# design 1

**Design 1: wiring by layer**

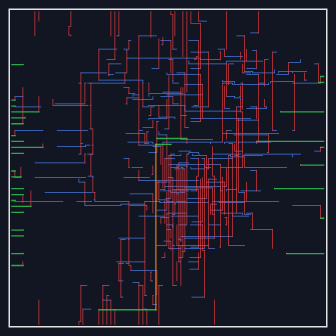
**src/rtl/approx_loa_adder_pipe.sv**
```systemverilog
// Two-stage lower-part-OR approximate adder with valid/ready flow control.
// Define APPROX_LOA_ERR_MON_EN to build the exact-sum error path and the error monitor.
module approx_loa_adder_pipe #(
    parameter int WIDTH       = 8,
    parameter int APPROX_BITS = 4,
    parameter int ET          = 5,
    parameter int CNT_W       = 8
) (
    input  logic             clk,
    input  logic             rst,
    input  logic             in_valid,
    output logic             in_ready,
    input  logic [WIDTH-1:0] in_a,
    input  logic [WIDTH-1:0] in_b,
    output logic             out_valid,
    input  logic             out_ready,
    output logic [WIDTH:0]   out_sum,
    output logic [WIDTH:0]   out_err,
    input  logic             stats_clr,
    output logic [WIDTH:0]   err_max,
    output logic [CNT_W-1:0] viol_cnt,
    output logic             err_flag
);

    localparam int K = APPROX_BITS;

    // Bit loop keeps K = 0 and K = WIDTH legal without zero-width slices.
    function automatic logic [WIDTH:0] loa_sum(input logic [WIDTH-1:0] a,
                                               input logic [WIDTH-1:0] b);
        logic [WIDTH:0] lo;
        logic [WIDTH:0] carry;
        logic [WIDTH:0] hi;
        lo    = '0;
        carry = '0;
        for (int i = 0; i < WIDTH; i++) begin
            if (i < K)
                lo[i] = a[i] | b[i];
            if (i == K - 1)
                carry[0] = a[i] & b[i];
        end
        hi = ({1'b0, a} >> K) + ({1'b0, b} >> K) + carry;
        return lo | (hi << K);
    endfunction

    logic             adv1, adv2;
    logic             vld_p1_d, vld_p1_q;
    logic [WIDTH-1:0] a_p1_d, a_p1_q;
    logic [WIDTH-1:0] b_p1_d, b_p1_q;
    logic [WIDTH:0]   sum_p1;
    logic             vld_p2_d, vld_p2_q;
    logic [WIDTH:0]   sum_p2_d, sum_p2_q;

    always_comb begin
        adv2     = ~vld_p2_q | out_ready;
        adv1     = ~vld_p1_q | adv2;
        vld_p1_d = adv1 ? in_valid : vld_p1_q;
        a_p1_d   = a_p1_q;
        b_p1_d   = b_p1_q;
        if (adv1 && in_valid) begin
            a_p1_d = in_a;
            b_p1_d = in_b;
        end
        // S1 -> S2 boundary
        sum_p1   = loa_sum(a_p1_q, b_p1_q);
        vld_p2_d = adv2 ? vld_p1_q : vld_p2_q;
        sum_p2_d = (adv2 && vld_p1_q) ? sum_p1 : sum_p2_q;
    end

    always_ff @(posedge clk) begin
        if (rst) begin
            vld_p1_q <= 1'b0;
            vld_p2_q <= 1'b0;
            sum_p2_q <= '0;
        end else begin
            vld_p1_q <= vld_p1_d;
            vld_p2_q <= vld_p2_d;
            sum_p2_q <= sum_p2_d;
        end
    end

    // Operand registers carry no state worth clearing; validity is tracked by vld_p1_q.
    always_ff @(posedge clk) begin
        a_p1_q <= a_p1_d;
        b_p1_q <= b_p1_d;
    end

    assign in_ready  = adv1;
    assign out_valid = vld_p2_q;
    assign out_sum   = sum_p2_q;

`ifdef APPROX_LOA_ERR_MON_EN
    localparam logic [WIDTH:0] ET_W = ET[WIDTH:0];

    function automatic logic [WIDTH:0] abs_diff(input logic [WIDTH:0] x,
                                                input logic [WIDTH:0] y);
        return (x >= y) ? (x - y) : (y - x);
    endfunction

    function automatic logic [CNT_W-1:0] sat_inc(input logic [CNT_W-1:0] c);
        return (&c) ? c : c + CNT_W'(1);
    endfunction

    logic [WIDTH:0]   exact_p1, err_p1;
    logic [WIDTH:0]   err_p2_d, err_p2_q;
    logic [WIDTH:0]   err_max_d, err_max_q;
    logic [CNT_W-1:0] viol_cnt_d, viol_cnt_q;
    logic             err_flag_d, err_flag_q;
    logic             out_xfer;

    always_comb begin
        exact_p1   = {1'b0, a_p1_q} + {1'b0, b_p1_q};
        err_p1     = abs_diff(exact_p1, sum_p1);
        err_p2_d   = (adv2 && vld_p1_q) ? err_p1 : err_p2_q;
        out_xfer   = vld_p2_q & out_ready;
        err_max_d  = err_max_q;
        viol_cnt_d = viol_cnt_q;
        err_flag_d = err_flag_q;
        // Clear takes priority so a coincident transfer is dropped from the statistics.
        if (stats_clr) begin
            err_max_d  = '0;
            viol_cnt_d = '0;
            err_flag_d = 1'b0;
        end else if (out_xfer) begin
            if (err_p2_q > err_max_q)
                err_max_d = err_p2_q;
            if (err_p2_q > ET_W) begin
                viol_cnt_d = sat_inc(viol_cnt_q);
                err_flag_d = 1'b1;
            end
        end
    end

    always_ff @(posedge clk) begin
        if (rst) begin
            err_p2_q   <= '0;
            err_max_q  <= '0;
            viol_cnt_q <= '0;
            err_flag_q <= 1'b0;
        end else begin
            err_p2_q   <= err_p2_d;
            err_max_q  <= err_max_d;
            viol_cnt_q <= viol_cnt_d;
            err_flag_q <= err_flag_d;
        end
    end

    assign out_err  = err_p2_q;
    assign err_max  = err_max_q;
    assign viol_cnt = viol_cnt_q;
    assign err_flag = err_flag_q;
`else
    logic unused_mon;
    assign unused_mon = stats_clr | (ET < 0);
    assign out_err    = '0;
    assign err_max    = '0;
    assign viol_cnt   = '0;
    assign err_flag   = 1'b0;
`endif

endmodule

```
**config.mk**
```make
export PLATFORM = sky130hd
export DESIGN_NAME = approx_loa_adder_pipe
export DESIGN_NICKNAME = d
export VERILOG_FILES = /design/src/rtl/approx_loa_adder_pipe.sv
export SDC_FILE = /design/constraint.sdc
export NUM_CORES = 1
export LEC_CHECK = 0
export ABC_AREA = 1
export CAP_MARGIN = 20
export CELL_PAD_IN_SITES_DETAIL_PLACEMENT = 1
export CELL_PAD_IN_SITES_GLOBAL_PLACEMENT = 2
export CORE_UTILIZATION = 26
export DETAILED_ROUTE_END_ITERATION = 8
export PLACE_DENSITY = 0.83
export SLEW_MARGIN = 20
export SYNTH_ARGS = -nofsm -noshare
export SYNTH_HDL_FRONTEND = slang
export SYNTH_SLANG_ARGS = --single-unit
```
**constraint.sdc**
```tcl
create_clock -name clk -period 5.3 [get_ports clk]
set_clock_uncertainty 0.15 [all_clocks]
set_input_delay 0.53 -clock clk [delete_from_list [all_inputs] [get_ports clk]]
set_output_delay 0.53 -clock clk [all_outputs]
set_load 0.1 [all_outputs]
```
==> reports/qor.log <==
INFO  pwr            power.density=339.7nW/um2
INFO  finish         comb_multi_in=76
INFO  status         outcome=finished clean
INFO  place          globalplace.congestion=0.6912
INFO  finish         antenna_cells=0
INFO  critical_path  r2r_cells=8
INFO  yosys          ys_top_logic_family=buffers and inverters
INFO  yosys          ys_top_cells_by_area=sky130_fd_sc_hd__edfxtp_1, sky130_fd_sc_hd__dfxtp_1, sky130_fd_sc_hd__buf_4, sky130_fd_sc_hd__inv_1, sky130_fd_sc_hd__fa_1
INFO  global_route   antenna_found_initial=0
INFO  finish         flop-count=27
INFO  critical_path  worst_ep_arrival_time=2.29ns
INFO  clocking       cts-hold-fix-buffers=0
INFO  critical_path  buf_inv_on_cp=3
INFO  yosys          yosys.cell_types.count=24
INFO  finish         finish.net_count=178
INFO  place          io_buffers=30
About 'wiring by layer' of design 1:
legend:
  green:
    layer: met3
    wire_length: 131 um
  red:
    layer: met2
    wire_length: 1250 um
  blue:
    layer: met1
    wire_length: 911 um
  orange:
    layer: met4
    wire_length: 38.1 um
final wirelength: 2333 um
global router's overall resource usage: 9.514%
average wire per standard cell: 10.70 um

## metal layers
metal / share of wire (%) / routed length [um] / up-vias
met4: 1.6 / 38 / 0
met2: 54 / 1253 / 34
met3: 5.6 / 131 / 2
met1: 39 / 910 / 372
met5: 0 / 0 / -
li1: - / - / 399
## worst reg2reg max path: stages, from the launching register on
cell,delay [ns]
sky130_fd_sc_hd__edfxtp_1,0.33
sky130_fd_sc_hd__inv_1,0.05
sky130_fd_sc_hd__fa_1,0.46
sky130_fd_sc_hd__fa_1,0.41
sky130_fd_sc_hd__inv_1,0.08
sky130_fd_sc_hd__nand2_1,0.07
sky130_fd_sc_hd__a21oi_1,0.15
sky130_fd_sc_hd__nor3_1,0.07
sky130_fd_sc_hd__nor2_1,0.08
## power breakdown
part           switching (mW)  internal [mW]
registers             0.00600          0.236
clock network          0.0645         0.0533
logic                   0.152         0.0345
total                   0.223          0.324
## metrics by stage
step,hold WS (ns),power [mW],std cells,instance area [um2]
after floorplan,0.3025,0.4164,145,1400
after global placement,0.3134,0.4298,214,1562
after detailed placement,0.3250,0.4344,214,1562
after CTS,0.3489,0.5513,218,1610
after global routing,0.3859,0.5697,218,1610
final,0.3413,0.5470,218,1610

# design 2

### config.mk
export PLATFORM = sky130hd
export DESIGN_NAME = riscv_ifetch
export DESIGN_NICKNAME = d
export VERILOG_FILES = /design/src/rtl/riscv_ifetch_pkg.sv /design/src/rtl/riscv_ifetch_fifo.sv /design/src/rtl/riscv_ifetch.sv
export SDC_FILE = /design/constraint.sdc
export NUM_CORES = 1
export LEC_CHECK = 0
export ABC_AREA = 0
export CORE_ASPECT_RATIO = 1.25
export CORE_UTILIZATION = 35
export DETAILED_ROUTE_END_ITERATION = 10
export GPL_TIMING_DRIVEN = 0
export SETUP_SLACK_MARGIN = 0.4
export SLEW_MARGIN = 10
export SYNTH_ARGS = -nofsm -noshare
export SYNTH_HDL_FRONTEND = slang
export SYNTH_SLANG_ARGS = --single-unit
### constraint.sdc
create_clock -name master_clk -period 5.2 [get_ports master_clk]
set_input_delay 0.52 -clock master_clk [delete_from_list [all_inputs] [get_ports master_clk]]
set_output_delay 0.52 -clock master_clk [all_outputs]
set_load 0.01 [all_outputs]
### src/rtl/riscv_ifetch_pkg.sv
// rtl/riscv_ifetch_pkg.sv - shared state enum, NOP constant and prefetch entry type for riscv_ifetch
package riscv_ifetch_pkg;

  typedef enum logic [1:0] {
    IDLE  = 2'd0,
    FETCH = 2'd1,
    DROP  = 2'd2
  } ifetch_state_t;

  localparam logic [31:0] NOP = 32'h0000_0013;

  localparam int unsigned IFETCH_PC_W = 32;

  typedef struct packed {
    logic [IFETCH_PC_W-1:0] pc;
    logic [31:0]            instr;
  } ifetch_entry_t;

endpackage

### src/rtl/riscv_ifetch_fifo.sv
// rtl/riscv_ifetch_fifo.sv - synchronous prefetch FIFO; flush wins over push and pop
module riscv_ifetch_fifo
  import riscv_ifetch_pkg::*;
#(
  parameter int unsigned DEPTH = 2,
  parameter type         T     = ifetch_entry_t
) (
  input  logic i_clk,
  input  logic i_rst_n,
  input  logic i_push,
  input  logic i_pop,
  input  logic i_flush,
  input  T     i_data,
  output logic o_full,
  output logic o_empty,
  output T     o_head
);

  localparam int unsigned     AW       = (DEPTH > 1) ? $clog2(DEPTH) : 1;
  localparam logic [AW:0]     FULL_CNT = (AW+1)'(DEPTH);

  T               r_mem [DEPTH];
  logic [AW-1:0]  r_wr_ptr;
  logic [AW-1:0]  r_rd_ptr;
  logic [AW:0]    r_count;
  logic           w_wr_en;
  logic           w_rd_en;

  assign o_full  = (r_count == FULL_CNT);
  assign o_empty = (r_count == '0);
  assign w_wr_en = i_push & !o_full & !i_flush;
  assign w_rd_en = i_pop & !o_empty & !i_flush;
  assign o_head  = r_mem[r_rd_ptr];

  always_ff @(posedge i_clk or negedge i_rst_n) begin
    if (!i_rst_n) begin
      r_wr_ptr <= '0;
      r_rd_ptr <= '0;
      r_count  <= '0;
    end else if (i_flush) begin
      r_wr_ptr <= '0;
      r_rd_ptr <= '0;
      r_count  <= '0;
    end else begin
      if (w_wr_en) r_wr_ptr <= r_wr_ptr + AW'(1);
      if (w_rd_en) r_rd_ptr <= r_rd_ptr + AW'(1);
      case ({w_wr_en, w_rd_en})
        2'b10:   r_count <= r_count + (AW+1)'(1);
        2'b01:   r_count <= r_count - (AW+1)'(1);
        default: r_count <= r_count;
      endcase
    end
  end

  // Storage needs no reset: the head is only looked at when the count is non-zero.
  always_ff @(posedge i_clk) begin
    if (w_wr_en) r_mem[r_wr_ptr] <= i_data;
  end

endmodule

### src/rtl/riscv_ifetch.sv
// rtl/riscv_ifetch.sv - instruction fetch stage with prefetch FIFO and redirect flush
// Optional fetch/bubble counters are built when IFETCH_PERF_EN is defined.
module riscv_ifetch
  import riscv_ifetch_pkg::*;
#(
  parameter int unsigned       WIDTH      = 32,
  parameter logic [WIDTH-1:0]  RESET_PC   = '0,
  parameter int unsigned       FIFO_DEPTH = 2
) (
  input  logic              master_clk,
  input  logic              master_nrst,
  output logic              imem_req,
  output logic [WIDTH-1:0]  imem_addr,
  input  logic              imem_ack,
  input  logic [31:0]       imem_rdata,
  input  logic              redirect_valid,
  input  logic [WIDTH-1:0]  redirect_pc,
  output logic              instr_valid,
  input  logic              instr_ready,
  output logic [31:0]       instruction,
  output logic [WIDTH-1:0]  pc_current
`ifdef IFETCH_PERF_EN
  ,
  output logic [31:0]       perf_fetched,
  output logic [31:0]       perf_bubbles
`endif
);

  typedef struct packed {
    logic [WIDTH-1:0] pc;
    logic [31:0]      instr;
  } entry_t;

  ifetch_state_t     r_state;
  logic [WIDTH-1:0]  r_fetch_pc;
  logic [WIDTH-1:0]  r_drop_addr;

  logic              w_full;
  logic              w_empty;
  logic              w_ack;
  logic              w_push;
  logic              w_pop;
  logic [WIDTH-1:0]  w_redirect_pc;
  logic              w_unused_pc_lsb;
  entry_t            w_push_entry;
  entry_t            w_head;

  assign imem_req  = (r_state == FETCH) ? !w_full : (r_state == DROP);
  // DROP keeps presenting the stale address so a redirect cannot disturb the pending request.
  assign imem_addr = (r_state == DROP) ? r_drop_addr : r_fetch_pc;

  assign w_ack           = imem_req & imem_ack;
  assign w_push          = (r_state == FETCH) & w_ack & !redirect_valid;
  assign w_pop           = instr_valid & instr_ready;
  assign w_redirect_pc   = {redirect_pc[WIDTH-1:2], 2'b00};
  assign w_unused_pc_lsb = ^redirect_pc[1:0];

  assign w_push_entry.pc    = r_fetch_pc;
  assign w_push_entry.instr = imem_rdata;

  assign instr_valid = !w_empty;
  assign instruction = w_empty ? NOP : w_head.instr;
  assign pc_current  = w_empty ? r_fetch_pc : w_head.pc;

  always_ff @(posedge master_clk or negedge master_nrst) begin
    if (!master_nrst) begin
      r_state     <= IDLE;
      r_fetch_pc  <= RESET_PC;
      r_drop_addr <= RESET_PC;
    end else begin
      if (redirect_valid)  r_fetch_pc <= w_redirect_pc;
      else if (w_push)     r_fetch_pc <= r_fetch_pc + WIDTH'(4);
      case (r_state)
        IDLE:    r_state <= FETCH;
        FETCH: begin
          if (redirect_valid && imem_req && !imem_ack) begin
            r_state     <= DROP;
            r_drop_addr <= r_fetch_pc;
          end
        end
        DROP:    if (imem_ack) r_state <= FETCH;
        default: r_state <= IDLE;
      endcase
    end
  end

  riscv_ifetch_fifo #(
    .DEPTH (FIFO_DEPTH),
    .T     (entry_t)
  ) u_fifo (
    .i_clk   (master_clk),
    .i_rst_n (master_nrst),
    .i_push  (w_push),
    .i_pop   (w_pop),
    .i_flush (redirect_valid),
    .i_data  (w_push_entry),
    .o_full  (w_full),
    .o_empty (w_empty),
    .o_head  (w_head)
  );

`ifdef IFETCH_PERF_EN
  logic [31:0] r_perf_fetched;
  logic [31:0] r_perf_bubbles;

  always_ff @(posedge master_clk or negedge master_nrst) begin
    if (!master_nrst) begin
      r_perf_fetched <= '0;
      r_perf_bubbles <= '0;
    end else begin
      if (w_pop)                       r_perf_fetched <= r_perf_fetched + 32'd1;
      if (instr_ready && !instr_valid) r_perf_bubbles <= r_perf_bubbles + 32'd1;
    end
  end

  assign perf_fetched = r_perf_fetched;
  assign perf_bubbles = r_perf_bubbles;
`endif

endmodule
**Design 2: clock distribution**

Scale bar: 50 um.
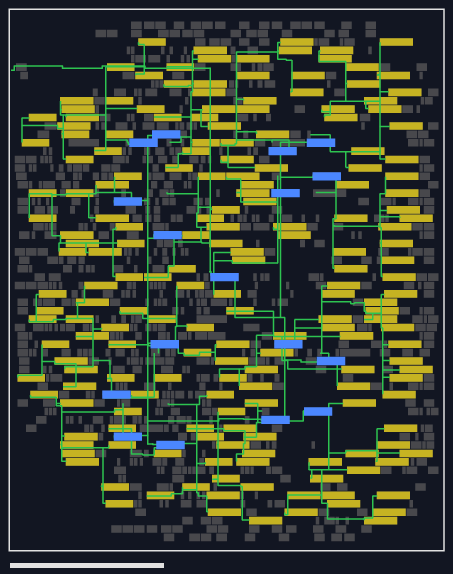
legend:
  green:
    item: clock wires
    length: 2390 um
  blue:
    item: cells driving clock nets
    count: 17
  yellow:
    item: flip-flops
    count: 190
flops lie: widely spread
power dissipated in the clock network: 1.28 mW
clock power share: 31.6%
Skew-Pair Late Insertion Delay: 0.44 ns

**Design 2: selected gate families**

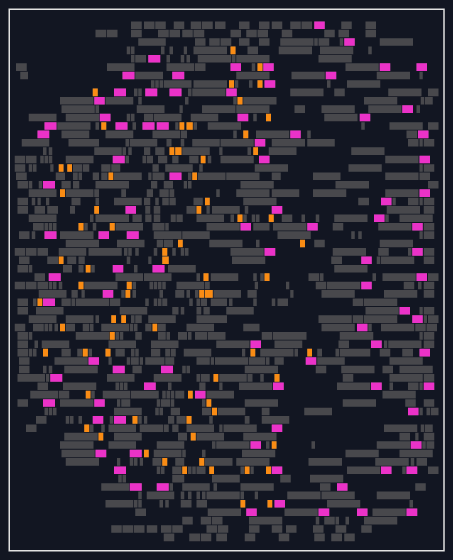
legend:
  magenta:
    family: multiplexers
    cells: 92
    where: widely spread
  orange:
    family: inverting AOI/OAI gates
    cells: 72
logic gate fraction of the total cell area: 25.23%
Layout Cells excl Fill: 1192
most frequent logic cell in the layout: sky130_fd_sc_hd__nand2_1

==> reports/qor.log <==
INFO  clocking       cts_root_buf=sky130_fd_sc_hd__clkbuf_16
INFO  yosys          cells_in_synth_stat_txt=701
INFO  critical_path  crit_cells=5
INFO  global_route   antenna_found_initial=0
INFO  pwr            power.switching_fraction=27.22%
INFO  die            die_width=140.3um
INFO  finish         finish.net_count=961
INFO  place          dp_worst_slack=2.101ns
INFO  global_route   grt_start_max_net_pins=54
INFO  yosys          ys_top_logic_family=simple AND/OR/NAND/NOR gates
INFO  routing        met1_layer_wirelength_in_the_final_routing=8938um
INFO  place          numPlacedInstances=1159
INFO  die            initCoreUtil=36.09%
INFO  critical_path  r2r_cells=6
INFO  critical_path  timing.rr.end=u_fifo.r_mem[0][16]
INFO  routing        first_pass_iters=5
INFO  yosys          yosys.stat.chipArea=8372um2
INFO  die            number_of_cell_rows=62
INFO  critical_path  reg2reg_slack=2.81ns
INFO  pwr            internal_power=2.957mW
INFO  yosys          postSynth.asyncResetShare=34.74%
INFO  hold_path      hold_path_end=u_fifo.r_mem[0][36]
INFO  critical_path  worst_path_most_repeated_cell=sky130_fd_sc_hd__clkbuf_1
INFO  pwr            p_leak=4.008nW
INFO  critical_path  critical_path_required=4.68ns
INFO  yosys          synth_compound_gate_area_share=4.469%
INFO  yosys          count_of_yosys_warnings_during_synthesis=0
INFO  yosys          synth.area.mux_share=11.43%
INFO  status         outcome=finished clean
INFO  yosys          synth-xor-area-share=3.034%
**Design 2: wiring by layer**

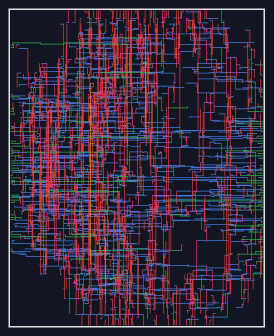
legend:
  blue:
    layer: met1
    wire_length: 8940 um
  green:
    layer: met3
    wire_length: 973 um
  orange:
    layer: met4
    wire_length: 260 um
  red:
    layer: met2
    wire_length: 10400 um
average wire per standard cell: 17.29 um
final wirelength: 20610 um
number of vias in the routed layout: 5802

-- final cells by class --
cell class,count,area [um2],share of cell area (%)
flip-flops and latches,190,5375,48.50
well taps,288,360.3,3.251
clock inverters,13,138.9,1.253
plain buffers,49,205.2,1.851
repair buffers,168,1752,15.80
clock buffers,19,432.9,3.906
inverters,6,22.52,0.2032
multi-input cells,459,2796,25.23
-- stage by stage --
step                      util [%]  power, mW
after global routing         47.78      4.258
after global placement       44.62      2.791
after CTS                    47.78      4.114
after floorplan                  -      2.363
after detailed placement     45.27      2.822
final                        47.78      4.063
-- cell usage after synthesis, drive strengths merged (5+ instances only) --
cell / count / share of area (%)
nor4: 14 / 1.0
nand2: 160 / 7.2
dfrtp: 66 / 20
buf: 11 / 0.70
o21ai: 67 / 4.0
nand3: 11 / 0.81
mux2i: 63 / 7.5
nor2: 42 / 1.9
inv: 5 / 0.22
nand4: 7 / 0.70
mux2: 29 / 3.9
clkbuf: 38 / 1.7
edfxtp: 124 / 44
and3: 5 / 0.45
xor2: 6 / 0.63
and4: 5 / 0.52
xnor2: 23 / 2.4
-- repair_timing --
item	CTS	global route
setup endpoints to repair	0	0
hold endpoints to repair	13	0
hold buffers	1	0
resized	0	0

# design 3

**Design 3: wiring by layer**

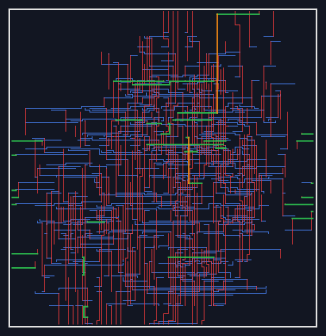
===== config.mk =====
export PLATFORM = sky130hd
export DESIGN_NAME = hazard_forward_unit_flat
export DESIGN_NICKNAME = d
export VERILOG_FILES = /design/src/rtl/hazard_forward_unit_if.sv /design/src/rtl/hazard_forward_unit.sv /design/src/flat_wrapper.sv
export SDC_FILE = /design/constraint.sdc
export NUM_CORES = 1
export LEC_CHECK = 0
export CAP_MARGIN = 20
export CORE_AREA = 2 2 57 59
export CTS_BUF_LIST = sky130_fd_sc_hd__clkbuf_8
export DETAILED_ROUTE_END_ITERATION = 10
export DIE_AREA = 0 0 59 61
export HOLD_SLACK_MARGIN = 0.08
export MAX_ROUTING_LAYER = met4
export PLACE_DENSITY = 0.76
export SYNTH_ARGS = -nofsm -noshare
export SYNTH_HDL_FRONTEND = slang
export SYNTH_SLANG_ARGS = --single-unit

===== constraint.sdc =====
create_clock -name clk_i -period 2.1 [get_ports clk_i]
set_input_delay 0.21 -clock clk_i [delete_from_list [all_inputs] [get_ports clk_i]]
set_output_delay 0.21 -clock clk_i [all_outputs]
set_load 0.01 [all_outputs]

===== src/rtl/hazard_forward_unit_if.sv =====
// Bundles the pipeline-side signals seen by the hazard/forwarding unit.
// The master side is the pipeline, which drives the stage fields and
// consumes the stall, flush and select outputs. The slave side is the
// unit itself.
interface hazard_forward_unit_if #(
    parameter int REG_ADDR_W = 2,
    parameter int CNT_W      = 16
);
    logic [REG_ADDR_W-1:0] id_rs1;
    logic [REG_ADDR_W-1:0] id_rs2;
    logic                  id_use_rs1;
    logic                  id_use_rs2;
    logic                  id_valid;
    logic                  id_halt;
    logic [REG_ADDR_W-1:0] ex_rd;
    logic                  ex_reg_write;
    logic                  ex_mem_read;
    logic [REG_ADDR_W-1:0] mem_rd;
    logic                  mem_reg_write;
    logic [REG_ADDR_W-1:0] wb_rd;
    logic                  wb_reg_write;
    logic                  ex_redirect;
    logic [1:0]            fwd_a;
    logic [1:0]            fwd_b;
    logic                  pc_stall;
    logic                  ifid_stall;
    logic                  ifid_flush;
    logic                  idex_bubble;
    logic                  halted;
    logic [CNT_W-1:0]      stall_cnt;

    modport master (
        output id_rs1, id_rs2, id_use_rs1, id_use_rs2, id_valid, id_halt,
        output ex_rd, ex_reg_write, ex_mem_read,
        output mem_rd, mem_reg_write, wb_rd, wb_reg_write, ex_redirect,
        input  fwd_a, fwd_b, pc_stall, ifid_stall, ifid_flush, idex_bubble,
        input  halted, stall_cnt
    );

    modport slave (
        input  id_rs1, id_rs2, id_use_rs1, id_use_rs2, id_valid, id_halt,
        input  ex_rd, ex_reg_write, ex_mem_read,
        input  mem_rd, mem_reg_write, wb_rd, wb_reg_write, ex_redirect,
        output fwd_a, fwd_b, pc_stall, ifid_stall, ifid_flush, idex_bubble,
        output halted, stall_cnt
    );
endinterface


===== src/rtl/hazard_forward_unit.sv =====
// Hazard and forwarding controller for the 5-stage pipeline.
// It sits beside ID and resolves RAW hazards against the EX, MEM and WB
// producers. It also raises load-use stalls, multi-cycle redirect flushes
// and a sticky halt. Operand selects are registered, so they are valid
// during the consumer's EX cycle. Stall and flush cycles are counted by a
// saturating counter.
module hazard_forward_unit #(
    parameter int REG_ADDR_W   = 2,
    parameter int FLUSH_CYCLES = 1,
    parameter int ZERO_REG     = 0,
    parameter int CNT_W        = 16
) (
    input  logic                  clk_i,
    input  logic                  reset_i,
    hazard_forward_unit_if.slave  bus_if
);

    typedef enum logic [1:0] {
        ST_RUN   = 2'd0,
        ST_FLUSH = 2'd1,
        ST_HALT  = 2'd2
    } state_t;

    localparam logic [2:0] FLUSH_RELOAD = 3'(FLUSH_CYCLES - 1);

    localparam logic [1:0] SEL_RF    = 2'd0;
    localparam logic [1:0] SEL_MEMWB = 2'd1;
    localparam logic [1:0] SEL_EXMEM = 2'd2;
    localparam logic [1:0] SEL_WB    = 2'd3;

    state_t           state_q, state_d;
    logic [2:0]       fcnt_q, fcnt_d;
    logic [1:0]       fwd_a_q, fwd_b_q;
    logic [CNT_W-1:0] stall_cnt_q;

    logic pc_stall, ifid_stall, ifid_flush, idex_bubble;
    logic load_use;
    logic [1:0] sel_a, sel_b;

    // A source matches a producer when it is read and the producer writes
    // that register. A hardwired zero register never matches, and this is
    // decided from the destination value.
    function automatic logic srcMatch(
        input logic                  use_src,
        input logic [REG_ADDR_W-1:0] src,
        input logic                  p_we,
        input logic [REG_ADDR_W-1:0] p_rd
    );
        return use_src & p_we & (src == p_rd) &
               !((ZERO_REG != 0) && (p_rd == '0));
    endfunction

    // Youngest producer wins: EX, then MEM, then WB, otherwise the register file.
    function automatic logic [1:0] srcSelect(
        input logic                  use_src,
        input logic [REG_ADDR_W-1:0] src
    );
        logic [1:0] sel;
        sel = SEL_RF;
        if (srcMatch(use_src, src, bus_if.ex_reg_write, bus_if.ex_rd))
            sel = SEL_EXMEM;
        else if (srcMatch(use_src, src, bus_if.mem_reg_write, bus_if.mem_rd))
            sel = SEL_MEMWB;
        else if (srcMatch(use_src, src, bus_if.wb_reg_write, bus_if.wb_rd))
            sel = SEL_WB;
        return sel;
    endfunction

    // Load-use hazard detection and per-source forwarding selection for the ID instruction.
    always_comb begin
        load_use = bus_if.id_valid & bus_if.ex_mem_read &
                   (srcMatch(bus_if.id_use_rs1, bus_if.id_rs1, bus_if.ex_reg_write, bus_if.ex_rd) |
                    srcMatch(bus_if.id_use_rs2, bus_if.id_rs2, bus_if.ex_reg_write, bus_if.ex_rd));
        sel_a    = srcSelect(bus_if.id_use_rs1, bus_if.id_rs1);
        sel_b    = srcSelect(bus_if.id_use_rs2, bus_if.id_rs2);
    end

    // Next-state logic and Mealy control outputs. Priority is redirect, then halt, then load-use.
    always_comb begin
        state_d     = state_q;
        fcnt_d      = fcnt_q;
        pc_stall    = 1'b0;
        ifid_stall  = 1'b0;
        ifid_flush  = 1'b0;
        idex_bubble = 1'b0;
        case (state_q)
            ST_RUN: begin
                if (bus_if.ex_redirect) begin
                    ifid_flush  = 1'b1;
                    idex_bubble = 1'b1;
                    if (FLUSH_CYCLES > 1) begin
                        state_d = ST_FLUSH;
                        fcnt_d  = FLUSH_RELOAD;
                    end
                end else if (bus_if.id_halt && bus_if.id_valid) begin
                    pc_stall   = 1'b1;
                    ifid_stall = 1'b1;
                    state_d    = ST_HALT;
                end else if (load_use) begin
                    pc_stall    = 1'b1;
                    ifid_stall  = 1'b1;
                    idex_bubble = 1'b1;
                end
            end
            ST_FLUSH: begin
                ifid_flush = 1'b1;
                if (bus_if.ex_redirect) begin
                    idex_bubble = 1'b1;
                    fcnt_d      = FLUSH_RELOAD;
                end else if (fcnt_q <= 3'd1) begin
                    fcnt_d  = 3'd0;
                    state_d = ST_RUN;
                end else begin
                    fcnt_d = fcnt_q - 3'd1;
                end
            end
            ST_HALT: begin
                pc_stall    = 1'b1;
                ifid_stall  = 1'b1;
                idex_bubble = 1'b1;
            end
            default: begin
                state_d = ST_RUN;
                fcnt_d  = 3'd0;
            end
        endcase
    end

    // FSM state and flush-countdown registers.
    always_ff @(posedge clk_i) begin
        if (reset_i) begin
            state_q <= ST_RUN;
            fcnt_q  <= 3'd0;
        end else begin
            state_q <= state_d;
            fcnt_q  <= fcnt_d;
        end
    end

    // Registered operand selects. A bubble or a halt hands EX a register-file operand.
    always_ff @(posedge clk_i) begin
        if (reset_i) begin
            fwd_a_q <= SEL_RF;
            fwd_b_q <= SEL_RF;
        end else if (idex_bubble || (state_q == ST_HALT)) begin
            fwd_a_q <= SEL_RF;
            fwd_b_q <= SEL_RF;
        end else begin
            fwd_a_q <= sel_a;
            fwd_b_q <= sel_b;
        end
    end

    // Saturating count of stall or flush cycles. It is frozen while halted.
    always_ff @(posedge clk_i) begin
        if (reset_i) begin
            stall_cnt_q <= '0;
        end else if ((state_q != ST_HALT) && (pc_stall || ifid_flush) &&
                     (stall_cnt_q != {CNT_W{1'b1}})) begin
            stall_cnt_q <= stall_cnt_q + 1'b1;
        end
    end

    assign bus_if.fwd_a       = fwd_a_q;
    assign bus_if.fwd_b       = fwd_b_q;
    assign bus_if.pc_stall    = pc_stall;
    assign bus_if.ifid_stall  = ifid_stall;
    assign bus_if.ifid_flush  = ifid_flush;
    assign bus_if.idex_bubble = idex_bubble;
    assign bus_if.halted      = (state_q == ST_HALT);
    assign bus_if.stall_cnt   = stall_cnt_q;

endmodule


===== src/flat_wrapper.sv =====
// flat-port wrapper written by rule: the top's interface ports become plain ports
module hazard_forward_unit_flat 
#(
    parameter int REG_ADDR_W   = 2,
    parameter int FLUSH_CYCLES = 1,
    parameter int ZERO_REG     = 0,
    parameter int CNT_W        = 16
)
  (clk_i, reset_i, bus_if_id_rs1, bus_if_id_rs2, bus_if_id_use_rs1, bus_if_id_use_rs2, bus_if_id_valid, bus_if_id_halt, bus_if_ex_rd, bus_if_ex_reg_write, bus_if_ex_mem_read, bus_if_mem_rd, bus_if_mem_reg_write, bus_if_wb_rd, bus_if_wb_reg_write, bus_if_ex_redirect, bus_if_fwd_a, bus_if_fwd_b, bus_if_pc_stall, bus_if_ifid_stall, bus_if_ifid_flush, bus_if_idex_bubble, bus_if_halted, bus_if_stall_cnt);
  hazard_forward_unit_if #(.REG_ADDR_W(REG_ADDR_W), .CNT_W(CNT_W)) bus_if_i ();
  input  logic clk_i;
  input  logic reset_i;
  input wire logic [$bits(bus_if_i.id_rs1)-1:0] bus_if_id_rs1;
  input wire logic [$bits(bus_if_i.id_rs2)-1:0] bus_if_id_rs2;
  input wire logic [$bits(bus_if_i.id_use_rs1)-1:0] bus_if_id_use_rs1;
  input wire logic [$bits(bus_if_i.id_use_rs2)-1:0] bus_if_id_use_rs2;
  input wire logic [$bits(bus_if_i.id_valid)-1:0] bus_if_id_valid;
  input wire logic [$bits(bus_if_i.id_halt)-1:0] bus_if_id_halt;
  input wire logic [$bits(bus_if_i.ex_rd)-1:0] bus_if_ex_rd;
  input wire logic [$bits(bus_if_i.ex_reg_write)-1:0] bus_if_ex_reg_write;
  input wire logic [$bits(bus_if_i.ex_mem_read)-1:0] bus_if_ex_mem_read;
  input wire logic [$bits(bus_if_i.mem_rd)-1:0] bus_if_mem_rd;
  input wire logic [$bits(bus_if_i.mem_reg_write)-1:0] bus_if_mem_reg_write;
  input wire logic [$bits(bus_if_i.wb_rd)-1:0] bus_if_wb_rd;
  input wire logic [$bits(bus_if_i.wb_reg_write)-1:0] bus_if_wb_reg_write;
  input wire logic [$bits(bus_if_i.ex_redirect)-1:0] bus_if_ex_redirect;
  output wire logic [$bits(bus_if_i.fwd_a)-1:0] bus_if_fwd_a;
  output wire logic [$bits(bus_if_i.fwd_b)-1:0] bus_if_fwd_b;
  output wire logic [$bits(bus_if_i.pc_stall)-1:0] bus_if_pc_stall;
  output wire logic [$bits(bus_if_i.ifid_stall)-1:0] bus_if_ifid_stall;
  output wire logic [$bits(bus_if_i.ifid_flush)-1:0] bus_if_ifid_flush;
  output wire logic [$bits(bus_if_i.idex_bubble)-1:0] bus_if_idex_bubble;
  output wire logic [$bits(bus_if_i.halted)-1:0] bus_if_halted;
  output wire logic [$bits(bus_if_i.stall_cnt)-1:0] bus_if_stall_cnt;
  assign bus_if_i.id_rs1 = bus_if_id_rs1;
  assign bus_if_i.id_rs2 = bus_if_id_rs2;
  assign bus_if_i.id_use_rs1 = bus_if_id_use_rs1;
  assign bus_if_i.id_use_rs2 = bus_if_id_use_rs2;
  assign bus_if_i.id_valid = bus_if_id_valid;
  assign bus_if_i.id_halt = bus_if_id_halt;
  assign bus_if_i.ex_rd = bus_if_ex_rd;
  assign bus_if_i.ex_reg_write = bus_if_ex_reg_write;
  assign bus_if_i.ex_mem_read = bus_if_ex_mem_read;
  assign bus_if_i.mem_rd = bus_if_mem_rd;
  assign bus_if_i.mem_reg_write = bus_if_mem_reg_write;
  assign bus_if_i.wb_rd = bus_if_wb_rd;
  assign bus_if_i.wb_reg_write = bus_if_wb_reg_write;
  assign bus_if_i.ex_redirect = bus_if_ex_redirect;
  assign bus_if_fwd_a = bus_if_i.fwd_a;
  assign bus_if_fwd_b = bus_if_i.fwd_b;
  assign bus_if_pc_stall = bus_if_i.pc_stall;
  assign bus_if_ifid_stall = bus_if_i.ifid_stall;
  assign bus_if_ifid_flush = bus_if_i.ifid_flush;
  assign bus_if_idex_bubble = bus_if_i.idex_bubble;
  assign bus_if_halted = bus_if_i.halted;
  assign bus_if_stall_cnt = bus_if_i.stall_cnt;
  hazard_forward_unit #(.REG_ADDR_W(REG_ADDR_W), .FLUSH_CYCLES(FLUSH_CYCLES), .ZERO_REG(ZERO_REG), .CNT_W(CNT_W)) u_core (.clk_i(clk_i), .reset_i(reset_i), .bus_if(bus_if_i));
endmodule

==> reports/qor.log <==
INFO  die            die_width=59um
INFO  sta            finalSetupViolCount=1
INFO  routing        drt-vias-per-instance=5.803
INFO  status         outcome=complete, but fails checks
INFO  routing        first_pass_iters=4
INFO  clocking       postCtsSetupBuffers=0
INFO  finish         num-nonclk-inverters=4
INFO  clocking       cts-hold-fix-buffers=0
INFO  yosys          cell_taking_the_most_area_after_synthesis=sky130_fd_sc_hd__dfxtp_1
INFO  die            tap_cells=33
INFO  global_route   antenna_found_initial=0
INFO  routing        drt_first_iter_violations=75
INFO  yosys          yosys-top-cells-count=sky130_fd_sc_hd__dfxtp_1, sky130_fd_sc_hd__nor2_1, sky130_fd_sc_hd__nand2_1, sky130_fd_sc_hd__xnor2_1
INFO  yosys          yosys.area_share.adder=0.9579%
INFO  global_route   grt_pass1_vias=1372
INFO  finish         finalInstanceArea=1991um2
INFO  critical_path  worst_ep_arrival_time=2.30ns
INFO  yosys          syn-cell-area=1306um2
INFO  finish         most_numerous_logic_cells_after_layout=sky130_fd_sc_hd__clkdlybuf4s50_1, sky130_fd_sc_hd__dfxtp_1, sky130_fd_sc_hd__buf_4
INFO  finish         mi_logic_area=867.1um2
INFO  sta            setup_slack=-0.0001548ns
INFO  status         failed_checks=negative setup slack
INFO  place          globalplace.congestion=0.8198
INFO  place          post_dp_cell_area=1884um2
INFO  critical_path  crit_cells=9
INFO  yosys          yosys.cell_types.count=40
About 'wiring by layer' of design 3:
legend:
  blue:
    layer: met1
    wire_length: 1680 um
  red:
    layer: met2
    wire_length: 2040 um
  green:
    layer: met3
    wire_length: 141 um
  orange:
    layer: met4
    wire_length: 27.9 um
number of vias in the routed layout: 1445
final wirelength: 3889 um
average wire per standard cell: 15.62 um
global router's overall resource usage: 21.88%

[power by group through the flow]
| stage | Sequential [mW] | Combinational [mW] | Clock, mW |
|---|---|---|---|
| after CTS | 0.416 | 0.191 | 0.262 |
| final | 0.416 | 0.205 | 0.264 |
| after global routing | 0.417 | 0.221 | 0.278 |
| after floorplan | 0.424 | 0.0850 | 0 |
| after detailed placement | 0.424 | 0.194 | 0 |
| after global placement | 0.424 | 0.190 | 0 |
[layer usage]
metal  global-route usage (%)  share of wire (%)  vias up
met2                    38.89                 53       52
met1                    25.74                 43      704
met4                    6.818               0.69        0
li1                         -                  -      685
met3                    2.559                3.6        4
met5                        -                  0        -
[how the worst min path moves through the flow]
stage,end,slack (ns),cells past startpoint
after floorplan,u_core.state_q[1],0.37,2
after global placement,u_core.bus_if.stall_cnt[13],0.49,2
after detailed placement,u_core.bus_if.stall_cnt[5],0.51,2
after CTS,u_core.bus_if.stall_cnt[5],0.52,2
after global routing,u_core.state_q[1],0.45,4
final,u_core.state_q[1],0.42,4

# design 4

--- config.mk ---
export PLATFORM = sky130hd
export DESIGN_NAME = prco_mem_ctrl
export DESIGN_NICKNAME = d
export VERILOG_FILES = /design/src/rtl/prco_mem_ctrl.sv
export SDC_FILE = /design/constraint.sdc
export NUM_CORES = 1
export LEC_CHECK = 0
export CAP_MARGIN = 20
export CORE_ASPECT_RATIO = 1.4
export CORE_MARGIN = 8
export CORE_UTILIZATION = 48
export DETAILED_ROUTE_END_ITERATION = 10
export PLACE_DENSITY = 0.9
export SLEW_MARGIN = 0
export SYNTH_ARGS = -nofsm -noshare
export SYNTH_HDL_FRONTEND = slang
export SYNTH_SLANG_ARGS = --single-unit
--- constraint.sdc ---
create_clock -name i_clk -period 4.7 [get_ports i_clk]
set_input_delay 0.94 -clock i_clk [delete_from_list [all_inputs] [get_ports i_clk]]
set_output_delay 0.94 -clock i_clk [all_outputs]
set_load 0.03 [all_outputs]
--- src/rtl/prco_mem_ctrl.sv ---
// Initiator side of the local-memory strobe protocol: one-entry fetch and data slots, data-first issue,
// completion/timeout tracking. Define PRCO_MEM_CTRL_STATS_EN to add saturating event counters.
module prco_mem_ctrl #(
    parameter int P_ADDR_W  = 16,
    parameter int P_DATA_W  = 16,
    parameter int P_TIMEOUT = 15
) (
    input  logic                i_clk,
    input  logic                i_reset,
    input  logic                i_fetch_req,
    input  logic [P_ADDR_W-1:0] i_pc,
    input  logic                i_ld_req,
    input  logic                i_st_req,
    input  logic [P_ADDR_W-1:0] i_addr,
    input  logic [P_DATA_W-1:0] i_wdata,
    input  logic                i_err_clr,
    output logic                q_fetch_rdy,
    output logic                q_data_rdy,
    output logic [P_DATA_W-1:0] q_instr,
    output logic                q_instr_valid,
    output logic [P_DATA_W-1:0] q_rdata,
    output logic                q_rdata_valid,
    output logic                q_st_done,
    output logic                q_err,
    output logic [1:0]          q_err_code,
    output logic                q_ce_fetch,
    output logic                q_ce_alu,
    output logic                q_mem_we,
    output logic [P_ADDR_W-1:0] q_mem_addr,
    output logic [P_DATA_W-1:0] q_mem_dina,
`ifdef PRCO_MEM_CTRL_STATS_EN
    output logic [15:0]         q_n_fetch,
    output logic [15:0]         q_n_load,
    output logic [15:0]         q_n_store,
    output logic [15:0]         q_n_timeout,
`endif
    input  logic                i_ce_dec,
    input  logic                i_ce_reg,
    input  logic [P_DATA_W-1:0] i_mem_douta
);

    localparam int            TW    = $clog2(P_TIMEOUT + 1);
    localparam logic [TW-1:0] TLAST = TW'(P_TIMEOUT - 1);

    localparam logic [1:0] ERR_TIMEOUT  = 2'b01;
    localparam logic [1:0] ERR_OVERFLOW = 2'b10;
    localparam logic [1:0] ERR_STROBE   = 2'b11;

    typedef enum logic [1:0] {
        IDLE   = 2'd0,
        WAIT_F = 2'd1,
        WAIT_D = 2'd2
    } state_t;

    state_t        state, state_next;
    logic [TW-1:0] tcnt, tcnt_next;

    logic [P_ADDR_W-1:0] fetch_pc, data_addr;
    logic [P_DATA_W-1:0] data_wdata;
    logic                data_we;

    logic                issue_fetch, issue_data;
    logic                ce_fetch_next, ce_alu_next, mem_we_next;
    logic [P_ADDR_W-1:0] mem_addr_next;
    logic [P_DATA_W-1:0] mem_dina_next, instr_next, rdata_next;
    logic                instr_valid_next, rdata_valid_next, st_done_next;
    logic                fsm_err;
    logic [1:0]          fsm_code;
    logic                data_req, overflow;

    assign data_req = i_ld_req | i_st_req;
    assign overflow = (i_fetch_req & ~q_fetch_rdy) | (data_req & ~q_data_rdy);

    always_ff @(posedge i_clk or posedge i_reset) begin
        if (i_reset) begin
            state <= IDLE;
            tcnt  <= '0;
        end else begin
            // NOTE: registers take non-blocking assignments so every flop samples pre-edge values.
            state <= state_next;
            tcnt  <= tcnt_next;
        end
    end

    always_comb begin
        // NOTE: every signal driven here gets a default first, so no path can infer a latch.
        state_next       = state;
        tcnt_next        = tcnt;
        issue_fetch      = 1'b0;
        issue_data       = 1'b0;
        ce_fetch_next    = 1'b0;
        ce_alu_next      = 1'b0;
        mem_we_next      = q_mem_we;
        mem_addr_next    = q_mem_addr;
        mem_dina_next    = q_mem_dina;
        instr_next       = q_instr;
        instr_valid_next = 1'b0;
        rdata_next       = q_rdata;
        rdata_valid_next = 1'b0;
        st_done_next     = 1'b0;
        fsm_err          = 1'b0;
        fsm_code         = 2'b00;

        case (state)
            IDLE: begin
                if (!q_data_rdy) begin
                    issue_data    = 1'b1;
                    ce_alu_next   = 1'b1;
                    mem_addr_next = data_addr;
                    mem_we_next   = data_we;
                    mem_dina_next = data_wdata;
                    tcnt_next     = '0;
                    state_next    = WAIT_D;
                end else if (!q_fetch_rdy) begin
                    issue_fetch   = 1'b1;
                    ce_fetch_next = 1'b1;
                    mem_addr_next = fetch_pc;
                    mem_we_next   = 1'b0;
                    tcnt_next     = '0;
                    state_next    = WAIT_F;
                end
            end
            WAIT_F: begin
                if (i_ce_dec) begin
                    instr_next       = i_mem_douta;
                    instr_valid_next = 1'b1;
                    state_next       = IDLE;
                end else if (i_ce_reg) begin
                    fsm_err    = 1'b1;
                    fsm_code   = ERR_STROBE;
                    state_next = IDLE;
                end else if (tcnt == TLAST) begin
                    fsm_err    = 1'b1;
                    fsm_code   = ERR_TIMEOUT;
                    state_next = IDLE;
                end else begin
                    tcnt_next = tcnt + 1'b1;
                end
            end
            WAIT_D: begin
                if (i_ce_reg) begin
                    // q_mem_we still holds the type of the access in flight
                    if (q_mem_we) begin
                        st_done_next = 1'b1;
                    end else begin
                        rdata_next       = i_mem_douta;
                        rdata_valid_next = 1'b1;
                    end
                    state_next = IDLE;
                end else if (i_ce_dec) begin
                    fsm_err    = 1'b1;
                    fsm_code   = ERR_STROBE;
                    state_next = IDLE;
                end else if (tcnt == TLAST) begin
                    fsm_err    = 1'b1;
                    fsm_code   = ERR_TIMEOUT;
                    state_next = IDLE;
                end else begin
                    tcnt_next = tcnt + 1'b1;
                end
            end
            default: state_next = IDLE;
        endcase
    end

    always_ff @(posedge i_clk or posedge i_reset) begin
        if (i_reset) begin
            q_ce_fetch    <= 1'b0;
            q_ce_alu      <= 1'b0;
            q_mem_we      <= 1'b0;
            q_mem_addr    <= '0;
            q_mem_dina    <= '0;
            q_instr       <= '0;
            q_instr_valid <= 1'b0;
            q_rdata       <= '0;
            q_rdata_valid <= 1'b0;
            q_st_done     <= 1'b0;
        end else begin
            q_ce_fetch    <= ce_fetch_next;
            q_ce_alu      <= ce_alu_next;
            q_mem_we      <= mem_we_next;
            q_mem_addr    <= mem_addr_next;
            q_mem_dina    <= mem_dina_next;
            q_instr       <= instr_next;
            q_instr_valid <= instr_valid_next;
            q_rdata       <= rdata_next;
            q_rdata_valid <= rdata_valid_next;
            q_st_done     <= st_done_next;
        end
    end

    // A slot can only be issued while full, so issue and capture never collide.
    always_ff @(posedge i_clk or posedge i_reset) begin
        if (i_reset) begin
            q_fetch_rdy <= 1'b1;
            fetch_pc    <= '0;
            q_data_rdy  <= 1'b1;
            data_addr   <= '0;
            data_wdata  <= '0;
            data_we     <= 1'b0;
        end else begin
            if (issue_fetch) begin
                q_fetch_rdy <= 1'b1;
            end else if (i_fetch_req && q_fetch_rdy) begin
                q_fetch_rdy <= 1'b0;
                fetch_pc    <= i_pc;
            end
            if (issue_data) begin
                q_data_rdy <= 1'b1;
            end else if (data_req && q_data_rdy) begin
                q_data_rdy <= 1'b0;
                data_addr  <= i_addr;
                data_wdata <= i_wdata;
                data_we    <= i_st_req;
            end
        end
    end

    // First error sticks; a new error in the clearing cycle is recorded.
    always_ff @(posedge i_clk or posedge i_reset) begin
        if (i_reset) begin
            q_err      <= 1'b0;
            q_err_code <= 2'b00;
        end else if (i_err_clr || !q_err) begin
            if (fsm_err) begin
                q_err      <= 1'b1;
                q_err_code <= fsm_code;
            end else if (overflow) begin
                q_err      <= 1'b1;
                q_err_code <= ERR_OVERFLOW;
            end else if (i_err_clr) begin
                q_err      <= 1'b0;
                q_err_code <= 2'b00;
            end
        end
    end

`ifdef PRCO_MEM_CTRL_STATS_EN
    function automatic logic [15:0] sat_inc(input logic [15:0] v);
        return (v == 16'hFFFF) ? v : v + 16'd1;
    endfunction

    always_ff @(posedge i_clk or posedge i_reset) begin
        if (i_reset) begin
            q_n_fetch   <= '0;
            q_n_load    <= '0;
            q_n_store   <= '0;
            q_n_timeout <= '0;
        end else begin
            if (instr_valid_next) q_n_fetch <= sat_inc(q_n_fetch);
            if (rdata_valid_next) q_n_load  <= sat_inc(q_n_load);
            if (st_done_next)     q_n_store <= sat_inc(q_n_store);
            if (fsm_err && (fsm_code == ERR_TIMEOUT)) q_n_timeout <= sat_inc(q_n_timeout);
        end
    end
`endif

endmodule

==> reports/qor.log <==
INFO  finish         num-nonclk-inverters=10
INFO  routing        drtAntennaViolNets=0
INFO  yosys          synth-seq-area-share=62.26%
INFO  critical_path  crit_path_max_incr_delay=0.98ns
INFO  finish         final_cell_count_no_fill=705
INFO  finish         area.share.sequential=43.58%
INFO  global_route   grt_first_pass_wirelength=20300um
INFO  global_route   global_route.overflow_total=0
INFO  critical_path  cp_top_family=flip-flops
INFO  finish         n_all_buffers=149
INFO  hold_path      number_of_instances_on_the_worst_hold_path=2
INFO  pwr            share_clk_of_total_power=23.4%
INFO  die            die_width=104.2um
INFO  sta            worst_max_slew_margin_expressed_relative_to_the_limit=45.42%
INFO  hold_path      worstHoldPathType=flip-flop to flip-flop
INFO  yosys          yosys.area_share.adder=1.436%
INFO  critical_path  reg2reg_slack=2.32ns
INFO  clocking       cts.reportedPaths.clkPinSlew=0.06ns
INFO  status         outcome=finished clean
INFO  critical_path  worst_r2r_startpoint=q_data_rdy
INFO  pwr            netSwitchingPower=2.232mW
INFO  routing        avgRoutedWirePerCell=17.32um
INFO  finish         non_clock_buffer_area_fraction_after_layout=20.20%
INFO  hold_path      hold_path_end=q_mem_dina[6]
INFO  sta            setup_slack=1.560ns
INFO  routing        route.final.wire_length=12210um
INFO  sta            fin_tns_setup=0ns
## power groups by stage
stage	Clock (mW)	Sequential [mW]	Combinational [mW]
floorplan	0	2.55	1.08
detailed placement	0	2.05	2.57
global placement	0	2.02	2.49
finish	1.40	2.04	2.56
CTS	1.42	2.04	2.58
global route	1.47	2.12	2.75
## routing by layer
metal	up-vias	track usage [%]
met1	1785	19.57
met2	140	28.86
met5	-	0
li1	1675	-
met3	18	6.562
met4	0	6.733
## placed cells by master, fill, tap and decap left out, drive strengths merged, types with 2 or more instances in the layout
cell type,netlist,layout
dfstp,2,2
clkbuf,2,18
o21ai,9,9
nand2b,2,2
nand2,62,62
ha,6,6
nand3,2,2
clkinv,0,3
and3,2,2
clkdlybuf4s50,0,146
inv,10,13
mux2i,18,18
bufinv,0,4
nand3b,3,3
o31ai,2,2
nor2,22,22
o21bai,2,2
dfrtp,128,128
a21oi,17,17
nand4,2,2
mux2,81,81
clkinvlp,0,4
buf,15,3
a31oi,3,3
**Design 4: port wiring**

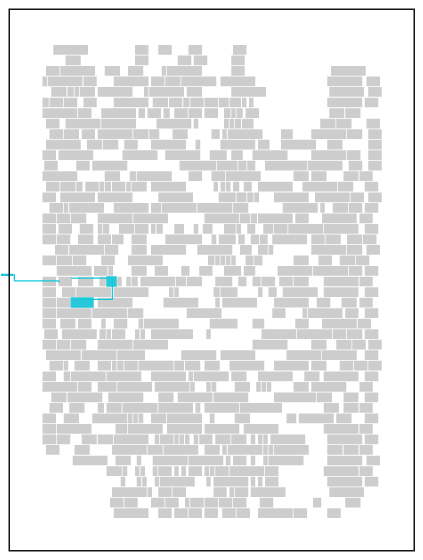
legend:
  cyan:
    port: `i_ld_req`
    bits: 1
    direction: input
    edge: west
    end_cells: 2
    buffers: 1
    wire: 38.9 um


# design 5

**Design 5: selected gate families**

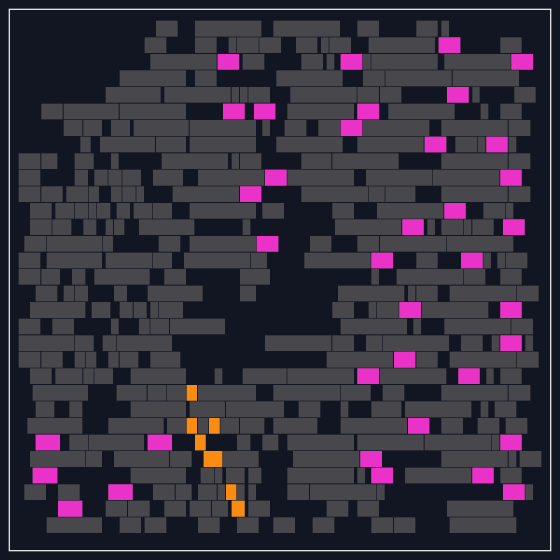
**Design 5: the clock network**

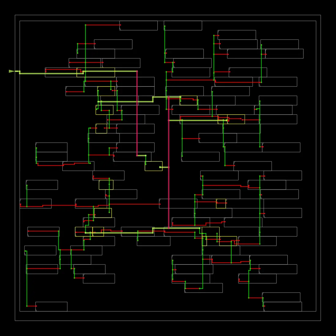
<file path="src/rtl/checkpoint_requester.sv">
// Checkpoint requester: queues checkpoints from fetch and pushes them into the
// checkpoint buffer, returning the allocated id to fetch one cycle after each push.

package checkpoint_pkg;
    localparam int RAT_MAP_WIDTH = 8;
    localparam int HISTORY_WIDTH = 8;

    typedef struct packed {
        logic [RAT_MAP_WIDTH-1:0] rat_valid;
        logic [RAT_MAP_WIDTH-1:0] rat_visible;
        logic [HISTORY_WIDTH-1:0] global_history;
        logic [HISTORY_WIDTH-1:0] local_history;
    } checkpoint_t;
endpackage

`ifndef CHECKPOINT_ID_WIDTH
`define CHECKPOINT_ID_WIDTH 4
`endif

module checkpoint_requester
    import checkpoint_pkg::*;
#(
    parameter int REQ_FIFO_DEPTH  = 2,
    parameter int STALL_CNT_WIDTH = 16
) (
    input  logic                            clk,
    input  logic                            rst,
    input  logic                            fetch_req_valid,
    input  checkpoint_t                     fetch_req_data,
    output logic                            fetch_req_ready,
    output logic                            fetch_rsp_valid,
    output logic [`CHECKPOINT_ID_WIDTH-1:0] fetch_rsp_id,
    input  logic [`CHECKPOINT_ID_WIDTH-1:0] cpbuf_fetch_new_id,
    input  logic                            cpbuf_fetch_new_id_valid,
    output checkpoint_t                     fetch_cpbuf_data,
    output logic                            fetch_cpbuf_push,
    input  logic                            commit_cpbuf_flush,
    output logic [STALL_CNT_WIDTH-1:0]      stall_cnt
);
    localparam int AW = $clog2(REQ_FIFO_DEPTH);
    localparam logic [AW:0] PTR_ONE = 1;
    localparam logic [STALL_CNT_WIDTH-1:0] STALL_ONE = 1;

    checkpoint_t queue_mem [REQ_FIFO_DEPTH];
    logic [AW:0] wr_ptr;
    logic [AW:0] rd_ptr;
    logic        full;
    logic        empty;
    logic        push;
    logic        accept;
    logic        rsp_valid_q;
    logic [`CHECKPOINT_ID_WIDTH-1:0] rsp_id_q;
    logic [STALL_CNT_WIDTH-1:0]      stall_q;

    // The head is gated to zero when empty so the buffer never sees stale data.
    always_comb begin
        empty            = (wr_ptr == rd_ptr);
        full             = (wr_ptr[AW] != rd_ptr[AW]) &&
                           (wr_ptr[AW-1:0] == rd_ptr[AW-1:0]);
        push             = !empty && cpbuf_fetch_new_id_valid && !commit_cpbuf_flush;
        fetch_req_ready  = !commit_cpbuf_flush && (!full || push);
        accept           = fetch_req_valid && fetch_req_ready;
        fetch_cpbuf_data = empty ? '0 : queue_mem[rd_ptr[AW-1:0]];
        fetch_cpbuf_push = push;
    end

    always_ff @(posedge clk) begin
        if (accept) begin
            queue_mem[wr_ptr[AW-1:0]] <= fetch_req_data;
        end
    end

    // A flush simply snaps the read pointer onto the write pointer.
    always_ff @(posedge clk or negedge rst) begin
        if (!rst) begin
            wr_ptr <= '0;
            rd_ptr <= '0;
        end else begin
            if (accept) begin
                wr_ptr <= wr_ptr + PTR_ONE;
            end
            if (commit_cpbuf_flush) begin
                rd_ptr <= wr_ptr;
            end else if (push) begin
                rd_ptr <= rd_ptr + PTR_ONE;
            end
        end
    end

    always_ff @(posedge clk or negedge rst) begin
        if (!rst) begin
            rsp_valid_q <= 1'b0;
            rsp_id_q    <= '0;
        end else begin
            rsp_valid_q <= push;
            if (push) begin
                rsp_id_q <= cpbuf_fetch_new_id;
            end
        end
    end

    always_ff @(posedge clk or negedge rst) begin
        if (!rst) begin
            stall_q <= '0;
        end else if (!empty && !cpbuf_fetch_new_id_valid && !commit_cpbuf_flush &&
                     (stall_q != '1)) begin
            stall_q <= stall_q + STALL_ONE;
        end
    end

    assign fetch_rsp_valid = rsp_valid_q;
    assign fetch_rsp_id    = rsp_id_q;
    assign stall_cnt       = stall_q;

endmodule

</file>
<file path="config.mk">
export PLATFORM = sky130hd
export DESIGN_NAME = checkpoint_requester
export DESIGN_NICKNAME = d
export VERILOG_FILES = /design/src/rtl/checkpoint_requester.sv
export SDC_FILE = /design/constraint.sdc
export NUM_CORES = 1
export LEC_CHECK = 0
export CAP_MARGIN = 0
export CORE_UTILIZATION = 48
export DETAILED_ROUTE_END_ITERATION = 10
export HOLD_SLACK_MARGIN = 0.05
export PLACE_DENSITY = 0.79
export SYNTH_ARGS = -nofsm -noshare
export SYNTH_HDL_FRONTEND = slang
export SYNTH_SLANG_ARGS = --single-unit
</file>
<file path="constraint.sdc">
create_clock -name clk -period 3.1 [get_ports clk]
set_clock_uncertainty 0.05 [all_clocks]
set_input_delay 0.775 -clock clk [delete_from_list [all_inputs] [get_ports clk]]
set_output_delay 0.775 -clock clk [all_outputs]
set_load 0.005 [all_outputs]
</file>
==> reports/qor.log <==
INFO  die            initCoreUtil=49.80%
INFO  clocking       cts-hold-fix-buffers=0
INFO  yosys          yosys_register_bits=89
INFO  finish         final-clk-cell-share=4.078%
INFO  status         outcome=finished clean
INFO  pwr            netSwitchingPower=1.317mW
INFO  sta            setup_slack=0.1585ns
INFO  yosys          cells_in_synth_stat_txt=243
INFO  clocking       tritoncts_clock_tree=yes
INFO  place          post_dp_cell_area=4737um2
INFO  finish         nFillCells=524
INFO  die            core_region_area=7253um2
INFO  yosys          count_of_yosys_warnings_during_synthesis=0
INFO  finish         comb_multi_in=143
INFO  job            drv.max_cap_violation_count=0
INFO  critical_path  buf_inv_on_cp=2
INFO  finish         finish.net_count=390
INFO  finish         area.share.sequential=51.62%
INFO  sta            fin_tns_setup=0ns
Notes on 'selected gate families' of design 5 above:
legend:
  magenta:
    family: multiplexers
    cells: 37
    where: widely spread
  orange:
    family: inverting AOI/OAI gates
    cells: 7

Notes on 'the clock network' of design 5 above:
FF+latch count: 89
Skew-Pair Late Insertion Delay: 0.34 ns
power dissipated in the clock network: 0.784 mW
number of CTS-inserted buffers: 9
Clock Buffer Count: 9

kinds of logic (layout without fill, tap and decap cells):
kind of cell | count (synthesis) | in the layout | share of synthesized area [%]
flip-flops | 89 | 89 | 70.52
AND-OR/OR-AND | 7 | 7 | 1.108
buffers and inverters | 11 | 121 | 1.489
adder cells (fa/ha/maj) | 1 | 1 | 0.3463
multiplexers | 37 | 37 | 10.43
AND/OR/NAND/NOR | 77 | 77 | 10.60
XOR/XNOR | 21 | 21 | 5.507
final timing paths:
kind | startpoint | endpoint | slack [ns] | cells after the start
hold / removal | stall_cnt[15] | stall_cnt[15] | 0.45 | 1
min in group asynchronous | rst | stall_cnt[12] | 0.73 | 2
setup reg to reg | stall_cnt[0] | stall_cnt[1] | 1.07 | 5
setup / recovery | cpbuf_fetch_new_id_valid | fetch_cpbuf_push | 0.16 | 4
hold reg to reg | stall_cnt[15] | stall_cnt[15] | 0.45 | 1
max in group asynchronous | rst | rd_ptr[0] | 2.00 | 2
registers in the layout, summed over array words and instances, names as in the netlist:
name / count
rd_ptr: 2
fetch_rsp_valid: 1
stall_cnt: 16
wr_ptr: 2
queue_mem: 64
fetch_rsp_id: 4

# design 6

## src/rtl/sb_pattern_detector_param_if.sv

```systemverilog
// Sideband RX stream bundle between the deserialiser/decoder side and the
// pattern detector.
//   i_de_ser_data / i_de_ser_valid : deserialised word and its qualifier
//   i_out_ready                    : decoder can take the forwarded word
//   o_pattern_out / o_pattern_out_valid : forwarded word, held until accepted
// master: the surrounding logic (drives words and ready, observes forwarding)
// slave : the pattern detector
interface sb_pattern_detector_param_if #(
    parameter int DATA_W = 64
);
    logic [DATA_W-1:0] i_de_ser_data;
    logic              i_de_ser_valid;
    logic              i_out_ready;
    logic [DATA_W-1:0] o_pattern_out;
    logic              o_pattern_out_valid;

    modport master (
        output i_de_ser_data,
        output i_de_ser_valid,
        output i_out_ready,
        input  o_pattern_out,
        input  o_pattern_out_valid
    );

    modport slave (
        input  i_de_ser_data,
        input  i_de_ser_valid,
        input  i_out_ready,
        output o_pattern_out,
        output o_pattern_out_valid
    );
endinterface

```

## src/rtl/sb_pattern_detector_param.sv

```systemverilog
// Sideband RX pattern detector. Hunts for runs of alternating clock-pattern
// words during RESET and SBINIT, pulses start-of-pattern / sample-done to the
// link training FSM, flags SBINIT timeout, and forwards non-pattern words to
// the message decoder through a 1-entry valid/ready register.
// Ports:
//   i_clk, i_rst                 : clock, synchronous active-high reset
//   i_state                      : 0 RESET, 1 SBINIT, others ACTIVE
//   sb (slave)                   : word input and forwarded-word output
//   o_rx_sb_start_pattern        : pulse, first match seen in RESET
//   o_rx_sb_pattern_samp_done    : pulse, REQ_CNT consecutive matches in SBINIT
//   o_timeout                    : pulse, TIMEOUT_CYC SBINIT cycles w/o done
//   o_overflow                   : pulse, forwarded word dropped (reg full)
module sb_pattern_detector_param #(
    parameter int DATA_W      = 64,
    parameter int REQ_CNT     = 2,
    parameter int MSB_VAL     = 1,
    parameter int TIMEOUT_CYC = 1000,
    parameter int TO_W        = 16
) (
    input  logic                       i_clk,
    input  logic                       i_rst,
    input  logic [2:0]                 i_state,
    sb_pattern_detector_param_if.slave sb,
    output logic                       o_rx_sb_start_pattern,
    output logic                       o_rx_sb_pattern_samp_done,
    output logic                       o_timeout,
    output logic                       o_overflow
);
    localparam int               CNT_W     = $clog2(REQ_CNT + 1);
    localparam logic [CNT_W-1:0] REQ_V     = CNT_W'(REQ_CNT);
    localparam logic [TO_W-1:0]  TO_V      = TO_W'(TIMEOUT_CYC);
    localparam logic [2:0]       ST_RESET  = 3'd0;
    localparam logic [2:0]       ST_SBINIT = 3'd1;

    // A clock-pattern word alternates on every bit and ends in MSB_VAL.
    function automatic logic is_pattern(input logic [DATA_W-1:0] w);
        logic ok;
        ok = (w[DATA_W-1] == (MSB_VAL != 0));
        for (int k = 0; k < DATA_W - 1; k++) begin
            if (w[k] == w[k+1]) ok = 1'b0;
        end
        return ok;
    endfunction

    // In ACTIVE states the run length has no consumer; saturate so it
    // cannot wrap inside its narrow counter.
    function automatic logic [CNT_W-1:0] sat_inc(input logic [CNT_W-1:0] c);
        return (c >= REQ_V) ? REQ_V : c + CNT_W'(1);
    endfunction

    logic [2:0]        state_prev_q, state_prev_d;
    logic [CNT_W-1:0]  cnt_q, cnt_d;
    logic [TO_W-1:0]   tcnt_q, tcnt_d;
    logic              start_q, start_d;
    logic              done_q, done_d;
    logic              to_q, to_d;
    logic              ovf_q, ovf_d;
    logic [DATA_W-1:0] data_q, data_d;
    logic              vld_q, vld_d;

    logic              state_chg, in_reset, in_sbinit, match, fwd;
    logic [CNT_W-1:0]  cnt_base, cnt_next;

    always_comb begin
        state_chg    = (i_state != state_prev_q);
        in_reset     = (i_state == ST_RESET);
        in_sbinit    = (i_state == ST_SBINIT);
        match        = is_pattern(sb.i_de_ser_data);
        // A state change restarts the run before this cycle's word counts.
        cnt_base     = state_chg ? '0 : cnt_q;
        cnt_next     = cnt_base + CNT_W'(1);

        state_prev_d = i_state;
        cnt_d        = cnt_base;
        start_d      = 1'b0;
        done_d       = 1'b0;
        fwd          = 1'b0;

        if (sb.i_de_ser_valid) begin
            if (match) begin
                if (in_reset) begin
                    start_d = (cnt_base == '0);
                    cnt_d   = (cnt_next == REQ_V) ? '0 : cnt_next;
                end else if (in_sbinit) begin
                    if (cnt_next == REQ_V) begin
                        done_d = 1'b1;
                        cnt_d  = '0;
                    end else begin
                        cnt_d  = cnt_next;
                    end
                end else begin
                    cnt_d = sat_inc(cnt_base);
                    fwd   = 1'b1;
                end
            end else begin
                cnt_d = '0;
                fwd   = !in_reset;
            end
        end

        // SBINIT watchdog: restarts on entry and on every sample-done.
        tcnt_d = '0;
        to_d   = 1'b0;
        if ((TIMEOUT_CYC != 0) && in_sbinit && !state_chg && !done_d) begin
            if (tcnt_q + TO_W'(1) == TO_V) begin
                to_d = 1'b1;
            end else begin
                tcnt_d = tcnt_q + TO_W'(1);
            end
        end

        // 1-entry output register: load when empty or being drained this
        // cycle; otherwise the incoming word is lost and reported.
        data_d = data_q;
        vld_d  = vld_q;
        ovf_d  = 1'b0;
        if (fwd) begin
            if (!vld_q || sb.i_out_ready) begin
                data_d = sb.i_de_ser_data;
                vld_d  = 1'b1;
            end else begin
                ovf_d  = 1'b1;
            end
        end else if (vld_q && sb.i_out_ready) begin
            vld_d = 1'b0;
        end
    end

    always_ff @(posedge i_clk) begin
        if (i_rst) begin
            state_prev_q <= ST_RESET;
            cnt_q        <= '0;
            tcnt_q       <= '0;
            start_q      <= 1'b0;
            done_q       <= 1'b0;
            to_q         <= 1'b0;
            ovf_q        <= 1'b0;
            data_q       <= '0;
            vld_q        <= 1'b0;
        end else begin
            state_prev_q <= state_prev_d;
            cnt_q        <= cnt_d;
            tcnt_q       <= tcnt_d;
            start_q      <= start_d;
            done_q       <= done_d;
            to_q         <= to_d;
            ovf_q        <= ovf_d;
            data_q       <= data_d;
            vld_q        <= vld_d;
        end
    end

    assign o_rx_sb_start_pattern     = start_q;
    assign o_rx_sb_pattern_samp_done = done_q;
    assign o_timeout                 = to_q;
    assign o_overflow                = ovf_q;
    assign sb.o_pattern_out          = data_q;
    assign sb.o_pattern_out_valid    = vld_q;
endmodule

```

## src/flat_wrapper.sv

```systemverilog
// flat-port wrapper written by rule: the top's interface ports become plain ports
module sb_pattern_detector_param_flat 
#(
    parameter int DATA_W      = 64,
    parameter int REQ_CNT     = 2,
    parameter int MSB_VAL     = 1,
    parameter int TIMEOUT_CYC = 1000,
    parameter int TO_W        = 16
)
  (i_clk, i_rst, i_state, o_rx_sb_start_pattern, o_rx_sb_pattern_samp_done, o_timeout, o_overflow, sb_i_de_ser_data, sb_i_de_ser_valid, sb_i_out_ready, sb_o_pattern_out, sb_o_pattern_out_valid);
  sb_pattern_detector_param_if #(.DATA_W(DATA_W)) sb_i ();
  input  logic i_clk;
  input  logic i_rst;
  input  logic [2:0] i_state;
  output logic o_rx_sb_start_pattern;
  output logic o_rx_sb_pattern_samp_done;
  output logic o_timeout;
  output logic o_overflow;
  input wire logic [$bits(sb_i.i_de_ser_data)-1:0] sb_i_de_ser_data;
  input wire logic [$bits(sb_i.i_de_ser_valid)-1:0] sb_i_de_ser_valid;
  input wire logic [$bits(sb_i.i_out_ready)-1:0] sb_i_out_ready;
  output wire logic [$bits(sb_i.o_pattern_out)-1:0] sb_o_pattern_out;
  output wire logic [$bits(sb_i.o_pattern_out_valid)-1:0] sb_o_pattern_out_valid;
  assign sb_i.i_de_ser_data = sb_i_de_ser_data;
  assign sb_i.i_de_ser_valid = sb_i_de_ser_valid;
  assign sb_i.i_out_ready = sb_i_out_ready;
  assign sb_o_pattern_out = sb_i.o_pattern_out;
  assign sb_o_pattern_out_valid = sb_i.o_pattern_out_valid;
  sb_pattern_detector_param #(.DATA_W(DATA_W), .REQ_CNT(REQ_CNT), .MSB_VAL(MSB_VAL), .TIMEOUT_CYC(TIMEOUT_CYC), .TO_W(TO_W)) u_core (.i_clk(i_clk), .i_rst(i_rst), .i_state(i_state), .sb(sb_i), .o_rx_sb_start_pattern(o_rx_sb_start_pattern), .o_rx_sb_pattern_samp_done(o_rx_sb_pattern_samp_done), .o_timeout(o_timeout), .o_overflow(o_overflow));
endmodule
```

## config.mk

```make
export PLATFORM = sky130hd
export DESIGN_NAME = sb_pattern_detector_param_flat
export DESIGN_NICKNAME = d
export VERILOG_FILES = /design/src/rtl/sb_pattern_detector_param_if.sv /design/src/rtl/sb_pattern_detector_param.sv /design/src/flat_wrapper.sv
export SDC_FILE = /design/constraint.sdc
export NUM_CORES = 1
export LEC_CHECK = 0
export ABC_AREA = 1
export CORE_MARGIN = 2
export CORE_UTILIZATION = 45
export DETAILED_ROUTE_END_ITERATION = 12
export PLACE_DENSITY = 0.76
export SYNTH_ARGS = -nofsm -noshare
export SYNTH_HDL_FRONTEND = slang
export SYNTH_SLANG_ARGS = --single-unit
export TNS_END_PERCENT = 10
```

## constraint.sdc

```tcl
create_clock -name i_clk -period 1.85 [get_ports i_clk]
set_clock_uncertainty 0.2 [all_clocks]
set_input_delay 0.185 -clock i_clk [delete_from_list [all_inputs] [get_ports i_clk]]
set_output_delay 0.185 -clock i_clk [all_outputs]
set_load 0.01 [all_outputs]
```

**Design 6: the clock network**

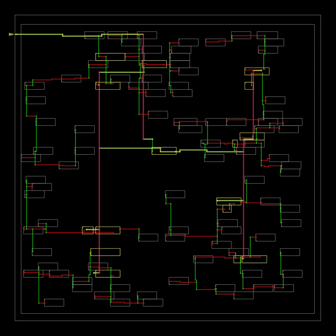
Clock Buffer Count: 9
power dissipated in the clock network: 2.03 mW
FF+latch count: 90
number of sinks driven by the clock tree: 90
Skew-Pair Late Insertion Delay: 0.36 ns

**Design 6: wiring by layer**

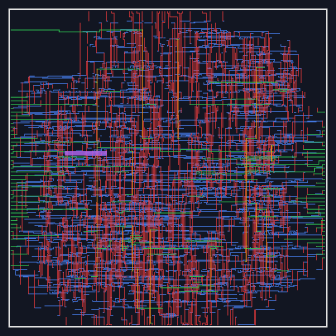
legend:
  red:
    layer: met2
    wire_length: 8380 um
  green:
    layer: met3
    wire_length: 1210 um
  purple:
    layer: met5
    wire_length: 13.8 um
  blue:
    layer: met1
    wire_length: 7490 um
  orange:
    layer: met4
    wire_length: 363 um
global router's overall resource usage: 26.83%
final wirelength: 17460 um
average wire per standard cell: 13.06 um
number of vias in the routed layout: 6461

==> reports/qor.log <==
INFO  status         outcome=complete, but fails checks
INFO  critical_path  crit_path_max_incr_delay=0.38ns
INFO  sta            setup_slack=-0.09263ns
INFO  status         failed_checks=negative setup slack
INFO  place          io_buffers=139
INFO  pwr            netSwitchingPower=1.573mW
INFO  clocking       cts.reportedPaths.clkPinSlew=0.07ns
INFO  sta            period_minus_slack=1.943ns
INFO  place          post_dp_cell_area=7879um2
INFO  sta            finalSetupViolCount=26
INFO  yosys          postSynth.asyncResetShare=0%
INFO  hold_path      hold_path_end=u_core.sb.o_pattern_out[63]
INFO  yosys          post_synth.cell_area_avg=5.917um2
INFO  global_route   gr-usage-met2=45.45%
INFO  finish         non_clock_buffer_area_fraction_after_layout=28.09%
INFO  yosys          cell_taking_the_most_area_after_synthesis=sky130_fd_sc_hd__dfxtp_1
INFO  place          dp_worst_slack=-0.6529ns
INFO  global_route   antenna_found_initial=6
INFO  pwr            vdd_drop_max=432.6uV
INFO  yosys          ys_top_cells_by_area=sky130_fd_sc_hd__dfxtp_1, sky130_fd_sc_hd__nand2_1, sky130_fd_sc_hd__inv_1, sky130_fd_sc_hd__nand4_1, sky130_fd_sc_hd__nor2_1
INFO  critical_path  setup.worst_path.end_class=flip-flop
INFO  routing        remaining_drc_errors=0
INFO  yosys          synthesis.instances=938
**Design 6: selected gate families**

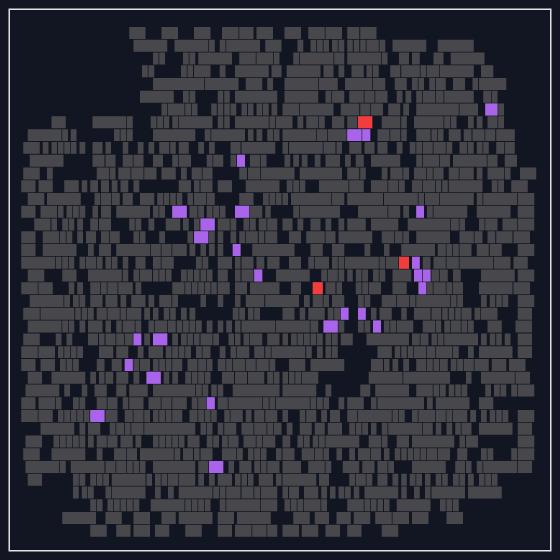
legend:
  purple:
    family: inverting AOI/OAI gates
    cells: 26
  red:
    family: AND and OR gates
    cells: 3
logic gate fraction of the total cell area: 34.08%
most frequent logic cell in the layout: sky130_fd_sc_hd__nand2_1
Layout Cells excl Fill: 1337

placed cells by master (no fill, tap or decap), types with 7 or more instances in the layout:
cell type	n
sky130_fd_sc_hd__nand2_1	257
sky130_fd_sc_hd__inv_1	196
sky130_fd_sc_hd__buf_4	115
sky130_fd_sc_hd__nor2_1	99
sky130_fd_sc_hd__dfxtp_1	86
sky130_fd_sc_hd__clkdlybuf4s50_1	77
sky130_fd_sc_hd__nand4_1	71
sky130_fd_sc_hd__dlygate4sd2_1	61
sky130_fd_sc_hd__nand3_1	39
sky130_fd_sc_hd__inv_2	22
sky130_fd_sc_hd__nand2_2	18
sky130_fd_sc_hd__clkinv_1	18
sky130_fd_sc_hd__nor2_2	17
sky130_fd_sc_hd__o21ai_2	10
sky130_fd_sc_hd__clkbuf_16	9
sky130_fd_sc_hd__o21ai_0	8
sky130_fd_sc_hd__nor3_1	8
sky130_fd_sc_hd__nor3_2	7
sky130_fd_sc_hd__nor2_4	7
power by group through the flow:
stage	Sequential, mW	Combinational [mW]	Clock, mW
final	2.13	1.31	2.03
after global routing	2.14	1.45	2.13
after CTS	2.13	1.29	2.06
after detailed placement	2.17	1.27	0
after global placement	2.17	1.26	0
after floorplan	2.22	0.538	0

# design 7

**src/rtl/arb_pkg.sv**
```systemverilog
// Shared types and sizes for the four-requester priority arbiter.
// Holds the FSM state encoding and the index-to-one-hot helper.
package arb_pkg;

    localparam int NUM_REQ = 4;
    localparam int IDX_W   = 2;

    typedef enum logic {
        IDLE,
        GRANT
    } arb_state_t;

    function automatic logic [NUM_REQ-1:0] idx_to_onehot(input logic [IDX_W-1:0] idx);
        return NUM_REQ'(1) << idx;
    endfunction

endpackage

```
**src/rtl/arb_pick_encoder.sv**
```systemverilog
// Combinational winner picker: searches offset-1, offset-2, offset-3, offset (mod 4).
// An offset of zero yields plain fixed priority 3 > 2 > 1 > 0.
module arb_pick_encoder
    import arb_pkg::*;
(
    input  logic [NUM_REQ-1:0] req,
    input  logic [IDX_W-1:0]   offset,
    output logic               any,
    output logic [IDX_W-1:0]   winner
);

    logic [IDX_W-1:0] cand;

    // Walk the search order backwards so the earliest candidate in the order wins.
    always_comb begin
        any    = |req;
        winner = '0;
        cand   = '0;
        for (int k = NUM_REQ; k >= 1; k--) begin
            cand = offset - k[IDX_W-1:0];
            if (req[cand]) begin
                winner = cand;
            end
        end
    end

endmodule

```
**src/rtl/priority_arbiter_4.sv**
```systemverilog
// Four-requester arbiter with grant hold, done/withdraw release and MAX_HOLD timeout.
// Define ARB_ROUND_ROBIN_EN to build the rotating-priority pointer; default is fixed priority.
module priority_arbiter_4
    import arb_pkg::*;
#(
    parameter  int MAX_HOLD = 16,
    localparam int CNT_W    = $clog2(MAX_HOLD + 1)
) (
    input  logic               clk,
    input  logic               reset,
    input  logic [NUM_REQ-1:0] req,
    input  logic               done,
    output logic [NUM_REQ-1:0] gnt,
    output logic               gnt_valid,
    output logic [IDX_W-1:0]   gnt_id,
    output logic               timeout
);

    arb_state_t         state;
    arb_state_t         state_next;
    logic [NUM_REQ-1:0] gnt_next;
    logic [IDX_W-1:0]   gnt_id_next;
    logic               timeout_next;
    logic [CNT_W-1:0]   cnt;
    logic [CNT_W-1:0]   cnt_next;
    logic               pick_any;
    logic [IDX_W-1:0]   pick_winner;
    logic [IDX_W-1:0]   offset;
    logic               hold_max;
    logic               released;

`ifdef ARB_ROUND_ROBIN_EN
    logic [IDX_W-1:0]   ptr;
    logic [IDX_W-1:0]   ptr_next;

    assign offset = ptr;
`else
    assign offset = '0;
`endif

    arb_pick_encoder u_pick (
        .req    (req),
        .offset (offset),
        .any    (pick_any),
        .winner (pick_winner)
    );

    assign hold_max  = (cnt == CNT_W'(MAX_HOLD));
    assign released  = done | ~req[gnt_id] | hold_max;
    assign gnt_valid = |gnt;

    always_ff @(posedge clk or posedge reset) begin
        if (reset) begin
            state   <= IDLE;
            gnt     <= '0;
            gnt_id  <= '0;
            timeout <= 1'b0;
            cnt     <= '0;
`ifdef ARB_ROUND_ROBIN_EN
            ptr     <= '0;
`endif
        end else begin
            state   <= state_next;
            gnt     <= gnt_next;
            gnt_id  <= gnt_id_next;
            timeout <= timeout_next;
            cnt     <= cnt_next;
`ifdef ARB_ROUND_ROBIN_EN
            ptr     <= ptr_next;
`endif
        end
    end

    // timeout only flags a pure forced release; done or a withdrawn request masks it.
    always_comb begin
        state_next   = state;
        gnt_next     = gnt;
        gnt_id_next  = gnt_id;
        timeout_next = 1'b0;
        cnt_next     = cnt;
`ifdef ARB_ROUND_ROBIN_EN
        ptr_next     = ptr;
`endif
        case (state)
            IDLE: begin
                if (pick_any) begin
                    state_next  = GRANT;
                    gnt_next    = idx_to_onehot(pick_winner);
                    gnt_id_next = pick_winner;
                    cnt_next    = CNT_W'(1);
`ifdef ARB_ROUND_ROBIN_EN
                    ptr_next    = pick_winner;
`endif
                end
            end
            GRANT: begin
                if (released) begin
                    state_next   = IDLE;
                    gnt_next     = '0;
                    gnt_id_next  = '0;
                    cnt_next     = '0;
                    timeout_next = hold_max & ~done & req[gnt_id];
                end else if (!hold_max) begin
                    cnt_next = cnt + CNT_W'(1);
                end
            end
            default: begin
                state_next = IDLE;
            end
        endcase
    end

endmodule
```
**config.mk**
```make
export PLATFORM = sky130hd
export DESIGN_NAME = priority_arbiter_4
export DESIGN_NICKNAME = d
export VERILOG_FILES = /design/src/rtl/arb_pkg.sv /design/src/rtl/arb_pick_encoder.sv /design/src/rtl/priority_arbiter_4.sv
export SDC_FILE = /design/constraint.sdc
export NUM_CORES = 1
export LEC_CHECK = 0
export ABC_AREA = 1
export CAP_MARGIN = 10
export CORE_MARGIN = 1.5
export CORE_UTILIZATION = 25
export CTS_BUF_LIST = sky130_fd_sc_hd__clkbuf_4 sky130_fd_sc_hd__clkbuf_8 sky130_fd_sc_hd__clkbuf_16
export CTS_CLUSTER_DIAMETER = 80
export CTS_CLUSTER_SIZE = 8
export DETAILED_ROUTE_END_ITERATION = 16
export GPL_TIMING_DRIVEN = 0
export PLACE_DENSITY = 0.43
export REMOVE_ABC_BUFFERS = 1
export SLEW_MARGIN = 20
export SYNTH_ARGS = -nofsm -noshare
export SYNTH_HDL_FRONTEND = slang
export SYNTH_HIERARCHICAL = 1
export SYNTH_SLANG_ARGS = --single-unit
```
**constraint.sdc**
```tcl
create_clock -name clk -period 1.8 [get_ports clk]
set_clock_uncertainty 0.15 [all_clocks]
set_input_delay 0.18 -clock clk [delete_from_list [all_inputs] [get_ports clk]]
set_output_delay 0.18 -clock clk [all_outputs]
set_load 0.05 [all_outputs]
```
**Design 7: clock distribution**

Scale bar: 20 um.
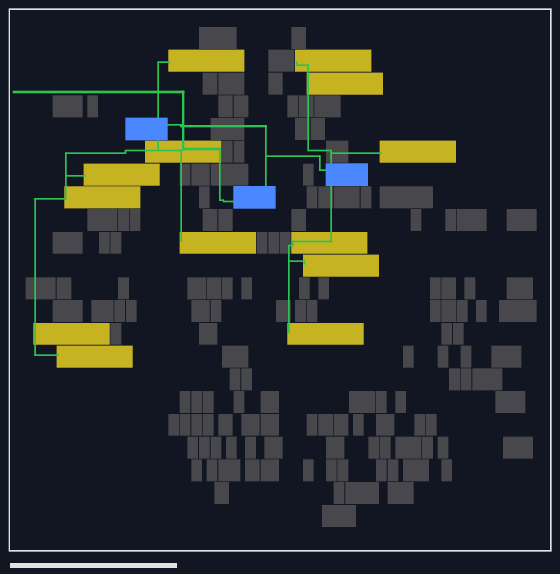
legend:
  blue:
    item: cells driving clock nets
    count: 3
  yellow:
    item: flip-flops
    count: 13
  green:
    item: clock wires
    length: 197 um
routed clock nets: 4

==> reports/qor.log <==
INFO  place          numPlacedInstances=199
INFO  routing        route.met2.wl=833um
INFO  critical_path  crit_path_max_incr_delay=0.82ns
INFO  routing        met1_layer_wirelength_in_the_final_routing=1082um
INFO  clocking       worst_skew_pair.late_latency=0.24ns
INFO  clocking       post_cts.resized_instances=6
INFO  clocking       clock_path_buffers=2
INFO  routing        drt-vias-per-instance=4.167
INFO  pwr            power.switching_fraction=45.98%
INFO  global_route   use_met1=14.46%
INFO  sta            report.final.slew_viol_count=0
INFO  yosys          cells_in_synth_stat_txt=134
INFO  critical_path  worst_r2r_startpoint=cnt[0]
INFO  status         outcome=finished clean
INFO  yosys          cell_taking_the_most_area_after_synthesis=sky130_fd_sc_hd__dfrtp_1
INFO  finish         mi_logic_area=516.7um2
INFO  global_route   grt_start_max_net_pins=14
INFO  sta            grt_setup_unrepaired=no
**Design 7: selected gate families**

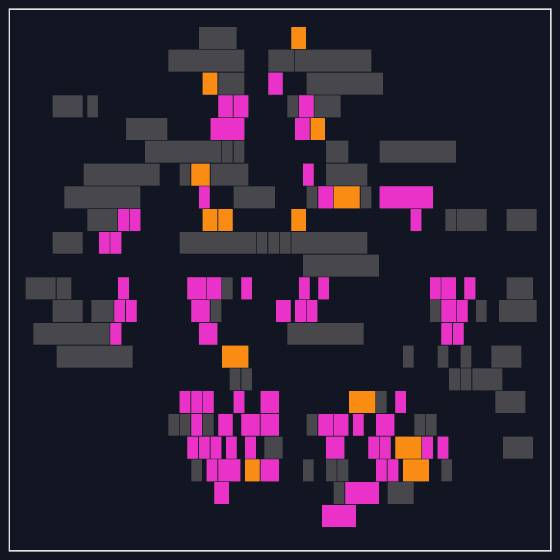
legend:
  magenta:
    family: NAND gates
    cells: 68
  orange:
    family: inverting AOI/OAI gates
    cells: 13
most frequent logic cell in the layout: sky130_fd_sc_hd__nand2_1
logic gate fraction of the total cell area: 43.20%
Layout Cells excl Fill: 203

-- cell usage in the layout (no fill, tap or decap), drive strengths merged --
master         instances
nand3                 15
inv                   27
xnor2                  1
clkdlybuf4s50         11
ha                     2
nand4                  4
o22ai                  1
dfrtp                 13
a21oi                  2
nor2                   5
nand3b                 1
buf                    1
conb                   5
clkbuf                 4
xor2                   2
dlygate4sd2            1
dlymetal6s2s           1
o21ai                 10
nand2                 48
or4                    1
-- final timing paths --
check | endpoint | slack, ns | depth (start not counted)
max in group asynchronous | timeout | 1.03 | 2
min in group clk | gnt[3] | 0.35 | 2
min | gnt[1] | 0.12 | 2
max reg2reg | gnt[2] | 0.27 | 9
max | gnt[0] | 0.04 | 1
min reg2reg | gnt[3] | 0.35 | 2
-- stage by stage --
step | hold WS, ns | setup WS [ns] | utilization (%) | area (um2)
6_report | 0.1235 | 0.04212 | 32.67 | 1196
3_5_place_dp | 0.3333 | -0.1283 | 31.44 | 1151
3_3_place_gp | 0.3394 | -0.1307 | 31.44 | 1151
2_1_floorplan | -0.09304 | 0.08454 | - | 950.9
4_1_cts | 0.1422 | 0.01173 | 32.60 | 1194
5_1_grt | 0.1754 | 0.006920 | 32.67 | 1196

# design 8

**Design 8: clock distribution**

Scale bar: 20 um.
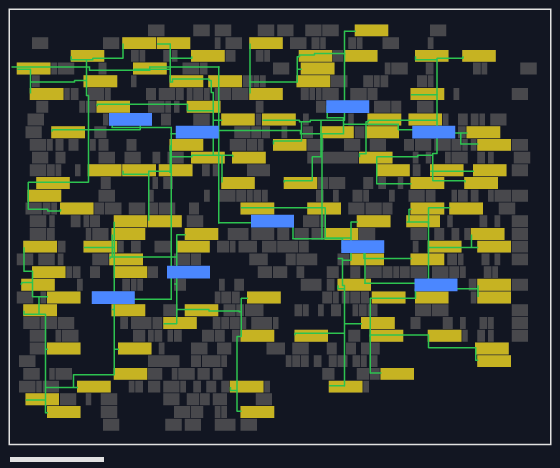
**Design 8: the clock network**

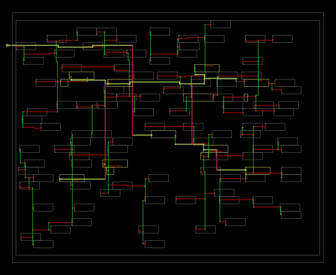
## src/rtl/dtree_loader_pkg.sv

```systemverilog
// Shared types and constants for the decision-tree feature loader.
// Contents: FSM state enum, selected feature indices, default widths.
// Imported by dtree_feature_select and dtree_feature_loader.
package dtree_loader_pkg;

  typedef enum logic [2:0] {
    ST_COLLECT = 3'd0,
    ST_EVAL    = 3'd1,
    ST_CAPTURE = 3'd2,
    ST_HOLD    = 3'd3,
    ST_DRAIN   = 3'd4
  } state_t;

  // Feature indices consumed by the printed tree.
  localparam int IDX_X13  = 13;
  localparam int IDX_X27  = 27;
  localparam int IDX_X235 = 235;
  localparam int IDX_X264 = 264;
  localparam int IDX_X278 = 278;

  localparam int DEF_NUM_FEATURES = 279;
  localparam int DEF_FEAT_W       = 8;
  localparam int DEF_CLASS_W      = 5;

endpackage

```

## src/rtl/dtree_feature_select.sv

```systemverilog
// Index comparator plus shadow register bank for the five tree features.
// Latency: shadow written on the edge that accepts the matching byte.
// Backpressure: none; writes only when the parent asserts wr.
// Ports: clk/rst, wr (byte accepted while collecting), idx (byte index),
//        data (byte), sh_x* (shadow values, copied to the tree bank by parent).
module dtree_feature_select
  import dtree_loader_pkg::*;
#(
  parameter int IDX_W  = 9,
  parameter int FEAT_W = DEF_FEAT_W
) (
  input  logic              clk,
  input  logic              rst,
  input  logic              wr,
  input  logic [IDX_W-1:0]  idx,
  input  logic [FEAT_W-1:0] data,
  output logic [FEAT_W-1:0] sh_x13,
  output logic [FEAT_W-1:0] sh_x27,
  output logic [FEAT_W-1:0] sh_x235,
  output logic [FEAT_W-1:0] sh_x264,
  output logic [FEAT_W-1:0] sh_x278
);

  logic [4:0] we;

  always_comb begin
    we[0] = wr && (idx == IDX_W'(IDX_X13));
    we[1] = wr && (idx == IDX_W'(IDX_X27));
    we[2] = wr && (idx == IDX_W'(IDX_X235));
    we[3] = wr && (idx == IDX_W'(IDX_X264));
    we[4] = wr && (idx == IDX_W'(IDX_X278));
  end

  // No explicit discard on a bad record: a record only reaches the tree
  // after passing every index, so each shadow is rewritten before use.
  always_ff @(posedge clk) begin
    if (rst) begin
      sh_x13  <= '0;
      sh_x27  <= '0;
      sh_x235 <= '0;
      sh_x264 <= '0;
      sh_x278 <= '0;
    end else begin
      if (we[0]) sh_x13  <= data;
      if (we[1]) sh_x27  <= data;
      if (we[2]) sh_x235 <= data;
      if (we[3]) sh_x264 <= data;
      if (we[4]) sh_x278 <= data;
    end
  end

endmodule

```

## src/rtl/dtree_feature_loader.sv

```systemverilog
// Serial record loader feeding the arrhythmia decision tree; returns its class.
// Latency: res_valid rises on the 3rd clk edge counting the one accepting the last byte.
// Backpressure: in_ready low from EVAL until the result handshake (res_valid & res_ready).
// Ports: in_data/in_valid/in_last/in_ready byte stream; feat_x* + feat_valid tree bank;
//        tree_class from tree; res_class/res_valid/res_ready result; frame_err bad-record pulse.
// Option: define DTREE_LOADER_CHECKSUM_EN to expect a trailing mod-256 checksum byte.
module dtree_feature_loader
  import dtree_loader_pkg::*;
#(
  parameter int NUM_FEATURES = DEF_NUM_FEATURES,
  parameter int FEAT_W       = DEF_FEAT_W,
  parameter int CLASS_W      = DEF_CLASS_W
) (
  input  logic               clk,
  input  logic               rst,
  input  logic [FEAT_W-1:0]  in_data,
  input  logic               in_valid,
  input  logic               in_last,
  output logic               in_ready,
  output logic [FEAT_W-1:0]  feat_x13,
  output logic [FEAT_W-1:0]  feat_x27,
  output logic [FEAT_W-1:0]  feat_x235,
  output logic [FEAT_W-1:0]  feat_x264,
  output logic [FEAT_W-1:0]  feat_x278,
  output logic               feat_valid,
  input  logic [CLASS_W-1:0] tree_class,
  output logic [CLASS_W-1:0] res_class,
  output logic               res_valid,
  input  logic               res_ready,
  output logic               frame_err
);

`ifdef DTREE_LOADER_CHECKSUM_EN
  localparam int NUM_BYTES = NUM_FEATURES + 1;
`else
  localparam int NUM_BYTES = NUM_FEATURES;
`endif
  localparam int               IDX_W    = $clog2(NUM_BYTES);
  localparam logic [IDX_W-1:0] LAST_IDX = IDX_W'(NUM_BYTES - 1);

  state_t            state, state_nxt;
  logic [IDX_W-1:0]  idx;
  logic              acc;
  logic              at_last;
  logic              sum_bad;
  logic [FEAT_W-1:0] sh_x13, sh_x27, sh_x235, sh_x264, sh_x278;

  assign acc     = in_valid && in_ready;
  assign at_last = (idx == LAST_IDX);

`ifdef DTREE_LOADER_CHECKSUM_EN
  logic [FEAT_W-1:0] csum;

  // Restarts on index 0, so no clearing is needed between records. At the
  // checksum slot the compare uses the value before this byte is folded in.
  always_ff @(posedge clk) begin
    if (rst) begin
      csum <= '0;
    end else if (state == ST_COLLECT && acc) begin
      csum <= (idx == '0) ? in_data : csum + in_data;
    end
  end

  assign sum_bad = (in_data != csum);
`else
  assign sum_bad = 1'b0;
`endif

  dtree_feature_select #(
    .IDX_W  (IDX_W),
    .FEAT_W (FEAT_W)
  ) u_select (
    .clk     (clk),
    .rst     (rst),
    .wr      (state == ST_COLLECT && acc),
    .idx     (idx),
    .data    (in_data),
    .sh_x13  (sh_x13),
    .sh_x27  (sh_x27),
    .sh_x235 (sh_x235),
    .sh_x264 (sh_x264),
    .sh_x278 (sh_x278)
  );

  // State register
  always_ff @(posedge clk) begin
    if (rst) state <= ST_COLLECT;
    else     state <= state_nxt;
  end

  // Next-state logic
  always_comb begin
    state_nxt = state;
    case (state)
      ST_COLLECT: begin
        if (acc) begin
          if (in_last)      state_nxt = (at_last && !sum_bad) ? ST_EVAL : ST_COLLECT;
          else if (at_last) state_nxt = ST_DRAIN;
        end
      end
      ST_DRAIN:   if (acc && in_last) state_nxt = ST_COLLECT;
      ST_EVAL:    state_nxt = ST_CAPTURE;
      ST_CAPTURE: state_nxt = ST_HOLD;
      ST_HOLD:    if (res_valid && res_ready) state_nxt = ST_COLLECT;
      default:    state_nxt = ST_COLLECT;
    endcase
  end

  // Output logic
  always_comb begin
    in_ready = 1'b0;
    case (state)
      ST_COLLECT, ST_DRAIN: in_ready = 1'b1;
      default:              in_ready = 1'b0;
    endcase
  end

  // Index counter, visible feature bank, result register and error pulse
  always_ff @(posedge clk) begin
    if (rst) begin
      idx        <= '0;
      feat_x13   <= '0;
      feat_x27   <= '0;
      feat_x235  <= '0;
      feat_x264  <= '0;
      feat_x278  <= '0;
      feat_valid <= 1'b0;
      res_class  <= '0;
      res_valid  <= 1'b0;
      frame_err  <= 1'b0;
    end else begin
      feat_valid <= 1'b0;
      frame_err  <= 1'b0;
      case (state)
        ST_COLLECT: begin
          if (acc) begin
            if (in_last) begin
              idx <= '0;
              if (!at_last || sum_bad) frame_err <= 1'b1;
            end else if (at_last) begin
              // Long record: idx stays saturated while DRAIN swallows the tail.
              frame_err <= 1'b1;
            end else begin
              idx <= idx + IDX_W'(1);
            end
          end
        end
        ST_DRAIN: if (acc && in_last) idx <= '0;
        ST_EVAL: begin
          feat_x13   <= sh_x13;
          feat_x27   <= sh_x27;
          feat_x235  <= sh_x235;
          feat_x264  <= sh_x264;
          feat_x278  <= sh_x278;
          feat_valid <= 1'b1;
        end
        ST_CAPTURE: begin
          // feat_* have been stable for this whole cycle, so tree_class has settled.
          res_class <= tree_class;
          res_valid <= 1'b1;
        end
        ST_HOLD: begin
          if (res_valid && res_ready) begin
            res_valid <= 1'b0;
            idx       <= '0;
          end
        end
        default: ;
      endcase
    end
  end

endmodule
```

## config.mk

```make
export PLATFORM = sky130hd
export DESIGN_NAME = dtree_feature_loader
export DESIGN_NICKNAME = d
export VERILOG_FILES = /design/src/rtl/dtree_loader_pkg.sv /design/src/rtl/dtree_feature_select.sv /design/src/rtl/dtree_feature_loader.sv
export SDC_FILE = /design/constraint.sdc
export NUM_CORES = 1
export LEC_CHECK = 0
export CAP_MARGIN = 20
export CELL_PAD_IN_SITES_DETAIL_PLACEMENT = 0
export CELL_PAD_IN_SITES_GLOBAL_PLACEMENT = 1
export CORE_ASPECT_RATIO = 0.8
export CORE_UTILIZATION = 40
export DETAILED_ROUTE_END_ITERATION = 8
export PLACE_DENSITY_LB_ADDON = 0.3
export REMOVE_ABC_BUFFERS = 1
export SYNTH_ARGS = -nofsm -noshare
export SYNTH_HDL_FRONTEND = slang
export SYNTH_HIERARCHICAL = 1
export SYNTH_SLANG_ARGS = --single-unit
export TNS_END_PERCENT = 20
```

## constraint.sdc

```tcl
create_clock -name clk -period 5.8 [get_ports clk]
set_input_delay 0.87 -clock clk [delete_from_list [all_inputs] [get_ports clk]]
set_output_delay 0.87 -clock clk [all_outputs]
set_load 0.05 [all_outputs]
```

==> reports/qor.log <==
INFO  status         outcome=finished clean
INFO  pwr            vdd_drop_max=167.8uV
INFO  sta            fin_tns_setup=0ns
INFO  place          dp_worst_slack=2.802ns
INFO  routing        drt_first_iter_violations=117
INFO  clocking       cts-htree-levels=3
INFO  hold_path      hold_path_end=feat_x264[0]
INFO  hold_path      worstHoldStart=u_select/sh_x264[0]
INFO  routing        met1_layer_wirelength_in_the_final_routing=4231um
INFO  finish         final_cell_count_no_fill=641
INFO  sta            tightestPinTransition=0.9372ns
INFO  finish         area_growth_from_synthesis_to_final_layout=24.24%
INFO  finish         flop_area=2002um2
INFO  finish         fin_util=52.17%
INFO  routing        remaining_drc_errors=0
INFO  yosys          syn-cell-area=4119um2
INFO  critical_path  worst_ep_arrival_time=1.78ns
INFO  die            chipHeight=92.76um
INFO  yosys          postSynth.asyncResetShare=0%
INFO  routing        drtAntennaViolNets=0
Notes on 'clock distribution' of design 8 above:
legend:
  green:
    item: clock wires
    length: 1180 um
  yellow:
    item: flip-flops
    count: 100
  blue:
    item: cells driving clock nets
    count: 9
routed clock nets: 10
flops lie: widely spread

Notes on 'the clock network' of design 8 above:
Skew-Pair Late Insertion Delay: 0.34 ns
number of sinks driven by the clock tree: 100
FF+latch count: 100
Clock Buffer Count: 10
number of CTS-inserted buffers: 9

logic make-up after synthesis:
kind of cell               synth area share, %
adders and majority gates               0.9114
DFF                                      48.60
buffers and inverters                    3.766
and+or+nand+nor                          26.31
AOI/OAI and AO/OA                        9.235
muxes                                    11.18
final cells by class:
class | instances | area share, %
clock buffers | 10 | 4.474
clock inverters | 4 | 1.027
inverters | 5 | 0.3667
multi-input cells | 317 | 38.44
flip-flops and latches | 100 | 39.12
well taps | 136 | 3.325
repair buffers | 69 | 13.25
power by group:
| group | switching, mW | internal [mW] |
|---|---|---|
| clock | 0.248 | 0.330 |
| sequential | 0.00298 | 0.688 |
| combinational | 0.0263 | 0.0234 |
synth_stat cells, drive strengths merged (5+ instances only):
cell	number	area, um2
nor2	18	67.56
dfxtp	100	2002
nand3	6	35.03
inv	5	18.77
nand2	83	311.6
o31ai	5	37.54
o21ai	10	50.05
nor2b	7	43.79
clkbuf	23	87.58
a21oi	46	230.2
mux2i	46	460.4
buf	6	48.79
nand2b	52	340.3
worst max-delay path: cells and delay by family (launching register included):
family | cells | cell delay, ns
buffers and inverters | 1 | 0.84
and+or+nand+nor | 1 | 0.22
DFF | 1 | 0.39

# design 9

**Design 9: port wiring**

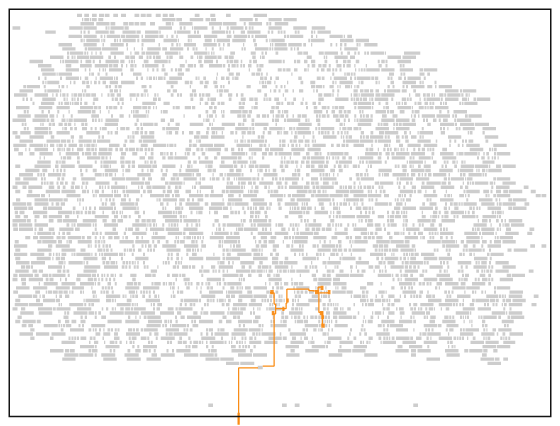
**config.mk**
```make
export PLATFORM = sky130hd
export DESIGN_NAME = class_bbox_accum
export DESIGN_NICKNAME = d
export VERILOG_FILES = /design/src/rtl/class_bbox_accum.sv
export SDC_FILE = /design/constraint.sdc
export NUM_CORES = 2
export LEC_CHECK = 0
export ABC_CLOCK_PERIOD_IN_PS = 8100
export CORE_ASPECT_RATIO = 0.75
export CORE_UTILIZATION = 38
export DETAILED_ROUTE_END_ITERATION = 12
export PLACE_DENSITY = 0.63
export SETUP_SLACK_MARGIN = 0.1
export SLEW_MARGIN = 0
export SYNTH_ARGS = -nofsm -noshare
export SYNTH_HDL_FRONTEND = slang
export SYNTH_SLANG_ARGS = --single-unit
```
**constraint.sdc**
```tcl
create_clock -name clk -period 8.1 [get_ports clk]
set_input_delay 0.81 -clock clk [delete_from_list [all_inputs] [get_ports clk]]
set_output_delay 0.81 -clock clk [all_outputs]
set_load 0.02 [all_outputs]
```
**src/rtl/class_bbox_accum.sv**
```systemverilog
// -----------------------------------------------------------------------------
// class_bbox_accum
//   Collects, over one frame of the pixel classifier's 3-bit class stream, a
//   bounding box (x/y min/max) and a saturating pixel count for every
//   non-background class.  After the last pixel of the frame it plays out one
//   record per class (1..NUM_CLASSES-1) over a valid/ready handshake, holding
//   off the classifier (in_ready=0) until the last record is taken.
//
// Ports
//   clk, rst            single rising-edge clock, asynchronous active-low reset
//   in_valid/in_ready   pixel handshake; transfer = in_valid & in_ready
//   in_sop/eol/eop      first pixel of frame / last of line / last of frame
//   pixel_class         class code of the current pixel (0 = background)
//   out_valid/out_ready record handshake
//   out_class           class index of the record
//   out_found           class had at least one counted pixel
//   out_xmin..out_ymax  bounding box, zero when !out_found
//   out_count           counted pixels, saturating at all-ones
//   frame_done          one-cycle pulse after the last record is accepted
//
// Configuration
//   BBOX_RUN_FILTER_EN  when defined, a pixel only counts if the previous
//                       accepted pixel on the same line had the same class;
//                       pixels at x=0 never count.
// -----------------------------------------------------------------------------
module class_bbox_accum #(
  parameter int IMAGE_W     = 640,
  parameter int IMAGE_H     = 480,
  parameter int X_W         = 11,
  parameter int Y_W         = 11,
  parameter int NUM_CLASSES = 8,
  parameter int CNT_W       = 20
) (
  input  logic             clk,
  input  logic             rst,
  input  logic             in_valid,
  output logic             in_ready,
  input  logic             in_sop,
  input  logic             in_eol,
  input  logic             in_eop,
  input  logic [2:0]       pixel_class,
  output logic             out_valid,
  input  logic             out_ready,
  output logic [2:0]       out_class,
  output logic             out_found,
  output logic [X_W-1:0]   out_xmin,
  output logic [X_W-1:0]   out_xmax,
  output logic [Y_W-1:0]   out_ymin,
  output logic [Y_W-1:0]   out_ymax,
  output logic [CNT_W-1:0] out_count,
  output logic             frame_done
);

  localparam logic [X_W-1:0]   X_LAST   = X_W'(IMAGE_W - 1);
  localparam logic [Y_W-1:0]   Y_LAST   = Y_W'(IMAGE_H - 1);
  localparam logic [X_W-1:0]   X_ONE    = {{(X_W-1){1'b0}}, 1'b1};
  localparam logic [Y_W-1:0]   Y_ONE    = {{(Y_W-1){1'b0}}, 1'b1};
  localparam logic [CNT_W-1:0] CNT_ONE  = {{(CNT_W-1){1'b0}}, 1'b1};
  localparam logic [2:0]       LAST_CLS = 3'(NUM_CLASSES - 1);

  typedef enum logic [1:0] {
    S_IDLE    = 2'd0,
    S_ACCUM   = 2'd1,
    S_READOUT = 2'd2
  } state_t;

  state_t             state_q, state_d;
  logic [X_W-1:0]     x_q, x_d;
  logic [Y_W-1:0]     y_q, y_d;
  logic [X_W-1:0]     xmin_q [NUM_CLASSES];
  logic [X_W-1:0]     xmin_d [NUM_CLASSES];
  logic [X_W-1:0]     xmax_q [NUM_CLASSES];
  logic [X_W-1:0]     xmax_d [NUM_CLASSES];
  logic [Y_W-1:0]     ymin_q [NUM_CLASSES];
  logic [Y_W-1:0]     ymin_d [NUM_CLASSES];
  logic [Y_W-1:0]     ymax_q [NUM_CLASSES];
  logic [Y_W-1:0]     ymax_d [NUM_CLASSES];
  logic [CNT_W-1:0]   cnt_q  [NUM_CLASSES];
  logic [CNT_W-1:0]   cnt_d  [NUM_CLASSES];
  logic [2:0]         rd_idx_q, rd_idx_d;
  logic               in_ready_q, in_ready_d;
  logic               out_valid_q, out_valid_d;
  logic               frame_done_q, frame_done_d;
  logic [2:0]         out_class_q, out_class_d;
  logic               out_found_q, out_found_d;
  logic [X_W-1:0]     out_xmin_q, out_xmin_d, out_xmax_q, out_xmax_d;
  logic [Y_W-1:0]     out_ymin_q, out_ymin_d, out_ymax_q, out_ymax_d;
  logic [CNT_W-1:0]   out_count_q, out_count_d;
`ifdef BBOX_RUN_FILTER_EN
  logic [2:0]         prev_q, prev_d;
`endif

  logic               fire_s, start_s, proc_s, class_ok_s, run_ok_s, hit_s, load_s;
  logic [X_W-1:0]     cur_x_s;
  logic [Y_W-1:0]     cur_y_s;

  // in_ready is low exactly in READOUT, so a transfer never happens there.
  assign fire_s     = in_valid & in_ready_q;
  assign start_s    = fire_s & in_sop;
  assign proc_s     = fire_s & (in_sop | (state_q == S_ACCUM));
  // A start-of-frame pixel is located at (0,0) regardless of the counters.
  assign cur_x_s    = in_sop ? '0 : x_q;
  assign cur_y_s    = in_sop ? '0 : y_q;
  assign class_ok_s = (pixel_class != 3'd0) && (int'(pixel_class) < NUM_CLASSES);
`ifdef BBOX_RUN_FILTER_EN
  assign run_ok_s   = (cur_x_s != '0) && (pixel_class == prev_q);
`else
  assign run_ok_s   = 1'b1;
`endif
  assign hit_s      = proc_s & class_ok_s & run_ok_s;

  // Next-state: accumulators, coordinates, FSM and the record register.
  always_comb begin
    state_d      = state_q;
    x_d          = x_q;
    y_d          = y_q;
    xmin_d       = xmin_q;
    xmax_d       = xmax_q;
    ymin_d       = ymin_q;
    ymax_d       = ymax_q;
    cnt_d        = cnt_q;
    rd_idx_d     = rd_idx_q;
    in_ready_d   = in_ready_q;
    out_valid_d  = out_valid_q;
    frame_done_d = 1'b0;
    out_class_d  = out_class_q;
    out_found_d  = out_found_q;
    out_xmin_d   = out_xmin_q;
    out_xmax_d   = out_xmax_q;
    out_ymin_d   = out_ymin_q;
    out_ymax_d   = out_ymax_q;
    out_count_d  = out_count_q;
    load_s       = 1'b0;
`ifdef BBOX_RUN_FILTER_EN
    prev_d       = prev_q;
`endif

    // Clear first so the sop pixel itself lands in freshly reset boxes.
    if (start_s) begin
      for (int i = 0; i < NUM_CLASSES; i++) begin
        xmin_d[i] = '1;
        xmax_d[i] = '0;
        ymin_d[i] = '1;
        ymax_d[i] = '0;
        cnt_d[i]  = '0;
      end
    end else begin
      cnt_d = cnt_d;
    end

    if (hit_s) begin
      if (cur_x_s < xmin_d[pixel_class]) xmin_d[pixel_class] = cur_x_s;
      else                               xmin_d[pixel_class] = xmin_d[pixel_class];
      if (cur_x_s > xmax_d[pixel_class]) xmax_d[pixel_class] = cur_x_s;
      else                               xmax_d[pixel_class] = xmax_d[pixel_class];
      if (cur_y_s < ymin_d[pixel_class]) ymin_d[pixel_class] = cur_y_s;
      else                               ymin_d[pixel_class] = ymin_d[pixel_class];
      if (cur_y_s > ymax_d[pixel_class]) ymax_d[pixel_class] = cur_y_s;
      else                               ymax_d[pixel_class] = ymax_d[pixel_class];
      if (cnt_d[pixel_class] != '1)      cnt_d[pixel_class]  = cnt_d[pixel_class] + CNT_ONE;
      else                               cnt_d[pixel_class]  = cnt_d[pixel_class];
    end else begin
      cnt_d = cnt_d;
    end

    // Coordinates saturate at the last column/line instead of wrapping.
    if (proc_s) begin
      if (in_eol) begin
        x_d = '0;
        y_d = (cur_y_s == Y_LAST) ? cur_y_s : cur_y_s + Y_ONE;
      end else begin
        x_d = (cur_x_s == X_LAST) ? cur_x_s : cur_x_s + X_ONE;
        y_d = cur_y_s;
      end
`ifdef BBOX_RUN_FILTER_EN
      prev_d = in_eol ? 3'd0 : pixel_class;
`endif
    end else begin
      x_d = x_q;
    end

    if (proc_s && in_eop) begin
      state_d     = S_READOUT;
      in_ready_d  = 1'b0;
      out_valid_d = 1'b1;
      rd_idx_d    = 3'd1;
      load_s      = 1'b1;
    end else if (start_s) begin
      state_d = S_ACCUM;
    end else if ((state_q == S_READOUT) && out_ready) begin
      if (rd_idx_q == LAST_CLS) begin
        state_d      = S_IDLE;
        in_ready_d   = 1'b1;
        out_valid_d  = 1'b0;
        frame_done_d = 1'b1;
        out_class_d  = 3'd0;
        out_found_d  = 1'b0;
        out_xmin_d   = '0;
        out_xmax_d   = '0;
        out_ymin_d   = '0;
        out_ymax_d   = '0;
        out_count_d  = '0;
      end else begin
        rd_idx_d = rd_idx_q + 3'd1;
        load_s   = 1'b1;
      end
    end else begin
      state_d = state_q;
    end

    // Records read the post-update accumulators so the eop pixel is included.
    if (load_s) begin
      out_class_d = rd_idx_d;
      out_found_d = (cnt_d[rd_idx_d] != '0);
      out_xmin_d  = out_found_d ? xmin_d[rd_idx_d] : '0;
      out_xmax_d  = out_found_d ? xmax_d[rd_idx_d] : '0;
      out_ymin_d  = out_found_d ? ymin_d[rd_idx_d] : '0;
      out_ymax_d  = out_found_d ? ymax_d[rd_idx_d] : '0;
      out_count_d = cnt_d[rd_idx_d];
    end else begin
      out_class_d = out_class_d;
    end
  end

  // State and output registers.
  always_ff @(posedge clk or negedge rst) begin
    if (!rst) begin
      state_q      <= S_IDLE;
      x_q          <= '0;
      y_q          <= '0;
      for (int i = 0; i < NUM_CLASSES; i++) begin
        xmin_q[i] <= '1;
        xmax_q[i] <= '0;
        ymin_q[i] <= '1;
        ymax_q[i] <= '0;
        cnt_q[i]  <= '0;
      end
      rd_idx_q     <= 3'd0;
      in_ready_q   <= 1'b1;
      out_valid_q  <= 1'b0;
      frame_done_q <= 1'b0;
      out_class_q  <= 3'd0;
      out_found_q  <= 1'b0;
      out_xmin_q   <= '0;
      out_xmax_q   <= '0;
      out_ymin_q   <= '0;
      out_ymax_q   <= '0;
      out_count_q  <= '0;
`ifdef BBOX_RUN_FILTER_EN
      prev_q       <= 3'd0;
`endif
    end else begin
      state_q      <= state_d;
      x_q          <= x_d;
      y_q          <= y_d;
      xmin_q       <= xmin_d;
      xmax_q       <= xmax_d;
      ymin_q       <= ymin_d;
      ymax_q       <= ymax_d;
      cnt_q        <= cnt_d;
      rd_idx_q     <= rd_idx_d;
      in_ready_q   <= in_ready_d;
      out_valid_q  <= out_valid_d;
      frame_done_q <= frame_done_d;
      out_class_q  <= out_class_d;
      out_found_q  <= out_found_d;
      out_xmin_q   <= out_xmin_d;
      out_xmax_q   <= out_xmax_d;
      out_ymin_q   <= out_ymin_d;
      out_ymax_q   <= out_ymax_d;
      out_count_q  <= out_count_d;
`ifdef BBOX_RUN_FILTER_EN
      prev_q       <= prev_d;
`endif
    end
  end

  assign in_ready   = in_ready_q;
  assign out_valid  = out_valid_q;
  assign frame_done = frame_done_q;
  assign out_class  = out_class_q;
  assign out_found  = out_found_q;
  assign out_xmin   = out_xmin_q;
  assign out_xmax   = out_xmax_q;
  assign out_ymin   = out_ymin_q;
  assign out_ymax   = out_ymax_q;
  assign out_count  = out_count_q;

endmodule

```
==> reports/qor.log <==
INFO  finish         fin_util=43.66%
INFO  finish         finish.net_count=3864
INFO  clocking       post_cts.resized_instances=0
INFO  die            number_of_cell_rows=95
INFO  clocking       tritoncts_clock_tree=yes
INFO  critical_path  worst_ep_arrival_time=7.73ns
INFO  clocking       cts.reportedPaths.clkPinSlew=0.07ns
INFO  yosys          synthesis.instances=3825
INFO  routing        avgRoutedWirePerCell=32.87um
INFO  finish         post_route_cells_drive_above_1_share=15.62%
INFO  status         failed_checks=max-capacitance violations
INFO  finish         most_frequent_logic_cell_in_the_layout=sky130_fd_sc_hd__o21ai_0
INFO  yosys          count_of_yosys_warnings_during_synthesis=0
INFO  job            drv.max_cap_violation_count=1
INFO  critical_path  crit_path_start_kind=input pin
INFO  status         outcome=complete, but fails checks
Notes on 'port wiring' of design 9 above:
legend:
  orange:
    port: `in_eol`
    bits: 1
    direction: input
    edge: south
    end_cells: 10
    buffers: 1
    wire: 182 um

-- logic make-up (layout without fill, tap and decap cells) --
logic type	after synthesis	after routing	synth area share [%]
buffers and inverters	388	423	4.613
muxes	206	206	7.012
other	0	6	0
AOI/OAI and AO/OA	1375	1375	25.48
adders and majority gates	45	45	1.628
xor gates and xnor gates	20	20	0.5066
DFF	610	610	44.78
and+or+nand+nor	1181	1181	15.98
-- critical path: cells and delay by family --
| family | cells | cell delay, ns |
|---|---|---|
| AOI/OAI and AO/OA | 6 | 2.39 |
| buffers and inverters | 3 | 1.52 |
| and+or+nand+nor | 7 | 2.81 |
-- per-layer routing --
metal	routed length (um)	vias to the layer above	GRT usage (%)
met4	7874	12	14.60
met3	28940	564	16.59
li1	-	14200	-
met1	67640	16930	50.66
met5	93	-	0
met2	62390	3198	44.84
-- cell type report --
class / count / area [um2]
Timing Repair Buffer: 245 / 2161
Clock inverter: 25 / 357.8
Antenna cell: 6 / 15.01
Tap cell: 1212 / 1516
Inverter: 64 / 245.2
Multi-Input combinational cell: 2827 / 17680
Fill cell: 8814 / 50630
Clock buffer: 89 / 1773
Sequential cell: 610 / 15490

# design 10

### config.mk
export PLATFORM = sky130hd
export DESIGN_NAME = keypad_scanner
export DESIGN_NICKNAME = d
export VERILOG_FILES = /design/src/rtl/keypad_pkg.sv /design/src/rtl/scan_tick.sv /design/src/rtl/keypad_scanner.sv
export SDC_FILE = /design/constraint.sdc
export NUM_CORES = 1
export LEC_CHECK = 0
export ABC_CLOCK_PERIOD_IN_PS = 3250
export CORE_ASPECT_RATIO = 0.6
export CORE_MARGIN = 10
export CORE_UTILIZATION = 61
export CTS_CLUSTER_DIAMETER = 200
export CTS_CLUSTER_SIZE = 16
export DETAILED_ROUTE_END_ITERATION = 10
export MAX_ROUTING_LAYER = met4
export PLACE_DENSITY = 0.92
export SLEW_MARGIN = 10
export SYNTH_ARGS = -nofsm -noshare
export SYNTH_HDL_FRONTEND = slang
export SYNTH_SLANG_ARGS = --single-unit
export TNS_END_PERCENT = 5
### constraint.sdc
create_clock -name clk -period 3.25 [get_ports clk]
set_input_delay 0.65 -clock clk [delete_from_list [all_inputs] [get_ports clk]]
set_output_delay 0.65 -clock clk [all_outputs]
set_load 0.02 [all_outputs]
### src/rtl/keypad_pkg.sv
`default_nettype none
// ============================================================================
// Module      : keypad_pkg
// Description : Shared types, geometry constants and helpers for the 4x4
//               matrix keypad scanner: FSM state enum, row/column/code widths,
//               row-drive rotation and row-drive to row-index conversion.
// Revision    : 1.0 - initial release
// ============================================================================
package keypad_pkg;

  localparam int ROWS   = 4;
  localparam int COLS   = 4;
  localparam int CODE_W = 4;
  localparam int ROW_W  = 2;
  localparam int COL_W  = 2;

  typedef enum logic [1:0] {
    SCAN     = 2'd0,
    DEBOUNCE = 2'd1,
    ACCEPT   = 2'd2,
    HELD     = 2'd3
  } state_e;

  // Active-low one-cold row drive: 1110 -> 1101 -> 1011 -> 0111 -> 1110.
  function automatic logic [ROWS-1:0] row_rotate(input logic [ROWS-1:0] row_drv_n);
    return {row_drv_n[ROWS-2:0], row_drv_n[ROWS-1]};
  endfunction

  // Index of the (single) low bit of an active-low row drive.
  function automatic logic [ROW_W-1:0] row_index(input logic [ROWS-1:0] row_drv_n);
    logic [ROW_W-1:0] idx;
    idx = '0;
    for (int r = ROWS - 1; r >= 0; r--) begin
      if (!row_drv_n[r]) idx = ROW_W'(r);
    end
    return idx;
  endfunction

endpackage
`default_nettype wire

### src/rtl/scan_tick.sv
`default_nettype none
// ============================================================================
// Module      : scan_tick
// Description : Free-running divider counting 0..SCAN_DIV-1; tick is high for
//               the single cycle in which the count sits at its terminal value.
//               Shared with the display digit multiplexer.
// Ports       : clk   - system clock
//               rst_n - asynchronous active-low reset (count returns to 0)
//               tick  - one-cycle pulse every SCAN_DIV cycles
// Revision    : 1.0 - initial release
// ============================================================================
module scan_tick #(
  parameter int SCAN_DIV = 50000
) (
  input  logic clk,
  input  logic rst_n,
  output logic tick
);

  localparam int              CNT_W = (SCAN_DIV > 1) ? $clog2(SCAN_DIV) : 1;
  localparam logic [CNT_W-1:0] TERM = CNT_W'(SCAN_DIV - 1);

  logic [CNT_W-1:0] cnt_q;
  logic [CNT_W-1:0] cnt_d;

  always_comb begin
    tick  = (cnt_q == TERM);
    cnt_d = tick ? '0 : cnt_q + CNT_W'(1);
  end

  always_ff @(posedge clk or negedge rst_n) begin
    if (!rst_n) cnt_q <= '0;
    else        cnt_q <= cnt_d;
  end

endmodule
`default_nettype wire

### src/rtl/keypad_scanner.sv
`default_nettype none
// ============================================================================
// Module      : keypad_scanner
// Description : 4x4 matrix keypad scanner. Drives one row low at a time,
//               double-flop synchronizes the columns, debounces press and
//               release, and reports row*4+col with a one-cycle strobe.
// Ports       : clk       - system clock
//               rst_n     - asynchronous active-low reset
//               row_n     - row drive, active-low, one bit low at all times
//               col_n     - column sense, active-low, asynchronous to clk
//               key_code  - code of the last accepted key
//               key_valid - one-cycle strobe when key_code is updated
//               key_held  - high while the accepted key remains pressed
// Options     : KEYPAD_REPEAT_EN - auto-repeat strobes while a key is held
// Revision    : 1.0 - initial release
// ============================================================================
module keypad_scanner
  import keypad_pkg::*;
#(
  parameter int SCAN_DIV     = 50000,
  parameter int DEBOUNCE_CNT = 4,
  parameter int REPEAT_DELAY = 50,
  parameter int REPEAT_RATE  = 10
) (
  input  logic              clk,
  input  logic              rst_n,
  output logic [ROWS-1:0]   row_n,
  input  logic [COLS-1:0]   col_n,
  output logic [CODE_W-1:0] key_code,
  output logic              key_valid,
  output logic              key_held
);

  localparam logic [3:0] DB_TARGET = 4'(DEBOUNCE_CNT);

  logic tick;

  scan_tick #(
    .SCAN_DIV (SCAN_DIV)
  ) u_scan_tick (
    .clk   (clk),
    .rst_n (rst_n),
    .tick  (tick)
  );

  // Column synchronizer; idle (released) level is all ones.
  logic [COLS-1:0] col_meta_q;
  logic [COLS-1:0] col_s_q;

  always_ff @(posedge clk or negedge rst_n) begin
    if (!rst_n) begin
      col_meta_q <= '1;
      col_s_q    <= '1;
    end else begin
      col_meta_q <= col_n;
      col_s_q    <= col_meta_q;
    end
  end

  state_e            state_q,     state_d;
  logic [ROWS-1:0]   row_n_q,     row_n_d;
  logic [COL_W-1:0]  col_idx_q,   col_idx_d;
  logic [3:0]        cnt_q,       cnt_d;
  logic [CODE_W-1:0] key_code_q,  key_code_d;
  logic              key_valid_q, key_valid_d;
  logic              key_held_q,  key_held_d;

  logic              any_low;
  logic [COL_W-1:0]  hit_col;
  logic              col_low;
  logic [3:0]        cnt_inc;

`ifdef KEYPAD_REPEAT_EN
  localparam int             RPT_W      = $clog2(REPEAT_DELAY + 1);
  localparam logic [RPT_W-1:0] RPT_FIRE   = RPT_W'(REPEAT_DELAY);
  localparam logic [RPT_W-1:0] RPT_RELOAD = RPT_W'(REPEAT_DELAY - REPEAT_RATE);
  localparam logic [RPT_W-1:0] RPT_MAX    = '1;

  logic [RPT_W-1:0] rpt_q, rpt_d;
  logic [RPT_W-1:0] rpt_inc;
`else
  logic unused_repeat_params;
  assign unused_repeat_params = (REPEAT_DELAY > REPEAT_RATE);
`endif

  always_comb begin
    any_low = ~&col_s_q;
    // Scan from the top down so the lowest-index low column wins.
    hit_col = '0;
    for (int c = COLS - 1; c >= 0; c--) begin
      if (!col_s_q[c]) hit_col = COL_W'(c);
    end
    col_low = ~col_s_q[col_idx_q];
    cnt_inc = (cnt_q == 4'hF) ? cnt_q : cnt_q + 4'd1;
  end

  always_comb begin
    state_d     = state_q;
    row_n_d     = row_n_q;
    col_idx_d   = col_idx_q;
    cnt_d       = cnt_q;
    key_code_d  = key_code_q;
    key_valid_d = 1'b0;
    key_held_d  = key_held_q;
`ifdef KEYPAD_REPEAT_EN
    rpt_d       = rpt_q;
    rpt_inc     = (rpt_q == RPT_MAX) ? rpt_q : rpt_q + RPT_W'(1);
`endif

    unique case (state_q)
      SCAN: begin
        if (tick) begin
          if (any_low) begin
            col_idx_d = hit_col;
            cnt_d     = 4'd1;
            state_d   = (DEBOUNCE_CNT == 1) ? ACCEPT : DEBOUNCE;
          end else begin
            row_n_d = row_rotate(row_n_q);
          end
        end
      end

      DEBOUNCE: begin
        if (tick) begin
          if (col_low) begin
            cnt_d = cnt_inc;
            if (cnt_inc >= DB_TARGET) state_d = ACCEPT;
          end else begin
            cnt_d   = 4'd0;
            row_n_d = row_rotate(row_n_q);
            state_d = SCAN;
          end
        end
      end

      ACCEPT: begin
        key_code_d  = {row_index(row_n_q), col_idx_q};
        key_valid_d = 1'b1;
        key_held_d  = 1'b1;
        cnt_d       = 4'd0;  // reused as the release counter in HELD
`ifdef KEYPAD_REPEAT_EN
        rpt_d       = '0;
`endif
        state_d     = HELD;
      end

      HELD: begin
        // Only the accepted key's column is observed; other keys are ignored.
        if (tick) begin
          if (!col_low) begin
            cnt_d = cnt_inc;
`ifdef KEYPAD_REPEAT_EN
            rpt_d = '0;
`endif
            if (cnt_inc >= DB_TARGET) begin
              cnt_d      = 4'd0;
              key_held_d = 1'b0;
              row_n_d    = row_rotate(row_n_q);
              state_d    = SCAN;
            end
          end else begin
            cnt_d = 4'd0;
`ifdef KEYPAD_REPEAT_EN
            if (rpt_inc == RPT_FIRE) begin
              key_valid_d = 1'b1;
              rpt_d       = RPT_RELOAD;
            end else begin
              rpt_d = rpt_inc;
            end
`endif
          end
        end
      end

      default: state_d = SCAN;
    endcase
  end

  always_ff @(posedge clk or negedge rst_n) begin
    if (!rst_n) begin
      state_q     <= SCAN;
      row_n_q     <= 4'b1110;
      col_idx_q   <= '0;
      cnt_q       <= '0;
      key_code_q  <= '0;
      key_valid_q <= 1'b0;
      key_held_q  <= 1'b0;
    end else begin
      state_q     <= state_d;
      row_n_q     <= row_n_d;
      col_idx_q   <= col_idx_d;
      cnt_q       <= cnt_d;
      key_code_q  <= key_code_d;
      key_valid_q <= key_valid_d;
      key_held_q  <= key_held_d;
    end
  end

`ifdef KEYPAD_REPEAT_EN
  always_ff @(posedge clk or negedge rst_n) begin
    if (!rst_n) rpt_q <= '0;
    else        rpt_q <= rpt_d;
  end
`endif

  assign row_n     = row_n_q;
  assign key_code  = key_code_q;
  assign key_valid = key_valid_q;
  assign key_held  = key_held_q;

endmodule
`default_nettype wire

**Design 10: clock distribution**

Scale bar: 20 um.
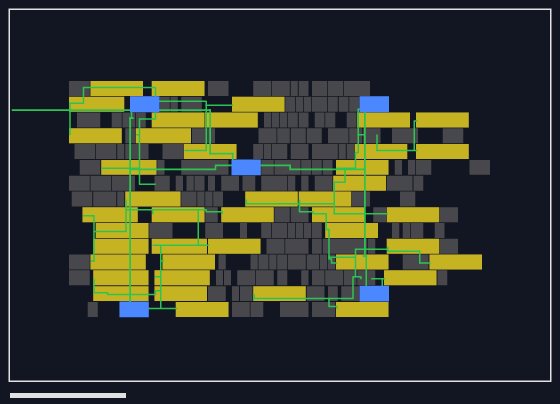
legend:
  blue:
    item: cells driving clock nets
    count: 5
  green:
    item: clock wires
    length: 471 um
  yellow:
    item: flip-flops
    count: 42
routed clock nets: 6

**Design 10: the clock network**

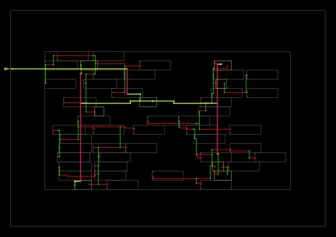
FF+latch count: 42
number of CTS-inserted buffers: 5
Skew-Pair Late Insertion Delay: 0.30 ns

==> reports/qor.log <==
INFO  die            design.die.area=5942um2
INFO  pwr            power.density=402.3nW/um2
INFO  critical_path  worst_setup_path_startpoint=u_scan_tick.cnt_q[11]
INFO  status         outcome=finished clean
INFO  pwr            p_leak=0.9928nW
INFO  finish         regMostFlops=u_scan_tick.cnt_q
INFO  finish         post_route_cells_drive_above_1_share=15.82%
INFO  sta            post-route-period-util=79.01%
INFO  pwr            share_clk_of_total_power=38.5%
INFO  finish         flop_area=1065um2
INFO  finish         area.share.sequential=47.68%
INFO  sta            report.final.slew_viol_count=0
INFO  die            chipHeight=63.85um
INFO  sta            hold_viol_final=0
INFO  finish         most_frequent_logic_cell_in_the_layout=sky130_fd_sc_hd__dfrtp_1
INFO  finish         area_growth_from_synthesis_to_final_layout=14.28%
INFO  place          post_dp_cell_area=2140um2
INFO  clocking       cts_root_buf=sky130_fd_sc_hd__clkbuf_8
INFO  clocking       tritoncts_clock_tree=yes
INFO  finish         comb_multi_in=119
routing by layer:
| metal | global-route usage (%) | share of wire, % | vias to the layer above |
|---|---|---|---|
| met5 | - | 0 | - |
| met4 | 6.322 | 2.6 | 0 |
| li1 | - | - | 656 |
| met1 | 16.45 | 46 | 689 |
| met2 | 21.34 | 45 | 64 |
| met3 | 4.196 | 6.6 | 14 |
logic make-up (layout without fill, tap and decap cells):
kind of cell / after synthesis / count (layout)
compound gates: 28 / 28
xor+xnor: 14 / 14
fa+ha+maj: 7 / 7
buf+inv: 16 / 35
flops: 42 / 42
mux: 8 / 8
simple gates: 62 / 62
metrics by stage:
stage	cells	utilization [%]
floorplan	177	-
global placement	230	72.15
detailed placement	230	72.15
CTS	238	75.32
global route	238	75.32
finish	238	75.32
worst max-delay path, cell delays in order (launching register included):
cell                       delay (ns)
sky130_fd_sc_hd__dfrtp_1         0.44
sky130_fd_sc_hd__or4b_4          0.57
sky130_fd_sc_hd__nor4_4          0.51
sky130_fd_sc_hd__o22ai_1         0.38
sky130_fd_sc_hd__a211oi_1        0.37
sky130_fd_sc_hd__mux2i_1         0.23

# design 11

**Design 11: selected gate families**

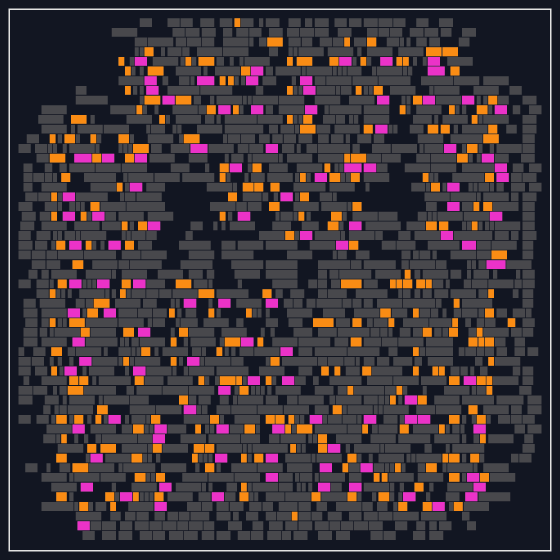
File: src/rtl/pipe_stage_elastic_pkg.sv
// Shared definitions for the elastic inter-stage register: exception codes,
// the default EX/MEM payload layout and the skid-buffer state encoding.
package pipe_stage_elastic_pkg;

    localparam int PC_W = 32;

    // Exception codes carried in exc_code, as used across the pipeline.
    localparam logic [4:0] EXC_INT  = 5'h00;
    localparam logic [4:0] EXC_MOD  = 5'h01;
    localparam logic [4:0] EXC_TLBL = 5'h02;
    localparam logic [4:0] EXC_TLBS = 5'h03;
    localparam logic [4:0] EXC_ADEL = 5'h04;
    localparam logic [4:0] EXC_ADES = 5'h05;
    localparam logic [4:0] EXC_SYS  = 5'h08;
    localparam logic [4:0] EXC_BP   = 5'h09;
    localparam logic [4:0] EXC_RI   = 5'h0a;
    localparam logic [4:0] EXC_OV   = 5'h0c;

    // Default 64-bit EX/MEM payload layout (LSB positions and widths).
    localparam int EXMEM_RESULT_LSB = 0;
    localparam int EXMEM_RESULT_W   = 32;
    localparam int EXMEM_DEST_LSB   = 32;
    localparam int EXMEM_DEST_W     = 5;
    localparam int EXMEM_REGWR_BIT  = 37;
    localparam int EXMEM_MEMRD_BIT  = 38;
    localparam int EXMEM_MEMWR_BIT  = 39;
    localparam int EXMEM_SIZE_LSB   = 40;
    localparam int EXMEM_SIZE_W     = 2;

    // Encoded as {main_valid, skid_valid}.
    typedef enum logic [1:0] {
        SB_EMPTY = 2'b00,
        SB_ONE   = 2'b10,
        SB_FULL  = 2'b11
    } skidState_t;

endpackage

File: src/rtl/pipe_skid_buf.sv
// Two-entry valid/ready buffer; inReady comes straight from a state bit so the
// upstream ready path is registered.
module pipe_skid_buf
    import pipe_stage_elastic_pkg::*;
#(
    parameter int W = 8
) (
    input  logic         clk,
    input  logic         reset,
    input  logic         flush,
    input  logic         inValid,
    output logic         inReady,
    input  logic [W-1:0] inData,
    output logic         outValid,
    input  logic         outReady,
    output logic [W-1:0] outData
);

    skidState_t   stateReg, stateNext;
    logic [W-1:0] mainReg, skidReg;
    logic         loadMainIn, loadMainSkid, loadSkid;
    logic         accept, emit;

    assign inReady  = !stateReg[0];
    assign outValid = stateReg[1];
    assign outData  = mainReg;

    always_ff @(posedge clk) begin
        if (reset || flush) begin
            stateReg <= SB_EMPTY;
        end else begin
            stateReg <= stateNext;
        end
    end

    always_comb begin
        stateNext    = stateReg;
        loadMainIn   = 1'b0;
        loadMainSkid = 1'b0;
        loadSkid     = 1'b0;
        accept       = inValid && !stateReg[0];
        emit         = stateReg[1] && outReady;
        case (stateReg)
            SB_EMPTY: begin
                if (accept) begin
                    stateNext  = SB_ONE;
                    loadMainIn = 1'b1;
                end
            end
            SB_ONE: begin
                if (accept && emit) begin
                    loadMainIn = 1'b1;
                end else if (accept) begin
                    stateNext = SB_FULL;
                    loadSkid  = 1'b1;
                end else if (emit) begin
                    stateNext = SB_EMPTY;
                end
            end
            SB_FULL: begin
                if (emit) begin
                    stateNext    = SB_ONE;
                    loadMainSkid = 1'b1;
                end
            end
            default: stateNext = SB_EMPTY;
        endcase
    end

    always_ff @(posedge clk) begin
        if (reset || flush) begin
            mainReg <= '0;
            skidReg <= '0;
        end else begin
            if (loadMainIn) begin
                mainReg <= inData;
            end else if (loadMainSkid) begin
                mainReg <= skidReg;
            end
            if (loadSkid) begin
                skidReg <= inData;
            end
        end
    end

endmodule

File: src/rtl/pipe_stage_elastic.sv
// Elastic pipeline register between two stages: valid/ready handshake,
// optional skid buffer, synchronous flush, exception fence and stall counter.
module pipe_stage_elastic
    import pipe_stage_elastic_pkg::*;
#(
    parameter int DATA_W = 64,
    parameter int EXC_W  = 5,
    parameter int SKID   = 1,
    parameter int CNT_W  = 16
) (
    input  logic              clk,
    input  logic              reset,
    input  logic              flush,
    input  logic              in_valid,
    output logic              in_ready,
    input  logic [DATA_W-1:0] in_data,
    input  logic [31:0]       in_pc,
    input  logic              in_exc_occur,
    input  logic [EXC_W-1:0]  in_exc_code,
    input  logic              in_bd,
    output logic              out_valid,
    input  logic              out_ready,
    output logic [DATA_W-1:0] out_data,
    output logic [31:0]       out_pc,
    output logic              out_exc_occur,
    output logic [EXC_W-1:0]  out_exc_code,
    output logic              out_bd,
    output logic              fenced,
    output logic [CNT_W-1:0]  stall_cnt
);

    localparam int BUNDLE_W = DATA_W + PC_W + 1 + EXC_W + 1;

    logic [BUNDLE_W-1:0] inBundle, heldBundle, outBundle;
    logic                heldValid, stageReady, acceptFire;
    logic                fencedReg;
    logic [CNT_W-1:0]    stallCntReg;

    assign inBundle   = {in_data, in_pc, in_exc_occur, in_exc_code, in_bd};
    assign in_ready   = stageReady && !fencedReg;
    assign acceptFire = in_valid && in_ready;

    generate
        if (SKID != 0) begin : gSkid
            pipe_skid_buf #(.W(BUNDLE_W)) uBuf (
                .clk      (clk),
                .reset    (reset),
                .flush    (flush),
                .inValid  (in_valid && !fencedReg),
                .inReady  (stageReady),
                .inData   (inBundle),
                .outValid (heldValid),
                .outReady (out_ready),
                .outData  (heldBundle)
            );
        end else begin : gSingle
            logic                mainValidReg;
            logic [BUNDLE_W-1:0] mainReg;

            // Ready looks through the register when downstream is draining it.
            assign stageReady = !mainValidReg || out_ready;
            assign heldValid  = mainValidReg;
            assign heldBundle = mainReg;

            always_ff @(posedge clk) begin
                if (reset || flush) begin
                    mainValidReg <= 1'b0;
                    mainReg      <= '0;
                end else if (acceptFire) begin
                    mainValidReg <= 1'b1;
                    mainReg      <= inBundle;
                end else if (out_ready) begin
                    mainValidReg <= 1'b0;
                end
            end
        end
    endgenerate

    // Bubbles present an all-zero payload so valid-blind consumers see a NOP.
    for (genvar gi = 0; gi < BUNDLE_W; gi++) begin : gZero
        assign outBundle[gi] = heldBundle[gi] & heldValid;
    end

    assign out_valid = heldValid;
    assign {out_data, out_pc, out_exc_occur, out_exc_code, out_bd} = outBundle;

    always_ff @(posedge clk) begin
        if (reset || flush) begin
            fencedReg <= 1'b0;
        end else if (acceptFire && in_exc_occur) begin
            fencedReg <= 1'b1;
        end
    end

    // Survives flush so stalls around a pipeline kill are still visible.
    always_ff @(posedge clk) begin
        if (reset) begin
            stallCntReg <= '0;
        end else if (heldValid && !out_ready && (stallCntReg != {CNT_W{1'b1}})) begin
            stallCntReg <= stallCntReg + {{(CNT_W-1){1'b0}}, 1'b1};
        end
    end

    assign fenced    = fencedReg;
    assign stall_cnt = stallCntReg;

endmodule
File: config.mk
export PLATFORM = sky130hd
export DESIGN_NAME = pipe_stage_elastic
export DESIGN_NICKNAME = d
export VERILOG_FILES = /design/src/rtl/pipe_stage_elastic_pkg.sv /design/src/rtl/pipe_skid_buf.sv /design/src/rtl/pipe_stage_elastic.sv
export SDC_FILE = /design/constraint.sdc
export NUM_CORES = 1
export LEC_CHECK = 0
export ABC_AREA = 0
export CAP_MARGIN = 5
export CORE_MARGIN = 2
export CORE_UTILIZATION = 45
export CTS_CLUSTER_DIAMETER = 50
export DETAILED_ROUTE_END_ITERATION = 12
export GPL_TIMING_DRIVEN = 0
export PLACE_DENSITY = 0.76
export SLEW_MARGIN = 20
export SYNTH_ARGS = -nofsm -noshare
export SYNTH_HDL_FRONTEND = slang
export SYNTH_HIERARCHICAL = 1
export SYNTH_SLANG_ARGS = --single-unit
File: constraint.sdc
create_clock -name clk -period 2.03 [get_ports clk]
set_clock_uncertainty 0.2 [all_clocks]
set_input_delay 0.406 -clock clk [delete_from_list [all_inputs] [get_ports clk]]
set_output_delay 0.406 -clock clk [all_outputs]
set_load 0.02 [all_outputs]
==> reports/qor.log <==
INFO  global_route   global_route.overflow_total=0
INFO  critical_path  timing.rr.end=gSkid.uBuf/outData[15]
INFO  sta            grt_setup_unrepaired=yes
INFO  sta            post-route-period-util=107.5%
INFO  critical_path  worst_r2r_startpoint=gSkid.uBuf/stateReg[1]
INFO  status         failed_checks=negative setup slack
INFO  clocking       cts-htree-levels=1
INFO  routing        drtAntennaViolNets=0
INFO  sta            setup_slack=-0.1517ns
INFO  clocking       numCtsBuffers=28
INFO  finish         flop-count=225
INFO  critical_path  timing.critical_path.fanout_max=10
INFO  place          io_buffers=229
INFO  finish         comb_multi_in=824
INFO  finish         area_growth_from_synthesis_to_final_layout=57.59%
INFO  status         outcome=complete, but fails checks
INFO  critical_path  setup.worst_path.class=flip-flop to output pin
INFO  place          globalplace.congestion=0.8141
INFO  critical_path  worst_setup_path_startpoint=gSkid.uBuf/stateReg[1]
INFO  sta            finalSetupViolCount=296
## Picture notes: 'selected gate families' of design 11
legend:
  magenta:
    family: multiplexers
    cells: 105
    where: widely spread
  orange:
    family: inverting AOI/OAI gates
    cells: 245
    where: widely spread
Layout Cells excl Fill: 1761
most frequent logic cell in the layout: sky130_fd_sc_hd__dfxtp_1
logic gate fraction of the total cell area: 34.97%

==> state kept, by name (all words and copies together), names as in the netlist <==
| register | count |
|---|---|
| fenced | 1 |
| gSkid.uBuf/outData | 103 |
| gSkid.uBuf/skidReg | 103 |
| gSkid.uBuf/stateReg | 2 |
| stall_cnt | 16 |
==> power breakdown <==
group	switching (mW)	internal (mW)
sequential	0.0820	4.54
clock	2.00	3.05
combinational	0.757	0.802
total	2.84	8.40
==> repair_timing <==
| item | in CTS | in global routing |
|---|---|---|
| setup endpoints to repair | 330 | 297 |
| setup buffers | 15 | 22 |
| pin swaps | 3 | 55 |
| resized | 701 | 303 |
| hold buffers | 0 | 0 |
| cloned | 6 | 16 |
==> critical path, stage by stage, from the launching register on <==
cell and delay (ns):
sky130_fd_sc_hd__dfxtp_4 0.41, sky130_fd_sc_hd__clkbuf_16 0.21, sky130_fd_sc_hd__buf_8 0.14, sky130_fd_sc_hd__and2_1 0.15
sky130_fd_sc_hd__buf_6 0.13
==> cells by family after synthesis <==
kind of cell	synth area share, %
adder cells (fa/ha/maj)	0.6364
multiplexers	10.75
AND-OR/OR-AND	15.80
flip-flops	45.82
buffers and inverters	4.684
AND/OR/NAND/NOR	22.31

# design 12

### src/rtl/ed25519_pkg.sv
// ed25519_pkg: shared frame geometry, bridge FSM states and the request packer.
//
// Contents:
//   FRAME_TX_W / FRAME_RX_W : request / response frame widths in bits
//   TX_WORDS / RX_WORDS     : 64-bit words per request / response frame
//   SCALAR_W                : width of M, x and y
//   bridge_state_t          : host bridge FSM encoding
//   pack_req()              : builds the request frame {0, M, 0, x, 0, y}
package ed25519_pkg;

  localparam int FRAME_TX_W = 768;
  localparam int FRAME_RX_W = 512;
  localparam int TX_WORDS   = 12;
  localparam int RX_WORDS   = 8;
  localparam int SCALAR_W   = 255;

  typedef enum logic [2:0] {
    S_IDLE,
    S_TX,
    S_WAIT,
    S_RX,
    S_RSP
  } bridge_state_t;

  // Each 255-bit operand is padded with a zero MSB so that the frame is
  // three 256-bit slots, sent most-significant word first.
  function automatic logic [FRAME_TX_W-1:0] pack_req(
    input logic [SCALAR_W-1:0] m,
    input logic [SCALAR_W-1:0] x,
    input logic [SCALAR_W-1:0] y
  );
    return {1'b0, m, 1'b0, x, 1'b0, y};
  endfunction

endpackage

### src/rtl/ed25519_host_bridge.sv
// ed25519_host_bridge: host-side end of the ed25519 core word-stream protocol.
//
// Takes one parallel scalar-multiply request, streams it to the core as a
// 12-word frame, gathers the 8-word result frame and presents it as a
// parallel (x, y) response together with the core latency in cycles.
//
// Ports:
//   i_clk, i_rst        clock, synchronous active-high reset
//   i_req_valid/o_req_ready, i_req_m/x/y   request port (255-bit operands)
//   o_tx_valid/i_tx_ready, o_tx_data       word stream toward the core
//   i_rx_valid/o_rx_ready, i_rx_data       word stream from the core
//   o_rsp_valid/i_rsp_ready, o_rsp_x/y     response port
//   o_rsp_cycles        last TX handshake to first RX handshake, saturating
//   o_busy              high whenever the FSM is not idle
//   o_state             current FSM state, for debug
//
// Handshakes: on every port a transfer happens on a rising edge where valid
// and ready are both high. A valid source holds valid and data stable until
// that transfer and never withdraws valid without it.
module ed25519_host_bridge
  import ed25519_pkg::*;
#(
  parameter int WORD_W = 64,
  parameter int CYC_W  = 32
) (
  input  logic                i_clk,
  input  logic                i_rst,
  input  logic                i_req_valid,
  output logic                o_req_ready,
  input  logic [SCALAR_W-1:0] i_req_m,
  input  logic [SCALAR_W-1:0] i_req_x,
  input  logic [SCALAR_W-1:0] i_req_y,
  output logic                o_tx_valid,
  input  logic                i_tx_ready,
  output logic [WORD_W-1:0]   o_tx_data,
  input  logic                i_rx_valid,
  output logic                o_rx_ready,
  input  logic [WORD_W-1:0]   i_rx_data,
  output logic                o_rsp_valid,
  input  logic                i_rsp_ready,
  output logic [SCALAR_W-1:0] o_rsp_x,
  output logic [SCALAR_W-1:0] o_rsp_y,
  output logic [CYC_W-1:0]    o_rsp_cycles,
  output logic                o_busy,
  output bridge_state_t       o_state
);

  bridge_state_t state, state_next;

  // The request frame is shifted left one word per TX handshake, so the
  // word on the wire is always the top slice of a flop.
  logic [FRAME_TX_W-1:0] tx_shift;
  // Response words shift in from the bottom. The register is one bit short
  // of a full frame so the discarded b511 simply falls off the top.
  logic [FRAME_RX_W-2:0] rx_buf;
  logic [3:0]            tx_cnt;
  logic [2:0]            rx_cnt;
  logic [CYC_W-1:0]      lat_cnt;

  logic req_hs, tx_hs, rx_hs, rsp_hs, tx_last, rx_last;

  assign req_hs  = i_req_valid & o_req_ready;
  assign tx_hs   = o_tx_valid & i_tx_ready;
  assign rx_hs   = i_rx_valid & o_rx_ready;
  assign rsp_hs  = o_rsp_valid & i_rsp_ready;
  assign tx_last = tx_hs && (tx_cnt == 4'(TX_WORDS - 1));
  assign rx_last = rx_hs && (state == S_RX) && (rx_cnt == 3'(RX_WORDS - 1));

  assign o_tx_data    = tx_shift[FRAME_TX_W-1 -: WORD_W];
  assign o_rsp_x      = rx_buf[FRAME_RX_W-2 -: SCALAR_W];
  assign o_rsp_y      = rx_buf[SCALAR_W-1:0];
  assign o_rsp_cycles = lat_cnt;
  assign o_state      = state;

  always_comb begin
    state_next = state;
    case (state)
      S_IDLE:  if (req_hs)  state_next = S_TX;
      S_TX:    if (tx_last) state_next = S_WAIT;
      S_WAIT:  if (rx_hs)   state_next = S_RX;
      S_RX:    if (rx_last) state_next = S_RSP;
      S_RSP:   if (rsp_hs)  state_next = S_IDLE;
      default: state_next = S_IDLE;
    endcase
  end

  always_ff @(posedge i_clk) begin
    if (i_rst) begin
      state       <= S_IDLE;
      o_req_ready <= 1'b0;
      o_tx_valid  <= 1'b0;
      o_rx_ready  <= 1'b0;
      o_rsp_valid <= 1'b0;
      o_busy      <= 1'b0;
      tx_shift    <= '0;
      rx_buf      <= '0;
      tx_cnt      <= '0;
      rx_cnt      <= '0;
      lat_cnt     <= '0;
    end else begin
      state <= state_next;
      // Port strobes are registered decodes of the next state, so each one
      // is already correct in the first cycle of its state.
      o_req_ready <= (state_next == S_IDLE);
      o_tx_valid  <= (state_next == S_TX);
      o_rx_ready  <= (state_next == S_WAIT) || (state_next == S_RX);
      o_rsp_valid <= (state_next == S_RSP);
      o_busy      <= (state_next != S_IDLE);

      if (req_hs) begin
        tx_shift <= pack_req(i_req_m, i_req_x, i_req_y);
        tx_cnt   <= '0;
      end else if (tx_hs) begin
        tx_shift <= tx_shift << WORD_W;
        tx_cnt   <= tx_cnt + 4'd1;
      end

      // Counting includes the edge of the first RX handshake, so the value
      // equals the number of edges between the two handshakes; it then
      // holds until the next frame has been fully sent.
      if (tx_last) begin
        lat_cnt <= '0;
      end else if ((state == S_WAIT) && (lat_cnt != '1)) begin
        lat_cnt <= lat_cnt + 1'b1;
      end

      if (tx_last) begin
        rx_cnt <= '0;
      end else if (rx_hs) begin
        rx_buf <= {rx_buf[FRAME_RX_W-WORD_W-2:0], i_rx_data};
        rx_cnt <= rx_cnt + 3'd1;
      end
    end
  end

endmodule

### config.mk
export PLATFORM = sky130hd
export DESIGN_NAME = ed25519_host_bridge
export DESIGN_NICKNAME = d
export VERILOG_FILES = /design/src/rtl/ed25519_pkg.sv /design/src/rtl/ed25519_host_bridge.sv
export SDC_FILE = /design/constraint.sdc
export NUM_CORES = 2
export LEC_CHECK = 0
export CAP_MARGIN = 15
export CORE_AREA = 4 4 565 567
export CTS_CLUSTER_SIZE = 20
export DETAILED_ROUTE_END_ITERATION = 6
export DIE_AREA = 0 0 569 571
export GPL_TIMING_DRIVEN = 0
export PLACE_DENSITY_LB_ADDON = 0.2
export SETUP_SLACK_MARGIN = 0.5
export SYNTH_ARGS = -nofsm -noshare
export SYNTH_HDL_FRONTEND = slang
export SYNTH_SLANG_ARGS = --single-unit
### constraint.sdc
create_clock -name i_clk -period 6.1 [get_ports i_clk]
set_clock_uncertainty 0.2 [all_clocks]
set_input_delay 1.22 -clock i_clk [delete_from_list [all_inputs] [get_ports i_clk]]
set_output_delay 1.22 -clock i_clk [all_outputs]
set_load 0.05 [all_outputs]
==> reports/qor.log <==
INFO  critical_path  crit_chain=clkdlybuf4s50_1, nand2_1, nand2_1, clkbuf_1, clkbuf_1, clkbuf_1, nor2_1, a311oi_1
INFO  routing        route.final.wire_length=353300um
INFO  routing        avgRoutedWirePerCell=26.81um
INFO  finish         final_cell_count_no_fill=13180
INFO  critical_path  reg2reg_slack=1.74ns
INFO  place          post_dp_cell_area=75490um2
INFO  global_route   grt_first_pass_wirelength=469000um
INFO  clocking       clock_path_buffers=4
INFO  status         outcome=finished clean
INFO  sta            period_minus_slack=4.678ns
INFO  yosys          synth-edff-count=0
INFO  pwr            p_leak=27.27nW
INFO  critical_path  setup.worst_path.end_class=flip-flop
INFO  pwr            vdd_drop_max=196.1uV
INFO  critical_path  crit_path_max_incr_delay=0.98ns
INFO  sta            tightestPinTransition=1.278ns
INFO  finish         area_growth_from_synthesis_to_final_layout=46.45%
INFO  pwr            power.switching_fraction=27.98%
INFO  finish         most_frequent_logic_cell_in_the_layout=sky130_fd_sc_hd__nand2_1
INFO  critical_path  r2r_cells=7
INFO  yosys          yosys_register_bits=1326
INFO  yosys          synth.area.mux_share=0%
INFO  global_route   grt_start_max_net_pins=14
## registers in the layout, summed over array words and instances (netlist names)
signal        count
rx_buf          511
o_req_ready       1
rx_cnt            3
o_busy            1
tx_cnt            4
o_rx_ready        1
tx_shift        768
o_state           3
o_tx_valid        1
o_rsp_cycles     32
o_rsp_valid       1
## cell type report
cell class / instances / area (um2) / area share (%)
sequential: 1326 / 26550 / 32.65
inverter: 5 / 18.77 / 0.02308
buffer: 1167 / 6569 / 8.079
clock inverter: 51 / 704.4 / 0.8663
timing repair buffer: 1460 / 14730 / 18.12
antenna: 70 / 175.2 / 0.2154
multi-input combinational: 4687 / 22410 / 27.57
clock buffer: 250 / 4946 / 6.083
tap: 4160 / 5205 / 6.401
## routing by layer
metal / share of wire (%) / GRT usage, % / vias to the layer above / wire length [um]
met2: 46 / 34.36 / 1931 / 163500
met4: 4.3 / 7.918 / 110 / 15240
met5: 0.19 / 0 / - / 655
li1: - / - / 27090 / -
met1: 41 / 25.13 / 26940 / 145500
met3: 8.0 / 6.083 / 659 / 28350
**Design 12: the clock network**

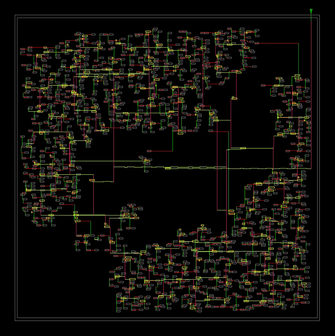
Clock Buffer Count: 250
power dissipated in the clock network: 10.4 mW

**Design 12: clock distribution**

Scale bar: 200 um.
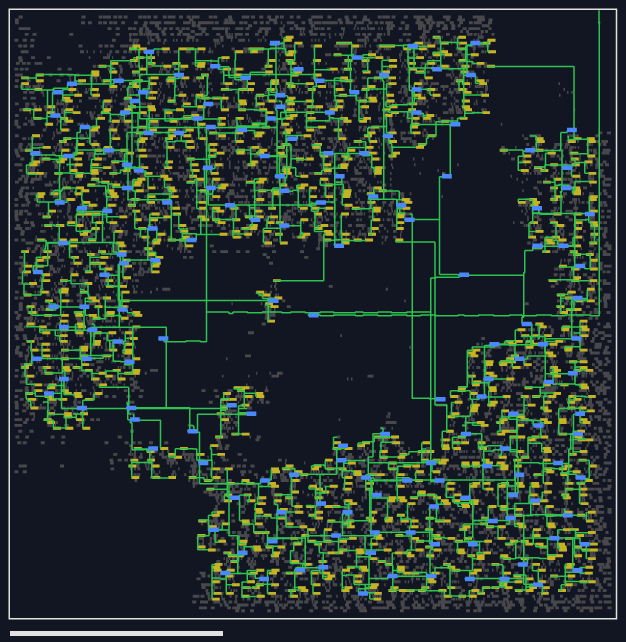
legend:
  blue:
    item: cells driving clock nets
    count: 169
  green:
    item: clock wires
    length: 22.0 mm
  yellow:
    item: flip-flops
    count: 1326
routed clock nets: 170
flops lie: widely spread


# design 13

--- config.mk ---
export PLATFORM = sky130hd
export DESIGN_NAME = adc_sample_averager
export DESIGN_NICKNAME = d
export VERILOG_FILES = /design/src/rtl/adc_pkg.sv /design/src/rtl/adc_result_fifo.sv /design/src/rtl/adc_sample_averager.sv
export SDC_FILE = /design/constraint.sdc
export NUM_CORES = 1
export LEC_CHECK = 0
export CAP_MARGIN = 10
export CORE_MARGIN = 2
export CORE_UTILIZATION = 41
export CTS_CLUSTER_SIZE = 40
export DETAILED_ROUTE_END_ITERATION = 6
export GPL_ROUTABILITY_DRIVEN = 0
export PLACE_DENSITY_LB_ADDON = 0.05
export SLEW_MARGIN = 40
export SYNTH_ARGS = -nofsm -noshare
export SYNTH_HDL_FRONTEND = slang
export SYNTH_HIERARCHICAL = 1
export SYNTH_SLANG_ARGS = --single-unit
--- constraint.sdc ---
create_clock -name wb_clk_i -period 8 [get_ports wb_clk_i]
set_clock_uncertainty 0.2 [all_clocks]
set_input_delay 1.2 -clock wb_clk_i [delete_from_list [all_inputs] [get_ports wb_clk_i]]
set_output_delay 1.2 -clock wb_clk_i [all_outputs]
set_load 0.05 [all_outputs]
--- src/rtl/adc_pkg.sv ---
// Shared definitions for the flash-ADC datapath: code width, comparator count
// and the code type used by everything downstream of the thermometer decoder.
package adc_pkg;

  localparam int ADC_CODE_W = 3;
  localparam int ADC_COMP_N = 7;

  typedef logic [ADC_CODE_W-1:0] adc_code_t;

endpackage : adc_pkg

--- src/rtl/adc_result_fifo.sv ---
// Show-ahead synchronous FIFO. Pointers carry one extra wrap bit so that full and
// empty are distinguishable. The head output holds its last value while empty.
module adc_result_fifo #(
  parameter int WIDTH = 5,
  parameter int DEPTH = 4,
  localparam int AW   = $clog2(DEPTH)
) (
  input  logic             clk,
  input  logic             rst,
  input  logic             clear,
  input  logic             push,
  input  logic [WIDTH-1:0] din,
  input  logic             pop,
  output logic [WIDTH-1:0] dout,
  output logic             full,
  output logic             empty,
  output logic [AW:0]      level
);

  logic [WIDTH-1:0] mem [DEPTH];
  logic [AW:0]      wr_ptr;
  logic [AW:0]      rd_ptr;
  logic [WIDTH-1:0] last_q;
  logic [WIDTH-1:0] head;
  logic             do_push;
  logic             do_pop;

  assign empty = (wr_ptr == rd_ptr);
  assign full  = (wr_ptr[AW] != rd_ptr[AW]) && (wr_ptr[AW-1:0] == rd_ptr[AW-1:0]);
  assign level = wr_ptr - rd_ptr;

  // A full FIFO still accepts a push when a pop frees the head in the same cycle.
  assign do_pop  = pop & ~empty & ~clear;
  assign do_push = push & (~full | do_pop) & ~clear;

  assign head = mem[rd_ptr[AW-1:0]];
  assign dout = empty ? last_q : head;

  // NOTE: sequential state uses non-blocking assignments so every register
  // samples pre-edge values, independent of block ordering.
  always_ff @(posedge clk or posedge rst) begin
    if (rst) begin
      wr_ptr <= '0;
      rd_ptr <= '0;
      last_q <= '0;
    end else if (clear) begin
      wr_ptr <= '0;
      rd_ptr <= '0;
      if (!empty) last_q <= head;
    end else begin
      if (do_push) wr_ptr <= wr_ptr + 1'b1;
      if (do_pop) begin
        rd_ptr <= rd_ptr + 1'b1;
        last_q <= head;
      end
    end
  end

  // NOTE: the storage array has no reset; an entry is only observed after it
  // has been written, so resetting it would add cost without changing behaviour.
  always_ff @(posedge clk) begin
    if (do_push) mem[wr_ptr[AW-1:0]] <= din;
  end

endmodule : adc_result_fifo

--- src/rtl/adc_sample_averager.sv ---
// Detects each completed flash-ADC conversion, sums 2^LOG2_AVG codes and queues
// the oversampled sums in a small FIFO drained over valid/ready.
module adc_sample_averager
  import adc_pkg::*;
#(
  parameter int CODE_W     = ADC_CODE_W,
  parameter int LOG2_AVG   = 2,
  parameter int FIFO_DEPTH = 4,
  localparam int SUM_W     = CODE_W + LOG2_AVG,
  localparam int LVL_W     = $clog2(FIFO_DEPTH) + 1
) (
  input  logic              wb_clk_i,
  input  logic              wb_rst_i,
  input  logic [CODE_W-1:0] code_i,
  input  logic              eoc_i,
  input  logic              enable_i,
  input  logic              clear_i,
  output logic [SUM_W-1:0]  sum_o,
  output logic              sum_valid_o,
  input  logic              sum_ready_i,
  output logic [LVL_W-1:0]  level_o,
  output logic              overflow_o
);

  // With LOG2_AVG=0 the counter degenerates to a constant 0 that always matches.
  localparam int CNT_W = (LOG2_AVG > 0) ? LOG2_AVG : 1;
  localparam logic [CNT_W-1:0] CNT_LAST = CNT_W'((1 << LOG2_AVG) - 1);

  logic             eoc_q;
  logic [SUM_W-1:0] acc;
  logic [CNT_W-1:0] cnt;
  logic             strobe;
  logic             last;
  logic [SUM_W-1:0] acc_sum;
  logic             push;
  logic             pop;
  logic             fifo_full;
  logic             fifo_empty;

  // NOTE: every signal driven here gets a default first, so no path through the
  // block can leave it unassigned and infer a latch.
  always_comb begin
    strobe  = 1'b0;
    last    = 1'b0;
    acc_sum = '0;
    push    = 1'b0;
    pop     = 1'b0;
    strobe  = eoc_i & ~eoc_q & enable_i;
    last    = (cnt == CNT_LAST);
    acc_sum = acc + SUM_W'(code_i);
    push    = strobe & last & ~clear_i;
    pop     = ~fifo_empty & sum_ready_i & ~clear_i;
  end

  // eoc_q resets high so an eoc already asserted out of reset is not a new edge.
  always_ff @(posedge wb_clk_i or posedge wb_rst_i) begin
    if (wb_rst_i) begin
      eoc_q      <= 1'b1;
      acc        <= '0;
      cnt        <= '0;
      overflow_o <= 1'b0;
    end else begin
      eoc_q <= eoc_i;
      if (clear_i) begin
        acc        <= '0;
        cnt        <= '0;
        overflow_o <= 1'b0;
      end else if (strobe) begin
        if (last) begin
          acc <= '0;
          cnt <= '0;
          if (fifo_full && !pop) overflow_o <= 1'b1;
        end else begin
          acc <= acc_sum;
          cnt <= cnt + 1'b1;
        end
      end
    end
  end

  adc_result_fifo #(
    .WIDTH (SUM_W),
    .DEPTH (FIFO_DEPTH)
  ) u_fifo (
    .clk   (wb_clk_i),
    .rst   (wb_rst_i),
    .clear (clear_i),
    .push  (push),
    .din   (acc_sum),
    .pop   (pop),
    .dout  (sum_o),
    .full  (fifo_full),
    .empty (fifo_empty),
    .level (level_o)
  );

  assign sum_valid_o = ~fifo_empty;

endmodule : adc_sample_averager

**Design 13: clock distribution**

Scale bar: 20 um.
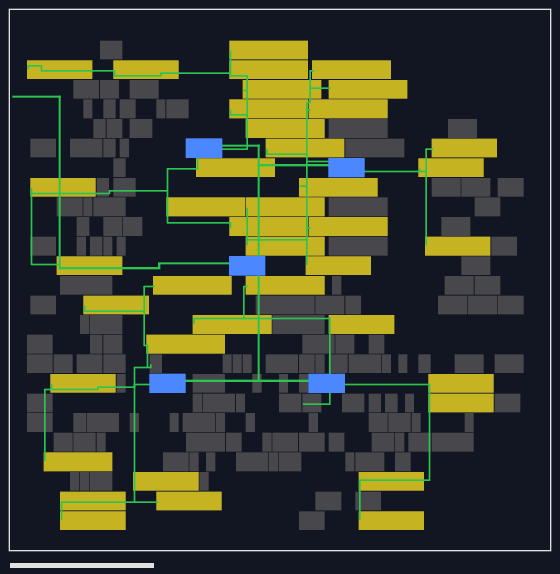
legend:
  blue:
    item: cells driving clock nets
    count: 5
  yellow:
    item: flip-flops
    count: 40
  green:
    item: clock wires
    length: 501 um
routed clock nets: 6
flops lie: widely spread
power dissipated in the clock network: 0.128 mW
clock power share: 30.6%

-- synthesized netlist by cell type (3+ instances only) --
| cell | count |
|---|---|
| sky130_fd_sc_hd__nand2_1 | 11 |
| sky130_fd_sc_hd__inv_1 | 13 |
| sky130_fd_sc_hd__nor2b_1 | 3 |
| sky130_fd_sc_hd__ha_1 | 11 |
| sky130_fd_sc_hd__nand3b_1 | 4 |
| sky130_fd_sc_hd__nor2_1 | 15 |
| sky130_fd_sc_hd__xor2_1 | 3 |
| sky130_fd_sc_hd__mux2_2 | 12 |
| sky130_fd_sc_hd__dfrtp_1 | 19 |
| sky130_fd_sc_hd__edfxtp_1 | 20 |
| sky130_fd_sc_hd__mux4_2 | 5 |
| sky130_fd_sc_hd__a21oi_1 | 8 |
-- metrics by stage --
stage	total power, mW	hold WS (ns)	std cells
6_report	0.4168	0.3043	250
5_1_grt	0.4391	0.3192	250
4_1_cts	0.4227	0.3079	250
3_5_place_dp	0.2945	0.2903	243
3_3_place_gp	0.2919	0.2849	243
2_1_floorplan	0.2741	0.2750	161
==> reports/qor.log <==
INFO  status         outcome=finished clean
INFO  yosys          yosys.area_share.adder=8.617%
INFO  yosys          postSynth.asyncResetShare=50.00%
INFO  place          dp_worst_slack=3.956ns
INFO  sta            setup_slack=3.634ns
INFO  routing        avgRoutedWirePerCell=15.41um
INFO  critical_path  reg2reg_slack=4.68ns
INFO  critical_path  critical_path_required=6.60ns
INFO  critical_path  crit_path_max_incr_delay=0.70ns
INFO  clocking       cts-htree-levels=2
INFO  global_route   grt_start_max_net_pins=24
INFO  yosys          synth-edff-count=20
INFO  yosys          yosys.stat.chipArea=2062um2
INFO  pwr            vdd_drop_max=92.96uV
INFO  yosys          cells_in_synth_stat_txt=161
INFO  clocking       post_cts.resized_instances=0
INFO  yosys          yosys.cell_types.count=41
INFO  pwr            internal_power=0.3078mW
INFO  critical_path  crit_cells=6
INFO  finish         non_clock_buffer_area_fraction_after_layout=7.841%
INFO  hold_path      hold_path_end=u_fifo/last_q[4]
INFO  critical_path  setup.worst_path.end_class=output pin
INFO  finish         flop-count=40
INFO  clocking       tritoncts_clock_tree=yes
INFO  place          io_buffers=18

# design 14

[src/rtl/instr_fetch_queue.sv]
// instr_fetch_queue: buffers 32-bit instruction words written by the host and
// issues them one at a time to the video processor control unit. Each issued
// instruction is retired when the control unit's busy flag falls. It is also
// retired without acknowledge if busy never rises within ACK_TIMEOUT cycles.
//
// Optional feature: define INSTR_OPCODE_FILTER_EN to drop writes whose opcode
// is above 4'b0011. A dropped write sets the sticky overflow flag.
//
// Parameters:
//   DEPTH_LOG2  - log2 of the FIFO depth
//   ACK_TIMEOUT - ISSUE cycles to wait for cu_busy before retiring (1..15)
// Ports:
//   clk, reset   - clock; asynchronous active-low reset
//   wr_en        - host write strobe, one word per cycle
//   instr_in     - instruction word: [3:0] opcode, [31:4] payload
//   cu_busy      - control unit new_instruction flag (1 = busy)
//   opCode       - issued opcode; 4'b1111 (NOP) when nothing is issued
//   data_out     - payload of the issued instruction
//   fifo_full    - FIFO holds 2^DEPTH_LOG2 words
//   fifo_empty   - FIFO holds no words
//   fifo_count   - queued words, excluding the issued one
//   overflow     - sticky flag for a dropped write
//   retire       - one-cycle pulse after the issued instruction retires
module instr_fetch_queue #(
  parameter int unsigned DEPTH_LOG2  = 3,
  parameter int unsigned ACK_TIMEOUT = 4
) (
  input  logic                  clk,
  input  logic                  reset,
  input  logic                  wr_en,
  input  logic [31:0]           instr_in,
  input  logic                  cu_busy,
  output logic [3:0]            opCode,
  output logic [27:0]           data_out,
  output logic                  fifo_full,
  output logic                  fifo_empty,
  output logic [DEPTH_LOG2:0]   fifo_count,
  output logic                  overflow,
  output logic                  retire
);

  localparam int unsigned DEPTH  = 2 ** DEPTH_LOG2;
  localparam int unsigned PTR_W  = DEPTH_LOG2;
  localparam int unsigned CNT_FW = DEPTH_LOG2 + 1;
  localparam int unsigned TMO_W  = 4;
  localparam int unsigned WORD_W = 32;
  localparam int unsigned OP_W   = 4;
  localparam int unsigned PAY_W  = 28;
  localparam logic [OP_W-1:0] NOP = 4'b1111;

  typedef enum logic [1:0] {
    IDLE,
    ISSUE,
    WAIT_DONE
  } state_t;

  // FIFO storage and pointers
  logic [WORD_W-1:0] mem [DEPTH];
  logic [PTR_W-1:0]  wr_ptr;
  logic [PTR_W-1:0]  rd_ptr;
  logic [WORD_W-1:0] head;

  // FSM
  state_t             state_q;
  state_t             state_d;
  logic [TMO_W-1:0]   tmo_q;
  logic [TMO_W-1:0]   tmo_d;
  logic [OP_W-1:0]    op_d;
  logic [PAY_W-1:0]   data_d;
  logic               retire_d;
  logic               retiring;
  logic               pop;

  // Write qualification
  logic               legal;
  logic               wr_accept;
  logic               wr_drop;
  logic [CNT_FW-1:0]  count_d;

`ifdef INSTR_OPCODE_FILTER_EN
  localparam logic [OP_W-1:0] MAX_LEGAL_OP = 4'b0011;
  assign legal = (instr_in[OP_W-1:0] <= MAX_LEGAL_OP);
`else
  assign legal = 1'b1;
`endif

  // Full is the registered flag, so a same-cycle pop never frees room for a write
  assign wr_accept = wr_en && !fifo_full && legal;
  assign wr_drop   = wr_en && !wr_accept;
  assign head      = mem[rd_ptr];

  // Storage array; contents need no reset because the pointers define validity
  always_ff @(posedge clk) begin
    if (wr_accept) begin
      mem[wr_ptr] <= instr_in;
    end
  end

  // Occupancy update from this cycle's push/pop pair
  always_comb begin
    count_d = fifo_count;
    case ({wr_accept, pop})
      2'b10:   count_d = fifo_count + CNT_FW'(1);
      2'b01:   count_d = fifo_count - CNT_FW'(1);
      default: count_d = fifo_count;
    endcase
  end

  // FIFO pointers, flags and sticky overflow
  always_ff @(posedge clk or negedge reset) begin
    if (!reset) begin
      wr_ptr     <= '0;
      rd_ptr     <= '0;
      fifo_count <= '0;
      fifo_full  <= 1'b0;
      fifo_empty <= 1'b1;
      overflow   <= 1'b0;
    end else begin
      if (wr_accept) begin
        wr_ptr <= wr_ptr + PTR_W'(1);
      end
      if (pop) begin
        rd_ptr <= rd_ptr + PTR_W'(1);
      end
      fifo_count <= count_d;
      fifo_full  <= (count_d == CNT_FW'(DEPTH));
      fifo_empty <= (count_d == '0);
      if (wr_drop) begin
        overflow <= 1'b1;
      end
    end
  end

  // FSM state register
  always_ff @(posedge clk or negedge reset) begin
    if (!reset) begin
      state_q <= IDLE;
    end else begin
      state_q <= state_d;
    end
  end

  // Next state, pop request and next output values
  always_comb begin
    state_d  = state_q;
    tmo_d    = tmo_q;
    op_d     = opCode;
    data_d   = data_out;
    retire_d = 1'b0;
    retiring = 1'b0;
    pop      = 1'b0;

    case (state_q)
      IDLE: begin
        if (!fifo_empty) begin
          pop = 1'b1;
        end
      end
      ISSUE: begin
        if (cu_busy) begin
          state_d = WAIT_DONE;
        end else if (tmo_q == TMO_W'(ACK_TIMEOUT - 1)) begin
          retiring = 1'b1;
        end else begin
          tmo_d = tmo_q + TMO_W'(1);
        end
      end
      WAIT_DONE: begin
        if (!cu_busy) begin
          retiring = 1'b1;
        end
      end
      default: begin
        state_d = IDLE;
        op_d    = NOP;
      end
    endcase

    // Retiring chains straight into the next word when one is queued
    if (retiring) begin
      retire_d = 1'b1;
      if (!fifo_empty) begin
        pop = 1'b1;
      end else begin
        state_d = IDLE;
        op_d    = NOP;
      end
    end

    if (pop) begin
      state_d = ISSUE;
      tmo_d   = '0;
      op_d    = head[OP_W-1:0];
      data_d  = head[WORD_W-1:OP_W];
    end
  end

  // Registered issue outputs and timeout counter
  always_ff @(posedge clk or negedge reset) begin
    if (!reset) begin
      tmo_q    <= '0;
      opCode   <= NOP;
      data_out <= '0;
      retire   <= 1'b0;
    end else begin
      tmo_q    <= tmo_d;
      opCode   <= op_d;
      data_out <= data_d;
      retire   <= retire_d;
    end
  end

endmodule
[config.mk]
export PLATFORM = sky130hd
export DESIGN_NAME = instr_fetch_queue
export DESIGN_NICKNAME = d
export VERILOG_FILES = /design/src/rtl/instr_fetch_queue.sv
export SDC_FILE = /design/constraint.sdc
export NUM_CORES = 1
export LEC_CHECK = 0
export CORE_MARGIN = 4
export CORE_UTILIZATION = 63
export DETAILED_ROUTE_END_ITERATION = 12
export PLACE_DENSITY = 0.82
export SLEW_MARGIN = 5
export SYNTH_ARGS = -nofsm -noshare
export SYNTH_HDL_FRONTEND = slang
export SYNTH_SLANG_ARGS = --single-unit
[constraint.sdc]
create_clock -name clk -period 8.8 [get_ports clk]
set_clock_uncertainty 0.05 [all_clocks]
set_input_delay 1.76 -clock clk [delete_from_list [all_inputs] [get_ports clk]]
set_output_delay 1.76 -clock clk [all_outputs]
set_load 0.02 [all_outputs]
**Design 14: wiring by layer**

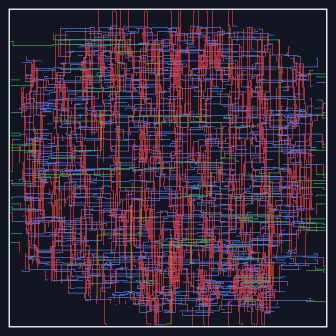
legend:
  orange:
    layer: met4
    wire_length: 541 um
  green:
    layer: met3
    wire_length: 1080 um
  blue:
    layer: met1
    wire_length: 8990 um
  red:
    layer: met2
    wire_length: 11700 um
global router's overall resource usage: 21.73%
final wirelength: 22340 um

**Design 14: selected gate families**

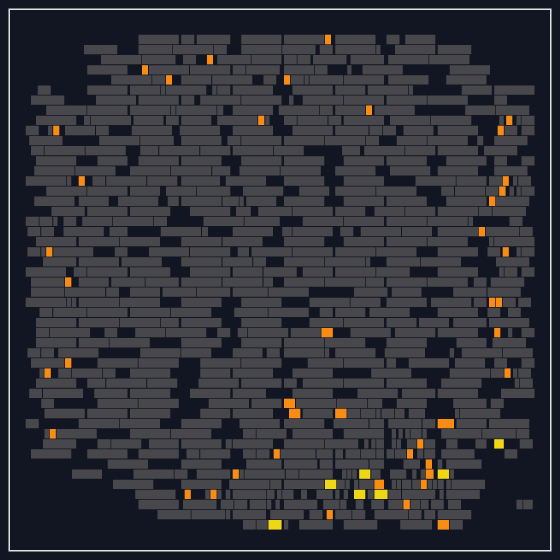
legend:
  yellow:
    family: AND-OR and OR-AND gates
    cells: 7
  orange:
    family: inverting AOI/OAI gates
    cells: 43
    where: widely spread
logic gate fraction of the total cell area: 20.02%
most frequent logic cell in the layout: sky130_fd_sc_hd__edfxtp_1
Layout Cells excl Fill: 928

==> reports/qor.log <==
INFO  status         outcome=finished clean
INFO  routing        route.met2.wl=11730um
INFO  sta            period_minus_slack=3.791ns
INFO  critical_path  crit_slowest_cell=sky130_fd_sc_hd__clkdlybuf4s50_1
INFO  job            warnings=29
INFO  die            design.die.area=21110um2
INFO  sta            fin_tns_setup=0ns
INFO  pwr            p_leak=4.694nW
INFO  sta            post-route-period-util=43.08%
INFO  routing        drtAntennaViolNets=0
INFO  yosys          ys_top_cells_by_area=sky130_fd_sc_hd__edfxtp_1, sky130_fd_sc_hd__mux4_2, sky130_fd_sc_hd__dfrtp_1, sky130_fd_sc_hd__mux2i_1, sky130_fd_sc_hd__nor2_1
INFO  finish         biggestRegsByFlops=mem x256, data_out x28
INFO  finish         post_route_cells_drive_above_1_share=20.31%
INFO  finish         regMostFlops=mem
INFO  clocking       cts_root_buf=sky130_fd_sc_hd__clkbuf_16
INFO  place          globalplace.congestion=0.7843
INFO  yosys          post_synth.cell_area_avg=20.06um2
INFO  place          hpwl=12330um
INFO  yosys          yosys.area_share.adder=0.9483%
INFO  routing        drt_first_iter_violations=407
INFO  critical_path  worst_setup_path_startpoint=wr_en
INFO  yosys          ys_dominant_reg_cell=sky130_fd_sc_hd__edfxtp_1
INFO  critical_path  critical_path_required=9.20ns
INFO  die            io_pins=76
INFO  yosys          yosys_register_bits=308
INFO  sta            finalSetupViolCount=0
INFO  pwr            totalPowerFinal=4.788mW
**Design 14: clock distribution**

Scale bar: 50 um.
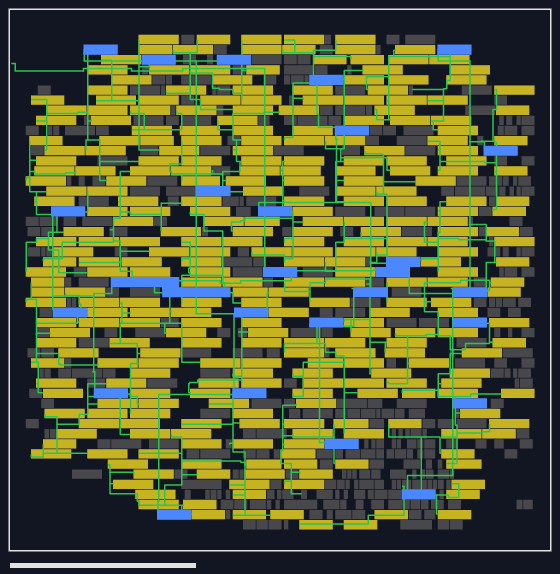
legend:
  yellow:
    item: flip-flops
    count: 308
  green:
    item: clock wires
    length: 3040 um
  blue:
    item: cells driving clock nets
    count: 29
routed clock nets: 30
flops lie: widely spread
power dissipated in the clock network: 1.19 mW
clock power share: 24.8%
Skew-Pair Late Insertion Delay: 0.53 ns

==> worst reg2reg max path, delay by kind of cell (launching register included) <==
kind,cells,cell delay (ns)
AND/OR/NAND/NOR,3,0.71
adder cells (fa/ha/maj),2,0.53
AND-OR/OR-AND,4,0.95
flip-flops,1,0.40
buffers and inverters,1,0.12
==> final cells by class <==
cell class	instances	area, um2	share of cell area, %
sequential	308	9001	65.26
multi-input combinational	250	2761	20.02
clock buffer	40	837.1	6.069
timing repair buffer	81	790.8	5.733
tap	229	286.5	2.077
clock inverter	13	90.09	0.6531
inverter	7	26.28	0.1905
==> power breakdown <==
| group | total, mW | leakage [nW] | switching (mW) | internal (mW) |
|---|---|---|---|---|
| combinational | 1.49 | 1.32 | 0.764 | 0.726 |
| clock | 1.19 | 0.457 | 0.500 | 0.690 |
| sequential | 2.11 | 2.92 | 0.234 | 1.87 |
==> final timing paths <==
check	depth (start not counted)	endpoint	slack (ns)
min reg2reg	1	overflow	0.41
max reg2reg	10	fifo_empty	5.93
max in group asynchronous	2	rd_ptr[0]	6.78
min in group asynchronous	2	fifo_count[3]	1.33
min	1	overflow	0.41
max	11	fifo_full	5.01

# design 15

**Design 15: the clock network**

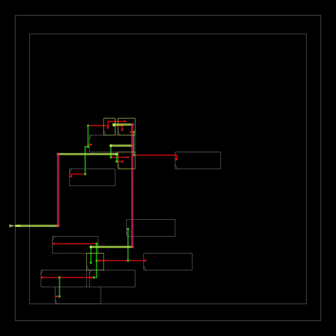
**Design 15: port wiring**

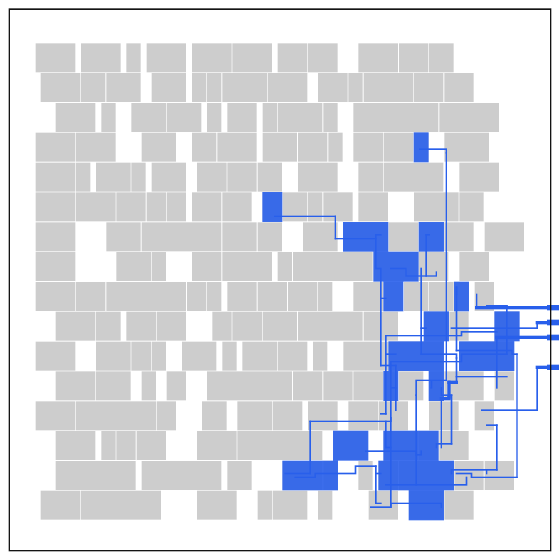
`src/rtl/mux_nto1_reg_if.sv`:
```
// Handshake bundle for the registered N-to-1 operand mux: per-channel inputs with
// valid/ready, mode/select controls, and a single buffered output word.
interface mux_nto1_reg_if #(
  parameter int WIDTH = 4,
  parameter int NCH   = 4
);
  localparam int SELW = (NCH > 1) ? $clog2(NCH) : 1;

  logic [NCH*WIDTH-1:0] data_in;
  logic [NCH-1:0]       in_valid;
  logic [NCH-1:0]       in_ready;
  logic                 mode;
  logic [SELW-1:0]      sel;
  logic [WIDTH-1:0]     out_data;
  logic [SELW-1:0]      out_ch;
  logic                 out_valid;
  logic                 out_ready;

  modport master (
    output data_in, in_valid, mode, sel, out_ready,
    input  in_ready, out_data, out_ch, out_valid
  );

  modport slave (
    input  data_in, in_valid, mode, sel, out_ready,
    output in_ready, out_data, out_ch, out_valid
  );
endinterface

```
`src/rtl/mux_nto1_reg.sv`:
```
// Registered N-to-1 operand mux with fixed-select and round-robin modes.
// One output word buffer; reloads in the same cycle it drains.
module mux_nto1_reg #(
  parameter int WIDTH = 4,
  parameter int NCH   = 4
) (
  input logic          clk,
  input logic          rst,
  mux_nto1_reg_if.slave bus
);
  localparam int SELW = (NCH > 1) ? $clog2(NCH) : 1;
  localparam logic [SELW:0] NCH_W = (SELW+1)'(NCH);

  logic [WIDTH-1:0] out_data_q, out_data_d;
  logic [SELW-1:0]  out_ch_q, out_ch_d;
  logic             out_valid_q, out_valid_d;
  logic [SELW-1:0]  ptr_q, ptr_d;

  logic             load_en;
  logic             any_valid;
  logic             sel_ok;
  logic             xfer;
  logic [NCH-1:0]   rot;
  logic [NCH-1:0]   ready;
  logic [SELW-1:0]  grant;
  logic [SELW-1:0]  chosen;
  logic [WIDTH-1:0] word;
  int unsigned      g;
  int unsigned      g_next;

  always_comb begin
    load_en   = !out_valid_q || bus.out_ready;

    // rot[k] is the valid of channel (ptr+k) mod NCH, so the first set bit is the grant
    rot       = NCH'({bus.in_valid, bus.in_valid} >> ptr_q);
    any_valid = 1'b0;
    grant     = '0;
    g         = 0;
    for (int unsigned k = 0; k < NCH; k++) begin
      if (!any_valid && rot[k]) begin
        any_valid = 1'b1;
        g         = 32'(ptr_q) + k;
        if (g >= NCH) g = g - NCH;
        grant     = SELW'(g);
      end
    end
    g_next = 32'(grant) + 1;
    if (g_next >= NCH) g_next = 0;

    sel_ok = bus.mode ? any_valid : ({1'b0, bus.sel} < NCH_W);
    chosen = bus.mode ? grant : bus.sel;

    ready = '0;
    word  = '0;
    for (int unsigned i = 0; i < NCH; i++) begin
      if (sel_ok && chosen == SELW'(i)) begin
        ready[i] = load_en;
        word     = bus.data_in[i*WIDTH +: WIDTH];
      end
    end
    xfer = |(ready & bus.in_valid);

    out_data_d  = out_data_q;
    out_ch_d    = out_ch_q;
    out_valid_d = out_valid_q;
    ptr_d       = ptr_q;
    if (xfer) begin
      out_data_d  = word;
      out_ch_d    = chosen;
      out_valid_d = 1'b1;
      if (bus.mode) ptr_d = SELW'(g_next);
    end else if (bus.out_ready) begin
      out_valid_d = 1'b0;
    end
  end

  always_ff @(posedge clk) begin
    if (rst) begin
      out_data_q  <= '0;
      out_ch_q    <= '0;
      out_valid_q <= 1'b0;
      ptr_q       <= '0;
    end else begin
      out_data_q  <= out_data_d;
      out_ch_q    <= out_ch_d;
      out_valid_q <= out_valid_d;
      ptr_q       <= ptr_d;
    end
  end

  assign bus.in_ready  = ready;
  assign bus.out_data  = out_data_q;
  assign bus.out_ch    = out_ch_q;
  assign bus.out_valid = out_valid_q;
endmodule
```
`src/flat_wrapper.sv`:
```
// flat-port wrapper written by rule: the top's interface ports become plain ports
module mux_nto1_reg_flat 
#(
  parameter int WIDTH = 4,
  parameter int NCH   = 4
)
  (clk, rst, bus_data_in, bus_in_valid, bus_mode, bus_sel, bus_out_ready, bus_in_ready, bus_out_data, bus_out_ch, bus_out_valid);
  mux_nto1_reg_if #(.WIDTH(WIDTH), .NCH(NCH)) bus_i ();
  input logic clk;
  input logic rst;
  input wire logic [$bits(bus_i.data_in)-1:0] bus_data_in;
  input wire logic [$bits(bus_i.in_valid)-1:0] bus_in_valid;
  input wire logic [$bits(bus_i.mode)-1:0] bus_mode;
  input wire logic [$bits(bus_i.sel)-1:0] bus_sel;
  input wire logic [$bits(bus_i.out_ready)-1:0] bus_out_ready;
  output wire logic [$bits(bus_i.in_ready)-1:0] bus_in_ready;
  output wire logic [$bits(bus_i.out_data)-1:0] bus_out_data;
  output wire logic [$bits(bus_i.out_ch)-1:0] bus_out_ch;
  output wire logic [$bits(bus_i.out_valid)-1:0] bus_out_valid;
  assign bus_i.data_in = bus_data_in;
  assign bus_i.in_valid = bus_in_valid;
  assign bus_i.mode = bus_mode;
  assign bus_i.sel = bus_sel;
  assign bus_i.out_ready = bus_out_ready;
  assign bus_in_ready = bus_i.in_ready;
  assign bus_out_data = bus_i.out_data;
  assign bus_out_ch = bus_i.out_ch;
  assign bus_out_valid = bus_i.out_valid;
  mux_nto1_reg #(.WIDTH(WIDTH), .NCH(NCH)) u_core (.clk(clk), .rst(rst), .bus(bus_i));
endmodule
```
`config.mk`:
```
export PLATFORM = sky130hd
export DESIGN_NAME = mux_nto1_reg_flat
export DESIGN_NICKNAME = d
export VERILOG_FILES = /design/src/rtl/mux_nto1_reg_if.sv /design/src/rtl/mux_nto1_reg.sv /design/src/flat_wrapper.sv
export SDC_FILE = /design/constraint.sdc
export NUM_CORES = 1
export LEC_CHECK = 0
export CAP_MARGIN = 20
export CORE_MARGIN = 2
export CORE_UTILIZATION = 42
export CTS_BUF_LIST = sky130_fd_sc_hd__clkbuf_4 sky130_fd_sc_hd__clkbuf_8 sky130_fd_sc_hd__clkbuf_16
export CTS_CLUSTER_SIZE = 24
export DETAILED_ROUTE_END_ITERATION = 16
export MAX_ROUTING_LAYER = met4
export PLACE_DENSITY = 0.88
export SLEW_MARGIN = 20
export SYNTH_ARGS = -nofsm -noshare
export SYNTH_HDL_FRONTEND = slang
export SYNTH_SLANG_ARGS = --single-unit
```
`constraint.sdc`:
```
create_clock -name clk -period 2.4 [get_ports clk]
set_clock_uncertainty 0.1 [all_clocks]
set_input_delay 0.48 -clock clk [delete_from_list [all_inputs] [get_ports clk]]
set_output_delay 0.48 -clock clk [all_outputs]
set_load 0.03 [all_outputs]
```
==> reports/qor.log <==
INFO  pwr            seqPwrFrac=25.7%
INFO  global_route   antenna_found_initial=0
INFO  pwr            combinational_fraction_of_design_power=58.1%
INFO  critical_path  setup.worst_path.end_class=output pin
INFO  pwr            total_combinational_power=0.440mW
INFO  sta            finalSetupViolCount=0
INFO  critical_path  timing.critical_path.to=bus_in_ready[1]
INFO  critical_path  worst_r2r_startpoint=u_core.ptr_q[1]
INFO  global_route   grt_pass1_vias=1215
INFO  job            warnings=26
INFO  pwr            power.largest_group=combinational cells
INFO  clocking       cts-hold-fix-buffers=0
INFO  status         outcome=finished clean
INFO  pwr            power.density=481.7nW/um2
INFO  yosys          syn-cell-area=859.6um2
INFO  finish         largest_register_ff_count=4
INFO  critical_path  setup.worst_path.class=input pin to output pin
INFO  pwr            totalPowerFinal=0.7582mW
INFO  finish         area.share.sequential=11.61%
INFO  pwr            vdd_drop_max=484.0uV
INFO  clocking       cts_root_buf=sky130_fd_sc_hd__clkbuf_4
INFO  yosys          synthesis.instances=114
INFO  place          dp_worst_slack=-0.3537ns
INFO  global_route   grt_start_max_net_pins=13
About 'the clock network' of design 15:
power dissipated in the clock network: 0.123 mW
number of sinks driven by the clock tree: 9

About 'port wiring' of design 15:
legend:
  blue:
    port: `bus_in_valid`
    bits: 4
    direction: input
    edge: east
    end_cells: 21
    buffers: 10
    wire: 285 um
count of port buffers added during placement: 36
Top Ports: 37

## synthesized netlist by cell type (2+ instances only)
library cell / instances / area share, %
sky130_fd_sc_hd__a211o_1: 5 / 5.1
sky130_fd_sc_hd__a211oi_1: 2 / 1.7
sky130_fd_sc_hd__a21oi_1: 8 / 4.7
sky130_fd_sc_hd__a2bb2oi_1: 4 / 4.1
sky130_fd_sc_hd__and2_1: 2 / 1.5
sky130_fd_sc_hd__and2b_1: 2 / 1.7
sky130_fd_sc_hd__dfxtp_1: 9 / 21
sky130_fd_sc_hd__inv_1: 8 / 3.5
sky130_fd_sc_hd__nand2_1: 9 / 3.9
sky130_fd_sc_hd__nand2b_1: 4 / 2.9
sky130_fd_sc_hd__nor2_1: 14 / 6.1
sky130_fd_sc_hd__nor2b_1: 7 / 5.1
sky130_fd_sc_hd__o21ai_0: 4 / 2.3
sky130_fd_sc_hd__o31a_1: 5 / 5.1
sky130_fd_sc_hd__or2_2: 2 / 1.5
## logic make-up after synthesis
family,share of synthesized area (%)
AND/OR/NAND/NOR,32.02
flip-flops,20.96
AND-OR/OR-AND,39.88
XOR/XNOR,1.019
buffers and inverters,4.948
multiplexers,1.165


==> notes/layouts.md <==
Pictures saved along the way, in no particular order.

Port wiring.
(a)
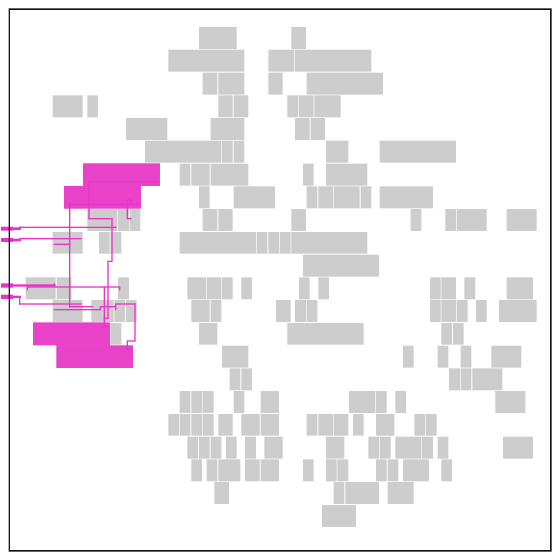
(b)
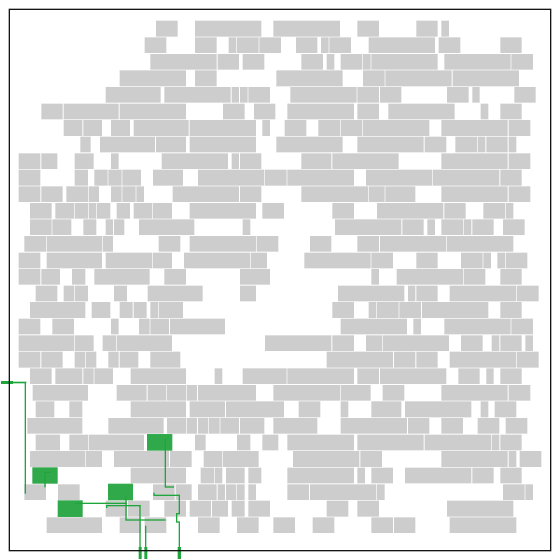
(c)
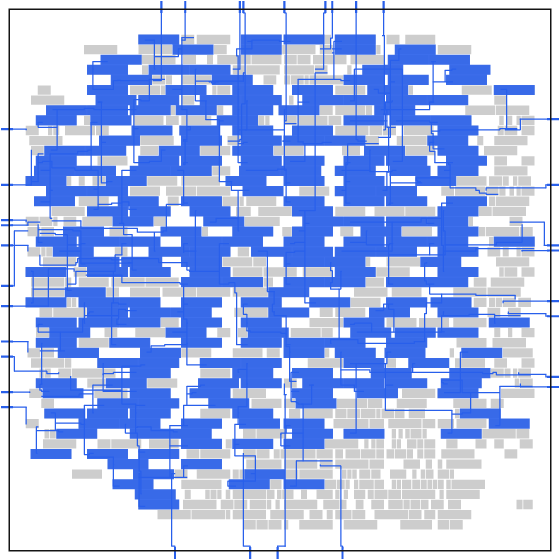
(d)
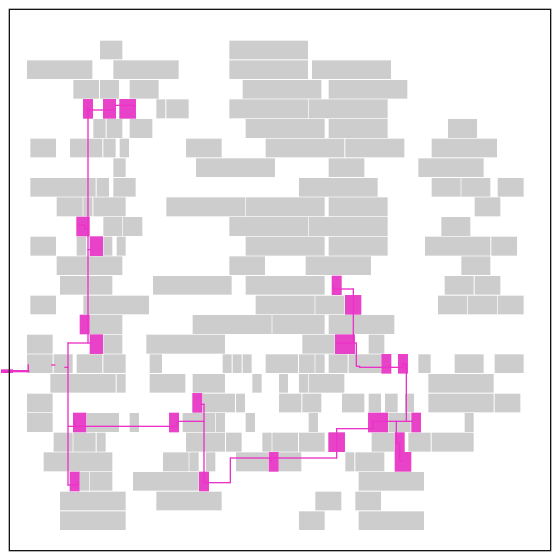
(e)
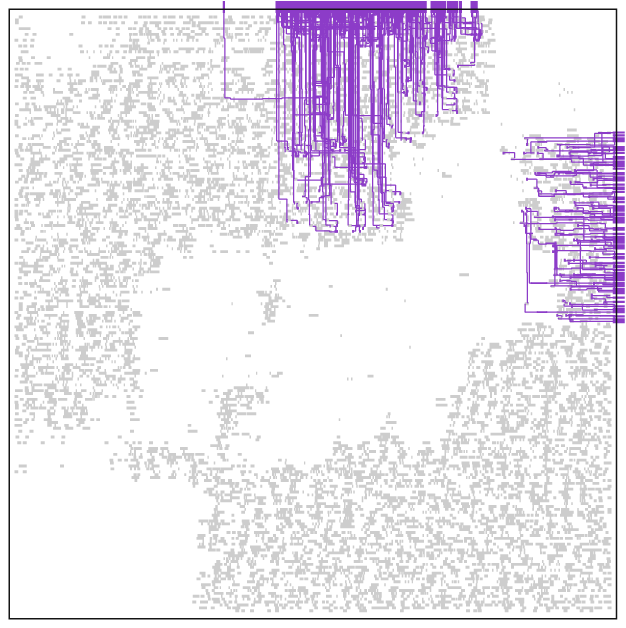
(f)
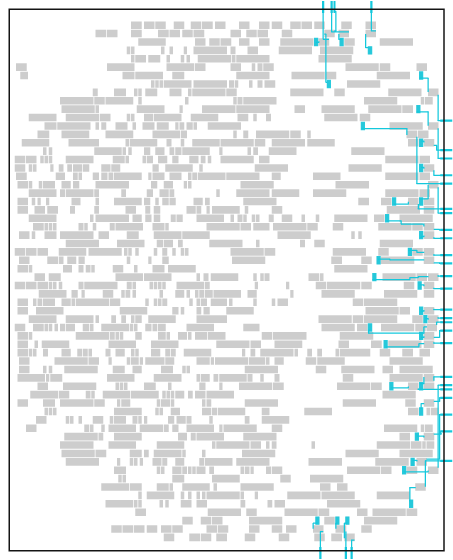
| picture | from |
|---|---|
| (d) | design 13 |
| (f) | design 2 |
| (a) | design 7 |
| (c) | design 14 |
| (b) | design 5 |
| (e) | design 12 |

Key to (e):
legend:
  purple:
    port: `i_req_m`
    bits: 255
    direction: input
    edge: 176 north, 79 east
    end_cells: 255
    buffers: 255
    wire: 21.8 mm


==> gallery <==
Port wiring.
Plate I
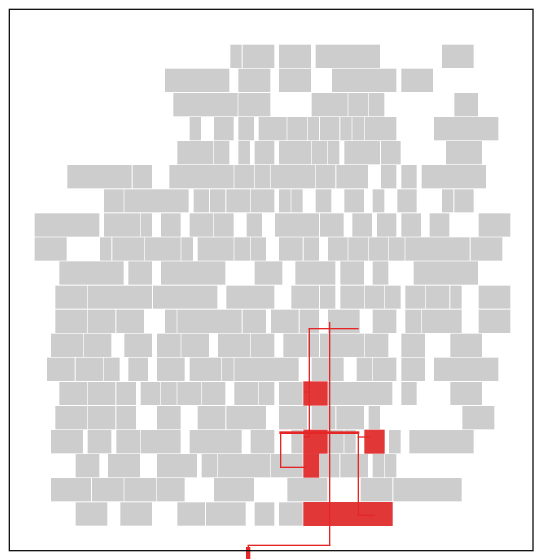
Plate II
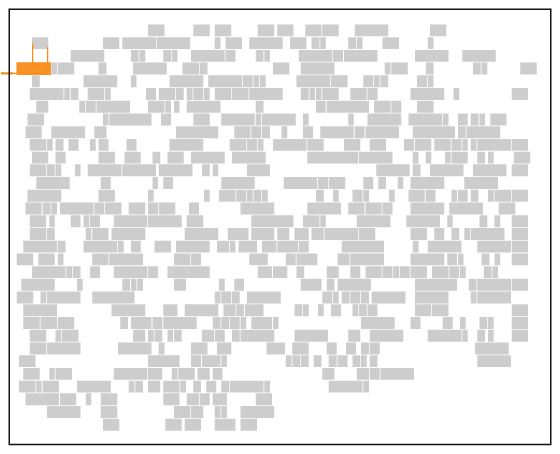
Plate III
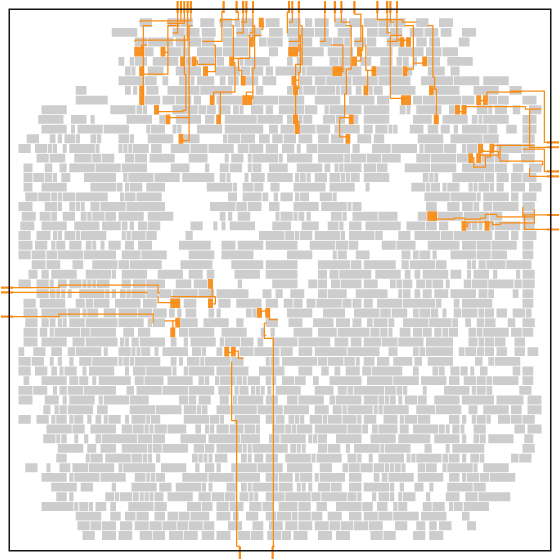
Plate IV
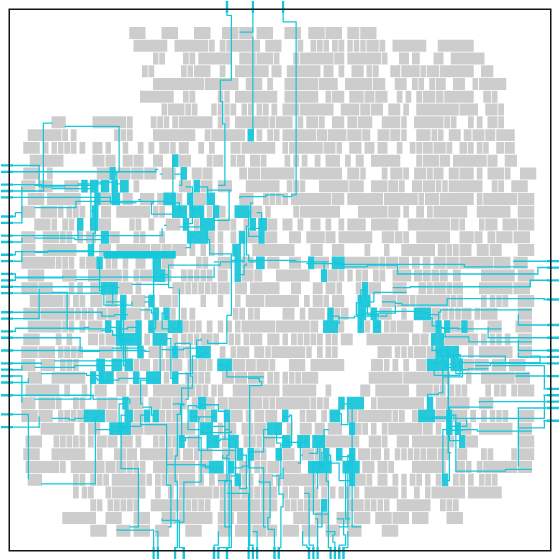
Plate V
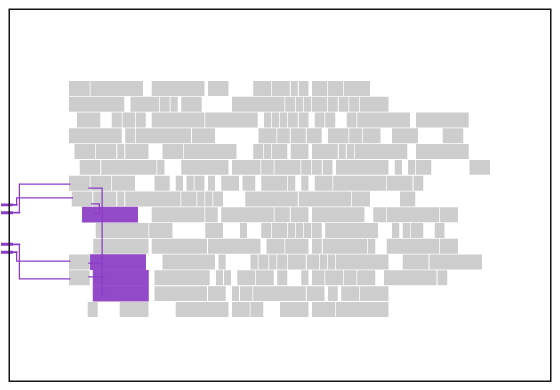
Plate VI
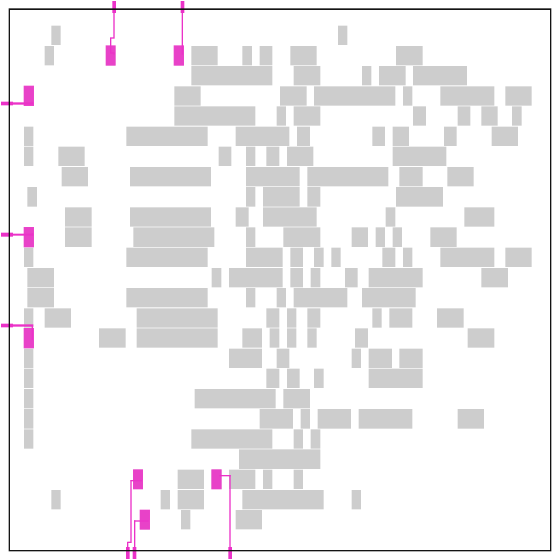
Of these, most cells: Plate III
Design 8 is Plate II.
Design 1 is Plate VI.
Design 3 is Plate I.
Design 6 is Plate IV.
Design 10 is Plate V.
Design 11 is Plate III.

Power is estimated from default activity; no workload was simulated.
